# ---- universal_shift_reg_n ----
Figure 1. The metal 1 layer (universal_shift_reg_n).
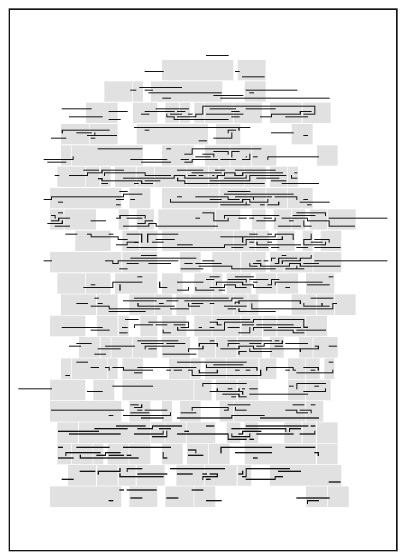

### config.mk
export PLATFORM = sky130hd
export DESIGN_NAME = universal_shift_reg_n
export DESIGN_NICKNAME = d
export VERILOG_FILES = /design/src/rtl/universal_shift_reg_n.sv
export SDC_FILE = /design/constraint.sdc
export NUM_CORES = 1
export LEC_CHECK = 0
export CAP_MARGIN = 20
export CORE_ASPECT_RATIO = 1.5
export CORE_MARGIN = 5
export CORE_UTILIZATION = 51
export DETAILED_ROUTE_END_ITERATION = 8
export PLACE_DENSITY = 0.77
export SYNTH_ARGS = -nofsm -noshare
export SYNTH_HDL_FRONTEND = slang
export SYNTH_SLANG_ARGS = --single-unit
### constraint.sdc
create_clock -name clk -period 1.6 [get_ports clk]
set_input_delay 0.16 -clock clk [delete_from_list [all_inputs] [get_ports clk]]
set_output_delay 0.16 -clock clk [all_outputs]
set_load 0.05 [all_outputs]
### src/rtl/universal_shift_reg_n.sv
// Parametrised universal shift register with eight single-step modes and a
// multi-step sequencer that reports its progress on busy and done.
module universal_shift_reg_n #(
   parameter int WIDTH = 4,
   parameter int AMT_W = 3
) (
   input  logic             clk,
   input  logic             rst,
   input  logic             en,
   input  logic [2:0]       mode,
   input  logic             sin_r,
   input  logic             sin_l,
   input  logic [WIDTH-1:0] pdata,
   input  logic             start,
   input  logic [AMT_W-1:0] amt,
   output logic [WIDTH-1:0] q,
   output logic             sout_r,
   output logic             sout_l,
   output logic             busy,
   output logic             done
);

   typedef enum logic [0:0] {IDLE = 1'b0, RUN = 1'b1} state_t;

   localparam logic [AMT_W-1:0] AMT_ONE = AMT_W'(1);
   localparam logic [AMT_W-1:0] AMT_ZERO = AMT_W'(0);

   state_t           state_r, state_s;
   logic [WIDTH-1:0] q_r, q_s;
   logic [AMT_W-1:0] cnt_r, cnt_s;
   logic [2:0]       mode_r, mode_s;
   logic             busy_r, busy_s;
   logic             done_r, done_s;

   function automatic logic [WIDTH-1:0] step_f(input logic [2:0] m,
                                               input logic [WIDTH-1:0] v,
                                               input logic sr,
                                               input logic sl);
      case (m)
         3'b000:  step_f = v;
         3'b001:  step_f = {sr, v[WIDTH-1:1]};
         3'b010:  step_f = {v[WIDTH-2:0], sl};
         3'b011:  step_f = pdata;
         3'b100:  step_f = {v[0], v[WIDTH-1:1]};
         3'b101:  step_f = {v[WIDTH-2:0], v[WIDTH-1]};
         3'b110:  step_f = {v[WIDTH-1], v[WIDTH-1:1]};
         3'b111:  step_f = {WIDTH{1'b0}};
         default: step_f = v;
      endcase
   endfunction

   // Hold, load and clear complete in one step whatever amt says.
   function automatic logic is_shift_f(input logic [2:0] m);
      case (m)
         3'b001, 3'b010, 3'b100, 3'b101, 3'b110: is_shift_f = 1'b1;
         default:                                is_shift_f = 1'b0;
      endcase
   endfunction

   // Next-state, datapath and handshake decode.
   always_comb begin
      state_s = state_r;
      q_s     = q_r;
      cnt_s   = cnt_r;
      mode_s  = mode_r;
      busy_s  = busy_r;
      done_s  = 1'b0;
      case (state_r)
         IDLE: begin
            if (start) begin
               mode_s = mode;
               if (!is_shift_f(mode)) begin
                  q_s    = step_f(mode, q_r, sin_r, sin_l);
                  done_s = 1'b1;
               end else if (amt == AMT_ZERO) begin
                  done_s = 1'b1;
               end else if (amt == AMT_ONE) begin
                  q_s    = step_f(mode, q_r, sin_r, sin_l);
                  done_s = 1'b1;
               end else begin
                  q_s     = step_f(mode, q_r, sin_r, sin_l);
                  cnt_s   = amt - AMT_ONE;
                  busy_s  = 1'b1;
                  state_s = RUN;
               end
            end else if (en) begin
               q_s = step_f(mode, q_r, sin_r, sin_l);
            end else begin
               q_s = q_r;
            end
         end
         RUN: begin
            q_s = step_f(mode_r, q_r, sin_r, sin_l);
            if (cnt_r == AMT_ONE) begin
               cnt_s   = AMT_ZERO;
               busy_s  = 1'b0;
               done_s  = 1'b1;
               state_s = IDLE;
            end else begin
               cnt_s = cnt_r - AMT_ONE;
            end
         end
         default: begin
            state_s = IDLE;
            busy_s  = 1'b0;
            cnt_s   = AMT_ZERO;
         end
      endcase
   end

   // State and datapath registers.
   always_ff @(posedge clk or posedge rst) begin
      if (rst) begin
         state_r <= IDLE;
         q_r     <= {WIDTH{1'b0}};
         cnt_r   <= AMT_ZERO;
         mode_r  <= 3'b000;
         busy_r  <= 1'b0;
         done_r  <= 1'b0;
      end else begin
         state_r <= state_s;
         q_r     <= q_s;
         cnt_r   <= cnt_s;
         mode_r  <= mode_s;
         busy_r  <= busy_s;
         done_r  <= done_s;
      end
   end

   assign q      = q_r;
   assign sout_r = q_r[0];
   assign sout_l = q_r[WIDTH-1];
   assign busy   = busy_r;
   assign done   = done_r;

endmodule

# ---- display_scheduler ----
==> config.mk <==
export PLATFORM = sky130hd
export DESIGN_NAME = display_scheduler
export DESIGN_NICKNAME = d
export VERILOG_FILES = /design/src/rtl/display_scheduler_pkg.sv /design/src/rtl/display_scheduler_rr_next_valid.sv /design/src/rtl/display_scheduler.sv
export SDC_FILE = /design/constraint.sdc
export NUM_CORES = 1
export LEC_CHECK = 0
export CORE_MARGIN = 3
export CORE_UTILIZATION = 53
export CTS_CLUSTER_DIAMETER = 80
export CTS_CLUSTER_SIZE = 16
export DETAILED_ROUTE_END_ITERATION = 8
export GPL_TIMING_DRIVEN = 0
export PLACE_DENSITY = 0.89
export SLEW_MARGIN = 10
export SYNTH_ARGS = -nofsm -noshare
export SYNTH_HDL_FRONTEND = slang
export SYNTH_SLANG_ARGS = --single-unit
==> constraint.sdc <==
create_clock -name clk -period 5 [get_ports clk]
set_clock_uncertainty 0.05 [all_clocks]
set_input_delay 1.5 -clock clk [delete_from_list [all_inputs] [get_ports clk]]
set_output_delay 1.5 -clock clk [all_outputs]
set_load 0.05 [all_outputs]
==> src/rtl/display_scheduler_pkg.sv <==
// Shared board constants and FSM encodings for the 7-segment display scheduler.
package display_scheduler_pkg;

  localparam logic [6:0] SEVSEG_OFF = 7'b1111111;
  localparam int NUM_DIGITS = 8;
  localparam int NIBBLE_W   = 4;
  localparam int WORD_W     = NUM_DIGITS * NIBBLE_W;

  typedef enum logic [1:0] {
    ST_IDLE  = 2'd0,
    ST_SHOW  = 2'd1,
    ST_BLANK = 2'd2
  } state_e;

  function automatic int max_int(input int a, input int b);
    return (a > b) ? a : b;
  endfunction

endpackage

==> src/rtl/display_scheduler_rr_next_valid.sv <==
// Round-robin search for the next valid source, starting at start_i (inclusive)
// or just after it (exclusive, start_i itself checked last).
module rr_next_valid #(
  parameter int N_SRC = 4,
  parameter int IDX_W = $clog2(N_SRC)
) (
  input  logic [N_SRC-1:0] valid_i,
  input  logic [IDX_W-1:0] start_i,
  input  logic             incl_i,
  output logic [IDX_W-1:0] idx_o,
  output logic             found_o
);

  logic [IDX_W:0]   pos;
  logic [IDX_W-1:0] sel;

  always_comb begin
    idx_o   = '0;
    found_o = 1'b0;
    pos     = '0;
    sel     = '0;
    for (int k = 0; k < N_SRC; k++) begin
      pos = {1'b0, start_i} + (IDX_W+1)'(k) + {{IDX_W{1'b0}}, ~incl_i};
      if (pos >= (IDX_W+1)'(N_SRC)) pos = pos - (IDX_W+1)'(N_SRC);
      sel = pos[IDX_W-1:0];
      if (!found_o && valid_i[sel]) begin
        found_o = 1'b1;
        idx_o   = sel;
      end
    end
  end

endmodule

==> src/rtl/display_scheduler.sv <==
// Rotates the eight-digit display between valid sources with a programmable
// dwell time and a blanking gap on every switch.
module display_scheduler
  import display_scheduler_pkg::*;
#(
  parameter int N_SRC        = 4,
  parameter int DWELL_CYCLES = 50_000_000,
  parameter int BLANK_CYCLES = 2_500_000,
  parameter int IDX_W        = $clog2(N_SRC)
) (
  input  logic                    clk,
  input  logic                    rst,
  input  logic [N_SRC-1:0]        src_valid,
  input  logic [N_SRC*WORD_W-1:0] src_numbers,
  input  logic                    next_pressed,
  input  logic                    hold,
  output logic [WORD_W-1:0]       numbers_out,
  output logic [NUM_DIGITS-1:0]   digit_en,
  output logic [IDX_W-1:0]        cur_src,
  output logic                    switched
);

  localparam int CNT_W = max_int(1, $clog2(max_int(DWELL_CYCLES, BLANK_CYCLES)));
  localparam logic [CNT_W-1:0] DWELL_LD = CNT_W'(DWELL_CYCLES - 1);
  localparam logic [CNT_W-1:0] BLANK_LD = CNT_W'(BLANK_CYCLES - 1);

  state_e                state_q, state_d;
  logic [CNT_W-1:0]      cnt_q, cnt_d;
  logic [IDX_W-1:0]      cur_src_q, cur_src_d;
  logic [WORD_W-1:0]     numbers_q, numbers_d;
  logic [NUM_DIGITS-1:0] digit_en_q, digit_en_d;
  logic                  switched_q, switched_d;

  logic [WORD_W-1:0] words [N_SRC];
  logic [IDX_W-1:0]  found_idx;
  logic              found;

  for (genvar i = 0; i < N_SRC; i++) begin : g_words
    assign words[i] = src_numbers[WORD_W*i +: WORD_W];
  end

  // IDLE searches inclusively from cur_src; BLANK searches strictly after it.
  rr_next_valid #(.N_SRC(N_SRC), .IDX_W(IDX_W)) u_rr (
    .valid_i (src_valid),
    .start_i (cur_src_q),
    .incl_i  (state_q == ST_IDLE),
    .idx_o   (found_idx),
    .found_o (found)
  );

  always_ff @(posedge clk or posedge rst) begin
    if (rst) begin
      state_q    <= ST_IDLE;
      cnt_q      <= '0;
      cur_src_q  <= '0;
      numbers_q  <= '0;
      digit_en_q <= '0;
      switched_q <= 1'b0;
    end else begin
      state_q    <= state_d;
      cnt_q      <= cnt_d;
      cur_src_q  <= cur_src_d;
      numbers_q  <= numbers_d;
      digit_en_q <= digit_en_d;
      switched_q <= switched_d;
    end
  end

  always_comb begin
    state_d    = state_q;
    cnt_d      = cnt_q;
    cur_src_d  = cur_src_q;
    numbers_d  = numbers_q;
    digit_en_d = '0;
    switched_d = 1'b0;
    unique case (state_q)
      ST_IDLE: begin
        if (found) begin
          state_d    = ST_SHOW;
          cnt_d      = DWELL_LD;
          cur_src_d  = found_idx;
          numbers_d  = words[found_idx];
          digit_en_d = '1;
          switched_d = 1'b1;
        end
      end
      ST_SHOW: begin
        numbers_d = words[cur_src_q];
        if (next_pressed || !src_valid[cur_src_q] || (cnt_q == '0 && !hold)) begin
          state_d = ST_BLANK;
          cnt_d   = BLANK_LD;
        end else begin
          digit_en_d = '1;
          if (!hold) cnt_d = cnt_q - 1'b1;
        end
      end
      ST_BLANK: begin
        if (cnt_q == '0) begin
          if (found) begin
            state_d    = ST_SHOW;
            cnt_d      = DWELL_LD;
            cur_src_d  = found_idx;
            numbers_d  = words[found_idx];
            digit_en_d = '1;
            switched_d = 1'b1;
          end else begin
            state_d = ST_IDLE;
          end
        end else begin
          cnt_d = cnt_q - 1'b1;
        end
      end
      default: state_d = ST_IDLE;
    endcase
  end

  assign numbers_out = numbers_q;
  assign digit_en    = digit_en_q;
  assign cur_src     = cur_src_q;
  assign switched    = switched_q;

endmodule

# ---- stage_sequencer ----
[src/rtl/decoder_pkg.sv]
// Shared decoder definitions: stage-sequencer FSM encoding, stage indices and
// default scheduling limits.
package decoder_pkg;

  typedef enum logic [2:0] {
    ST_IDLE    = 3'd0,
    ST_ISSUE   = 3'd1,
    ST_WAIT    = 3'd2,
    ST_ADVANCE = 3'd3,
    ST_ERROR   = 3'd4
  } seq_state_e;

  localparam int DEF_NUM_STAGES     = 32'sd6;
  localparam int DEF_TIMEOUT_CYCLES = 32'sd1048575;
  localparam int DEF_TIMEOUT_W      = 32'sd20;

  localparam int STG_HUFFMAN   = 32'sd0;
  localparam int STG_REQUANT   = 32'sd1;
  localparam int STG_REORDER   = 32'sd2;
  localparam int STG_STEREO    = 32'sd3;
  localparam int STG_ANTIALIAS = 32'sd4;
  localparam int STG_IMDCT     = 32'sd5;

  function automatic logic [31:0] stage_bit(input logic [31:0] idx);
    return 32'd1 << idx;
  endfunction

endpackage

[src/rtl/stage_watchdog.sv]
// Loadable saturating cycle counter guarding one stage's ready-to-done time.
module stage_watchdog
  import decoder_pkg::*;
#(
  parameter int W     = DEF_TIMEOUT_W,
  parameter int LIMIT = DEF_TIMEOUT_CYCLES
) (
  input  logic         clk,
  input  logic         rst,
  input  logic         clear,
  input  logic         load,
  input  logic [W-1:0] load_value,
  input  logic         enable,
  output logic         expired
);

  // Expires when the next increment would reach LIMIT, so the caller can act on that same edge.
  localparam logic [W-1:0] EXPIRE_AT = W'(LIMIT - 32'sd1);
  localparam logic [W-1:0] COUNT_MAX = {W{1'b1}};
  localparam logic [W-1:0] COUNT_ONE = W'(32'd1);

  logic [W-1:0] count_r;

  // Counter update: clear, then load, then saturating increment.
  always_ff @(posedge clk) begin
    if (!rst) begin
      count_r <= {W{1'b0}};
    end else if (clear) begin
      count_r <= {W{1'b0}};
    end else if (load) begin
      count_r <= load_value;
    end else if (enable && (count_r != COUNT_MAX)) begin
      count_r <= count_r + COUNT_ONE;
    end else begin
      count_r <= count_r;
    end
  end

  assign expired = (count_r >= EXPIRE_AT);

endmodule

[src/rtl/stage_sequencer.sv]
// Per-frame scheduler: pulses each granule stage in turn, waits for its done,
// repeats per granule, and flags stages that never answer.
module stage_sequencer
  import decoder_pkg::*;
#(
  parameter int NUM_STAGES     = DEF_NUM_STAGES,
  parameter int TIMEOUT_CYCLES = DEF_TIMEOUT_CYCLES,
  parameter int TIMEOUT_W      = DEF_TIMEOUT_W
) (
  input  logic                          clk,
  input  logic                          rst,
  input  logic                          frame_start,
  input  logic                          header_mpeg1,
  output logic [NUM_STAGES-1:0]         stage_ready,
  input  logic [NUM_STAGES-1:0]         stage_done,
  output logic                          granule_index,
  output logic [$clog2(NUM_STAGES)-1:0] active_stage,
  output logic                          busy,
  output logic                          frame_done,
  output logic                          timeout_error
);

  localparam int SW = $clog2(NUM_STAGES);
  localparam logic [SW-1:0]        LAST_STAGE = SW'(NUM_STAGES - 32'sd1);
  localparam logic [SW-1:0]        STAGE_ONE  = SW'(32'd1);
  // The ISSUE cycle already counts as the first elapsed cycle of the stage.
  localparam logic [TIMEOUT_W-1:0] WD_LOAD    = TIMEOUT_W'(32'd1);

  seq_state_e    state_r;
  logic          last_granule_r;
  logic          wd_clear_s;
  logic          wd_load_s;
  logic          wd_enable_s;
  logic          wd_expired_s;
  logic          active_done_s;
  logic          frame_last_s;
  logic [SW-1:0] next_stage_s;

  assign wd_load_s     = (state_r == ST_ISSUE);
  assign wd_enable_s   = (state_r == ST_WAIT);
  assign wd_clear_s    = !(wd_load_s || wd_enable_s);
  assign active_done_s = stage_done[active_stage];
  assign frame_last_s  = (active_stage == LAST_STAGE) && (granule_index == last_granule_r);
  assign next_stage_s  = active_stage + STAGE_ONE;

  stage_watchdog #(
    .W     (TIMEOUT_W),
    .LIMIT (TIMEOUT_CYCLES)
  ) u_watchdog (
    .clk        (clk),
    .rst        (rst),
    .clear      (wd_clear_s),
    .load       (wd_load_s),
    .load_value (WD_LOAD),
    .enable     (wd_enable_s),
    .expired    (wd_expired_s)
  );

  // Sequencing FSM with all outputs registered.
  always_ff @(posedge clk) begin
    if (!rst) begin
      state_r        <= ST_IDLE;
      last_granule_r <= 1'b0;
      stage_ready    <= {NUM_STAGES{1'b0}};
      granule_index  <= 1'b0;
      active_stage   <= {SW{1'b0}};
      busy           <= 1'b0;
      frame_done     <= 1'b0;
      timeout_error  <= 1'b0;
    end else begin
      stage_ready <= {NUM_STAGES{1'b0}};
      frame_done  <= 1'b0;
      case (state_r)
        ST_IDLE, ST_ERROR: begin
          if (frame_start) begin
            last_granule_r <= header_mpeg1;
            granule_index  <= 1'b0;
            active_stage   <= {SW{1'b0}};
            timeout_error  <= 1'b0;
            busy           <= 1'b1;
            stage_ready    <= NUM_STAGES'(stage_bit(32'd0));
            state_r        <= ST_ISSUE;
          end else begin
            state_r <= state_r;
          end
        end
        ST_ISSUE: begin
          state_r <= ST_WAIT;
        end
        ST_WAIT: begin
          // A done in the expiry cycle still counts as a completion.
          if (active_done_s) begin
            state_r <= ST_ADVANCE;
            if (frame_last_s) begin
              frame_done <= 1'b1;
              busy       <= 1'b0;
            end else begin
              busy <= 1'b1;
            end
          end else if (wd_expired_s) begin
            timeout_error <= 1'b1;
            busy          <= 1'b0;
            state_r       <= ST_ERROR;
          end else begin
            state_r <= ST_WAIT;
          end
        end
        ST_ADVANCE: begin
          if (active_stage != LAST_STAGE) begin
            active_stage <= next_stage_s;
            stage_ready  <= NUM_STAGES'(stage_bit(32'(next_stage_s)));
            state_r      <= ST_ISSUE;
          end else if (granule_index != last_granule_r) begin
            granule_index <= 1'b1;
            active_stage  <= {SW{1'b0}};
            stage_ready   <= NUM_STAGES'(stage_bit(32'd0));
            state_r       <= ST_ISSUE;
          end else begin
            state_r <= ST_IDLE;
          end
        end
        default: begin
          busy    <= 1'b0;
          state_r <= ST_IDLE;
        end
      endcase
    end
  end

endmodule

[config.mk]
export PLATFORM = sky130hd
export DESIGN_NAME = stage_sequencer
export DESIGN_NICKNAME = d
export VERILOG_FILES = /design/src/rtl/decoder_pkg.sv /design/src/rtl/stage_watchdog.sv /design/src/rtl/stage_sequencer.sv
export SDC_FILE = /design/constraint.sdc
export NUM_CORES = 1
export LEC_CHECK = 0
export CORE_AREA = 2 2 81 83
export CTS_CLUSTER_DIAMETER = 60
export DETAILED_ROUTE_END_ITERATION = 8
export DIE_AREA = 0 0 83 85
export GPL_TIMING_DRIVEN = 0
export PLACE_DENSITY = 0.44
export SLEW_MARGIN = 20
export SYNTH_ARGS = -nofsm -noshare
export SYNTH_HDL_FRONTEND = slang
export SYNTH_SLANG_ARGS = --single-unit
export TNS_END_PERCENT = 10
[constraint.sdc]
create_clock -name clk -period 3.1 [get_ports clk]
set_clock_uncertainty 0.2 [all_clocks]
set_input_delay 0.62 -clock clk [delete_from_list [all_inputs] [get_ports clk]]
set_output_delay 0.62 -clock clk [all_outputs]
set_load 0.1 [all_outputs]
# ---- pc_fetch_unit ----
File: config.mk
export PLATFORM = sky130hd
export DESIGN_NAME = pc_fetch_unit
export DESIGN_NICKNAME = d
export VERILOG_FILES = /design/src/rtl/cpu_pkg.sv /design/src/rtl/pc_next_sel.sv /design/src/rtl/pc_fetch_unit.sv
export SDC_FILE = /design/constraint.sdc
export NUM_CORES = 1
export LEC_CHECK = 0
export CAP_MARGIN = 20
export CORE_ASPECT_RATIO = 0.6
export CORE_MARGIN = 2
export CORE_UTILIZATION = 51
export CTS_CLUSTER_DIAMETER = 50
export DETAILED_ROUTE_END_ITERATION = 8
export PLACE_DENSITY = 0.92
export SYNTH_ARGS = -nofsm -noshare
export SYNTH_HDL_FRONTEND = slang
export SYNTH_SLANG_ARGS = --single-unit
File: constraint.sdc
create_clock -name clk -period 4.8 [get_ports clk]
set_input_delay 1.44 -clock clk [delete_from_list [all_inputs] [get_ports clk]]
set_output_delay 1.44 -clock clk [all_outputs]
set_load 0.005 [all_outputs]
File: src/rtl/cpu_pkg.sv
// rtl/cpu_pkg.sv - shared types and constants for the PC/fetch stage
package cpu_pkg;

  typedef enum logic [1:0] {
    RUN   = 2'b00,
    HALT  = 2'b01,
    FAULT = 2'b10
  } pc_state_t;

  localparam logic [31:0] DEFAULT_RESET_PC = 32'h0000_0000;
  localparam int          ROM_ADDR_W       = 10;

endpackage

File: src/rtl/pc_next_sel.sv
// rtl/pc_next_sel.sv - combinational target adder and next-PC priority mux
module pc_next_sel
  import cpu_pkg::*;
(
  input  logic [31:0] pc,
  input  logic [31:0] imm,
  input  logic [31:0] rs1,
  input  logic        jalr,
  input  logic        jal,
  input  logic        branch_taken,
  output logic [31:0] next_pc,
  output logic        misalign
);

  always_comb begin
    next_pc  = pc + 32'd4;
    misalign = 1'b0;
    if (jalr) begin
      next_pc  = (rs1 + imm) & ~32'd1;
      misalign = next_pc[1];
    end else if (jal || branch_taken) begin
      next_pc  = pc + imm;
      misalign = next_pc[1];
    end
  end

endmodule

File: src/rtl/pc_fetch_unit.sv
// rtl/pc_fetch_unit.sv - PC register, run/halt/fault FSM, go edge detect, cycle counter
module pc_fetch_unit
  import cpu_pkg::*;
#(
  parameter logic [31:0] RESET_PC = DEFAULT_RESET_PC,
  parameter int          ADDR_W   = ROM_ADDR_W
) (
  input  logic              clk,
  input  logic              reset,
  input  logic              go,
  input  logic              halt_req,
  input  logic              branch_taken,
  input  logic              jal,
  input  logic              jalr,
  input  logic [31:0]       imm,
  input  logic [31:0]       rs1,
  output logic [31:0]       pc,
  output logic [ADDR_W-1:0] rom_addr,
  output logic [31:0]       pc_plus4,
  output logic              halted,
  output logic              fault,
  output logic [31:0]       cycle_cnt
);

  pc_state_t   state, state_next;
  logic [31:0] pc_d;
  logic [31:0] sel_pc;
  logic        sel_misalign;
  logic        go_q;
  logic        go_rise;

  pc_next_sel u_sel (
    .pc           (pc),
    .imm          (imm),
    .rs1          (rs1),
    .jalr         (jalr),
    .jal          (jal),
    .branch_taken (branch_taken),
    .next_pc      (sel_pc),
    .misalign     (sel_misalign)
  );

  assign rom_addr = pc[ADDR_W+1:2];
  assign pc_plus4 = pc + 32'd4;
  assign go_rise  = go & ~go_q;

  // Halt wins over a misaligned target: the ecall never retires.
  always_comb begin
    state_next = state;
    pc_d       = pc;
    case (state)
      RUN: begin
        if (halt_req)          state_next = HALT;
        else if (sel_misalign) state_next = FAULT;
        else                   pc_d       = sel_pc;
      end
      HALT: begin
        if (go_rise) begin
          state_next = RUN;
          pc_d       = pc_plus4;
        end
      end
      FAULT:   state_next = FAULT;
      default: state_next = FAULT;
    endcase
  end

  always_ff @(posedge clk) begin
    if (reset) begin
      state     <= RUN;
      pc        <= RESET_PC;
      go_q      <= 1'b0;
      cycle_cnt <= 32'd0;
      halted    <= 1'b0;
      fault     <= 1'b0;
    end else begin
      state  <= state_next;
      pc     <= pc_d;
      go_q   <= go;
      halted <= (state_next == HALT);
      fault  <= (state_next == FAULT);
      if (state == RUN) cycle_cnt <= cycle_cnt + 32'd1;
    end
  end

endmodule

Figure 2. Met4 routing (display_scheduler).
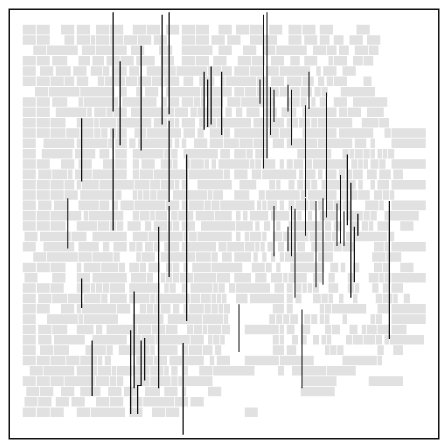
longest straight run	43.5 um
share of all routed wire	4.5%
vias after detailed routing: 6,403
final wirelength: 21,600 um

==> out/results.md, display_scheduler <==
| Step | Item | Reported |
|---|---|---|
| clock network | Post CTS Setup Buffer Count | 0 |
| route | Routed met1 length | 7800 um |
| grt | Most used routing layer in global routing | met2 |
| yosys | Ao+oa area frac | 27.5% |
| critical path | Start-to-end type of the worst setup path | input port to register |
| finish | Post-Layout Inst Area | 0.00827 sq mm |
| clock network | Post-CTS Hold Fix Bufs | 0 |
| pwr | Top power group | combinational logic |
| grt | Overall overflow remaining after global route | 0 |
| yosys | Number of instances in the synthesized netlist | 618 |
| yosys | Top cell area share | 26.6% |
| yosys | Part of the Yosys area used for sequential elements | 26.6% |
| floorplanning | Num tapcells | 140 |
| finish | Layout cells sized above 1 | 21.7% |
| critical path | Crit end category | register |
| status | Result of the run | finished, final reports clean |
| job | OpenROAD warning count | 31 |
| route | Violation tally from detailed-route iteration zero | 872 |
| place | Detailed Place HPWL | 16,200 um |
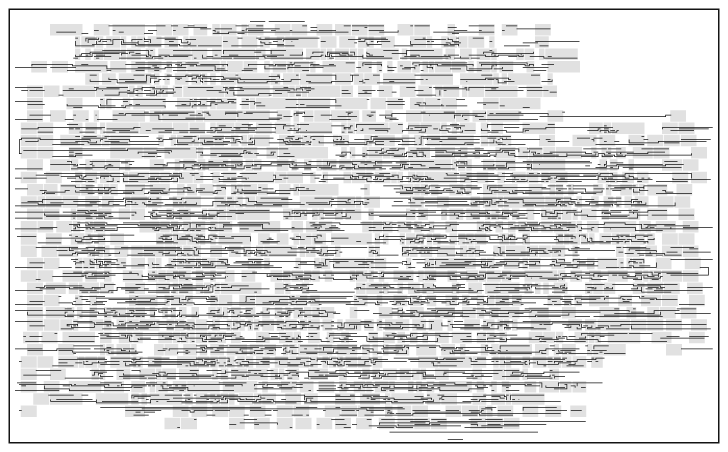
Figure 3: pc_fetch_unit, the metal 1 layer.
main direction	horizontal
longest straight run	49.7 um
nets with wire on the layer	1,167
share of all routed wire	44%
final wirelength: 26,100 um
vias after detailed routing: 8,230
global-route met1 utilization: 48.5%

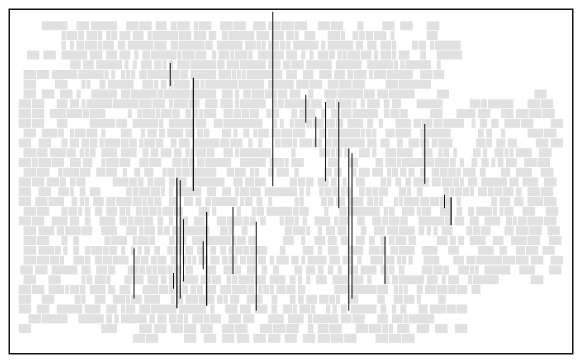
Figure 4: pc_fetch_unit, met4 routing.
nets with wire on the layer	20
longest straight run	48.3 um
share of all routed wire	1.8%
main direction	vertical
wire length on this layer	457 um

==> out/results.md, pc_fetch_unit <==
| Step | Item | Reported |
|---|---|---|
| timing | Maximum clock frequency | 0.213 GHz |
| yosys | Count leader, synth | sky130_fd_sc_hd__nor2_1 |
| finish | Area added between synthesis and finish | 31.8% |
| pwr | Combinational power | 1.15 mW |
| clock network | Post CTS Setup Buffer Count | 0 |
| route | DRC violations left | 0 |
| pwr | Peak VDD IR | 0.172 mV |
| status | Result of the run | finished, final reports clean |
| yosys | Synthesized area divided by synthesized cell count | 7.50 sq um |
| critical path | Most frequent CP cell | sky130_fd_sc_hd__nand4_2 |
| critical path | Cell depth of the worst flop-to-flop path | 13 |
| pwr | Top power group | combinational logic |
| route | Detailed-route wire length per cell | 20.1 um |
| pwr | Int Pwr | 1.56 mW |
| route | Top metal layer carrying routed signals | met4 |
| critical path | Buf/Inv on CP | 1 |
| critical path | Ordered list of cells on the worst path | nand4_2 -> nor4_4 -> nand4_2 -> nor2_2 -> and3_1 -> xor2_1 -> clkdlybuf4s50_1 |
| min path | Path class of the lowest-slack min-delay path | register to register |
| yosys | Commonest register cell after synthesis | sky130_fd_sc_hd__dfxtp_1 |
| place | Gp weighted congestion | 1.05 |
| route | Violation tally from detailed-route iteration zero | 955 |
| timing | Share of the cycle needed by the critical path after routing | 97.6% |
| floorplanning | Die Area | 0.0149 sq mm |
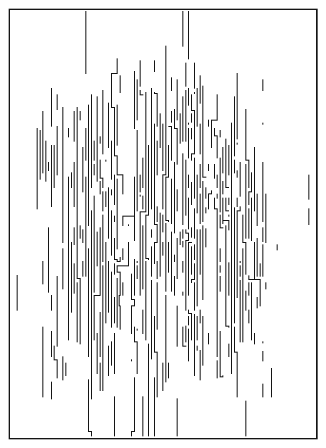
Figure 5: universal_shift_reg_n, signal wires on met2.
nets with wire on the layer	176
share of all routed wire	54%
longest straight run	40.3 um
wire length on this layer	1,910 um
final wirelength: 3520 um
vias after detailed routing: 1,263
global-route met2 utilization: 41.8%

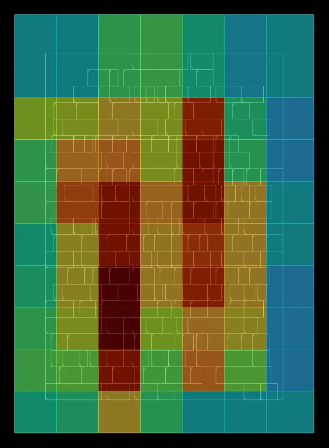
Figure 6: universal_shift_reg_n, routing congestion map.
met3 demand-to-capacity share in global routing: 2.15%
Tot GR Track Use: 21.5%

Notes on Figure 1 above:
main direction	horizontal
nets with wire on the layer	174
share of all routed wire	36%
longest straight run	14.7 um
wire length on this layer	1,280 um
global-route met1 utilization: 22.3%

==> out/results.md, universal_shift_reg_n <==
| Step | Item | Reported |
|---|---|---|
| critical path | Start-to-end type of the worst setup path | register to register |
| finish | Layout cells sized above 1 | 27.9% |
| timing | Fin worst setup slack | -43.4 ps |
| timing | Final count of negative-setup-slack endpoints | 1 |
| clock network | Number of gates resized after cts | 1 |
| status | Violations in the final reports | setup timing |
| status | Result of the run | complete, but fails checks |
| pwr | Combinational power | 1.80 mW |
| yosys | Top cells by area in the synthesized netlist | sky130_fd_sc_hd__dfrtp_1 (28%), sky130_fd_sc_hd__mux2i_1 (7.6%), sky130_fd_sc_hd__ha_1 (5.3%) |
| route | Routed met3 length | 218 um |
| critical path | Register-to-register path setup slack | -40 ps |
| timing | Share of the cycle needed by the critical path after routing | 103% |
| floorplanning | Core Area | 0.00223 sq mm |
| critical path | Stages on worst setup path | 4 |
| critical path | Ordered list of cells on the worst path | or4bb_4 -> a211oi_4 -> o41a_1 -> a31oi_1 |
| yosys | Yosys adder share | 5.31% |
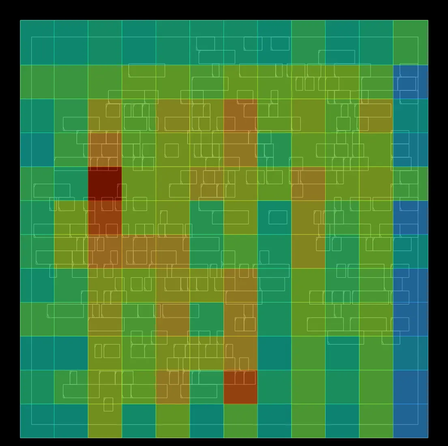
Figure 7: stage_sequencer, routing congestion map.
global-route met1 utilization: 16.3%
global-route met2 utilization: 20.5%

==> out/results.md, stage_sequencer <==
| Step | Item | Reported |
|---|---|---|
| clock network | Clock root buffer | sky130_fd_sc_hd__clkbuf_8 |
| yosys | Warnings from Yosys | 0 |
| finish | Number of clock buffers in the layout | 5 |
| clock network | Clock tree from TritonCTS | built |
| finish | Area of combinational cells with multiple inputs | 998 sq um |
| yosys | Leading post-synthesis cells by instance count | sky130_fd_sc_hd__dfxtp_1 (37), sky130_fd_sc_hd__nor2_1 (25), sky130_fd_sc_hd__nand2_1 (13), sky130_fd_sc_hd__nor3_1 (11) |
| clock network | Number of buffers added by the clock tree synthesis step | 5 |
| finish | Comb area share | 45.3% |
| yosys | Post-Synthesis Net Count | 224 |
| route | Top metal layer carrying routed signals | met4 |
| pwr | Power dissipated by switching net loads | 0.294 mW |
| critical path | Crit path launch type | register |
| finish | Nets | 253 |
| pwr | Power drawn by the sequential cells | 0.503 mW |
| yosys | Post-synth mux share | 3.07% |
| yosys | Flip-flops with a built-in enable | 0 |
| yosys | Ao+oa area frac | 13.6% |
| yosys | Post-Synth XOR/XNOR Area | 5.37% |
| finish | Number of fill cells in the layout | 651 |
| status | Result of the run | finished, final reports clean |
| pwr | PD cells | 449 mW/mm^2 |
| route | Routed met3 length | 155 um |
| yosys | Chip area line of the yosys report | 0.00180 sq mm |
| critical path | Endpoint arrival time on the critical path | 1810 ps |
| yosys | Netlist area before placement | 0.00180 sq mm |
| route | Remaining number of nets flagged by the antenna check after routing | 0 |
| route | Violation tally from detailed-route iteration zero | 43 |
| finish | Largest register by flop count | u_watchdog.count_r |
| pwr | Reported clock group power | 0.335 mW |
| timing | Post-route worst hold slack | 254 ps |
| timing | Final count of negative-setup-slack endpoints | 0 |
| finish | Seq_cells | 37 |
| pwr | Proportion of power drawn by the clock network | 33.8% |
| grt | Number of antenna violations at the first check in global routing | 0 |
| timing | Unrepaired setup endpoints after global routing | no |
| yosys | Synthesized area divided by synthesized cell count | 8.47 sq um |
| yosys | Simple logic cell fraction of the synthesized area | 31.9% |
| finish | Total number of multi-input combinational cells | 161 |
| pwr | Switching fraction of total power | 29.7% |
| yosys | Largest logic family | simple AND/OR/NAND/NOR gates |
| critical path | Delay-heaviest family, CP | buffers and inverters |

## Gallery

Placement density heat map.
picture 1
The bar under the picture is 50 um long. The die is cut into 16 by 10 equal tiles; dark blue is low, red is high, 0 to 100% covered.
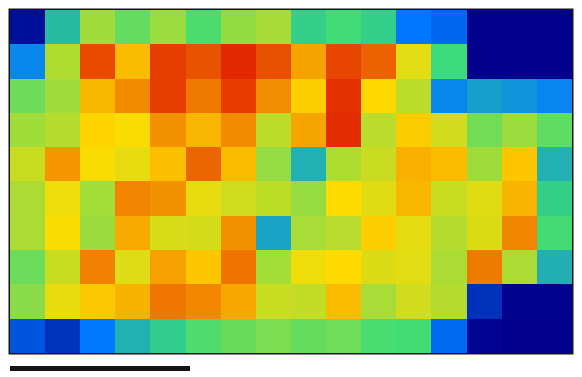
picture 2
The bar under the picture is 20 um long. The die is cut into 11 by 11 equal tiles; dark blue is low, red is high, 0 to 100% covered.
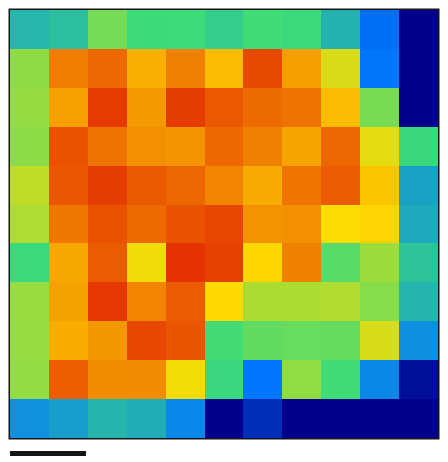
picture 3
The bar under the picture is 20 um long. The die is cut into 8 by 8 equal tiles; dark blue is low, red is high, 0 to 100% covered.
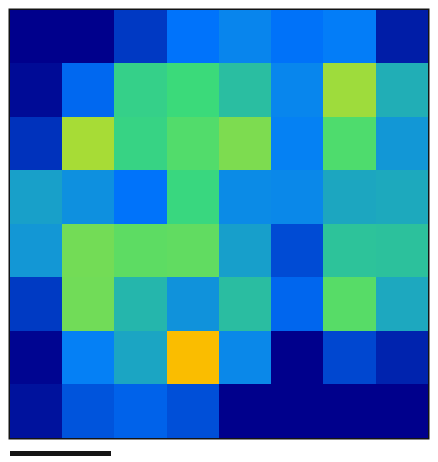
picture 4
The bar under the picture is 10 um long. The die is cut into 5 by 7 equal tiles; dark blue is low, red is high, 0 to 100% covered.
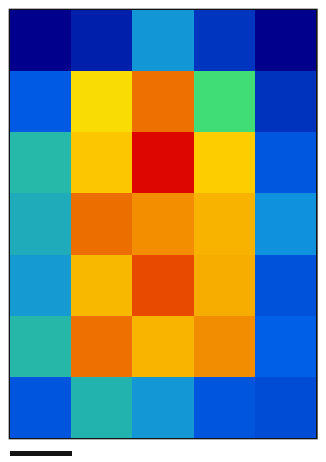
universal_shift_reg_n -> picture 4
stage_sequencer -> picture 3
pc_fetch_unit -> picture 1
display_scheduler -> picture 2
- smallest die: picture 4
- largest die: picture 1

Key to picture 2:
fullest tile	94%
tiles over 75% full	48%
nearly empty tiles	6.6%
mean over tiles	64%
emptiest ninth of the die	bottom right


# ---- cond_stage ----
Figure 8. Routing congestion map (cond_stage).
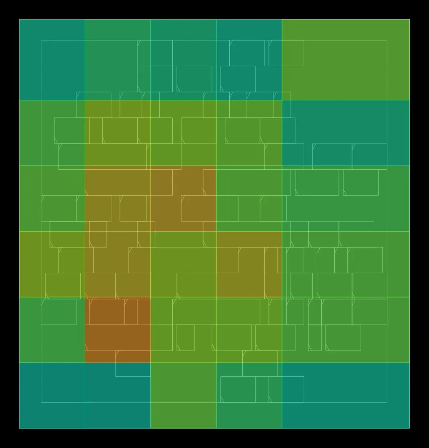

### config.mk
export PLATFORM = sky130hd
export DESIGN_NAME = cond_stage
export DESIGN_NICKNAME = d
export VERILOG_FILES = /design/src/rtl/cond_stage.sv
export SDC_FILE = /design/constraint.sdc
export NUM_CORES = 1
export LEC_CHECK = 0
export CAP_MARGIN = 20
export CORE_AREA = 2 2 39 41
export CTS_BUF_LIST = sky130_fd_sc_hd__clkbuf_2
export DETAILED_ROUTE_END_ITERATION = 10
export DIE_AREA = 0 0 41 43
export GPL_ROUTABILITY_DRIVEN = 0
export PLACE_DENSITY = 0.77
export SLEW_MARGIN = 40
export SYNTH_ARGS = -nofsm -noshare
export SYNTH_HDL_FRONTEND = slang
export SYNTH_SLANG_ARGS = --single-unit
### constraint.sdc
create_clock -name clk -period 3.9 [get_ports clk]
set_input_delay 0.78 -clock clk [delete_from_list [all_inputs] [get_ports clk]]
set_output_delay 0.78 -clock clk [all_outputs]
set_load 0.02 [all_outputs]
### src/rtl/cond_stage.sv
// Execute-stage condition evaluation plus NZCV flag register and E->M control register.
// Latency: CondExE/BranchTakenE combinational; flags and M controls update on the next edge.
// Backpressure: StallM freezes flags and M; StallE/FlushE insert a bubble and block flag writes.
module cond_stage (
    input  logic       clk,
    input  logic       reset,
    input  logic [3:0] CondE,
    input  logic [3:0] ALUFlags,
    input  logic [1:0] FlagWriteE,
    input  logic       PCSrcE,
    input  logic       RegWriteE,
    input  logic       MemtoRegE,
    input  logic       MemWriteE,
    input  logic       BranchE,
    input  logic       StallE,
    input  logic       StallM,
    input  logic       FlushE,
    output logic       PCSrcM,
    output logic       RegWriteM,
    output logic       MemtoRegM,
    output logic       MemWriteM,
    output logic       CondExE,
    output logic       BranchTakenE,
    output logic [3:0] FlagsQ
);

    logic [3:0] flags_q, flags_d;
    logic       pcsrc_m_q, pcsrc_m_d;
    logic       regwrite_m_q, regwrite_m_d;
    logic       memtoreg_m_q, memtoreg_m_d;
    logic       memwrite_m_q, memwrite_m_d;
    logic       flag_n, flag_z, flag_c, flag_v;
    logic       cond_base;
    logic       ok;

    // ARM conditions come in complementary pairs: evaluate the even one, invert on CondE[0].
    // The 111x pair evaluates to 1, so E passes and F never does.
    always_comb begin
        {flag_n, flag_z, flag_c, flag_v} = flags_q;
        cond_base = 1'b1;
        case (CondE[3:1])
            3'd0:    cond_base = flag_z;
            3'd1:    cond_base = flag_c;
            3'd2:    cond_base = flag_n;
            3'd3:    cond_base = flag_v;
            3'd4:    cond_base = flag_c & ~flag_z;
            3'd5:    cond_base = (flag_n == flag_v);
            3'd6:    cond_base = ~flag_z & (flag_n == flag_v);
            default: cond_base = 1'b1;
        endcase
        CondExE      = cond_base ^ CondE[0];
        ok           = CondExE & ~FlushE & ~StallE & ~StallM;
        BranchTakenE = BranchE & ok;
    end

    always_comb begin
        flags_d = flags_q;
        if (ok) begin
            if (FlagWriteE[1]) flags_d[3:2] = ALUFlags[3:2];
            if (FlagWriteE[0]) flags_d[1:0] = ALUFlags[1:0];
        end
    end

    // MemtoReg is left ungated; a squashed load cannot retire because RegWrite is gated.
    always_comb begin
        pcsrc_m_d    = pcsrc_m_q;
        regwrite_m_d = regwrite_m_q;
        memtoreg_m_d = memtoreg_m_q;
        memwrite_m_d = memwrite_m_q;
        if (!StallM) begin
            if (FlushE || StallE) begin
                pcsrc_m_d    = 1'b0;
                regwrite_m_d = 1'b0;
                memtoreg_m_d = 1'b0;
                memwrite_m_d = 1'b0;
            end else begin
                pcsrc_m_d    = PCSrcE & CondExE;
                regwrite_m_d = RegWriteE & CondExE;
                memtoreg_m_d = MemtoRegE;
                memwrite_m_d = MemWriteE & CondExE;
            end
        end
    end

    always_ff @(posedge clk or posedge reset) begin
        if (reset) begin
            flags_q      <= 4'b0000;
            pcsrc_m_q    <= 1'b0;
            regwrite_m_q <= 1'b0;
            memtoreg_m_q <= 1'b0;
            memwrite_m_q <= 1'b0;
        end else begin
            flags_q      <= flags_d;
            pcsrc_m_q    <= pcsrc_m_d;
            regwrite_m_q <= regwrite_m_d;
            memtoreg_m_q <= memtoreg_m_d;
            memwrite_m_q <= memwrite_m_d;
        end
    end

    assign FlagsQ    = flags_q;
    assign PCSrcM    = pcsrc_m_q;
    assign RegWriteM = regwrite_m_q;
    assign MemtoRegM = memtoreg_m_q;
    assign MemWriteM = memwrite_m_q;

endmodule

# ---- tagger_evt_fifo ----
[src/rtl/tagger_pkg.sv]
// Shared constants for the event-FIFO time tagger: record layout helpers,
// synchroniser depth and the width of the lost-trigger counter.
package tagger_pkg;

    localparam int unsigned TS_LSB     = 0;
    localparam int unsigned SYNC_DEPTH = 2;
    localparam int unsigned LOST_W     = 16;

    // Each channel field is {hit, delta}.
    function automatic int unsigned ch_field_w(input int unsigned delta_w);
        return delta_w + 1;
    endfunction

    function automatic int unsigned ch_lsb(input int unsigned ts_w, input int unsigned delta_w,
                                           input int unsigned idx);
        return ts_w + idx * ch_field_w(delta_w);
    endfunction

endpackage

[src/rtl/tagger_sync_fifo.sv]
// Single-clock first-word-fall-through FIFO; head word is valid one cycle after
// the push into an empty FIFO and reads as zero while empty.
module tagger_sync_fifo #(
    parameter int unsigned W     = 8,
    parameter int unsigned DEPTH = 16
) (
    input  logic                   clk,
    input  logic                   rst_n,
    input  logic                   push,
    input  logic [W-1:0]           din,
    output logic                   full,
    input  logic                   pop,
    output logic [W-1:0]           dout,
    output logic                   valid,
    output logic [$clog2(DEPTH):0] level
);

    localparam int unsigned AW = $clog2(DEPTH);

    logic [W-1:0]  mem_q [DEPTH];
    logic [AW-1:0] wr_ptr_q;
    logic [AW-1:0] rd_ptr_q;
    logic [AW:0]   cnt_q;
    logic          do_push;
    logic          do_pop;

    assign valid   = (cnt_q != '0);
    assign full    = (cnt_q == (AW+1)'(DEPTH));
    assign do_pop  = pop & valid;
    // A push into a full FIFO is accepted only when the head leaves in the same cycle.
    assign do_push = push & (~full | do_pop);
    assign level   = cnt_q;
    assign dout    = valid ? mem_q[rd_ptr_q] : '0;

    always_ff @(posedge clk) begin
        if (do_push) begin
            mem_q[wr_ptr_q] <= din;
        end
    end

    always_ff @(posedge clk or negedge rst_n) begin
        if (!rst_n) begin
            wr_ptr_q <= '0;
            rd_ptr_q <= '0;
            cnt_q    <= '0;
        end else begin
            if (do_push) begin
                wr_ptr_q <= wr_ptr_q + AW'(1);
            end
            if (do_pop) begin
                rd_ptr_q <= rd_ptr_q + AW'(1);
            end
            if (do_push && !do_pop) begin
                cnt_q <= cnt_q + (AW+1)'(1);
            end else if (do_pop && !do_push) begin
                cnt_q <= cnt_q - (AW+1)'(1);
            end
        end
    end

endmodule

[src/rtl/tagger_evt_fifo.sv]
// N-channel time tagger: synchronises channel/trigger pulses, builds one record per
// trigger edge (timestamp plus per-channel hit/delay) and queues it in an event FIFO.
module tagger_evt_fifo
    import tagger_pkg::*;
#(
    parameter int unsigned N_CH       = 3,
    parameter int unsigned TS_W       = 48,
    parameter int unsigned SCALER_W   = 32,
    parameter int unsigned DELTA_W    = 8,
    parameter int unsigned WINDOW     = 200,
    parameter int unsigned FIFO_DEPTH = 16
) (
    input  logic                                  clk,
    input  logic                                  rst_n,
    input  logic                                  ena_acq,
    input  logic                                  clr_cnt,
    input  logic [N_CH-1:0]                       ch_in,
    input  logic                                  trig,
    output logic                                  evt_valid,
    input  logic                                  evt_ready,
    output logic [TS_W+N_CH*(DELTA_W+1)-1:0]      evt_data,
    output logic [$clog2(FIFO_DEPTH):0]           fifo_level,
    output logic [LOST_W-1:0]                     lost_cnt,
    output logic [N_CH*SCALER_W-1:0]              ch_scalers,
    output logic [SCALER_W-1:0]                   trig_scaler,
    output logic [TS_W-1:0]                       timestamp
);

    localparam int unsigned FIELD_W = ch_field_w(DELTA_W);
    localparam int unsigned EVT_W   = TS_W + N_CH * FIELD_W;

    if (N_CH < 1 || N_CH > 8) begin : g_bad_n_ch
        $error("N_CH must be in 1..8");
    end
    if (WINDOW > 2**DELTA_W - 1) begin : g_bad_window
        $error("WINDOW does not fit in DELTA_W bits");
    end
    if (FIFO_DEPTH < 2 || (FIFO_DEPTH & (FIFO_DEPTH - 1)) != 0) begin : g_bad_depth
        $error("FIFO_DEPTH must be a power of 2 and at least 2");
    end

    // ------------------------------------------------------------------
    // Input synchronisers and rising-edge detect; trigger is the top bit.
    // ------------------------------------------------------------------
    logic [N_CH:0] raw_in;
    logic [N_CH:0] rise;

    assign raw_in = {trig, ch_in};

    for (genvar g = 0; g <= N_CH; g++) begin : g_sync
        logic [SYNC_DEPTH:0] sh_q;

        always_ff @(posedge clk or negedge rst_n) begin
            if (!rst_n) begin
                sh_q <= '0;
            end else begin
                sh_q <= {sh_q[SYNC_DEPTH-1:0], raw_in[g]};
            end
        end

        assign rise[g] = sh_q[SYNC_DEPTH-1] & ~sh_q[SYNC_DEPTH];
    end

    logic [N_CH-1:0] ch_edge;
    logic            trig_edge;

    assign ch_edge   = rise[N_CH-1:0] & {N_CH{ena_acq}};
    assign trig_edge = rise[N_CH] & ena_acq;

    // ------------------------------------------------------------------
    // Free-running timestamp
    // ------------------------------------------------------------------
    logic [TS_W-1:0] ts_q;

    always_ff @(posedge clk or negedge rst_n) begin
        if (!rst_n) begin
            ts_q <= '0;
        end else begin
            ts_q <= ts_q + TS_W'(1);
        end
    end

    assign timestamp = ts_q;

    // ------------------------------------------------------------------
    // Per-channel latest-edge capture and record builder
    // ------------------------------------------------------------------
    logic [TS_W-1:0]  ch_ts_q [N_CH];
    logic [N_CH-1:0]  seen_q;
    logic [TS_W-1:0]  delta [N_CH];
    logic [N_CH-1:0]  hit;
    logic [EVT_W-1:0] rec_d;
    logic [EVT_W-1:0] rec_q;
    logic             rec_vld_q;

    always_comb begin
        rec_d                    = '0;
        hit                      = '0;
        rec_d[TS_LSB +: TS_W]    = ts_q;
        for (int i = 0; i < N_CH; i++) begin
            // An edge coinciding with the trigger is taken as a zero-delay hit.
            delta[i] = ch_edge[i] ? '0 : (ts_q - ch_ts_q[i]);
            hit[i]   = ch_edge[i] | (seen_q[i] & (delta[i] <= TS_W'(WINDOW)));
            if (hit[i]) begin
                rec_d[ch_lsb(TS_W, DELTA_W, i) +: FIELD_W] = {1'b1, delta[i][DELTA_W-1:0]};
            end
        end
    end

    always_ff @(posedge clk or negedge rst_n) begin
        if (!rst_n) begin
            for (int i = 0; i < N_CH; i++) begin
                ch_ts_q[i] <= '0;
            end
            seen_q <= '0;
        end else begin
            for (int i = 0; i < N_CH; i++) begin
                if (ch_edge[i]) begin
                    ch_ts_q[i] <= ts_q;
                end
                if (trig_edge && hit[i]) begin
                    seen_q[i] <= 1'b0;
                end else if (ch_edge[i]) begin
                    seen_q[i] <= 1'b1;
                end
            end
        end
    end

    // Record stage runs independently of ena_acq so an in-flight record is still pushed.
    always_ff @(posedge clk or negedge rst_n) begin
        if (!rst_n) begin
            rec_q     <= '0;
            rec_vld_q <= 1'b0;
        end else begin
            rec_vld_q <= trig_edge;
            if (trig_edge) begin
                rec_q <= rec_d;
            end
        end
    end

    // ------------------------------------------------------------------
    // Event FIFO
    // ------------------------------------------------------------------
    logic fifo_full;
    logic drop;

    tagger_sync_fifo #(
        .W     (EVT_W),
        .DEPTH (FIFO_DEPTH)
    ) u_fifo (
        .clk   (clk),
        .rst_n (rst_n),
        .push  (rec_vld_q),
        .din   (rec_q),
        .full  (fifo_full),
        .pop   (evt_ready),
        .dout  (evt_data),
        .valid (evt_valid),
        .level (fifo_level)
    );

    // Full implies the head is valid, so evt_ready alone tells whether a slot frees up.
    assign drop = rec_vld_q & fifo_full & ~evt_ready;

    // ------------------------------------------------------------------
    // Scalers and lost counter; clear takes priority over counting.
    // ------------------------------------------------------------------
    logic [SCALER_W-1:0] ch_cnt_q [N_CH];
    logic [SCALER_W-1:0] trig_cnt_q;
    logic [LOST_W-1:0]   lost_q;

    always_ff @(posedge clk or negedge rst_n) begin
        if (!rst_n) begin
            for (int i = 0; i < N_CH; i++) begin
                ch_cnt_q[i] <= '0;
            end
            trig_cnt_q <= '0;
            lost_q     <= '0;
        end else if (clr_cnt) begin
            for (int i = 0; i < N_CH; i++) begin
                ch_cnt_q[i] <= '0;
            end
            trig_cnt_q <= '0;
            lost_q     <= '0;
        end else begin
            for (int i = 0; i < N_CH; i++) begin
                if (ch_edge[i]) begin
                    ch_cnt_q[i] <= ch_cnt_q[i] + SCALER_W'(1);
                end
            end
            if (trig_edge) begin
                trig_cnt_q <= trig_cnt_q + SCALER_W'(1);
            end
            if (drop && lost_q != '1) begin
                lost_q <= lost_q + LOST_W'(1);
            end
        end
    end

    for (genvar g = 0; g < N_CH; g++) begin : g_scaler_out
        assign ch_scalers[g*SCALER_W +: SCALER_W] = ch_cnt_q[g];
    end

    assign trig_scaler = trig_cnt_q;
    assign lost_cnt    = lost_q;

endmodule
[config.mk]
export PLATFORM = sky130hd
export DESIGN_NAME = tagger_evt_fifo
export DESIGN_NICKNAME = d
export VERILOG_FILES = /design/src/rtl/tagger_pkg.sv /design/src/rtl/tagger_sync_fifo.sv /design/src/rtl/tagger_evt_fifo.sv
export SDC_FILE = /design/constraint.sdc
export NUM_CORES = 2
export LEC_CHECK = 0
export ABC_AREA = 1
export CAP_MARGIN = 30
export CELL_PAD_IN_SITES_DETAIL_PLACEMENT = 1
export CELL_PAD_IN_SITES_GLOBAL_PLACEMENT = 1
export CORE_MARGIN = 2
export CORE_UTILIZATION = 52
export CTS_CLUSTER_DIAMETER = 100
export CTS_CLUSTER_SIZE = 25
export DETAILED_ROUTE_END_ITERATION = 7
export PLACE_DENSITY = 0.83
export RECOVER_POWER = 25
export SETUP_SLACK_MARGIN = 0.2
export SYNTH_ARGS = -nofsm -noshare
export SYNTH_HDL_FRONTEND = slang
export SYNTH_SLANG_ARGS = --single-unit
[constraint.sdc]
create_clock -name clk -period 12.5 [get_ports clk]
set_input_delay 3.125 -clock clk [delete_from_list [all_inputs] [get_ports clk]]
set_output_delay 3.125 -clock clk [all_outputs]
set_load 0.03 [all_outputs]
Figure 9. Signal wires on met2 (cond_stage).
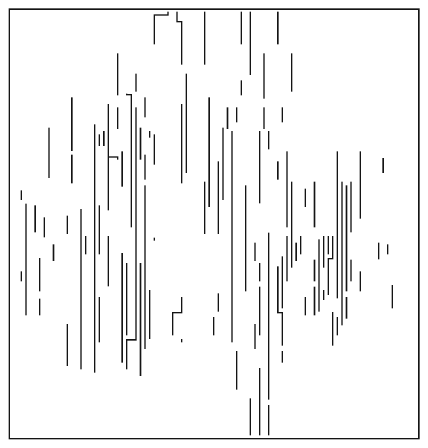
main direction	vertical
nets with wire on the layer	90
wire length on this layer	550 um
final wirelength: 1150 um
global-route met2 utilization: 22.2%
vias after detailed routing: 464

Notes on Figure 8 above:
most used routing layer in global routing: met2
Tot GR Track Use: 14.0%
core occupancy in the finished layout: 57.1%
detailed-route wire length per cell: 12.6 um

==> out/results.md, cond_stage <==
| Step | Item | Reported |
|---|---|---|
| yosys | Ao+oa area frac | 20.8% |
| yosys | Number of cells in Yosys stat | 41 |
| finish | Most frequent logic cell in the layout | sky130_fd_sc_hd__clkdlybuf4s50_1 |
| status | Result of the run | finished, final reports clean |
| critical path | Crit end category | primary output |
| yosys | Netlist area before placement | 450 sq um |
| route | Remaining number of nets flagged by the antenna check after routing | 0 |
| yosys | Warnings from Yosys | 0 |
| pwr | Power dissipated by switching net loads | 0.148 mW |
| timing | Pins over their slew limit | 0 |
| grt | Pin count of the biggest net entering global routing | 9 |
| grt | Wire length of the first global-routing pass | 1640 um |
| critical path | Maximum cell stage delay along the critical path | 590 ps |
| critical path | Endpoint arrival time on the critical path | 2970 ps |
| finish | Inverters | 3 |
| yosys | Cell taking the most area after synthesis | sky130_fd_sc_hd__dfrtp_1 |
| finish | Dominant kind of cell by area | non-clock buffers |
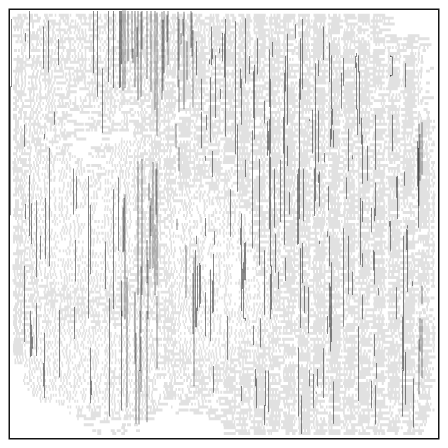
Figure 10: tagger_evt_fifo, met4 routing.
nets with wire on the layer	186
wire length on this layer	12,800 um
main direction	vertical
share of all routed wire	4.7%
vias after detailed routing: 64,140
final wirelength: 272,000 um

==> out/results.md, tagger_evt_fifo <==
| Step | Item | Reported |
|---|---|---|
| critical path | Register-to-register path setup slack | 7330 ps |
| finish | Seq_cells | 1,640 |
| critical path | Crit path launch type | register |
| finish | Non-filler cells in the finished layout | 10,626 |
| status | Result of the run | finished, final reports clean |
| pwr | Reported clock group power | 3.07 mW |
| critical path | Delay-heaviest family, CP | buffers and inverters |
| yosys | Count leader, synth | sky130_fd_sc_hd__nand2_1 |
| timing | Unrepaired setup endpoints after global routing | no |
| grt | Wire length of the first global-routing pass | 409,000 um |
| clock network | Sinks on the clock net | 1,640 |
| critical path | Stages on worst setup path | 8 |
| timing | Rel. slew slack | 18.4% |
| critical path | Critical path destination | evt_data[21] |
| finish | Number of fill cells in the layout | 17,179 |
| finish | Nets | 8,717 |
| timing | Number of endpoints with negative hold slack in the final report | 0 |
| clock network | Clock slew seen by the registers of the worst setup and hold paths | 100 ps |
| pwr | Proportion of power drawn by the clock network | 21.3% |
| yosys | Simple logic cell fraction of the synthesized area | 18.3% |
| floorplanning | Core Area | 0.152 sq mm |
| pwr | Switching fraction of total power | 39.2% |
| finish | Number of clock buffers in the layout | 111 |

# ---- idli_fetch_m ----
Figure 11. Met4 routing (idli_fetch_m).
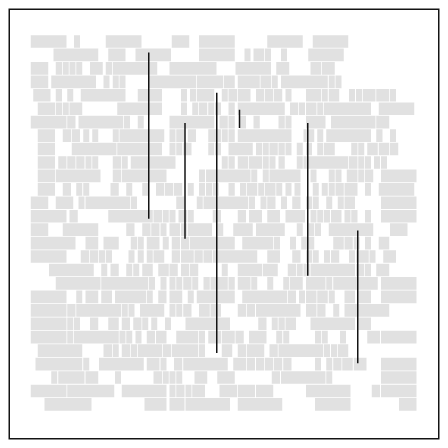

<file path="config.mk">
export PLATFORM = sky130hd
export DESIGN_NAME = idli_fetch_m
export DESIGN_NICKNAME = d
export VERILOG_FILES = /design/src/rtl/idli_fetch_m.sv
export SDC_FILE = /design/constraint.sdc
export NUM_CORES = 1
export LEC_CHECK = 0
export ABC_AREA = 1
export CORE_MARGIN = 4
export CORE_UTILIZATION = 48
export DETAILED_ROUTE_END_ITERATION = 12
export PLACE_DENSITY_LB_ADDON = 0.08
export SLEW_MARGIN = 15
export SYNTH_ARGS = -nofsm -noshare
export SYNTH_HDL_FRONTEND = slang
export SYNTH_SLANG_ARGS = --single-unit
</file>
<file path="constraint.sdc">
create_clock -name i_fe_gck -period 1.6 [get_ports i_fe_gck]
set_input_delay 0.4 -clock i_fe_gck [delete_from_list [all_inputs] [get_ports i_fe_gck]]
set_output_delay 0.4 -clock i_fe_gck [all_outputs]
set_load 0.05 [all_outputs]
</file>
<file path="src/rtl/idli_fetch_m.sv">
// Instruction fetch: SQI sequential-read front end that streams encoding nibbles aligned to the sync counter.
// Optional DUMMY phase enabled with `define IDLI_FE_DUMMY_EN.
module idli_fetch_m #(
  parameter logic [15:0] RESET_ADDR = 16'h0000
) (
  input  logic        i_fe_gck,
  input  logic        i_ex_rst_n,
  output logic        o_fe_cs_n,
  output logic [3:0]  o_fe_sio_out,
  output logic        o_fe_sio_oe,
  input  logic [3:0]  i_fe_sio_in,
  output logic [1:0]  o_fe_ctr,
  output logic [3:0]  o_fe_enc,
  output logic        o_fe_enc_vld,
  output logic [15:0] o_fe_pc,
  input  logic        i_fe_redirect,
  input  logic [15:0] i_fe_redirect_addr
);

  typedef logic [1:0] ctr_t;
  typedef logic [3:0] data_t;
  typedef enum logic [2:0] {IDLE, CMD, ADDR, DUMMY, DATA} state_t;

  // Start one cycle early so the registered CS_n/sio_out land on the start counter value.
`ifdef IDLI_FE_DUMMY_EN
  localparam ctr_t START_CTR = 2'd0;
`else
  localparam ctr_t START_CTR = 2'd2;
`endif

  state_t            state;
  logic [2:0]        cnt;
  logic [15:0]       fetch_addr;
  logic [5:0][3:0]   addr_nibs;
  logic              wrap;
  logic              restart;

  assign addr_nibs = {7'b0, fetch_addr, 1'b0};
  assign wrap      = (state == DATA) && o_fe_enc_vld && (o_fe_pc == 16'hFFFF);
  assign restart   = (o_fe_ctr == 2'd3) && (i_fe_redirect || wrap);

  always_ff @(posedge i_fe_gck or negedge i_ex_rst_n) begin
    if (!i_ex_rst_n) begin
      state        <= IDLE;
      cnt          <= 3'd0;
      fetch_addr   <= RESET_ADDR;
      o_fe_ctr     <= 2'd0;
      o_fe_cs_n    <= 1'b1;
      o_fe_sio_out <= 4'h0;
      o_fe_sio_oe  <= 1'b0;
      o_fe_enc     <= 4'h0;
      o_fe_enc_vld <= 1'b0;
      o_fe_pc      <= RESET_ADDR;
    end else begin
      o_fe_ctr <= o_fe_ctr + 2'd1;
      if (restart) begin
        // External redirect beats the implicit wrap to 0; the nibble in flight is dropped.
        state        <= IDLE;
        fetch_addr   <= i_fe_redirect ? i_fe_redirect_addr : 16'h0000;
        o_fe_cs_n    <= 1'b1;
        o_fe_sio_out <= 4'h0;
        o_fe_sio_oe  <= 1'b0;
        o_fe_enc_vld <= 1'b0;
      end else begin
        case (state)
          IDLE: if (o_fe_ctr == START_CTR) begin
            state        <= CMD;
            cnt          <= 3'd0;
            o_fe_cs_n    <= 1'b0;
            o_fe_sio_oe  <= 1'b1;
            o_fe_sio_out <= 4'h0;
          end
          CMD: if (cnt == 3'd0) begin
            cnt          <= 3'd1;
            o_fe_sio_out <= 4'h3;
          end else begin
            state        <= ADDR;
            cnt          <= 3'd0;
            o_fe_sio_out <= addr_nibs[5];
          end
          ADDR: if (cnt == 3'd5) begin
            cnt          <= 3'd0;
            o_fe_sio_out <= 4'h0;
`ifdef IDLI_FE_DUMMY_EN
            state        <= DUMMY;
`else
            state        <= DATA;
            o_fe_sio_oe  <= 1'b0;
`endif
          end else begin
            cnt          <= cnt + 3'd1;
            o_fe_sio_out <= addr_nibs[3'd4 - cnt];
          end
          DUMMY: if (cnt == 3'd1) begin
            state       <= DATA;
            o_fe_sio_oe <= 1'b0;
          end else begin
            cnt <= 3'd1;
          end
          DATA: begin
            o_fe_enc     <= data_t'(i_fe_sio_in);
            o_fe_enc_vld <= 1'b1;
            if (!o_fe_enc_vld)
              o_fe_pc <= fetch_addr;
            else if (o_fe_ctr == 2'd3)
              o_fe_pc <= o_fe_pc + 16'd1;
          end
          default: state <= IDLE;
        endcase
      end
    end
  end

endmodule

</file>
# ---- ps2_digit_tx ----
[src/rtl/ps2_digit_tx_pkg.sv]
// Shared PS/2 definitions: set-2 make codes for the decimal digits, break prefix,
// and the state encodings used by the keystroke sequencer and byte serializer.
package ps2_digit_tx_pkg;

    localparam logic [7:0] KEY_0 = 8'h45;
    localparam logic [7:0] KEY_1 = 8'h16;
    localparam logic [7:0] KEY_2 = 8'h1E;
    localparam logic [7:0] KEY_3 = 8'h26;
    localparam logic [7:0] KEY_4 = 8'h25;
    localparam logic [7:0] KEY_5 = 8'h2E;
    localparam logic [7:0] KEY_6 = 8'h36;
    localparam logic [7:0] KEY_7 = 8'h3D;
    localparam logic [7:0] KEY_8 = 8'h3E;
    localparam logic [7:0] KEY_9 = 8'h46;

    localparam logic [7:0] BREAK_PREFIX = 8'hF0;

    typedef enum logic [1:0] {
        FR_IDLE,
        FR_BIT_HI,
        FR_BIT_LO
    } frame_state_t;

    typedef enum logic [1:0] {
        SEQ_IDLE,
        SEQ_BYTE,
        SEQ_GAP
    } seq_state_t;

    function automatic logic [7:0] key_code(input logic [3:0] digit);
        logic [7:0] code;
        case (digit)
            4'd0:    code = KEY_0;
            4'd1:    code = KEY_1;
            4'd2:    code = KEY_2;
            4'd3:    code = KEY_3;
            4'd4:    code = KEY_4;
            4'd5:    code = KEY_5;
            4'd6:    code = KEY_6;
            4'd7:    code = KEY_7;
            4'd8:    code = KEY_8;
            4'd9:    code = KEY_9;
            default: code = 8'h00;
        endcase
        return code;
    endfunction

endpackage

[src/rtl/ps2_frame_tx.sv]
// Single-byte PS/2 serializer: start, 8 data bits LSB first, odd parity, stop.
// Each bit is CLK_DIV cycles with ps2_clk high followed by CLK_DIV cycles low.
module ps2_frame_tx
    import ps2_digit_tx_pkg::*;
#(
    parameter int CLK_DIV = 2500
) (
    input  logic       clk,
    input  logic       rst,
    input  logic       start,
    input  logic [7:0] tx_byte,
    output logic       frame_done,
    output logic       ps2_clk,
    output logic       ps2_data
);

    localparam int               DIV_W    = $clog2(CLK_DIV);
    localparam logic [DIV_W-1:0] DIV_LAST = DIV_W'(CLK_DIV - 1);
    localparam logic [3:0]       BIT_LAST = 4'd10;

    frame_state_t     state, state_nxt;
    logic [DIV_W-1:0] div_cnt, div_cnt_nxt;
    logic [3:0]       bit_idx, bit_idx_nxt;
    logic [10:0]      shreg;
    logic             load, shift;

    always_comb begin
        state_nxt   = state;
        div_cnt_nxt = div_cnt;
        bit_idx_nxt = bit_idx;
        load        = 1'b0;
        shift       = 1'b0;
        frame_done  = 1'b0;
        case (state)
            FR_IDLE: begin
                if (start) begin
                    state_nxt   = FR_BIT_HI;
                    div_cnt_nxt = '0;
                    bit_idx_nxt = '0;
                    load        = 1'b1;
                end
            end
            FR_BIT_HI: begin
                if (div_cnt == DIV_LAST) begin
                    state_nxt   = FR_BIT_LO;
                    div_cnt_nxt = '0;
                end else begin
                    div_cnt_nxt = div_cnt + 1'b1;
                end
            end
            FR_BIT_LO: begin
                if (div_cnt == DIV_LAST) begin
                    div_cnt_nxt = '0;
                    if (bit_idx == BIT_LAST) begin
                        state_nxt  = FR_IDLE;
                        frame_done = 1'b1;
                    end else begin
                        state_nxt   = FR_BIT_HI;
                        bit_idx_nxt = bit_idx + 1'b1;
                        shift       = 1'b1;
                    end
                end else begin
                    div_cnt_nxt = div_cnt + 1'b1;
                end
            end
            default: state_nxt = FR_IDLE;
        endcase
    end

    always_ff @(posedge clk) begin
        if (rst) begin
            state   <= FR_IDLE;
            div_cnt <= '0;
            bit_idx <= '0;
        end else begin
            state   <= state_nxt;
            div_cnt <= div_cnt_nxt;
            bit_idx <= bit_idx_nxt;
        end
    end

    // Frame bits are consumed from bit 0; the line only moves at the start of BIT_HI.
    always_ff @(posedge clk) begin
        if (load) begin
            shreg <= {1'b1, ~^tx_byte, tx_byte, 1'b0};
        end else if (shift) begin
            shreg <= {1'b1, shreg[10:1]};
        end
    end

    assign ps2_clk  = (state != FR_BIT_LO);
    assign ps2_data = (state == FR_IDLE) ? 1'b1 : shreg[0];

endmodule

[src/rtl/ps2_digit_tx.sv]
// PS/2 keystroke transmitter for a decimal digit: sends MAKE, F0, MAKE with an idle
// gap after every byte, and reports completion, bad digits and overlapping requests.
module ps2_digit_tx
    import ps2_digit_tx_pkg::*;
#(
    parameter int CLK_DIV  = 2500,
    parameter int GAP_BITS = 2
) (
    input  logic       clk,
    input  logic       rst,
    input  logic [3:0] num,
    input  logic       control,
    output logic       ps2_clk,
    output logic       ps2_data,
    output logic       busy,
    output logic       done,
    output logic       err,
    output logic       drop
);

    localparam int               GAP_CYC  = 2 * GAP_BITS * CLK_DIV;
    localparam int               GAP_W    = $clog2(GAP_CYC);
    localparam logic [GAP_W-1:0] GAP_LAST = GAP_W'(GAP_CYC - 1);

    seq_state_t       seq, seq_nxt;
    logic [1:0]       byte_idx, byte_idx_nxt;
    logic [GAP_W-1:0] gap_cnt, gap_cnt_nxt;
    logic [7:0]       make_q;
    logic [7:0]       tx_byte;
    logic             accept, frame_start, frame_done, done_nxt;

    assign busy   = (seq != SEQ_IDLE);
    assign accept = control && !busy && (num <= 4'd9);

    always_comb begin
        seq_nxt      = seq;
        byte_idx_nxt = byte_idx;
        gap_cnt_nxt  = gap_cnt;
        frame_start  = 1'b0;
        tx_byte      = make_q;
        done_nxt     = 1'b0;
        case (seq)
            SEQ_IDLE: begin
                if (accept) begin
                    seq_nxt      = SEQ_BYTE;
                    byte_idx_nxt = '0;
                    frame_start  = 1'b1;
                    tx_byte      = key_code(num);
                end
            end
            SEQ_BYTE: begin
                if (frame_done) begin
                    seq_nxt     = SEQ_GAP;
                    gap_cnt_nxt = '0;
                end
            end
            SEQ_GAP: begin
                if (gap_cnt == GAP_LAST) begin
                    if (byte_idx == 2'd2) begin
                        seq_nxt  = SEQ_IDLE;
                        done_nxt = 1'b1;
                    end else begin
                        // The next byte starts in this cycle so the gap stays exactly GAP_CYC long.
                        seq_nxt      = SEQ_BYTE;
                        byte_idx_nxt = byte_idx + 2'd1;
                        frame_start  = 1'b1;
                        tx_byte      = (byte_idx == 2'd0) ? BREAK_PREFIX : make_q;
                    end
                end else begin
                    gap_cnt_nxt = gap_cnt + 1'b1;
                end
            end
            default: seq_nxt = SEQ_IDLE;
        endcase
    end

    always_ff @(posedge clk) begin
        if (rst) begin
            seq      <= SEQ_IDLE;
            byte_idx <= '0;
            gap_cnt  <= '0;
            done     <= 1'b0;
            err      <= 1'b0;
            drop     <= 1'b0;
        end else begin
            seq      <= seq_nxt;
            byte_idx <= byte_idx_nxt;
            gap_cnt  <= gap_cnt_nxt;
            done     <= done_nxt;
            err      <= control && !busy && (num > 4'd9);
            drop     <= control && busy;
        end
    end

    always_ff @(posedge clk) begin
        if (accept) begin
            make_q <= key_code(num);
        end
    end

    ps2_frame_tx #(
        .CLK_DIV(CLK_DIV)
    ) u_frame_tx (
        .clk       (clk),
        .rst       (rst),
        .start     (frame_start),
        .tx_byte   (tx_byte),
        .frame_done(frame_done),
        .ps2_clk   (ps2_clk),
        .ps2_data  (ps2_data)
    );

endmodule
[config.mk]
export PLATFORM = sky130hd
export DESIGN_NAME = ps2_digit_tx
export DESIGN_NICKNAME = d
export VERILOG_FILES = /design/src/rtl/ps2_digit_tx_pkg.sv /design/src/rtl/ps2_frame_tx.sv /design/src/rtl/ps2_digit_tx.sv
export SDC_FILE = /design/constraint.sdc
export NUM_CORES = 1
export LEC_CHECK = 0
export CORE_UTILIZATION = 30
export DETAILED_ROUTE_END_ITERATION = 6
export PLACE_DENSITY_LB_ADDON = 0.3
export SLEW_MARGIN = 0
export SYNTH_ARGS = -nofsm -noshare
export SYNTH_HDL_FRONTEND = slang
export SYNTH_SLANG_ARGS = --single-unit
[constraint.sdc]
create_clock -name clk -period 2.8 [get_ports clk]
set_input_delay 0.42 -clock clk [delete_from_list [all_inputs] [get_ports clk]]
set_output_delay 0.42 -clock clk [all_outputs]
set_load 0.01 [all_outputs]
# ---- acc_slv_credit_buffer ----
--- config.mk ---
export PLATFORM = sky130hd
export DESIGN_NAME = acc_slv_credit_buffer
export DESIGN_NICKNAME = d
export VERILOG_FILES = /design/src/rtl/acc_pkg.sv /design/src/rtl/acc_slv_buf_fifo.sv /design/src/rtl/acc_slv_credit_buffer.sv
export SDC_FILE = /design/constraint.sdc
export NUM_CORES = 1
export LEC_CHECK = 0
export CAP_MARGIN = 40
export CORE_MARGIN = 1
export CORE_UTILIZATION = 53
export DETAILED_ROUTE_END_ITERATION = 10
export PLACE_DENSITY = 0.89
export SYNTH_ARGS = -nofsm -noshare
export SYNTH_HDL_FRONTEND = slang
export SYNTH_HIERARCHICAL = 1
export SYNTH_SLANG_ARGS = --single-unit
--- constraint.sdc ---
create_clock -name clk_i -period 6.75 [get_ports clk_i]
set_input_delay 0.675 -clock clk_i [delete_from_list [all_inputs] [get_ports clk_i]]
set_output_delay 0.675 -clock clk_i [all_outputs]
set_load 0.03 [all_outputs]
--- src/rtl/acc_pkg.sv ---
// Shared types, widths and helper functions for the accelerator-side interconnect blocks.
// The default request/response payloads carry the extended id produced by the interconnect.
package acc_pkg;

   localparam int unsigned InIdWidth = 5;
   localparam int unsigned NumReq    = 4;
   localparam int unsigned DataWidth = 32;

   function automatic int unsigned idx_width(input int unsigned n);
      return (n > 1) ? $clog2(n) : 1;
   endfunction

   function automatic int unsigned cnt_width(input int unsigned n);
      return $clog2(n + 1);
   endfunction

   // Interconnect appends the requester index to the incoming id.
   localparam int unsigned DefIdWidth = InIdWidth + idx_width(NumReq);

   typedef struct packed {
      logic [DefIdWidth-1:0] id;
      logic [DataWidth-1:0]  data;
   } acc_req_t;

   typedef struct packed {
      logic [DefIdWidth-1:0] id;
      logic [DataWidth-1:0]  data;
      logic                  error;
   } acc_rsp_t;

   typedef enum logic [1:0] {
      CNT_HOLD,
      CNT_INC,
      CNT_DEC
   } cnt_op_e;

endpackage

--- src/rtl/acc_slv_buf_fifo.sv ---
// Generic synchronous FIFO with occupancy count; the head entry is presented combinationally.
// Pushes while full and pops while empty are ignored.
module acc_slv_buf_fifo import acc_pkg::*; #(
   parameter int unsigned Depth = 4,
   parameter type         dtype = logic [7:0]
) (
   input  logic                          clk,
   input  logic                          rst_n,
   input  logic                          push,
   input  dtype                          data_in,
   input  logic                          pop,
   output dtype                          data_out,
   output logic                          full,
   output logic                          empty,
   output logic [cnt_width(Depth)-1:0]   count
);

   localparam int unsigned PtrW = idx_width(Depth);
   localparam int unsigned CntW = cnt_width(Depth);
   localparam logic [PtrW-1:0] LastPtr = PtrW'(Depth - 1);
   localparam logic [CntW-1:0] FullCnt = CntW'(Depth);

   dtype            mem [Depth];
   logic [PtrW-1:0] wr_ptr_reg, rd_ptr_reg;
   logic [CntW-1:0] count_reg;
   logic            do_push, do_pop;

   function automatic logic [PtrW-1:0] next_ptr(input logic [PtrW-1:0] ptr);
      return (ptr == LastPtr) ? '0 : ptr + PtrW'(1);
   endfunction

   assign full    = (count_reg == FullCnt);
   assign empty   = (count_reg == '0);
   assign count   = count_reg;
   assign do_push = push & ~full;
   assign do_pop  = pop & ~empty;

   always_ff @(posedge clk or negedge rst_n) begin
      if (!rst_n) begin
         wr_ptr_reg <= '0;
         rd_ptr_reg <= '0;
         count_reg  <= '0;
      end else begin
         if (do_push) wr_ptr_reg <= next_ptr(wr_ptr_reg);
         if (do_pop)  rd_ptr_reg <= next_ptr(rd_ptr_reg);
         case ({do_push, do_pop})
            2'b10:   count_reg <= count_reg + CntW'(1);
            2'b01:   count_reg <= count_reg - CntW'(1);
            default: count_reg <= count_reg;
         endcase
      end
   end

   // Storage is left unreset so it can map onto distributed RAM.
   always_ff @(posedge clk) begin
      if (do_push) mem[wr_ptr_reg] <= data_in;
   end

   assign data_out = mem[rd_ptr_reg];

endmodule

--- src/rtl/acc_slv_credit_buffer.sv ---
// Request buffer with outstanding-request credit limit between an interconnect slave port and an accelerator.
// Optional in-order response id checking is enabled with ACC_SLV_CREDIT_BUFFER_ID_CHECK_EN.
module acc_slv_credit_buffer import acc_pkg::*; #(
   parameter int unsigned Depth          = 4,
   parameter int unsigned MaxOutstanding = 8,
   parameter int unsigned IdWidth        = DefIdWidth,
   parameter type         req_t          = acc_req_t,
   parameter type         rsp_t          = acc_rsp_t,
   localparam int unsigned CntW          = cnt_width(MaxOutstanding)
) (
   input  logic            clk_i,
   input  logic            rst_ni,
   input  req_t            slv_q_i,
   input  logic            slv_q_valid_i,
   output logic            slv_q_ready_o,
   output rsp_t            slv_p_o,
   output logic            slv_p_valid_o,
   input  logic            slv_p_ready_i,
   output req_t            acc_q_o,
   output logic            acc_q_valid_o,
   input  logic            acc_q_ready_i,
   input  rsp_t            acc_p_i,
   input  logic            acc_p_valid_i,
   output logic            acc_p_ready_o,
   output logic [CntW-1:0] outstanding_o,
   output logic            busy_o,
   output logic            id_err_o
);

   localparam int unsigned FifoCntW = cnt_width(Depth);
   localparam logic [FifoCntW-1:0] DepthCnt = FifoCntW'(Depth);
   localparam logic [CntW-1:0]     MaxCnt   = CntW'(MaxOutstanding);

   logic [FifoCntW-1:0] fifo_cnt;
   logic                fifo_full, fifo_empty;
   logic                push, issue, retire, credit_retire;
   logic [CntW-1:0]     outstanding_reg, outstanding_next;
   cnt_op_e             cnt_op;

   acc_slv_buf_fifo #(
      .Depth (Depth),
      .dtype (req_t)
   ) u_req_fifo (
      .clk      (clk_i),
      .rst_n    (rst_ni),
      .push     (push),
      .data_in  (slv_q_i),
      .pop      (issue),
      .data_out (acc_q_o),
      .full     (fifo_full),
      .empty    (fifo_empty),
      .count    (fifo_cnt)
   );

   // Ready depends only on the registered count, so a pop never frees a slot in the same cycle.
   assign slv_q_ready_o = (fifo_cnt != DepthCnt);
   assign push          = slv_q_valid_i & slv_q_ready_o;

   assign acc_q_valid_o = ~fifo_empty & (outstanding_reg < MaxCnt);
   assign issue         = acc_q_valid_o & acc_q_ready_i;

   assign slv_p_o       = acc_p_i;
   assign slv_p_valid_o = acc_p_valid_i;
   assign acc_p_ready_o = slv_p_ready_i;
   assign retire        = acc_p_valid_i & slv_p_ready_i;

   // A retire with nothing in flight is spurious and returns no credit.
   assign credit_retire = retire & (outstanding_reg != '0);

   always_comb begin
      cnt_op = CNT_HOLD;
      if (issue && !credit_retire)
         cnt_op = CNT_INC;
      else if (credit_retire && !issue)
         cnt_op = CNT_DEC;
   end

   always_comb begin
      outstanding_next = outstanding_reg;
      case (cnt_op)
         CNT_INC: outstanding_next = outstanding_reg + CntW'(1);
         CNT_DEC: outstanding_next = outstanding_reg - CntW'(1);
         default: outstanding_next = outstanding_reg;
      endcase
   end

   always_ff @(posedge clk_i or negedge rst_ni) begin
      if (!rst_ni) outstanding_reg <= '0;
      else         outstanding_reg <= outstanding_next;
   end

   assign outstanding_o = outstanding_reg;
   assign busy_o        = ~fifo_empty | (outstanding_reg != '0);

`ifdef ACC_SLV_CREDIT_BUFFER_ID_CHECK_EN
   logic [IdWidth-1:0] id_head;
   logic               id_full, id_empty, id_mismatch, id_err_reg;
   logic [CntW-1:0]    id_cnt;

   acc_slv_buf_fifo #(
      .Depth (MaxOutstanding),
      .dtype (logic [IdWidth-1:0])
   ) u_id_fifo (
      .clk      (clk_i),
      .rst_n    (rst_ni),
      .push     (issue),
      .data_in  (acc_q_o.id),
      .pop      (credit_retire),
      .data_out (id_head),
      .full     (id_full),
      .empty    (id_empty),
      .count    (id_cnt)
   );

   assign id_mismatch = retire & ((outstanding_reg == '0) | (acc_p_i.id != id_head));

   always_ff @(posedge clk_i or negedge rst_ni) begin
      if (!rst_ni) id_err_reg <= 1'b0;
      else         id_err_reg <= id_err_reg | id_mismatch;
   end

   assign id_err_o = id_err_reg;

   logic unused_ok;
   assign unused_ok = fifo_full ^ id_full ^ id_empty ^ (^id_cnt);
`else
   assign id_err_o = 1'b0;

   logic unused_ok;
   assign unused_ok = fifo_full;
`endif

endmodule


## Gallery

Routing congestion map.
Plate I
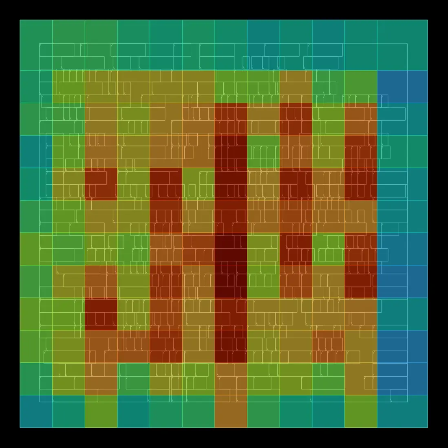
Plate II
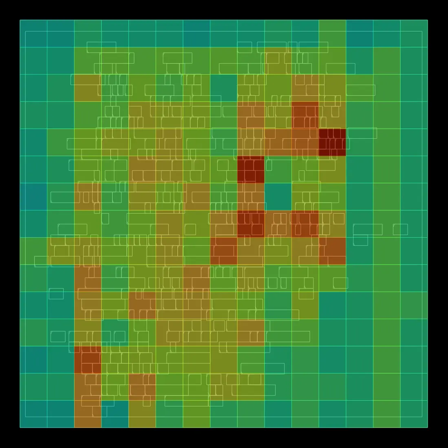
Plate III
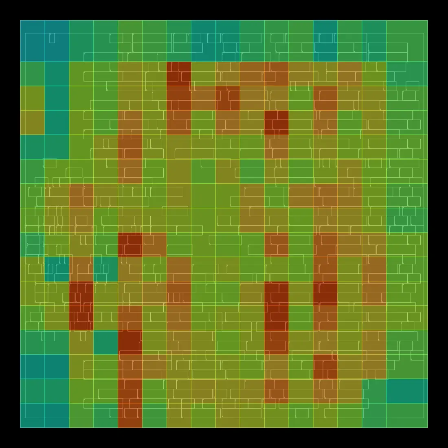
Plate III comes from acc_slv_credit_buffer.
Plate II comes from ps2_digit_tx.
Plate I comes from idli_fetch_m.
The one with the least wire per cell is Plate II.
The one with the highest track usage is Plate I.

Figure 12. The metal 1 layer (acc_slv_credit_buffer).
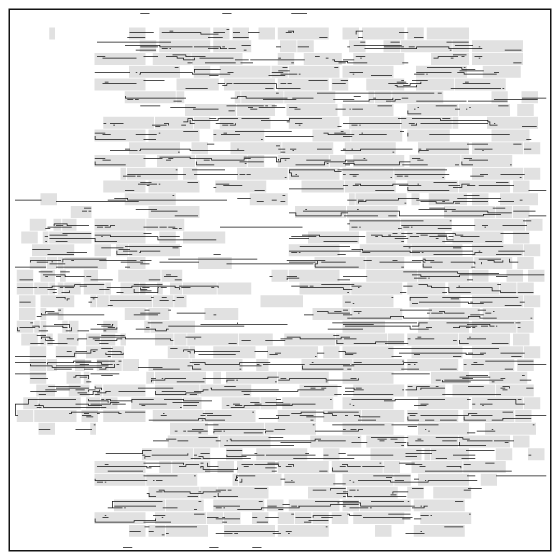
wire length on this layer	4,390 um
main direction	horizontal
final wirelength: 11,600 um
vias after detailed routing: 3,099
global-route met1 utilization: 21.4%

==> out/results.md, acc_slv_credit_buffer <==
| Step | Item | Reported |
|---|---|---|
| yosys | Post-Synth XOR/XNOR Area | 0.774% |
| timing | Setup TNS | 0 ps |
| status | Result of the run | finished, final reports clean |
| grt | Global-route met2 utilization | 33.4% |
| yosys | Warnings from Yosys | 6 |
| timing | Pin slew with the least headroom to its limit | 557 ps |
| timing | Unrepaired setup endpoints after global routing | no |
| pwr | Power drawn by the sequential cells | 1.51 mW |
| finish | Flip-flop count of the largest register, all copies and words added | 156 |
| yosys | Cell taking the most area after synthesis | sky130_fd_sc_hd__edfxtp_1 |
| timing | Number of endpoints with negative hold slack in the final report | 0 |
| yosys | Post-Synthesis Net Count | 420 |
| yosys | Chip area line of the yosys report | 0.00679 sq mm |
| grt | Number of antenna violations at the first check in global routing | 1 |
| grt | Wire length of the first global-routing pass | 17,900 um |
| yosys | Flip-flops with a built-in enable | 156 |
| critical path | Crit path launch type | register |
| floorplanning | Standard-cell row count | 40 |
| finish | Count of inserted antenna diode cells | 1 |
| pwr | Relative contribution of combinational cells to total power | 38.2% |
| yosys | Register bit total from synthesis | 167 |
| finish | Non-filler cells in the finished layout | 571 |
| yosys | Top cell area share | 69.0% |
| job | OpenROAD warning count | 30 |
| yosys | Netlist area before placement | 0.00679 sq mm |
| yosys | Part of the Yosys area used for sequential elements | 73.1% |
| clock network | Number of gates resized after cts | 0 |
| yosys | Post-synth cell types | 36 |
| finish | Nets | 484 |
| pwr | Power dissipated by switching net loads | 1.28 mW |
| critical path | Critical R2R Capture | outstanding_o[3]$_DFFE_PN0P_ |
| pwr | PD cells | 478 mW/mm^2 |
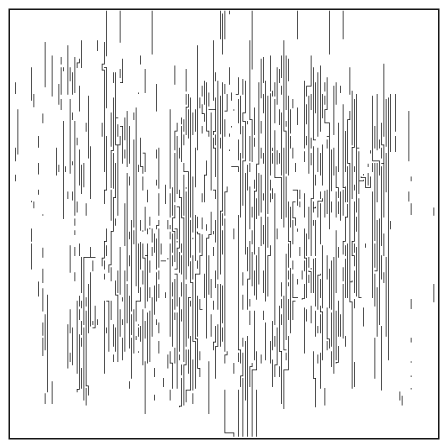
Figure 13: idli_fetch_m, signal wires on met2.
share of all routed wire	51%
main direction	vertical
final wirelength: 8410 um
global-route met2 utilization: 42.4%
vias after detailed routing: 2,974

Notes on Figure 11 above:
nets with wire on the layer	6
longest straight run	52.4 um
main direction	vertical
share of all routed wire	2.0%

==> out/results.md, idli_fetch_m <==
| Step | Item | Reported |
|---|---|---|
| yosys | Top cell area share | 42.2% |
| route | Met2 wire len | 4250 um |
| status | Result of the run | finished, final reports clean |
| pwr | P_leak | 2.09 nW |
| finish | Number of clock buffers in the layout | 6 |
| route | Remaining number of nets flagged by the antenna check after routing | 0 |
| timing | Pins over their slew limit | 0 |
| yosys | Largest logic family | simple AND/OR/NAND/NOR gates |
| pwr | Peak VDD IR | 1.29 mV |
| yosys | Ao+oa area frac | 9.41% |
| place | Gp weighted congestion | 0.956 |
| pwr | Relative contribution of combinational cells to total power | 61.0% |
| finish | Seq_cells | 51 |
| finish | FF/Latch Area | 0.00129 sq mm |
| pwr | Power dissipated by switching net loads | 3.52 mW |
| clock network | H-Tree Depth | 2 |
| pwr | Power after layout | 7.80 mW |
| critical path | Stages on worst setup path | 10 |
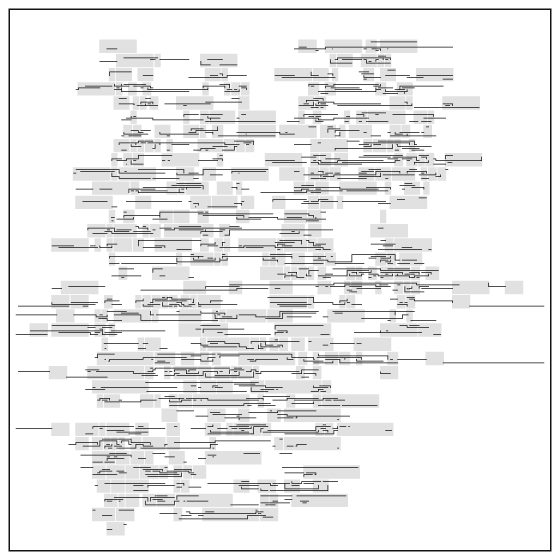
Figure 14: ps2_digit_tx, the metal 1 layer.
main direction	horizontal
nets with wire on the layer	381
wire length on this layer	3,240 um
share of all routed wire	52%
longest straight run	24.4 um
final wirelength: 6260 um
global-route met1 utilization: 16.6%

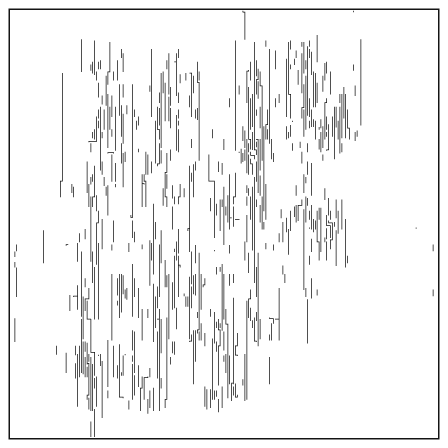
Figure 15: ps2_digit_tx, signal wires on met2.
longest straight run	32.1 um
main direction	vertical
global-route met2 utilization: 19.1%
vias after detailed routing: 2,474

==> out/results.md, ps2_digit_tx <==
| Step | Item | Reported |
|---|---|---|
| status | Result of the run | finished, final reports clean |
| route | Remaining number of nets flagged by the antenna check after routing | 0 |
| timing | Number of endpoints with negative hold slack in the final report | 0 |
| finish | Dominant logic cell types in the final layout | sky130_fd_sc_hd__nor2_1 (55), sky130_fd_sc_hd__dfxtp_1 (40), sky130_fd_sc_hd__buf_4 (30) |
| clock network | Clock slew seen by the registers of the worst setup and hold paths | 100 ps |
| route | Routed met1 length | 3240 um |
| critical path | Crit end category | register |
| finish | Post-Layout Inst Area | 0.00365 sq mm |
| grt | Wire length of the first global-routing pass | 10,800 um |
| pwr | Power drawn by the sequential cells | 0.921 mW |
| yosys | Warnings from Yosys | 0 |
| timing | Rel. slew slack | 65.4% |
| timing | Pin slew with the least headroom to its limit | 518 ps |
| clock network | Number of buffers between clock root and the deepest sink | 2 |
| finish | Dominant kind of cell by area | combinational gates |
| pwr | Reported clock group power | 0.477 mW |
| pwr | Relative contribution of combinational cells to total power | 25.5% |
| pwr | Proportion of power drawn by the clock network | 25.4% |
| critical path | Cell depth of the worst flop-to-flop path | 7 |
| finish | Share of the final layout cell area in sequential cells | 35.1% |
| pwr | Combinational power | 0.479 mW |
| critical path | Buf/Inv on CP | 4 |
| yosys | Simple logic cell fraction of the synthesized area | 24.5% |
| finish | Seq_cells | 56 |
| yosys | Post-Synth XOR/XNOR Area | 7.24% |
| yosys | Cell taking the most area after synthesis | sky130_fd_sc_hd__dfxtp_1 |
| yosys | Netlist area before placement | 0.00309 sq mm |

# ---- heartbeat_multi ----
Figure 16. Met4 routing (heartbeat_multi).
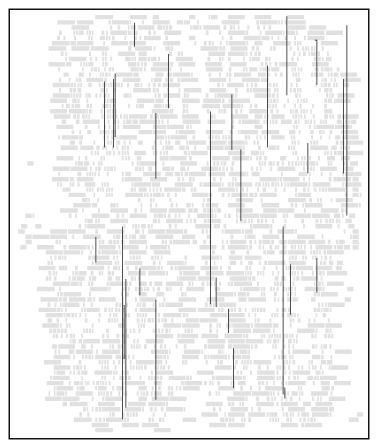

**src/rtl/heartbeat_multi.sv**
```systemverilog
// Multi-channel heartbeat generator: each channel produces an OFF/TOGGLE/PULSE/PWM
// waveform from its own period counter, reconfigured glitch-free through shadow registers.
module heartbeat_multi #(
  parameter int               CHANNELS     = 4,
  parameter int               CNT_W        = 16,
  parameter int               CH_W         = (CHANNELS > 1) ? $clog2(CHANNELS) : 1,
  parameter logic [1:0]       RESET_MODE   = 2'd1,
  parameter logic [CNT_W-1:0] RESET_PERIOD = '1,
  parameter logic [CNT_W-1:0] RESET_DUTY   = '0
) (
  input  logic                clk,
  input  logic                rst_n,
  input  logic                cfg_we,
  input  logic [CH_W-1:0]     cfg_chan,
  input  logic [1:0]          cfg_field,
  input  logic [CNT_W-1:0]    cfg_data,
  input  logic                restart,
  output logic [CHANNELS-1:0] sig,
  output logic [CHANNELS-1:0] sig_oe,
  output logic [CHANNELS-1:0] wrap
);

  typedef enum logic [1:0] {
    MODE_OFF    = 2'd0,
    MODE_TOGGLE = 2'd1,
    MODE_PULSE  = 2'd2,
    MODE_PWM    = 2'd3
  } mode_e;

  localparam logic [1:0] FIELD_PERIOD = 2'd0;
  localparam logic [1:0] FIELD_DUTY   = 2'd1;
  localparam logic [1:0] FIELD_MODE   = 2'd2;

  mode_e            mode_q    [CHANNELS];
  mode_e            mode_d    [CHANNELS];
  logic [CNT_W-1:0] cnt_q     [CHANNELS];
  logic [CNT_W-1:0] cnt_d     [CHANNELS];
  logic [CNT_W-1:0] per_q     [CHANNELS];
  logic [CNT_W-1:0] per_d     [CHANNELS];
  logic [CNT_W-1:0] duty_q    [CHANNELS];
  logic [CNT_W-1:0] duty_d    [CHANNELS];
  logic [CNT_W-1:0] per_sh_q  [CHANNELS];
  logic [CNT_W-1:0] per_sh_d  [CHANNELS];
  logic [CNT_W-1:0] duty_sh_q [CHANNELS];
  logic [CNT_W-1:0] duty_sh_d [CHANNELS];

  logic [CHANNELS-1:0] sig_q, sig_d;
  logic [CHANNELS-1:0] oe_q, oe_d;
  logic [CHANNELS-1:0] wrap_q, wrap_d;
  logic [CHANNELS-1:0] sel_s;
  logic [CHANNELS-1:0] mode_wr_s;
  logic [CHANNELS-1:0] wrap_ev_s;

  // Write-port decode and per-channel wrap detection; out-of-range channels match nothing.
  always_comb begin
    sel_s     = '0;
    mode_wr_s = '0;
    wrap_ev_s = '0;
    for (int i = 0; i < CHANNELS; i++) begin
      sel_s[i]     = cfg_we && (int'(cfg_chan) == i);
      mode_wr_s[i] = sel_s[i] && (cfg_field == FIELD_MODE);
      wrap_ev_s[i] = (mode_q[i] != MODE_OFF) && (cnt_q[i] == per_q[i]);
    end
  end

  // Next-state for every channel: restart/mode re-arm, then counter and waveform.
  always_comb begin
    mode_d    = mode_q;
    cnt_d     = cnt_q;
    per_d     = per_q;
    duty_d    = duty_q;
    per_sh_d  = per_sh_q;
    duty_sh_d = duty_sh_q;
    sig_d     = sig_q;
    oe_d      = oe_q;
    wrap_d    = wrap_q;
    for (int i = 0; i < CHANNELS; i++) begin
      // Shadow writes never touch the active copy, so any same-cycle copy sees the old value.
      if (sel_s[i]) begin
        case (cfg_field)
          FIELD_PERIOD: per_sh_d[i]  = cfg_data;
          FIELD_DUTY:   duty_sh_d[i] = cfg_data;
          default:      per_sh_d[i]  = per_sh_q[i];
        endcase
      end else begin
        per_sh_d[i] = per_sh_q[i];
      end

      if (restart || mode_wr_s[i]) begin
        if (mode_wr_s[i]) begin
          mode_d[i] = mode_e'(cfg_data[1:0]);
        end else begin
          mode_d[i] = mode_q[i];
        end
        cnt_d[i]  = '0;
        sig_d[i]  = 1'b0;
        wrap_d[i] = 1'b0;
        per_d[i]  = per_sh_q[i];
        duty_d[i] = duty_sh_q[i];
      end else if (mode_q[i] == MODE_OFF) begin
        cnt_d[i]  = '0;
        sig_d[i]  = 1'b0;
        wrap_d[i] = 1'b0;
      end else begin
        wrap_d[i] = wrap_ev_s[i];
        if (wrap_ev_s[i]) begin
          cnt_d[i]  = '0;
          per_d[i]  = per_sh_q[i];
          duty_d[i] = duty_sh_q[i];
        end else begin
          cnt_d[i] = cnt_q[i] + CNT_W'(1);
        end
        // PWM compares against the duty in force during this count, not the one being loaded.
        case (mode_q[i])
          MODE_TOGGLE: sig_d[i] = sig_q[i] ^ wrap_ev_s[i];
          MODE_PULSE:  sig_d[i] = wrap_ev_s[i];
          MODE_PWM:    sig_d[i] = (cnt_q[i] < duty_q[i]);
          default:     sig_d[i] = 1'b0;
        endcase
      end

      oe_d[i] = (mode_d[i] != MODE_OFF);
    end
  end

  // State registers; reset loads the configured defaults into every channel.
  always_ff @(posedge clk or negedge rst_n) begin
    if (!rst_n) begin
      for (int i = 0; i < CHANNELS; i++) begin
        mode_q[i]    <= mode_e'(RESET_MODE);
        cnt_q[i]     <= '0;
        per_q[i]     <= RESET_PERIOD;
        duty_q[i]    <= RESET_DUTY;
        per_sh_q[i]  <= RESET_PERIOD;
        duty_sh_q[i] <= RESET_DUTY;
      end
      sig_q  <= '0;
      oe_q   <= {CHANNELS{RESET_MODE != 2'd0}};
      wrap_q <= '0;
    end else begin
      mode_q    <= mode_d;
      cnt_q     <= cnt_d;
      per_q     <= per_d;
      duty_q    <= duty_d;
      per_sh_q  <= per_sh_d;
      duty_sh_q <= duty_sh_d;
      sig_q     <= sig_d;
      oe_q      <= oe_d;
      wrap_q    <= wrap_d;
    end
  end

  assign sig    = sig_q;
  assign sig_oe = oe_q;
  assign wrap   = wrap_q;

endmodule

```
**config.mk**
```make
export PLATFORM = sky130hd
export DESIGN_NAME = heartbeat_multi
export DESIGN_NICKNAME = d
export VERILOG_FILES = /design/src/rtl/heartbeat_multi.sv
export SDC_FILE = /design/constraint.sdc
export NUM_CORES = 1
export LEC_CHECK = 0
export ABC_AREA = 1
export CAP_MARGIN = 30
export CORE_ASPECT_RATIO = 1.2
export CORE_MARGIN = 2
export CORE_UTILIZATION = 43
export CTS_CLUSTER_SIZE = 16
export DETAILED_ROUTE_END_ITERATION = 6
export PLACE_DENSITY = 0.59
export SYNTH_ARGS = -nofsm -noshare
export SYNTH_HDL_FRONTEND = slang
export SYNTH_SLANG_ARGS = --single-unit
```
**constraint.sdc**
```tcl
create_clock -name clk -period 2.6 [get_ports clk]
set_clock_uncertainty 0.2 [all_clocks]
set_input_delay 0.52 -clock clk [delete_from_list [all_inputs] [get_ports clk]]
set_output_delay 0.52 -clock clk [all_outputs]
set_load 0.03 [all_outputs]
```
# ---- us_icmp_echo_tx ----
### config.mk
export PLATFORM = sky130hd
export DESIGN_NAME = us_icmp_echo_tx
export DESIGN_NICKNAME = d
export VERILOG_FILES = /design/src/rtl/us_icmp_pkg.sv /design/src/rtl/icmp_csum_acc.sv /design/src/rtl/us_icmp_echo_tx.sv
export SDC_FILE = /design/constraint.sdc
export NUM_CORES = 1
export LEC_CHECK = 0
export CAP_MARGIN = 40
export CORE_MARGIN = 8
export CORE_UTILIZATION = 30
export DETAILED_ROUTE_END_ITERATION = 8
export SETUP_SLACK_MARGIN = 0.5
export SLEW_MARGIN = 20
export SYNTH_ARGS = -nofsm -noshare
export SYNTH_HDL_FRONTEND = slang
export SYNTH_SLANG_ARGS = --single-unit
### constraint.sdc
create_clock -name tx_axis_aclk -period 6.7 [get_ports tx_axis_aclk]
set_input_delay 1.34 -clock tx_axis_aclk [delete_from_list [all_inputs] [get_ports tx_axis_aclk]]
set_output_delay 1.34 -clock tx_axis_aclk [all_outputs]
set_load 0.05 [all_outputs]
### src/rtl/us_icmp_pkg.sv
// us_icmp_pkg: ICMP constants, state encoding and beat-building helpers shared by echo tx/reply.
package us_icmp_pkg;
  localparam logic [7:0] ICMP_TYPE_ECHO_REQ = 8'd8;
  localparam logic [7:0] ICMP_TYPE_ECHO_REPLY = 8'd0;
  localparam bit LANE0_FIRST = 1'b1;
  typedef enum logic [1:0] {IDLE, CALC, FOLD, SEND} icmp_state_t;
  function automatic logic [31:0] sum4(input logic [63:0] d);
    logic [31:0] s;
    s = '0;
    for (int j = 0; j < 4; j++) s += {16'h0, d[16*j +: 8], d[16*j+8 +: 8]};
    return s;
  endfunction
  // first wire byte sits in the MSBs of the packed header and is spread to lanes in wire order
  function automatic logic [63:0] hdr_beat(input logic [7:0] t, input logic [15:0] cs, input logic [15:0] id,
                                           input logic [15:0] sq);
    logic [63:0] b;
    logic [63:0] r;
    b = {t, 8'h00, cs, id, sq};
    r = '0;
    for (int n = 0; n < 8; n++) r[8*(LANE0_FIRST ? n : 7-n) +: 8] = b[8*(7-n) +: 8];
    return r;
  endfunction
  function automatic logic [63:0] payload_chunk(input int unsigned k, input int unsigned p);
    logic [63:0] c;
    logic [31:0] idx;
    c = '0;
    for (int n = 0; n < 8; n++) begin
      idx = k * 8 + n;
      c[8*n +: 8] = idx < p ? idx[7:0] : 8'h00;
    end
    return c;
  endfunction
endpackage

### src/rtl/icmp_csum_acc.sv
// icmp_csum_acc: four-word one's-complement accumulate, double carry fold and complement.
module icmp_csum_acc
  import us_icmp_pkg::*;
(
  input  logic        clk,
  input  logic        rst,
  input  logic        clr,
  input  logic        add,
  input  logic        fold,
  input  logic [63:0] data,
  output logic [15:0] csum
);
  logic [31:0] acc;
  logic [16:0] s1;
  logic [15:0] s2;
  always_comb begin
    s1 = {1'b0, acc[15:0]} + {1'b0, acc[31:16]};
    s2 = s1[15:0] + {15'h0, s1[16]};
  end
  always_ff @(posedge clk) begin
    if (rst) begin
      acc  <= '0;
      csum <= '0;
    end else begin
      if (add) acc <= (clr ? 32'h0 : acc) + sum4(data);
      if (fold) csum <= ~s2;
    end
  end
endmodule

### src/rtl/us_icmp_echo_tx.sv
// us_icmp_echo_tx: builds one ICMP echo request per ping_req and streams it as 64-bit AXIS beats.
module us_icmp_echo_tx
  import us_icmp_pkg::*;
#(
  parameter int PAYLOAD_BYTES = 32
) (
  input  logic        tx_axis_aclk,
  input  logic        tx_axis_reset,
  input  logic        mac_exist,
  input  logic        ping_req,
  input  logic [15:0] ping_id,
  output logic        ping_busy,
  output logic        ping_done,
  output logic        ping_err,
  output logic [15:0] ping_seq,
  output logic        icmp_req_pending,
  output logic [63:0] icmp_tx_axis_tdata,
  output logic [7:0]  icmp_tx_axis_tkeep,
  output logic        icmp_tx_axis_tvalid,
  output logic        icmp_tx_axis_tlast,
  input  logic        icmp_tx_axis_tready
);
  localparam int CALC_CYC = (PAYLOAD_BYTES + 7) / 8;
  localparam int BEATS = (PAYLOAD_BYTES + 15) / 8;
  localparam int CW = $clog2(BEATS + 1);
  localparam logic [7:0] KEEP_LAST = PAYLOAD_BYTES % 8 == 0 ? 8'hFF : 8'((1 << (PAYLOAD_BYTES % 8)) - 1);
  icmp_state_t state, state_n;
  logic [CW-1:0] cnt;
  logic [15:0] id, seq, csum;
  logic [63:0] acc_data;
  logic accept, last, hs, err;
  always_comb begin
    accept = state == IDLE && ping_req && mac_exist;
    last = cnt == CW'(BEATS - 1);
    icmp_tx_axis_tvalid = state == SEND;
    icmp_tx_axis_tlast = icmp_tx_axis_tvalid && last;
    hs = icmp_tx_axis_tvalid && icmp_tx_axis_tready;
    ping_done = hs && last;
    ping_busy = state != IDLE;
    icmp_req_pending = state != IDLE;
    ping_err = err;
    ping_seq = seq;
    icmp_tx_axis_tkeep = !icmp_tx_axis_tvalid ? 8'h00 : last ? KEEP_LAST : 8'hFF;
    icmp_tx_axis_tdata = !icmp_tx_axis_tvalid ? 64'h0 :
                         cnt == '0 ? hdr_beat(ICMP_TYPE_ECHO_REQ, csum, id, seq) :
                         payload_chunk(32'(cnt) - 32'd1, PAYLOAD_BYTES);
    // the header enters the sum with a zero checksum field in the same cycle the request is accepted
    acc_data = state == IDLE ? hdr_beat(ICMP_TYPE_ECHO_REQ, 16'h0, ping_id, seq) :
               payload_chunk(32'(cnt), PAYLOAD_BYTES);
    state_n = state;
    if (accept) state_n = CALC;
    if (state == CALC && cnt == CW'(CALC_CYC - 1)) state_n = FOLD;
    if (state == FOLD) state_n = SEND;
    if (ping_done) state_n = IDLE;
  end
  always_ff @(posedge tx_axis_aclk) begin
    if (tx_axis_reset) begin
      state <= IDLE;
      cnt   <= '0;
      id    <= '0;
      seq   <= '0;
      err   <= 1'b0;
    end else begin
      state <= state_n;
      err   <= ping_req && !accept;
      if (accept) id <= ping_id;
      if (ping_done) seq <= seq + 16'd1;
      cnt <= state_n != state ? '0 : (state == CALC || hs) ? cnt + 1'b1 : cnt;
    end
  end
  icmp_csum_acc u_csum (
    .clk  (tx_axis_aclk),
    .rst  (tx_axis_reset),
    .clr  (accept),
    .add  (accept || state == CALC),
    .fold (state == FOLD),
    .data (acc_data),
    .csum (csum)
  );
endmodule


==> gallery <==
The metal 1 layer.
panel A
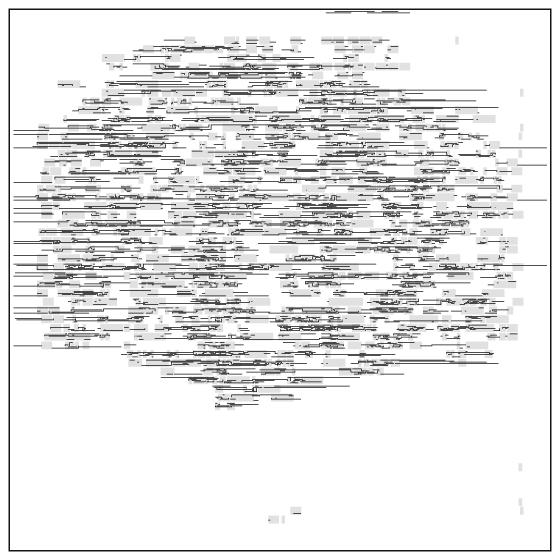
panel B
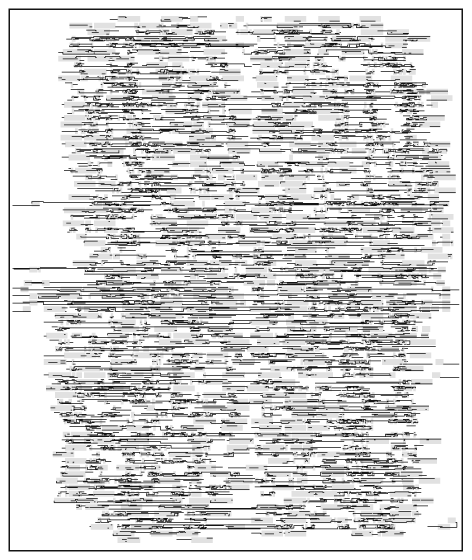
us_icmp_echo_tx: panel A
heartbeat_multi: panel B

Figure 17. Routing congestion map (heartbeat_multi).
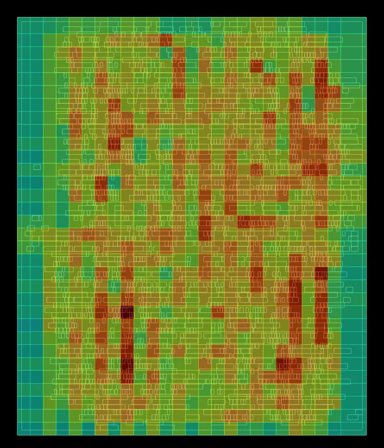
core occupancy in the finished layout: 49.4%
global-route met1 utilization: 31.1%

## Picture notes: Figure 16
longest straight run	100 um
main direction	vertical
final wirelength: 42,900 um
vias after detailed routing: 13,478

==> out/results.md, heartbeat_multi <==
| Step | Item | Reported |
|---|---|---|
| finish | Dominant logic cell types in the final layout | sky130_fd_sc_hd__nand2_1 (632), sky130_fd_sc_hd__inv_1 (269), sky130_fd_sc_hd__o21ai_0 (215) |
| grt | Number of antenna violations at the first check in global routing | 1 |
| route | TritonRoute pass-1 iters | 5 |
| finish | Most frequent logic cell in the layout | sky130_fd_sc_hd__nand2_1 |
| finish | Share of the final layout cell area in sequential cells | 44.4% |
| pwr | Power drawn by the sequential cells | 7.05 mW |
| critical path | Crit path max-delay cell type | sky130_fd_sc_hd__clkdlybuf4s50_1 |
| critical path | Worst path required time | 1880 ps |
| pwr | Combinational power | 3.24 mW |
| critical path | Cell depth of the worst flop-to-flop path | 10 |
| finish | Nets | 2,268 |
| pwr | Switching fraction of total power | 30.3% |
| timing | Shortest clock period the worst path allows after layout | 2520 ps |
| pwr | Proportion of power drawn by the clock network | 33.7% |
| timing | Pin slew with the least headroom to its limit | 639 ps |
| finish | Number of clock buffers in the layout | 60 |
| min path | Min-Delay Startpoint | per_sh_q[8]$_DFFE_PN1P_ |
| finish | Non-filler cells in the finished layout | 2,741 |
| yosys | Top cells by area in the synthesized netlist | sky130_fd_sc_hd__dfrtp_1 (30%), sky130_fd_sc_hd__dfstp_2 (21%), sky130_fd_sc_hd__nand2_1 (14%) |
| job | Max capacitance violation total | 0 |
| status | Result of the run | finished, final reports clean |
| route | Met2 wire len | 19,200 um |
| critical path | Worst-path fanout max | 1 |
| pwr | Sequential cell fraction of total power | 45.5% |
| timing | Setup TNS | 0 ps |
| clock network | Clock tree from TritonCTS | built |
| finish | Dominant kind of cell by area | sequential cells |
| min path | Path class of the lowest-slack min-delay path | register to register |
| pwr | Reported clock group power | 5.22 mW |
| pwr | PD cells | 794 mW/mm^2 |
| finish | Post-Layout Inst Area | 0.0195 sq mm |
| grt | Overall overflow remaining after global route | 0 |
| clock network | Number of buffers added by the clock tree synthesis step | 37 |
| yosys | Number of cells in Yosys stat | 2,116 |
| timing | Rel. slew slack | 57.4% |
| finish | Share of final layout cell area taken by non-clock buffers | 4.48% |
| yosys | Netlist area before placement | 0.0171 sq mm |
| timing | Number of endpoints with negative hold slack in the final report | 0 |
| yosys | Leading post-synthesis cells by instance count | sky130_fd_sc_hd__nand2_1 (632), sky130_fd_sc_hd__inv_1 (269), sky130_fd_sc_hd__nor2_1 (215), sky130_fd_sc_hd__o21ai_0 (215), sky130_fd_sc_hd__dfrtp_1 (204) |
| route | Top metal layer carrying routed signals | met4 |
| yosys | Share of async-settable or async-resettable flops after synthesis | 100% |
| yosys | Cell taking the most area after synthesis | sky130_fd_sc_hd__dfrtp_1 |
| min path | Min-Delay Path Depth | 2 |
| place | Area after DPL | 0.0183 sq mm |
| yosys | Commonest register cell after synthesis | sky130_fd_sc_hd__dfrtp_1 |
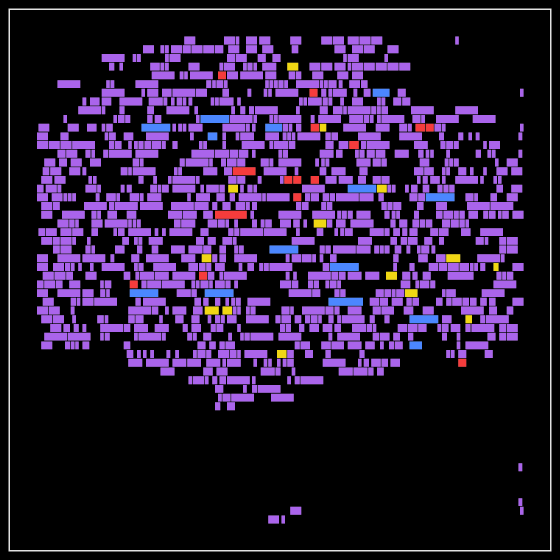
Figure 18: us_icmp_echo_tx, cells by drive strength.
size	color	cells
_6 and larger	blue	14
_3 and _4 cells	red	15
_0 and _1 cells	purple	947
_2 cells	yellow	14
fin worst setup slack: 1290 ps
number of non-clock buffers in the layout: 114

==> out/results.md, us_icmp_echo_tx <==
| Step | Item | Reported |
|---|---|---|
| yosys | Leading post-synthesis cells by instance count | sky130_fd_sc_hd__nand2_1 (136), sky130_fd_sc_hd__dfxtp_1 (86), sky130_fd_sc_hd__a21oi_1 (82), sky130_fd_sc_hd__nor2_1 (82), sky130_fd_sc_hd__ha_1 (55) |
| pwr | Power dissipated by switching net loads | 0.522 mW |
| clock network | Number of gates resized after cts | 0 |
| critical path | Critical path startpoint | ping_req |
| finish | Share of final layout cell area taken by non-clock buffers | 13.1% |
| critical path | Maximum cell stage delay along the critical path | 520 ps |
| pwr | Reported clock group power | 0.530 mW |
| finish | Dominant logic cell types in the final layout | sky130_fd_sc_hd__nand2_1 (136), sky130_fd_sc_hd__clkdlybuf4s50_1 (102), sky130_fd_sc_hd__dfxtp_1 (86) |
| clock network | Post-CTS Hold Fix Bufs | 0 |
| route | Top metal layer carrying routed signals | met4 |
| route | Met2 wire len | 8690 um |
| finish | Flip-flop count of the largest register, all copies and words added | 32 |
| critical path | Buf/Inv on CP | 1 |
| floorplanning | Standard-cell row count | 56 |
| timing | Setup TNS | 0 ps |
| route | DRC violations left | 0 |
| grt | Tot GR Track Use | 13.7% |
| grt | Met3 demand-to-capacity share in global routing | 3.52% |
| grt | Global-route met2 utilization | 22.1% |
| yosys | Flip-flops with a built-in enable | 0 |
| yosys | Ao+oa area frac | 19.9% |
| grt | Wire length of the first global-routing pass | 32,000 um |
| critical path | Critical path destination | u_csum.acc[22]$_SDFFE_PP0P_ |
| clock network | Source-to-sink clock delay at the later pin of the worst-skew pair | 350 ps |
| status | Result of the run | finished, final reports clean |
| clock network | Sinks on the clock net | 86 |
| finish | Area of combinational cells with multiple inputs | 0.00482 sq mm |
| critical path | Start-to-end type of the worst setup path | input port to register |
| yosys | Post-synth cell types | 69 |
| finish | Dominant kind of cell by area | combinational gates |
| yosys | Cell taking the most area after synthesis | sky130_fd_sc_hd__dfxtp_1 |
| pwr | Sequential cell fraction of total power | 36.6% |
| yosys | Count leader, synth | sky130_fd_sc_hd__nand2_1 |
| yosys | Number of instances in the synthesized netlist | 910 |

# ---- uart_cfg_sequencer ----
## config.mk

```make
export PLATFORM = sky130hd
export DESIGN_NAME = uart_cfg_sequencer
export DESIGN_NICKNAME = d
export VERILOG_FILES = /design/src/rtl/uart_cfg_sequencer.sv
export SDC_FILE = /design/constraint.sdc
export NUM_CORES = 1
export LEC_CHECK = 0
export CORE_AREA = 3 3 52 54
export CTS_BUF_LIST = sky130_fd_sc_hd__clkbuf_4
export DETAILED_ROUTE_END_ITERATION = 16
export DIE_AREA = 0 0 55 57
export GPL_TIMING_DRIVEN = 0
export PLACE_DENSITY = 0.82
export SLEW_MARGIN = 20
export SYNTH_ARGS = -nofsm -noshare
export SYNTH_HDL_FRONTEND = slang
export SYNTH_SLANG_ARGS = --single-unit
```

## constraint.sdc

```tcl
create_clock -name clk_i -period 3.5 [get_ports clk_i]
set_clock_uncertainty 0.15 [all_clocks]
set_input_delay 0.7 -clock clk_i [delete_from_list [all_inputs] [get_ports clk_i]]
set_output_delay 0.7 -clock clk_i [all_outputs]
set_load 0.03 [all_outputs]
```

## src/rtl/uart_cfg_sequencer.sv

```systemverilog
// rtl/uart_cfg_sequencer.sv - UART frame-format sequencer applying host and remote updates at safe points
// Optional handshake timeout enabled by defining UART_CFG_TIMEOUT_EN.
module uart_cfg_sequencer #(
  parameter logic [1:0]  RST_DATA_WIDTH  = 2'b11,
  parameter logic [1:0]  RST_STOP_BITS   = 2'b00,
  parameter logic [1:0]  RST_PARITY_MODE = 2'b00,
  parameter int unsigned TIMEOUT_CYCLES  = 65535
) (
  input  logic       clk_i,
  input  logic       rst_i,
  input  logic       cfg_wr_i,
  input  logic [1:0] cfg_data_width_i,
  input  logic [1:0] cfg_stop_bits_i,
  input  logic [1:0] cfg_parity_mode_i,
  output logic       cfg_busy_o,
  output logic       cfg_done_o,
  output logic       cfg_error_o,
  input  logic       tx_fifo_empty_i,
  input  logic       tx_done_i,
  output logic       tx_hold_o,
  output logic       tx_config_req_o,
  input  logic       tx_req_done_i,
  input  logic       rx_config_req_i,
  output logic       rx_req_ackn_o,
  input  logic       rx_done_i,
  input  logic [7:0] rx_data_i,
  output logic [1:0] data_width_o,
  output logic [1:0] stop_bits_number_o,
  output logic [1:0] parity_mode_o
);

  localparam logic [2:0] ST_IDLE     = 3'd0;
  localparam logic [2:0] ST_DRAIN    = 3'd1;
  localparam logic [2:0] ST_REQ_MST  = 3'd2;
  localparam logic [2:0] ST_SLV_ACK  = 3'd3;
  localparam logic [2:0] ST_SLV_DATA = 3'd4;
  localparam logic [2:0] ST_APPLY    = 3'd5;

  // Format vectors share the remote byte layout: {parity, stop, width}.
  localparam logic [5:0] RST_FMT = {RST_PARITY_MODE, RST_STOP_BITS, RST_DATA_WIDTH};

  logic [2:0] state;
  logic [2:0] state_nxt;
  logic       pend_valid;
  logic [5:0] pend_fmt;
  logic [5:0] apply_fmt;
  logic       apply_host;
  logic [5:0] fmt_q;
  logic       done_q;
  logic       err_q;
  logic       waiting;
  logic       timeout;
  logic       timeout_fire;
  logic       bad_byte;
  logic       host_to_apply;
  logic       remote_to_apply;

  assign waiting  = (state == ST_DRAIN) || (state == ST_REQ_MST) || (state == ST_SLV_DATA);
  assign bad_byte = (state == ST_SLV_DATA) && rx_done_i && (rx_data_i[7:6] != 2'b00);

  always_comb begin
    state_nxt    = state;
    timeout_fire = 1'b0;
    case (state)
      ST_IDLE: begin
        // A committed remote request is served before any pending host write.
        if (rx_config_req_i) begin
          state_nxt = ST_SLV_ACK;
        end else if (pend_valid || cfg_wr_i) begin
          state_nxt = ST_DRAIN;
        end
      end
      ST_DRAIN: begin
        if (tx_fifo_empty_i && tx_done_i) begin
          state_nxt = ST_REQ_MST;
        end else if (timeout) begin
          state_nxt    = ST_IDLE;
          timeout_fire = 1'b1;
        end
      end
      ST_REQ_MST: begin
        if (tx_req_done_i) begin
          state_nxt = ST_APPLY;
        end else if (timeout) begin
          state_nxt    = ST_IDLE;
          timeout_fire = 1'b1;
        end
      end
      ST_SLV_ACK: begin
        state_nxt = ST_SLV_DATA;
      end
      ST_SLV_DATA: begin
        if (rx_done_i) begin
          state_nxt = (rx_data_i[7:6] == 2'b00) ? ST_APPLY : ST_IDLE;
        end else if (timeout) begin
          state_nxt    = ST_IDLE;
          timeout_fire = 1'b1;
        end
      end
      ST_APPLY: begin
        state_nxt = ST_IDLE;
      end
      default: begin
        state_nxt = ST_IDLE;
      end
    endcase
  end

  assign host_to_apply   = (state == ST_REQ_MST) && (state_nxt == ST_APPLY);
  assign remote_to_apply = (state == ST_SLV_DATA) && (state_nxt == ST_APPLY);

  always_ff @(posedge clk_i) begin
    if (rst_i) begin
      state      <= ST_IDLE;
      pend_valid <= 1'b0;
      pend_fmt   <= 6'd0;
      apply_fmt  <= 6'd0;
      apply_host <= 1'b0;
      fmt_q      <= RST_FMT;
      done_q     <= 1'b0;
      err_q      <= 1'b0;
    end else begin
      state  <= state_nxt;
      done_q <= (state == ST_APPLY);
      err_q  <= bad_byte || timeout_fire;
      if (state == ST_APPLY) begin
        fmt_q <= apply_fmt;
      end
      if (host_to_apply) begin
        apply_fmt  <= pend_fmt;
        apply_host <= 1'b1;
      end else if (remote_to_apply) begin
        apply_fmt  <= rx_data_i[5:0];
        apply_host <= 1'b0;
      end
      // A new write always wins the slot, even in the cycle the old one is consumed.
      if (cfg_wr_i) begin
        pend_valid <= 1'b1;
        pend_fmt   <= {cfg_parity_mode_i, cfg_stop_bits_i, cfg_data_width_i};
      end else if (host_to_apply || timeout_fire) begin
        pend_valid <= 1'b0;
      end
    end
  end

`ifdef UART_CFG_TIMEOUT_EN
  localparam logic [31:0] TO_LAST = 32'(TIMEOUT_CYCLES - 1);

  logic [31:0] to_cnt;

  always_ff @(posedge clk_i) begin
    if (rst_i || (state_nxt != state) || !waiting) begin
      to_cnt <= 32'd0;
    end else begin
      to_cnt <= to_cnt + 32'd1;
    end
  end

  assign timeout = waiting && (to_cnt == TO_LAST);
`else
  // Without the timeout build the waiting states never give up.
  logic unused_timeout_cycles;
  assign unused_timeout_cycles = (TIMEOUT_CYCLES == 0) && waiting;
  assign timeout               = 1'b0;
`endif

  assign cfg_busy_o         = (state != ST_IDLE) || pend_valid;
  assign cfg_done_o         = done_q;
  assign cfg_error_o        = err_q;
  assign tx_hold_o          = (state == ST_DRAIN) || (state == ST_REQ_MST) ||
                              ((state == ST_APPLY) && apply_host);
  assign tx_config_req_o    = (state == ST_REQ_MST);
  assign rx_req_ackn_o      = (state == ST_SLV_ACK);
  assign data_width_o       = fmt_q[1:0];
  assign stop_bits_number_o = fmt_q[3:2];
  assign parity_mode_o      = fmt_q[5:4];

endmodule

```

# ---- rattlesnake_instruction_fetch ----
==> src/rtl/rattlesnake_instruction_fetch.sv <==
// Instruction fetch stage: owns the fetch PC and issues one memory read per
// controller fetch request. The returned word goes to decode as a one-cycle
// enable pulse. Redirects move the PC in either state. A redirect that lands
// while a read is outstanding causes the in-flight word to be dropped.
module rattlesnake_instruction_fetch #(
  parameter int                     XLEN        = 32,
  parameter int                     PC_BITWIDTH = 32,
  parameter logic [PC_BITWIDTH-1:0] RESET_PC    = '0
) (
  input  logic                   clk,
  input  logic                   reset_n,
  input  logic                   sync_reset,
  input  logic                   fetch_enable,
  input  logic                   jump_strobe,
  input  logic [PC_BITWIDTH-1:0] jump_addr,
  output logic                   mem_read_en,
  output logic [PC_BITWIDTH-1:0] mem_addr,
  input  logic                   mem_read_ack,
  input  logic [XLEN-1:0]        mem_data,
  output logic                   enable_out,
  output logic [XLEN-1:0]        IR_out,
  output logic [XLEN-1:0]        IR_original_out,
  output logic [PC_BITWIDTH-1:0] PC_out,
  output logic                   exception_misaligned,
  output logic                   exception_illegal,
  output logic                   busy
);

  typedef enum logic {IDLE, WAIT_ACK} state_t;

  localparam logic [XLEN-1:0] NOP = XLEN'(32'h0000_0013);

  state_t                   state;
  logic [PC_BITWIDTH-1:0]   pc;
  logic [PC_BITWIDTH-1:0]   fetch_addr;
  logic                     pending;
  logic                     discard;
  logic [PC_BITWIDTH-1:0]   target;

  // A redirect arriving with the request fetches from the new target directly.
  always_comb target = jump_strobe ? jump_addr : pc;

  // Fetch controller: state, PC bookkeeping and all registered outputs.
  always_ff @(posedge clk or negedge reset_n) begin
    if (!reset_n) begin
      state                <= IDLE;
      pc                   <= RESET_PC;
      fetch_addr           <= '0;
      pending              <= 1'b0;
      discard              <= 1'b0;
      mem_read_en          <= 1'b0;
      mem_addr             <= '0;
      enable_out           <= 1'b0;
      IR_out               <= '0;
      IR_original_out      <= '0;
      PC_out               <= '0;
      exception_misaligned <= 1'b0;
      exception_illegal    <= 1'b0;
      busy                 <= 1'b0;
    end else if (sync_reset) begin
      state                <= IDLE;
      pc                   <= RESET_PC;
      fetch_addr           <= '0;
      pending              <= 1'b0;
      discard              <= 1'b0;
      mem_read_en          <= 1'b0;
      mem_addr             <= '0;
      enable_out           <= 1'b0;
      IR_out               <= '0;
      IR_original_out      <= '0;
      PC_out               <= '0;
      exception_misaligned <= 1'b0;
      exception_illegal    <= 1'b0;
      busy                 <= 1'b0;
    end else begin
      mem_read_en          <= 1'b0;
      enable_out           <= 1'b0;
      exception_misaligned <= 1'b0;
      exception_illegal    <= 1'b0;
      if (jump_strobe) pc <= jump_addr;
      case (state)
        IDLE: begin
          if (fetch_enable || pending) begin
            pending <= 1'b0;
            if (target[1:0] != 2'b00) begin
              exception_misaligned <= 1'b1;
            end else begin
              mem_read_en <= 1'b1;
              mem_addr    <= target;
              fetch_addr  <= target;
              state       <= WAIT_ACK;
              busy        <= 1'b1;
            end
          end
        end
        WAIT_ACK: begin
          // Only one request is remembered; extras are absorbed.
          if (fetch_enable) pending <= 1'b1;
          if (mem_read_ack) begin
            state   <= IDLE;
            busy    <= 1'b0;
            discard <= 1'b0;
            // A redirect coinciding with the ack drops the word just like
            // an earlier one; the PC already takes jump_addr above.
            if (!discard && !jump_strobe) begin
              enable_out      <= 1'b1;
              IR_original_out <= mem_data;
              PC_out          <= fetch_addr;
              pc              <= fetch_addr + PC_BITWIDTH'(4);
              if (mem_data[1:0] == 2'b11) begin
                IR_out <= mem_data;
              end else begin
                IR_out            <= NOP;
                exception_illegal <= 1'b1;
              end
            end
          end else if (jump_strobe) begin
            discard <= 1'b1;
          end
        end
        default: state <= IDLE;
      endcase
    end
  end

endmodule

==> config.mk <==
export PLATFORM = sky130hd
export DESIGN_NAME = rattlesnake_instruction_fetch
export DESIGN_NICKNAME = d
export VERILOG_FILES = /design/src/rtl/rattlesnake_instruction_fetch.sv
export SDC_FILE = /design/constraint.sdc
export NUM_CORES = 1
export LEC_CHECK = 0
export CAP_MARGIN = 30
export CELL_PAD_IN_SITES_DETAIL_PLACEMENT = 1
export CELL_PAD_IN_SITES_GLOBAL_PLACEMENT = 1
export CORE_MARGIN = 10
export CORE_UTILIZATION = 30
export DETAILED_ROUTE_END_ITERATION = 10
export PLACE_DENSITY_LB_ADDON = 0.1
export SLEW_MARGIN = 0
export SYNTH_ARGS = -nofsm -noshare
export SYNTH_HDL_FRONTEND = slang
export SYNTH_SLANG_ARGS = --single-unit
export TNS_END_PERCENT = 5
==> constraint.sdc <==
create_clock -name clk -period 2.9 [get_ports clk]
set_input_delay 0.58 -clock clk [delete_from_list [all_inputs] [get_ports clk]]
set_output_delay 0.58 -clock clk [all_outputs]
set_load 0.01 [all_outputs]
# ---- irq_ctrl_n ----
--- config.mk ---
export PLATFORM = sky130hd
export DESIGN_NAME = irq_ctrl_n
export DESIGN_NICKNAME = d
export VERILOG_FILES = /design/src/rtl/irq_ctrl_n_pkg.sv /design/src/rtl/irq_prio_enc.sv /design/src/rtl/irq_ctrl_n.sv
export SDC_FILE = /design/constraint.sdc
export NUM_CORES = 1
export LEC_CHECK = 0
export ABC_AREA = 1
export CORE_UTILIZATION = 42
export DETAILED_ROUTE_END_ITERATION = 8
export HOLD_SLACK_MARGIN = 0.05
export PLACE_DENSITY = 0.81
export SYNTH_ARGS = -nofsm -noshare
export SYNTH_HDL_FRONTEND = slang
export SYNTH_SLANG_ARGS = --single-unit
--- constraint.sdc ---
create_clock -name clk -period 2 [get_ports clk]
set_input_delay 0.4 -clock clk [delete_from_list [all_inputs] [get_ports clk]]
set_output_delay 0.4 -clock clk [all_outputs]
set_load 0.01 [all_outputs]
--- src/rtl/irq_ctrl_n_pkg.sv ---
// Shared definitions for the irq_ctrl_n interrupt controller: register word
// offsets within the 4-word window and the request FSM state encoding.
package irq_ctrl_n_pkg;

  localparam logic [1:0] IRQC_ENABLE  = 2'd0;
  localparam logic [1:0] IRQC_PENDING = 2'd1;
  localparam logic [1:0] IRQC_MODE    = 2'd2;
  localparam logic [1:0] IRQC_CLAIM   = 2'd3;

  typedef enum logic [1:0] {
    StIdle = 2'd0,
    StReq  = 2'd1,
    StGap  = 2'd2
  } irq_state_e;

endpackage

--- src/rtl/irq_prio_enc.sv ---
// Lowest-index-first priority encoder: returns the index of the lowest set
// request bit plus a valid flag. Purely combinational.
module irq_prio_enc #(
  parameter int unsigned NUM_SRC = 8,
  parameter int unsigned ID_W    = 3
) (
  input  logic [NUM_SRC-1:0] req_i,
  output logic               valid_o,
  output logic [ID_W-1:0]    id_o
);

  always_comb begin
    id_o    = '0;
    valid_o = |req_i;
    // Scan downwards so the lowest set index is the last one assigned.
    for (int i = NUM_SRC - 1; i >= 0; i--) begin
      if (req_i[i]) id_o = ID_W'(i);
    end
  end

endmodule

--- src/rtl/irq_ctrl_n.sv ---
// Parametrised interrupt controller: latches sources into pending bits, masks
// them with ENABLE and presents one fixed-priority request to the core.
module irq_ctrl_n
  import irq_ctrl_n_pkg::*;
#(
  parameter int unsigned         NUM_SRC   = 8,
  parameter int unsigned         DATA_W    = 32,
  parameter int unsigned         ADDR_W    = 32,
  parameter logic [ADDR_W-1:0]   BASE_ADDR = 32'h4000_0000,
  localparam int unsigned        ID_W      = (NUM_SRC > 1) ? $clog2(NUM_SRC) : 1
) (
  input  logic               clk,
  input  logic               rst_n,
  input  logic [NUM_SRC-1:0] irq_src_i,
  input  logic               wr_en_i,
  input  logic               rd_en_i,
  input  logic [ADDR_W-1:0]  addr_i,
  input  logic [DATA_W-1:0]  wdata_i,
  output logic [DATA_W-1:0]  rdata_o,
  output logic               irq_o,
  output logic [ID_W-1:0]    irq_id_o,
  input  logic               irq_ack_i
);

  logic [NUM_SRC-1:0] r_enable, r_pending, r_mode, r_src_d1;
  logic [NUM_SRC-1:0] w_enable_d, w_pending_d, w_set, w_clr, w_masked;
  logic [DATA_W-1:0]  r_rdata, w_rdata;
  logic [ID_W-1:0]    r_irq_id, w_win_id;
  logic               r_irq, w_valid, w_in_win, w_ack_take;
  logic               w_wr_enable, w_wr_pending, w_wr_mode;
  logic [1:0]         w_word;
  irq_state_e         r_state;
  logic               w_unused;

  assign w_unused = ^{addr_i[1:0], wdata_i};

  // Window assumed 16-byte aligned; the low address bits select the word.
  assign w_in_win     = (addr_i[ADDR_W-1:4] == BASE_ADDR[ADDR_W-1:4]);
  assign w_word       = addr_i[3:2];
  assign w_wr_enable  = wr_en_i && w_in_win && (w_word == IRQC_ENABLE);
  assign w_wr_pending = wr_en_i && w_in_win && (w_word == IRQC_PENDING);
  assign w_wr_mode    = wr_en_i && w_in_win && (w_word == IRQC_MODE);
  assign w_ack_take   = (r_state == StReq) && irq_ack_i;
  assign w_masked     = r_pending & r_enable;

  always_comb begin
    w_set = (r_mode & irq_src_i & ~r_src_d1) | (~r_mode & irq_src_i);
    w_clr = '0;
    if (w_wr_pending) w_clr = wdata_i[NUM_SRC-1:0];
    if (w_ack_take)   w_clr[r_irq_id] = 1'b1;
    // Set is applied last so a new event beats a same-cycle clear.
    w_pending_d = (r_pending & ~w_clr) | w_set;
    w_enable_d  = w_wr_enable ? wdata_i[NUM_SRC-1:0] : r_enable;
  end

  always_comb begin
    w_rdata = '0;
    case (w_word)
      IRQC_ENABLE:  w_rdata[NUM_SRC-1:0] = r_enable;
      IRQC_PENDING: w_rdata[NUM_SRC-1:0] = r_pending;
      IRQC_MODE:    w_rdata[NUM_SRC-1:0] = r_mode;
      default: begin
        w_rdata[ID_W-1:0]   = r_irq_id;
        w_rdata[DATA_W-1]   = r_irq;
      end
    endcase
  end

  irq_prio_enc #(
    .NUM_SRC (NUM_SRC),
    .ID_W    (ID_W)
  ) u_prio_enc (
    .req_i   (w_masked),
    .valid_o (w_valid),
    .id_o    (w_win_id)
  );

  always_ff @(posedge clk) begin
    if (!rst_n) begin
      r_enable  <= '0;
      r_pending <= '0;
      r_mode    <= '0;
      r_src_d1  <= '0;
      r_rdata   <= '0;
    end else begin
      r_enable  <= w_enable_d;
      r_pending <= w_pending_d;
      r_src_d1  <= irq_src_i;
      if (w_wr_mode) r_mode <= wdata_i[NUM_SRC-1:0];
      r_rdata   <= (rd_en_i && w_in_win) ? w_rdata : '0;
    end
  end

  always_ff @(posedge clk) begin
    if (!rst_n) begin
      r_state  <= StIdle;
      r_irq    <= 1'b0;
      r_irq_id <= '0;
    end else begin
      case (r_state)
        StIdle: begin
          if (w_valid) begin
            r_state  <= StReq;
            r_irq    <= 1'b1;
            r_irq_id <= w_win_id;
          end
        end
        StReq: begin
          if (irq_ack_i) begin
            r_state <= StGap;
            r_irq   <= 1'b0;
          end else if (!(w_enable_d[r_irq_id] && w_pending_d[r_irq_id])) begin
            // Software withdrew the request before the core took it.
            r_state <= StIdle;
            r_irq   <= 1'b0;
          end
        end
        StGap: begin
          r_state <= StIdle;
          r_irq   <= 1'b0;
        end
        default: begin
          r_state <= StIdle;
          r_irq   <= 1'b0;
        end
      endcase
    end
  end

  assign rdata_o  = r_rdata;
  assign irq_o    = r_irq;
  assign irq_id_o = r_irq_id;

endmodule

# ---- mem_arbiter ----
==> src/rtl/cpu_types_pkg.sv <==
// rtl/cpu_types_pkg.sv - shared CPU memory-side types and arbiter constants
package cpu_types_pkg;

    typedef logic [31:0] word_t;

    typedef enum logic [1:0] {
        FREE   = 2'd0,
        BUSY   = 2'd1,
        ACCESS = 2'd2,
        ERROR  = 2'd3
    } ramstate_t;

    typedef enum logic [1:0] {
        IDLE   = 2'd0,
        IGRANT = 2'd1,
        DGRANT = 2'd2
    } arb_state_t;

    // Dcache wins allowed back-to-back while the icache is waiting.
    localparam logic [1:0] ARB_STARVE_LIMIT = 2'd3;

endpackage

==> src/rtl/mem_arbiter.sv <==
// rtl/mem_arbiter.sv - icache/dcache to single-port RAM arbiter, dcache priority with starvation guard
module mem_arbiter
    import cpu_types_pkg::*;
(
    input  logic      CLK,
    input  logic      nRST,
    input  logic      iREN,
    input  word_t     iaddr,
    output word_t     iload,
    output logic      iwait,
    input  logic      dREN,
    input  logic      dWEN,
    input  word_t     daddr,
    input  word_t     dstore,
    output word_t     dload,
    output logic      dwait,
    output logic      ramREN,
    output logic      ramWEN,
    output word_t     ramaddr,
    output word_t     ramstore,
    input  word_t     ramload,
    input  ramstate_t ramstate
);

    arb_state_t r_state;
    arb_state_t w_next;
    logic [1:0] r_starve;
    logic       w_dreq;
    logic       w_i_done;
    logic       w_d_done;

    assign w_dreq = dREN | dWEN;

    // Strobes and waits follow the live request so a dropped request aborts in the same cycle.
    always_comb begin
        ramREN   = 1'b0;
        ramWEN   = 1'b0;
        ramaddr  = '0;
        ramstore = '0;
        iwait    = 1'b1;
        dwait    = 1'b1;
        iload    = '0;
        dload    = '0;
        w_i_done = 1'b0;
        w_d_done = 1'b0;
        w_next   = r_state;

        case (r_state)
            IDLE: begin
                if (iREN && (r_starve == ARB_STARVE_LIMIT)) begin
                    w_next = IGRANT;
                end else if (w_dreq) begin
                    w_next = DGRANT;
                end else if (iREN) begin
                    w_next = IGRANT;
                end
            end

            IGRANT: begin
                ramREN  = iREN;
                ramaddr = iaddr;
                if (!iREN) begin
                    w_next = IDLE;
                end else if (ramstate == ACCESS) begin
                    iwait    = 1'b0;
                    iload    = ramload;
                    w_i_done = 1'b1;
                    w_next   = IDLE;
                end
            end

            DGRANT: begin
                ramREN   = dREN;
                ramWEN   = dWEN;
                ramaddr  = daddr;
                ramstore = dstore;
                if (!w_dreq) begin
                    w_next = IDLE;
                end else if (ramstate == ACCESS) begin
                    dwait    = 1'b0;
                    dload    = ramload;
                    w_d_done = 1'b1;
                    w_next   = IDLE;
                end
            end

            default: begin
                w_next = IDLE;
            end
        endcase
    end

    always_ff @(posedge CLK or negedge nRST) begin
        if (!nRST) begin
            r_state  <= IDLE;
            r_starve <= '0;
        end else begin
            r_state <= w_next;
            if (w_i_done) begin
                r_starve <= '0;
            end else if (w_d_done && iREN && (r_starve != ARB_STARVE_LIMIT)) begin
                r_starve <= r_starve + 2'd1;
            end
        end
    end

endmodule

==> config.mk <==
export PLATFORM = sky130hd
export DESIGN_NAME = mem_arbiter
export DESIGN_NICKNAME = d
export VERILOG_FILES = /design/src/rtl/cpu_types_pkg.sv /design/src/rtl/mem_arbiter.sv
export SDC_FILE = /design/constraint.sdc
export NUM_CORES = 1
export LEC_CHECK = 0
export ABC_CLOCK_PERIOD_IN_PS = 1900
export CELL_PAD_IN_SITES_DETAIL_PLACEMENT = 1
export CELL_PAD_IN_SITES_GLOBAL_PLACEMENT = 2
export CORE_AREA = 2 2 103 105
export DETAILED_ROUTE_END_ITERATION = 12
export DIE_AREA = 0 0 105 107
export DONT_BUFFER_PORTS = 1
export HOLD_SLACK_MARGIN = 0.05
export PLACE_DENSITY = 0.63
export SLEW_MARGIN = 15
export SYNTH_ARGS = -nofsm -noshare
export SYNTH_HDL_FRONTEND = slang
export SYNTH_SLANG_ARGS = --single-unit
==> constraint.sdc <==
create_clock -name CLK -period 1.9 [get_ports CLK]
set_input_delay 0.285 -clock CLK [delete_from_list [all_inputs] [get_ports CLK]]
set_output_delay 0.285 -clock CLK [all_outputs]
set_load 0.1 [all_outputs]
Figure 19. Signal wires on met2 (uart_cfg_sequencer).
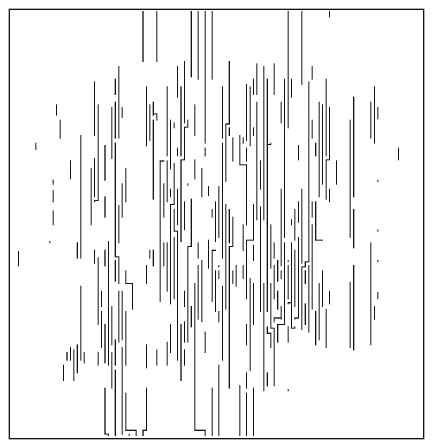
wire length on this layer	1,380 um
longest straight run	30.9 um
vias after detailed routing: 1,020
global-route met2 utilization: 30.6%
final wirelength: 2690 um

==> out/results.md, uart_cfg_sequencer <==
| Step | Item | Reported |
|---|---|---|
| status | Result of the run | finished, final reports clean |
| floorplanning | Initial Util | 51.0% |
| critical path | Endpoint arrival time on the critical path | 2060 ps |
| critical path | Stages on worst setup path | 5 |
| finish | Non-filler cells in the finished layout | 184 |
| place | Inst Count DP | 180 |
| pwr | Switching fraction of total power | 28.6% |
| pwr | Peak VDD IR | 0.366 mV |
| clock network | H-Tree Depth | 1 |
| grt | Met3 demand-to-capacity share in global routing | 6.27% |
| pwr | Proportion of power drawn by the clock network | 22.9% |
| yosys | Netlist area before placement | 0.00115 sq mm |
| critical path | Critical R2R Capture | apply_fmt[1]$_SDFFE_PP0P_ |
| yosys | Chip area line of the yosys report | 0.00115 sq mm |
| finish | Number of non-clock buffers in the layout | 43 |
| critical path | Critical path destination | tx_hold_o |
| critical path | Worst-path fanout max | 10 |
| route | TritonRoute pass-1 iters | 4 |
| pwr | Power after layout | 0.591 mW |
| pwr | Relative contribution of combinational cells to total power | 24.8% |
| finish | Nets | 179 |
| timing | Post-route worst hold slack | 328 ps |
| place | Detailed Place HPWL | 2140 um |
| yosys | Flip-flops with a built-in enable | 0 |
| clock network | Clock root buffer | sky130_fd_sc_hd__clkbuf_4 |
| route | Mean number of vias per cell | 5.54 |
| finish | Dominant logic cell types in the final layout | sky130_fd_sc_hd__clkdlybuf4s50_1 (31), sky130_fd_sc_hd__dfxtp_1 (25), sky130_fd_sc_hd__nor2_1 (16) |
| route | Top metal layer carrying routed signals | met4 |
| min path | Min-Delay Path Depth | 2 |
| grt | Overall overflow remaining after global route | 0 |
| job | OpenROAD warning count | 26 |
| timing | Share of the cycle needed by the critical path after routing | 83.0% |
| place | Post-placement worst setup slack | 966 ps |
| floorplanning | Num tapcells | 28 |
| grt | Pin count of the biggest net entering global routing | 14 |
| floorplanning | Height of the die | 57 um |
| pwr | PD cells | 387 mW/mm^2 |
| floorplanning | Die outline width | 55 um |
| yosys | Cell taking the most area after synthesis | sky130_fd_sc_hd__dfxtp_1 |
| pwr | Sequential cell fraction of total power | 52.3% |
| timing | Setup TNS | 0 ps |
| route | Routed met3 length | 149 um |
| yosys | Yosys adder share | 0% |
| critical path | Ordered list of cells on the worst path | buf_4 -> and2b_1 -> nor2b_1 -> a21o_1 -> clkdlybuf4s50_1 |
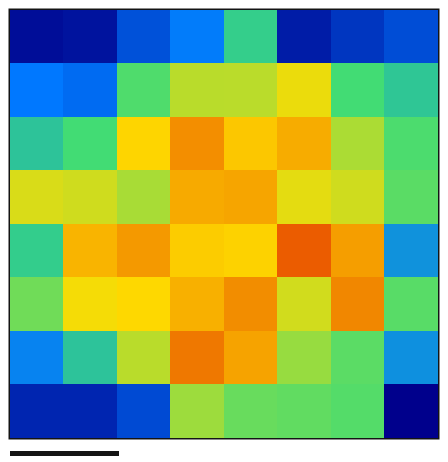
Figure 20: irq_ctrl_n, placement density heat map.
The bar under the picture is 20 um long. The die is cut into 8 by 8 equal tiles; dark blue is low, red is high, 0 to 100% covered.
tiles over 75% full	28%
mean over tiles	54%
densest ninth of the die	middle
fullest tile	90%
nearly empty tiles	1.6%
emptiest ninth of the die	top left
Core Area: 0.00557 sq mm
Initial Util: 44.3%
core occupancy in the finished layout: 61.8%

==> out/results.md, irq_ctrl_n <==
| Step | Item | Reported |
|---|---|---|
| status | Result of the run | finished, final reports clean |
| yosys | Share of async-settable or async-resettable flops after synthesis | 0% |
| route | Routed met1 length | 2760 um |
| yosys | Top cells by area in the synthesized netlist | sky130_fd_sc_hd__dfxtp_1 (37%), sky130_fd_sc_hd__nand2_1 (18%), sky130_fd_sc_hd__buf_4 (7.6%) |
| place | Area after DPL | 0.00331 sq mm |
| grt | Global-route met2 utilization | 43.7% |
| clock network | Number of buffers added by the clock tree synthesis step | 5 |
| clock network | Number of buffers between clock root and the deepest sink | 2 |
| floorplanning | Height of the die | 78.7 um |
| clock network | Clock tree from TritonCTS | built |
| min path | End point of the most critical hold path | rdata_o[3]$_SDFF_PN0_ |
| finish | Inverters | 45 |
| critical path | Start-to-end type of the worst setup path | input port to register |
| critical path | Crit path launch type | input port |
| grt | Tot GR Track Use | 23.7% |
| finish | Number of clock buffers in the layout | 7 |
| finish | Non-filler cells in the finished layout | 543 |
| min path | Min-Delay Startpoint | r_mode[3]$_SDFFE_PN0P_ |
| yosys | Top cell area share | 37.3% |
| critical path | Maximum cell stage delay along the critical path | 490 ps |
| yosys | Ao+oa area frac | 12.1% |
| critical path | Critical path startpoint | irq_ack_i |
| yosys | Cell taking the most area after synthesis | sky130_fd_sc_hd__dfxtp_1 |
| timing | Post-route worst hold slack | 523 ps |
| critical path | Worst-path fanout max | 4 |
| floorplanning | Die Area | 0.00619 sq mm |
| critical path | Worst R2R Start | irq_id_o[0]$_SDFFE_PN0P_ |
| route | Mean number of vias per cell | 4.99 |
| timing | Final count of negative-setup-slack endpoints | 0 |
| yosys | Largest logic family | simple AND/OR/NAND/NOR gates |
| clock network | H-Tree Depth | 2 |
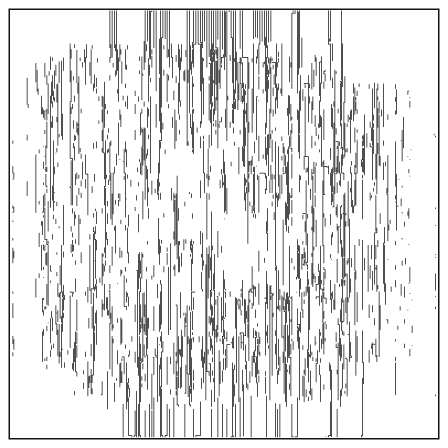
Figure 21: rattlesnake_instruction_fetch, signal wires on met2.
longest straight run	77.6 um
nets with wire on the layer	897
wire length on this layer	11,800 um
share of all routed wire	46%
main direction	vertical
vias after detailed routing: 6,575
global-route met2 utilization: 25.4%
final wirelength: 25,800 um

==> out/results.md, rattlesnake_instruction_fetch <==
| Step | Item | Reported |
|---|---|---|
| yosys | Synthesized area divided by synthesized cell count | 9.29 sq um |
| pwr | Proportion of power drawn by the clock network | 41.1% |
| yosys | Netlist area before placement | 0.00753 sq mm |
| critical path | Delay-heaviest family, CP | simple AND/OR/NAND/NOR gates |
| critical path | Ordered list of cells on the worst path | ha_1 -> nand2_1 -> or4_1 -> buf_4 -> or4_1 -> a31oi_1 |
| floorplanning | Die Area | 0.0318 sq mm |
| grt | Number of antenna violations at the first check in global routing | 0 |
| clock network | H-Tree Depth | 4 |
| pwr | Switching fraction of total power | 27.5% |
| critical path | Cell depth of the worst flop-to-flop path | 6 |
| timing | Number of endpoints with negative hold slack in the final report | 0 |
| timing | Shortest clock period the worst path allows after layout | 2400 ps |
| timing | Fin worst setup slack | 499 ps |
| timing | Maximum clock frequency | 0.417 GHz |
| grt | Tot GR Track Use | 16.1% |
| critical path | Maximum cell stage delay along the critical path | 550 ps |
| finish | Number of clock buffers in the layout | 19 |
| critical path | Worst path required time | 3240 ps |
| pwr | Power after layout | 5.38 mW |
| clock network | Number of buffers between clock root and the deepest sink | 2 |
| yosys | Post-Synthesis Net Count | 882 |
| critical path | Worst-path fanout max | 15 |
| grt | Most used routing layer in global routing | met2 |
| grt | Pin count of the biggest net entering global routing | 82 |
| yosys | Top cells by area in the synthesized netlist | sky130_fd_sc_hd__dfrtp_1 (56%), sky130_fd_sc_hd__nand2_1 (10%), sky130_fd_sc_hd__a21oi_1 (7.5%) |
| critical path | Critical R2R Capture | pc[28]$_DFF_PN0_ |
| critical path | Start-to-end type of the worst setup path | register to register |
| route | Violation tally from detailed-route iteration zero | 368 |
| yosys | Share of async-settable or async-resettable flops after synthesis | 100% |
| route | TritonRoute pass-1 iters | 4 |
| yosys | Number of cells in Yosys stat | 811 |
| finish | Post-Layout Inst Area | 0.0105 sq mm |
| clock network | Post CTS Setup Buffer Count | 0 |
| status | Result of the run | finished, final reports clean |
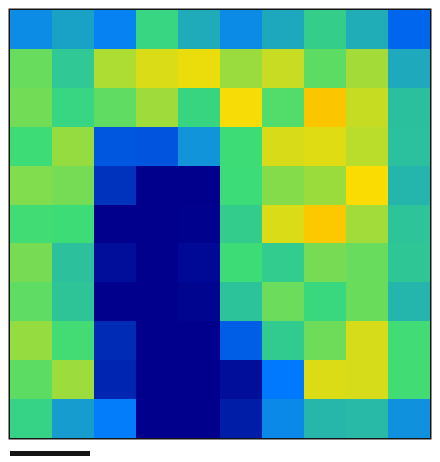
Figure 22: mem_arbiter, placement density heat map.
The bar under the picture is 20 um long. The die is cut into 10 by 11 equal tiles; dark blue is low, red is high, 0 to 100% covered.
emptiest ninth of the die	bottom middle
tiles over 75% full	1.8%
mean over tiles	41%
densest ninth of the die	right middle
Initial Util: 14.7%
Core Area: 0.0101 sq mm
core occupancy in the finished layout: 47.1%

==> out/results.md, mem_arbiter <==
| Step | Item | Reported |
|---|---|---|
| status | Result of the run | complete, but fails checks |
| status | Violations in the final reports | setup timing |
| critical path | Critical R2R Capture | r_starve[0]$_DFFE_PN0P_ |
| grt | Most used routing layer in global routing | met2 |
| critical path | Register-to-register path setup slack | 210 ps |
| finish | Number of non-clock buffers in the layout | 134 |
| finish | Non-filler cells in the finished layout | 475 |
| finish | Number of fill cells in the layout | 1,053 |
| grt | Tot GR Track Use | 15.4% |
| place | Detailed Place HPWL | 7710 um |
| critical path | Crit end category | primary output |
| finish | Number of clock buffers in the layout | 3 |
| route | Remaining number of nets flagged by the antenna check after routing | 0 |
| clock network | Number of buffers between clock root and the deepest sink | 2 |
| yosys | Register bit total from synthesis | 4 |
| timing | Fin worst setup slack | -148 ps |
| timing | Final count of negative-setup-slack endpoints | 99 |
| pwr | Reported clock group power | 0.177 mW |

## Gallery

Routing congestion map.
shot_01.png
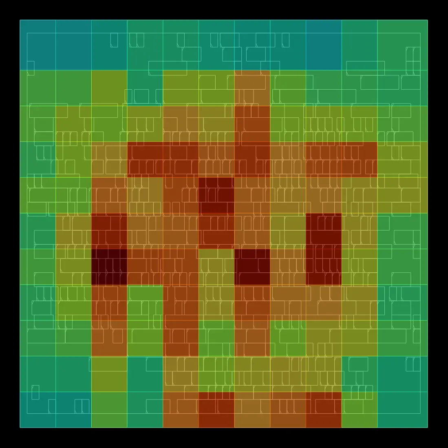
shot_02.png
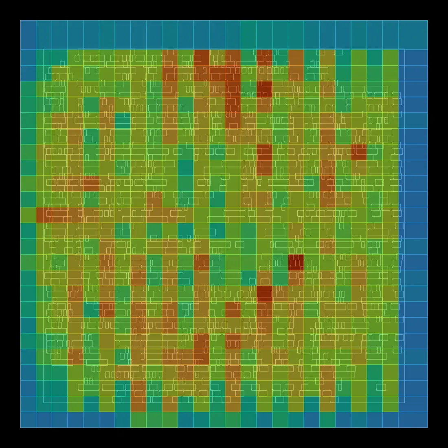
shot_03.png
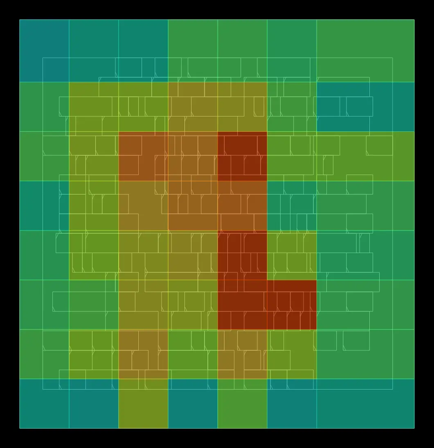
shot_04.png
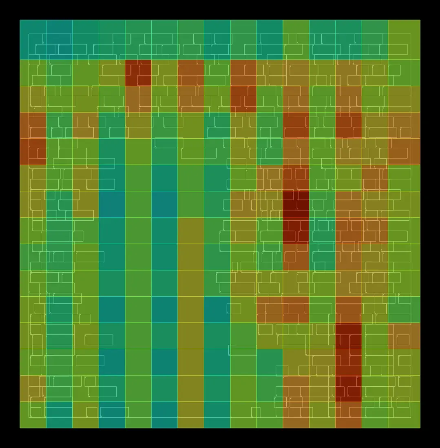
- shot_02.png = rattlesnake_instruction_fetch
- shot_04.png = mem_arbiter
- shot_03.png = uart_cfg_sequencer
- shot_01.png = irq_ctrl_n



==> layout pictures side by side <==
Cells by drive strength.
image #1
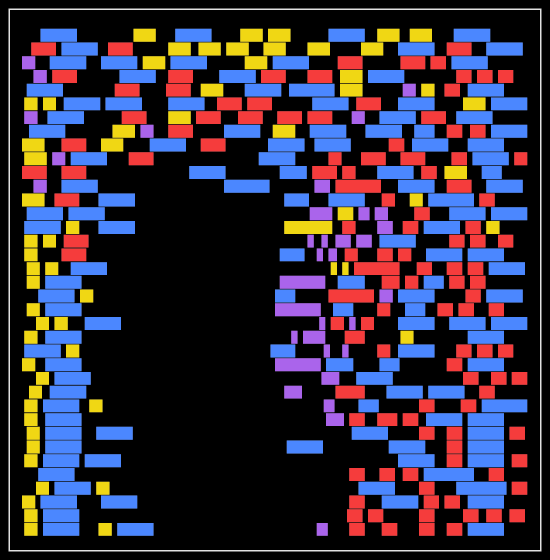
image #2
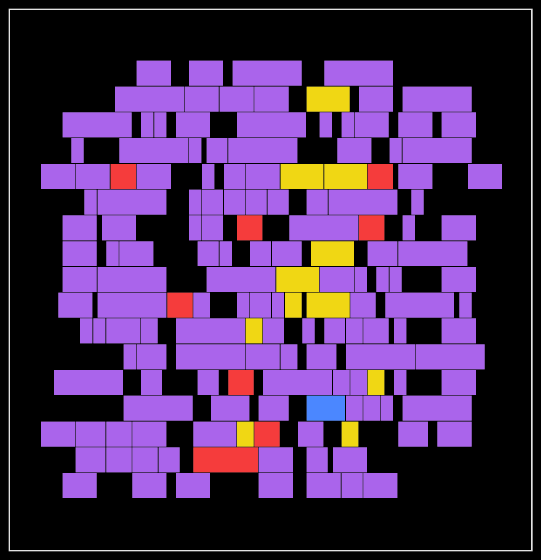
image #3
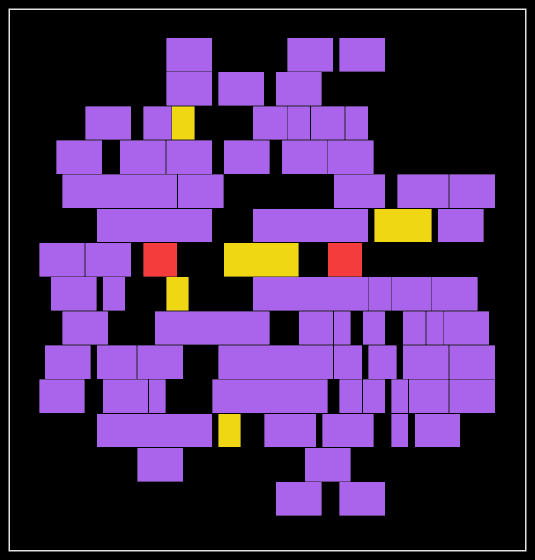
image #4
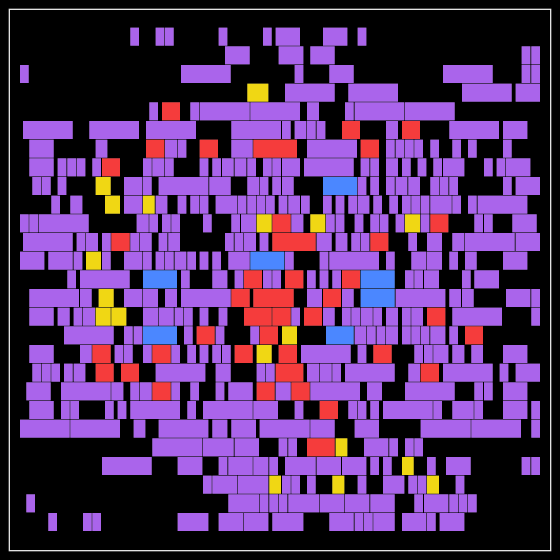
image #5
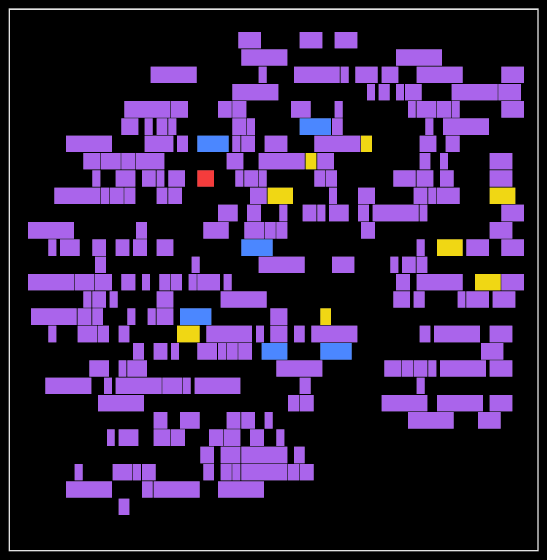
image #6
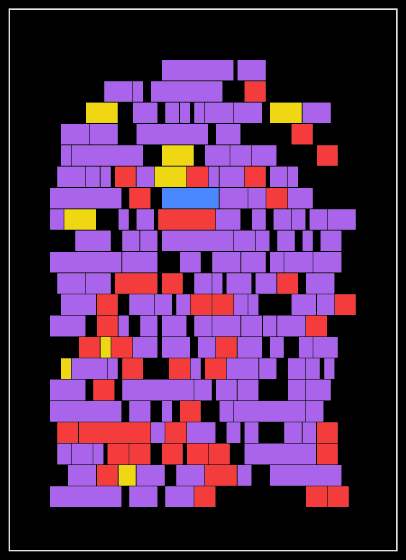
The one with the fewest cells is image #3.
cond_stage: image #3
uart_cfg_sequencer: image #2
mem_arbiter: image #1
stage_sequencer: image #5
universal_shift_reg_n: image #6
irq_ctrl_n: image #4

Key to image #5:
size	color	cells
_3 and _4 cells	red	1
_2 cells	yellow	8
_6 and larger	blue	6
_0 and _1 cells	purple	227


==> gallery <==
Signal wires on met2.
(a)
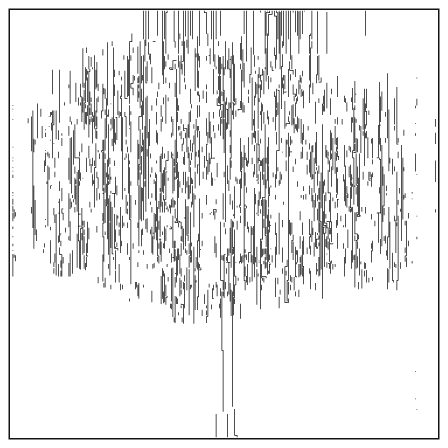
(b)
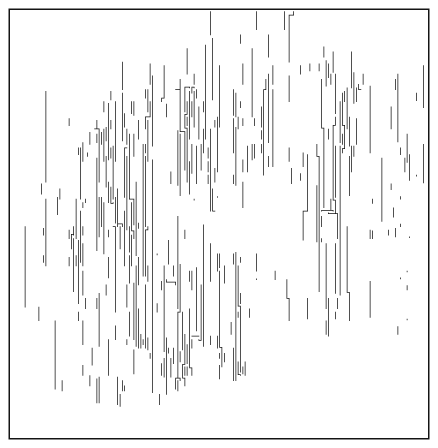
(c)
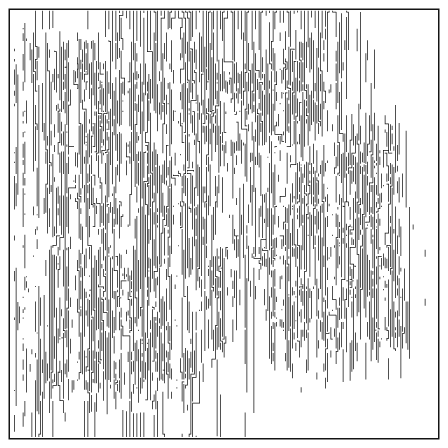
(d)
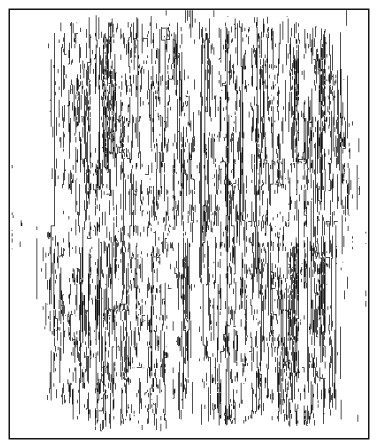
(e)
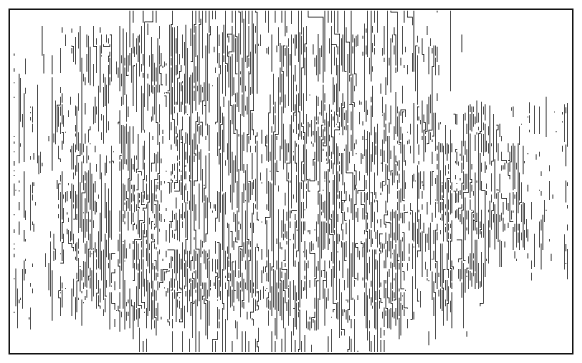
(f)
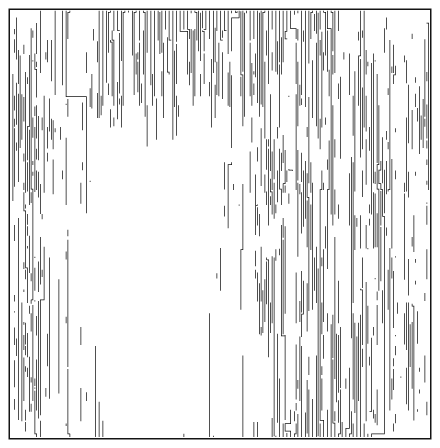
(d) is heartbeat_multi.
(b) is stage_sequencer.
(a) is us_icmp_echo_tx.
(e) is pc_fetch_unit.
(c) is display_scheduler.
(f) is mem_arbiter.

Key to (f):
main direction	vertical
wire length on this layer	5,780 um
longest straight run	57.7 um
share of all routed wire	58%
nets with wire on the layer	455

Power is estimated from default activity; no workload was simulated.
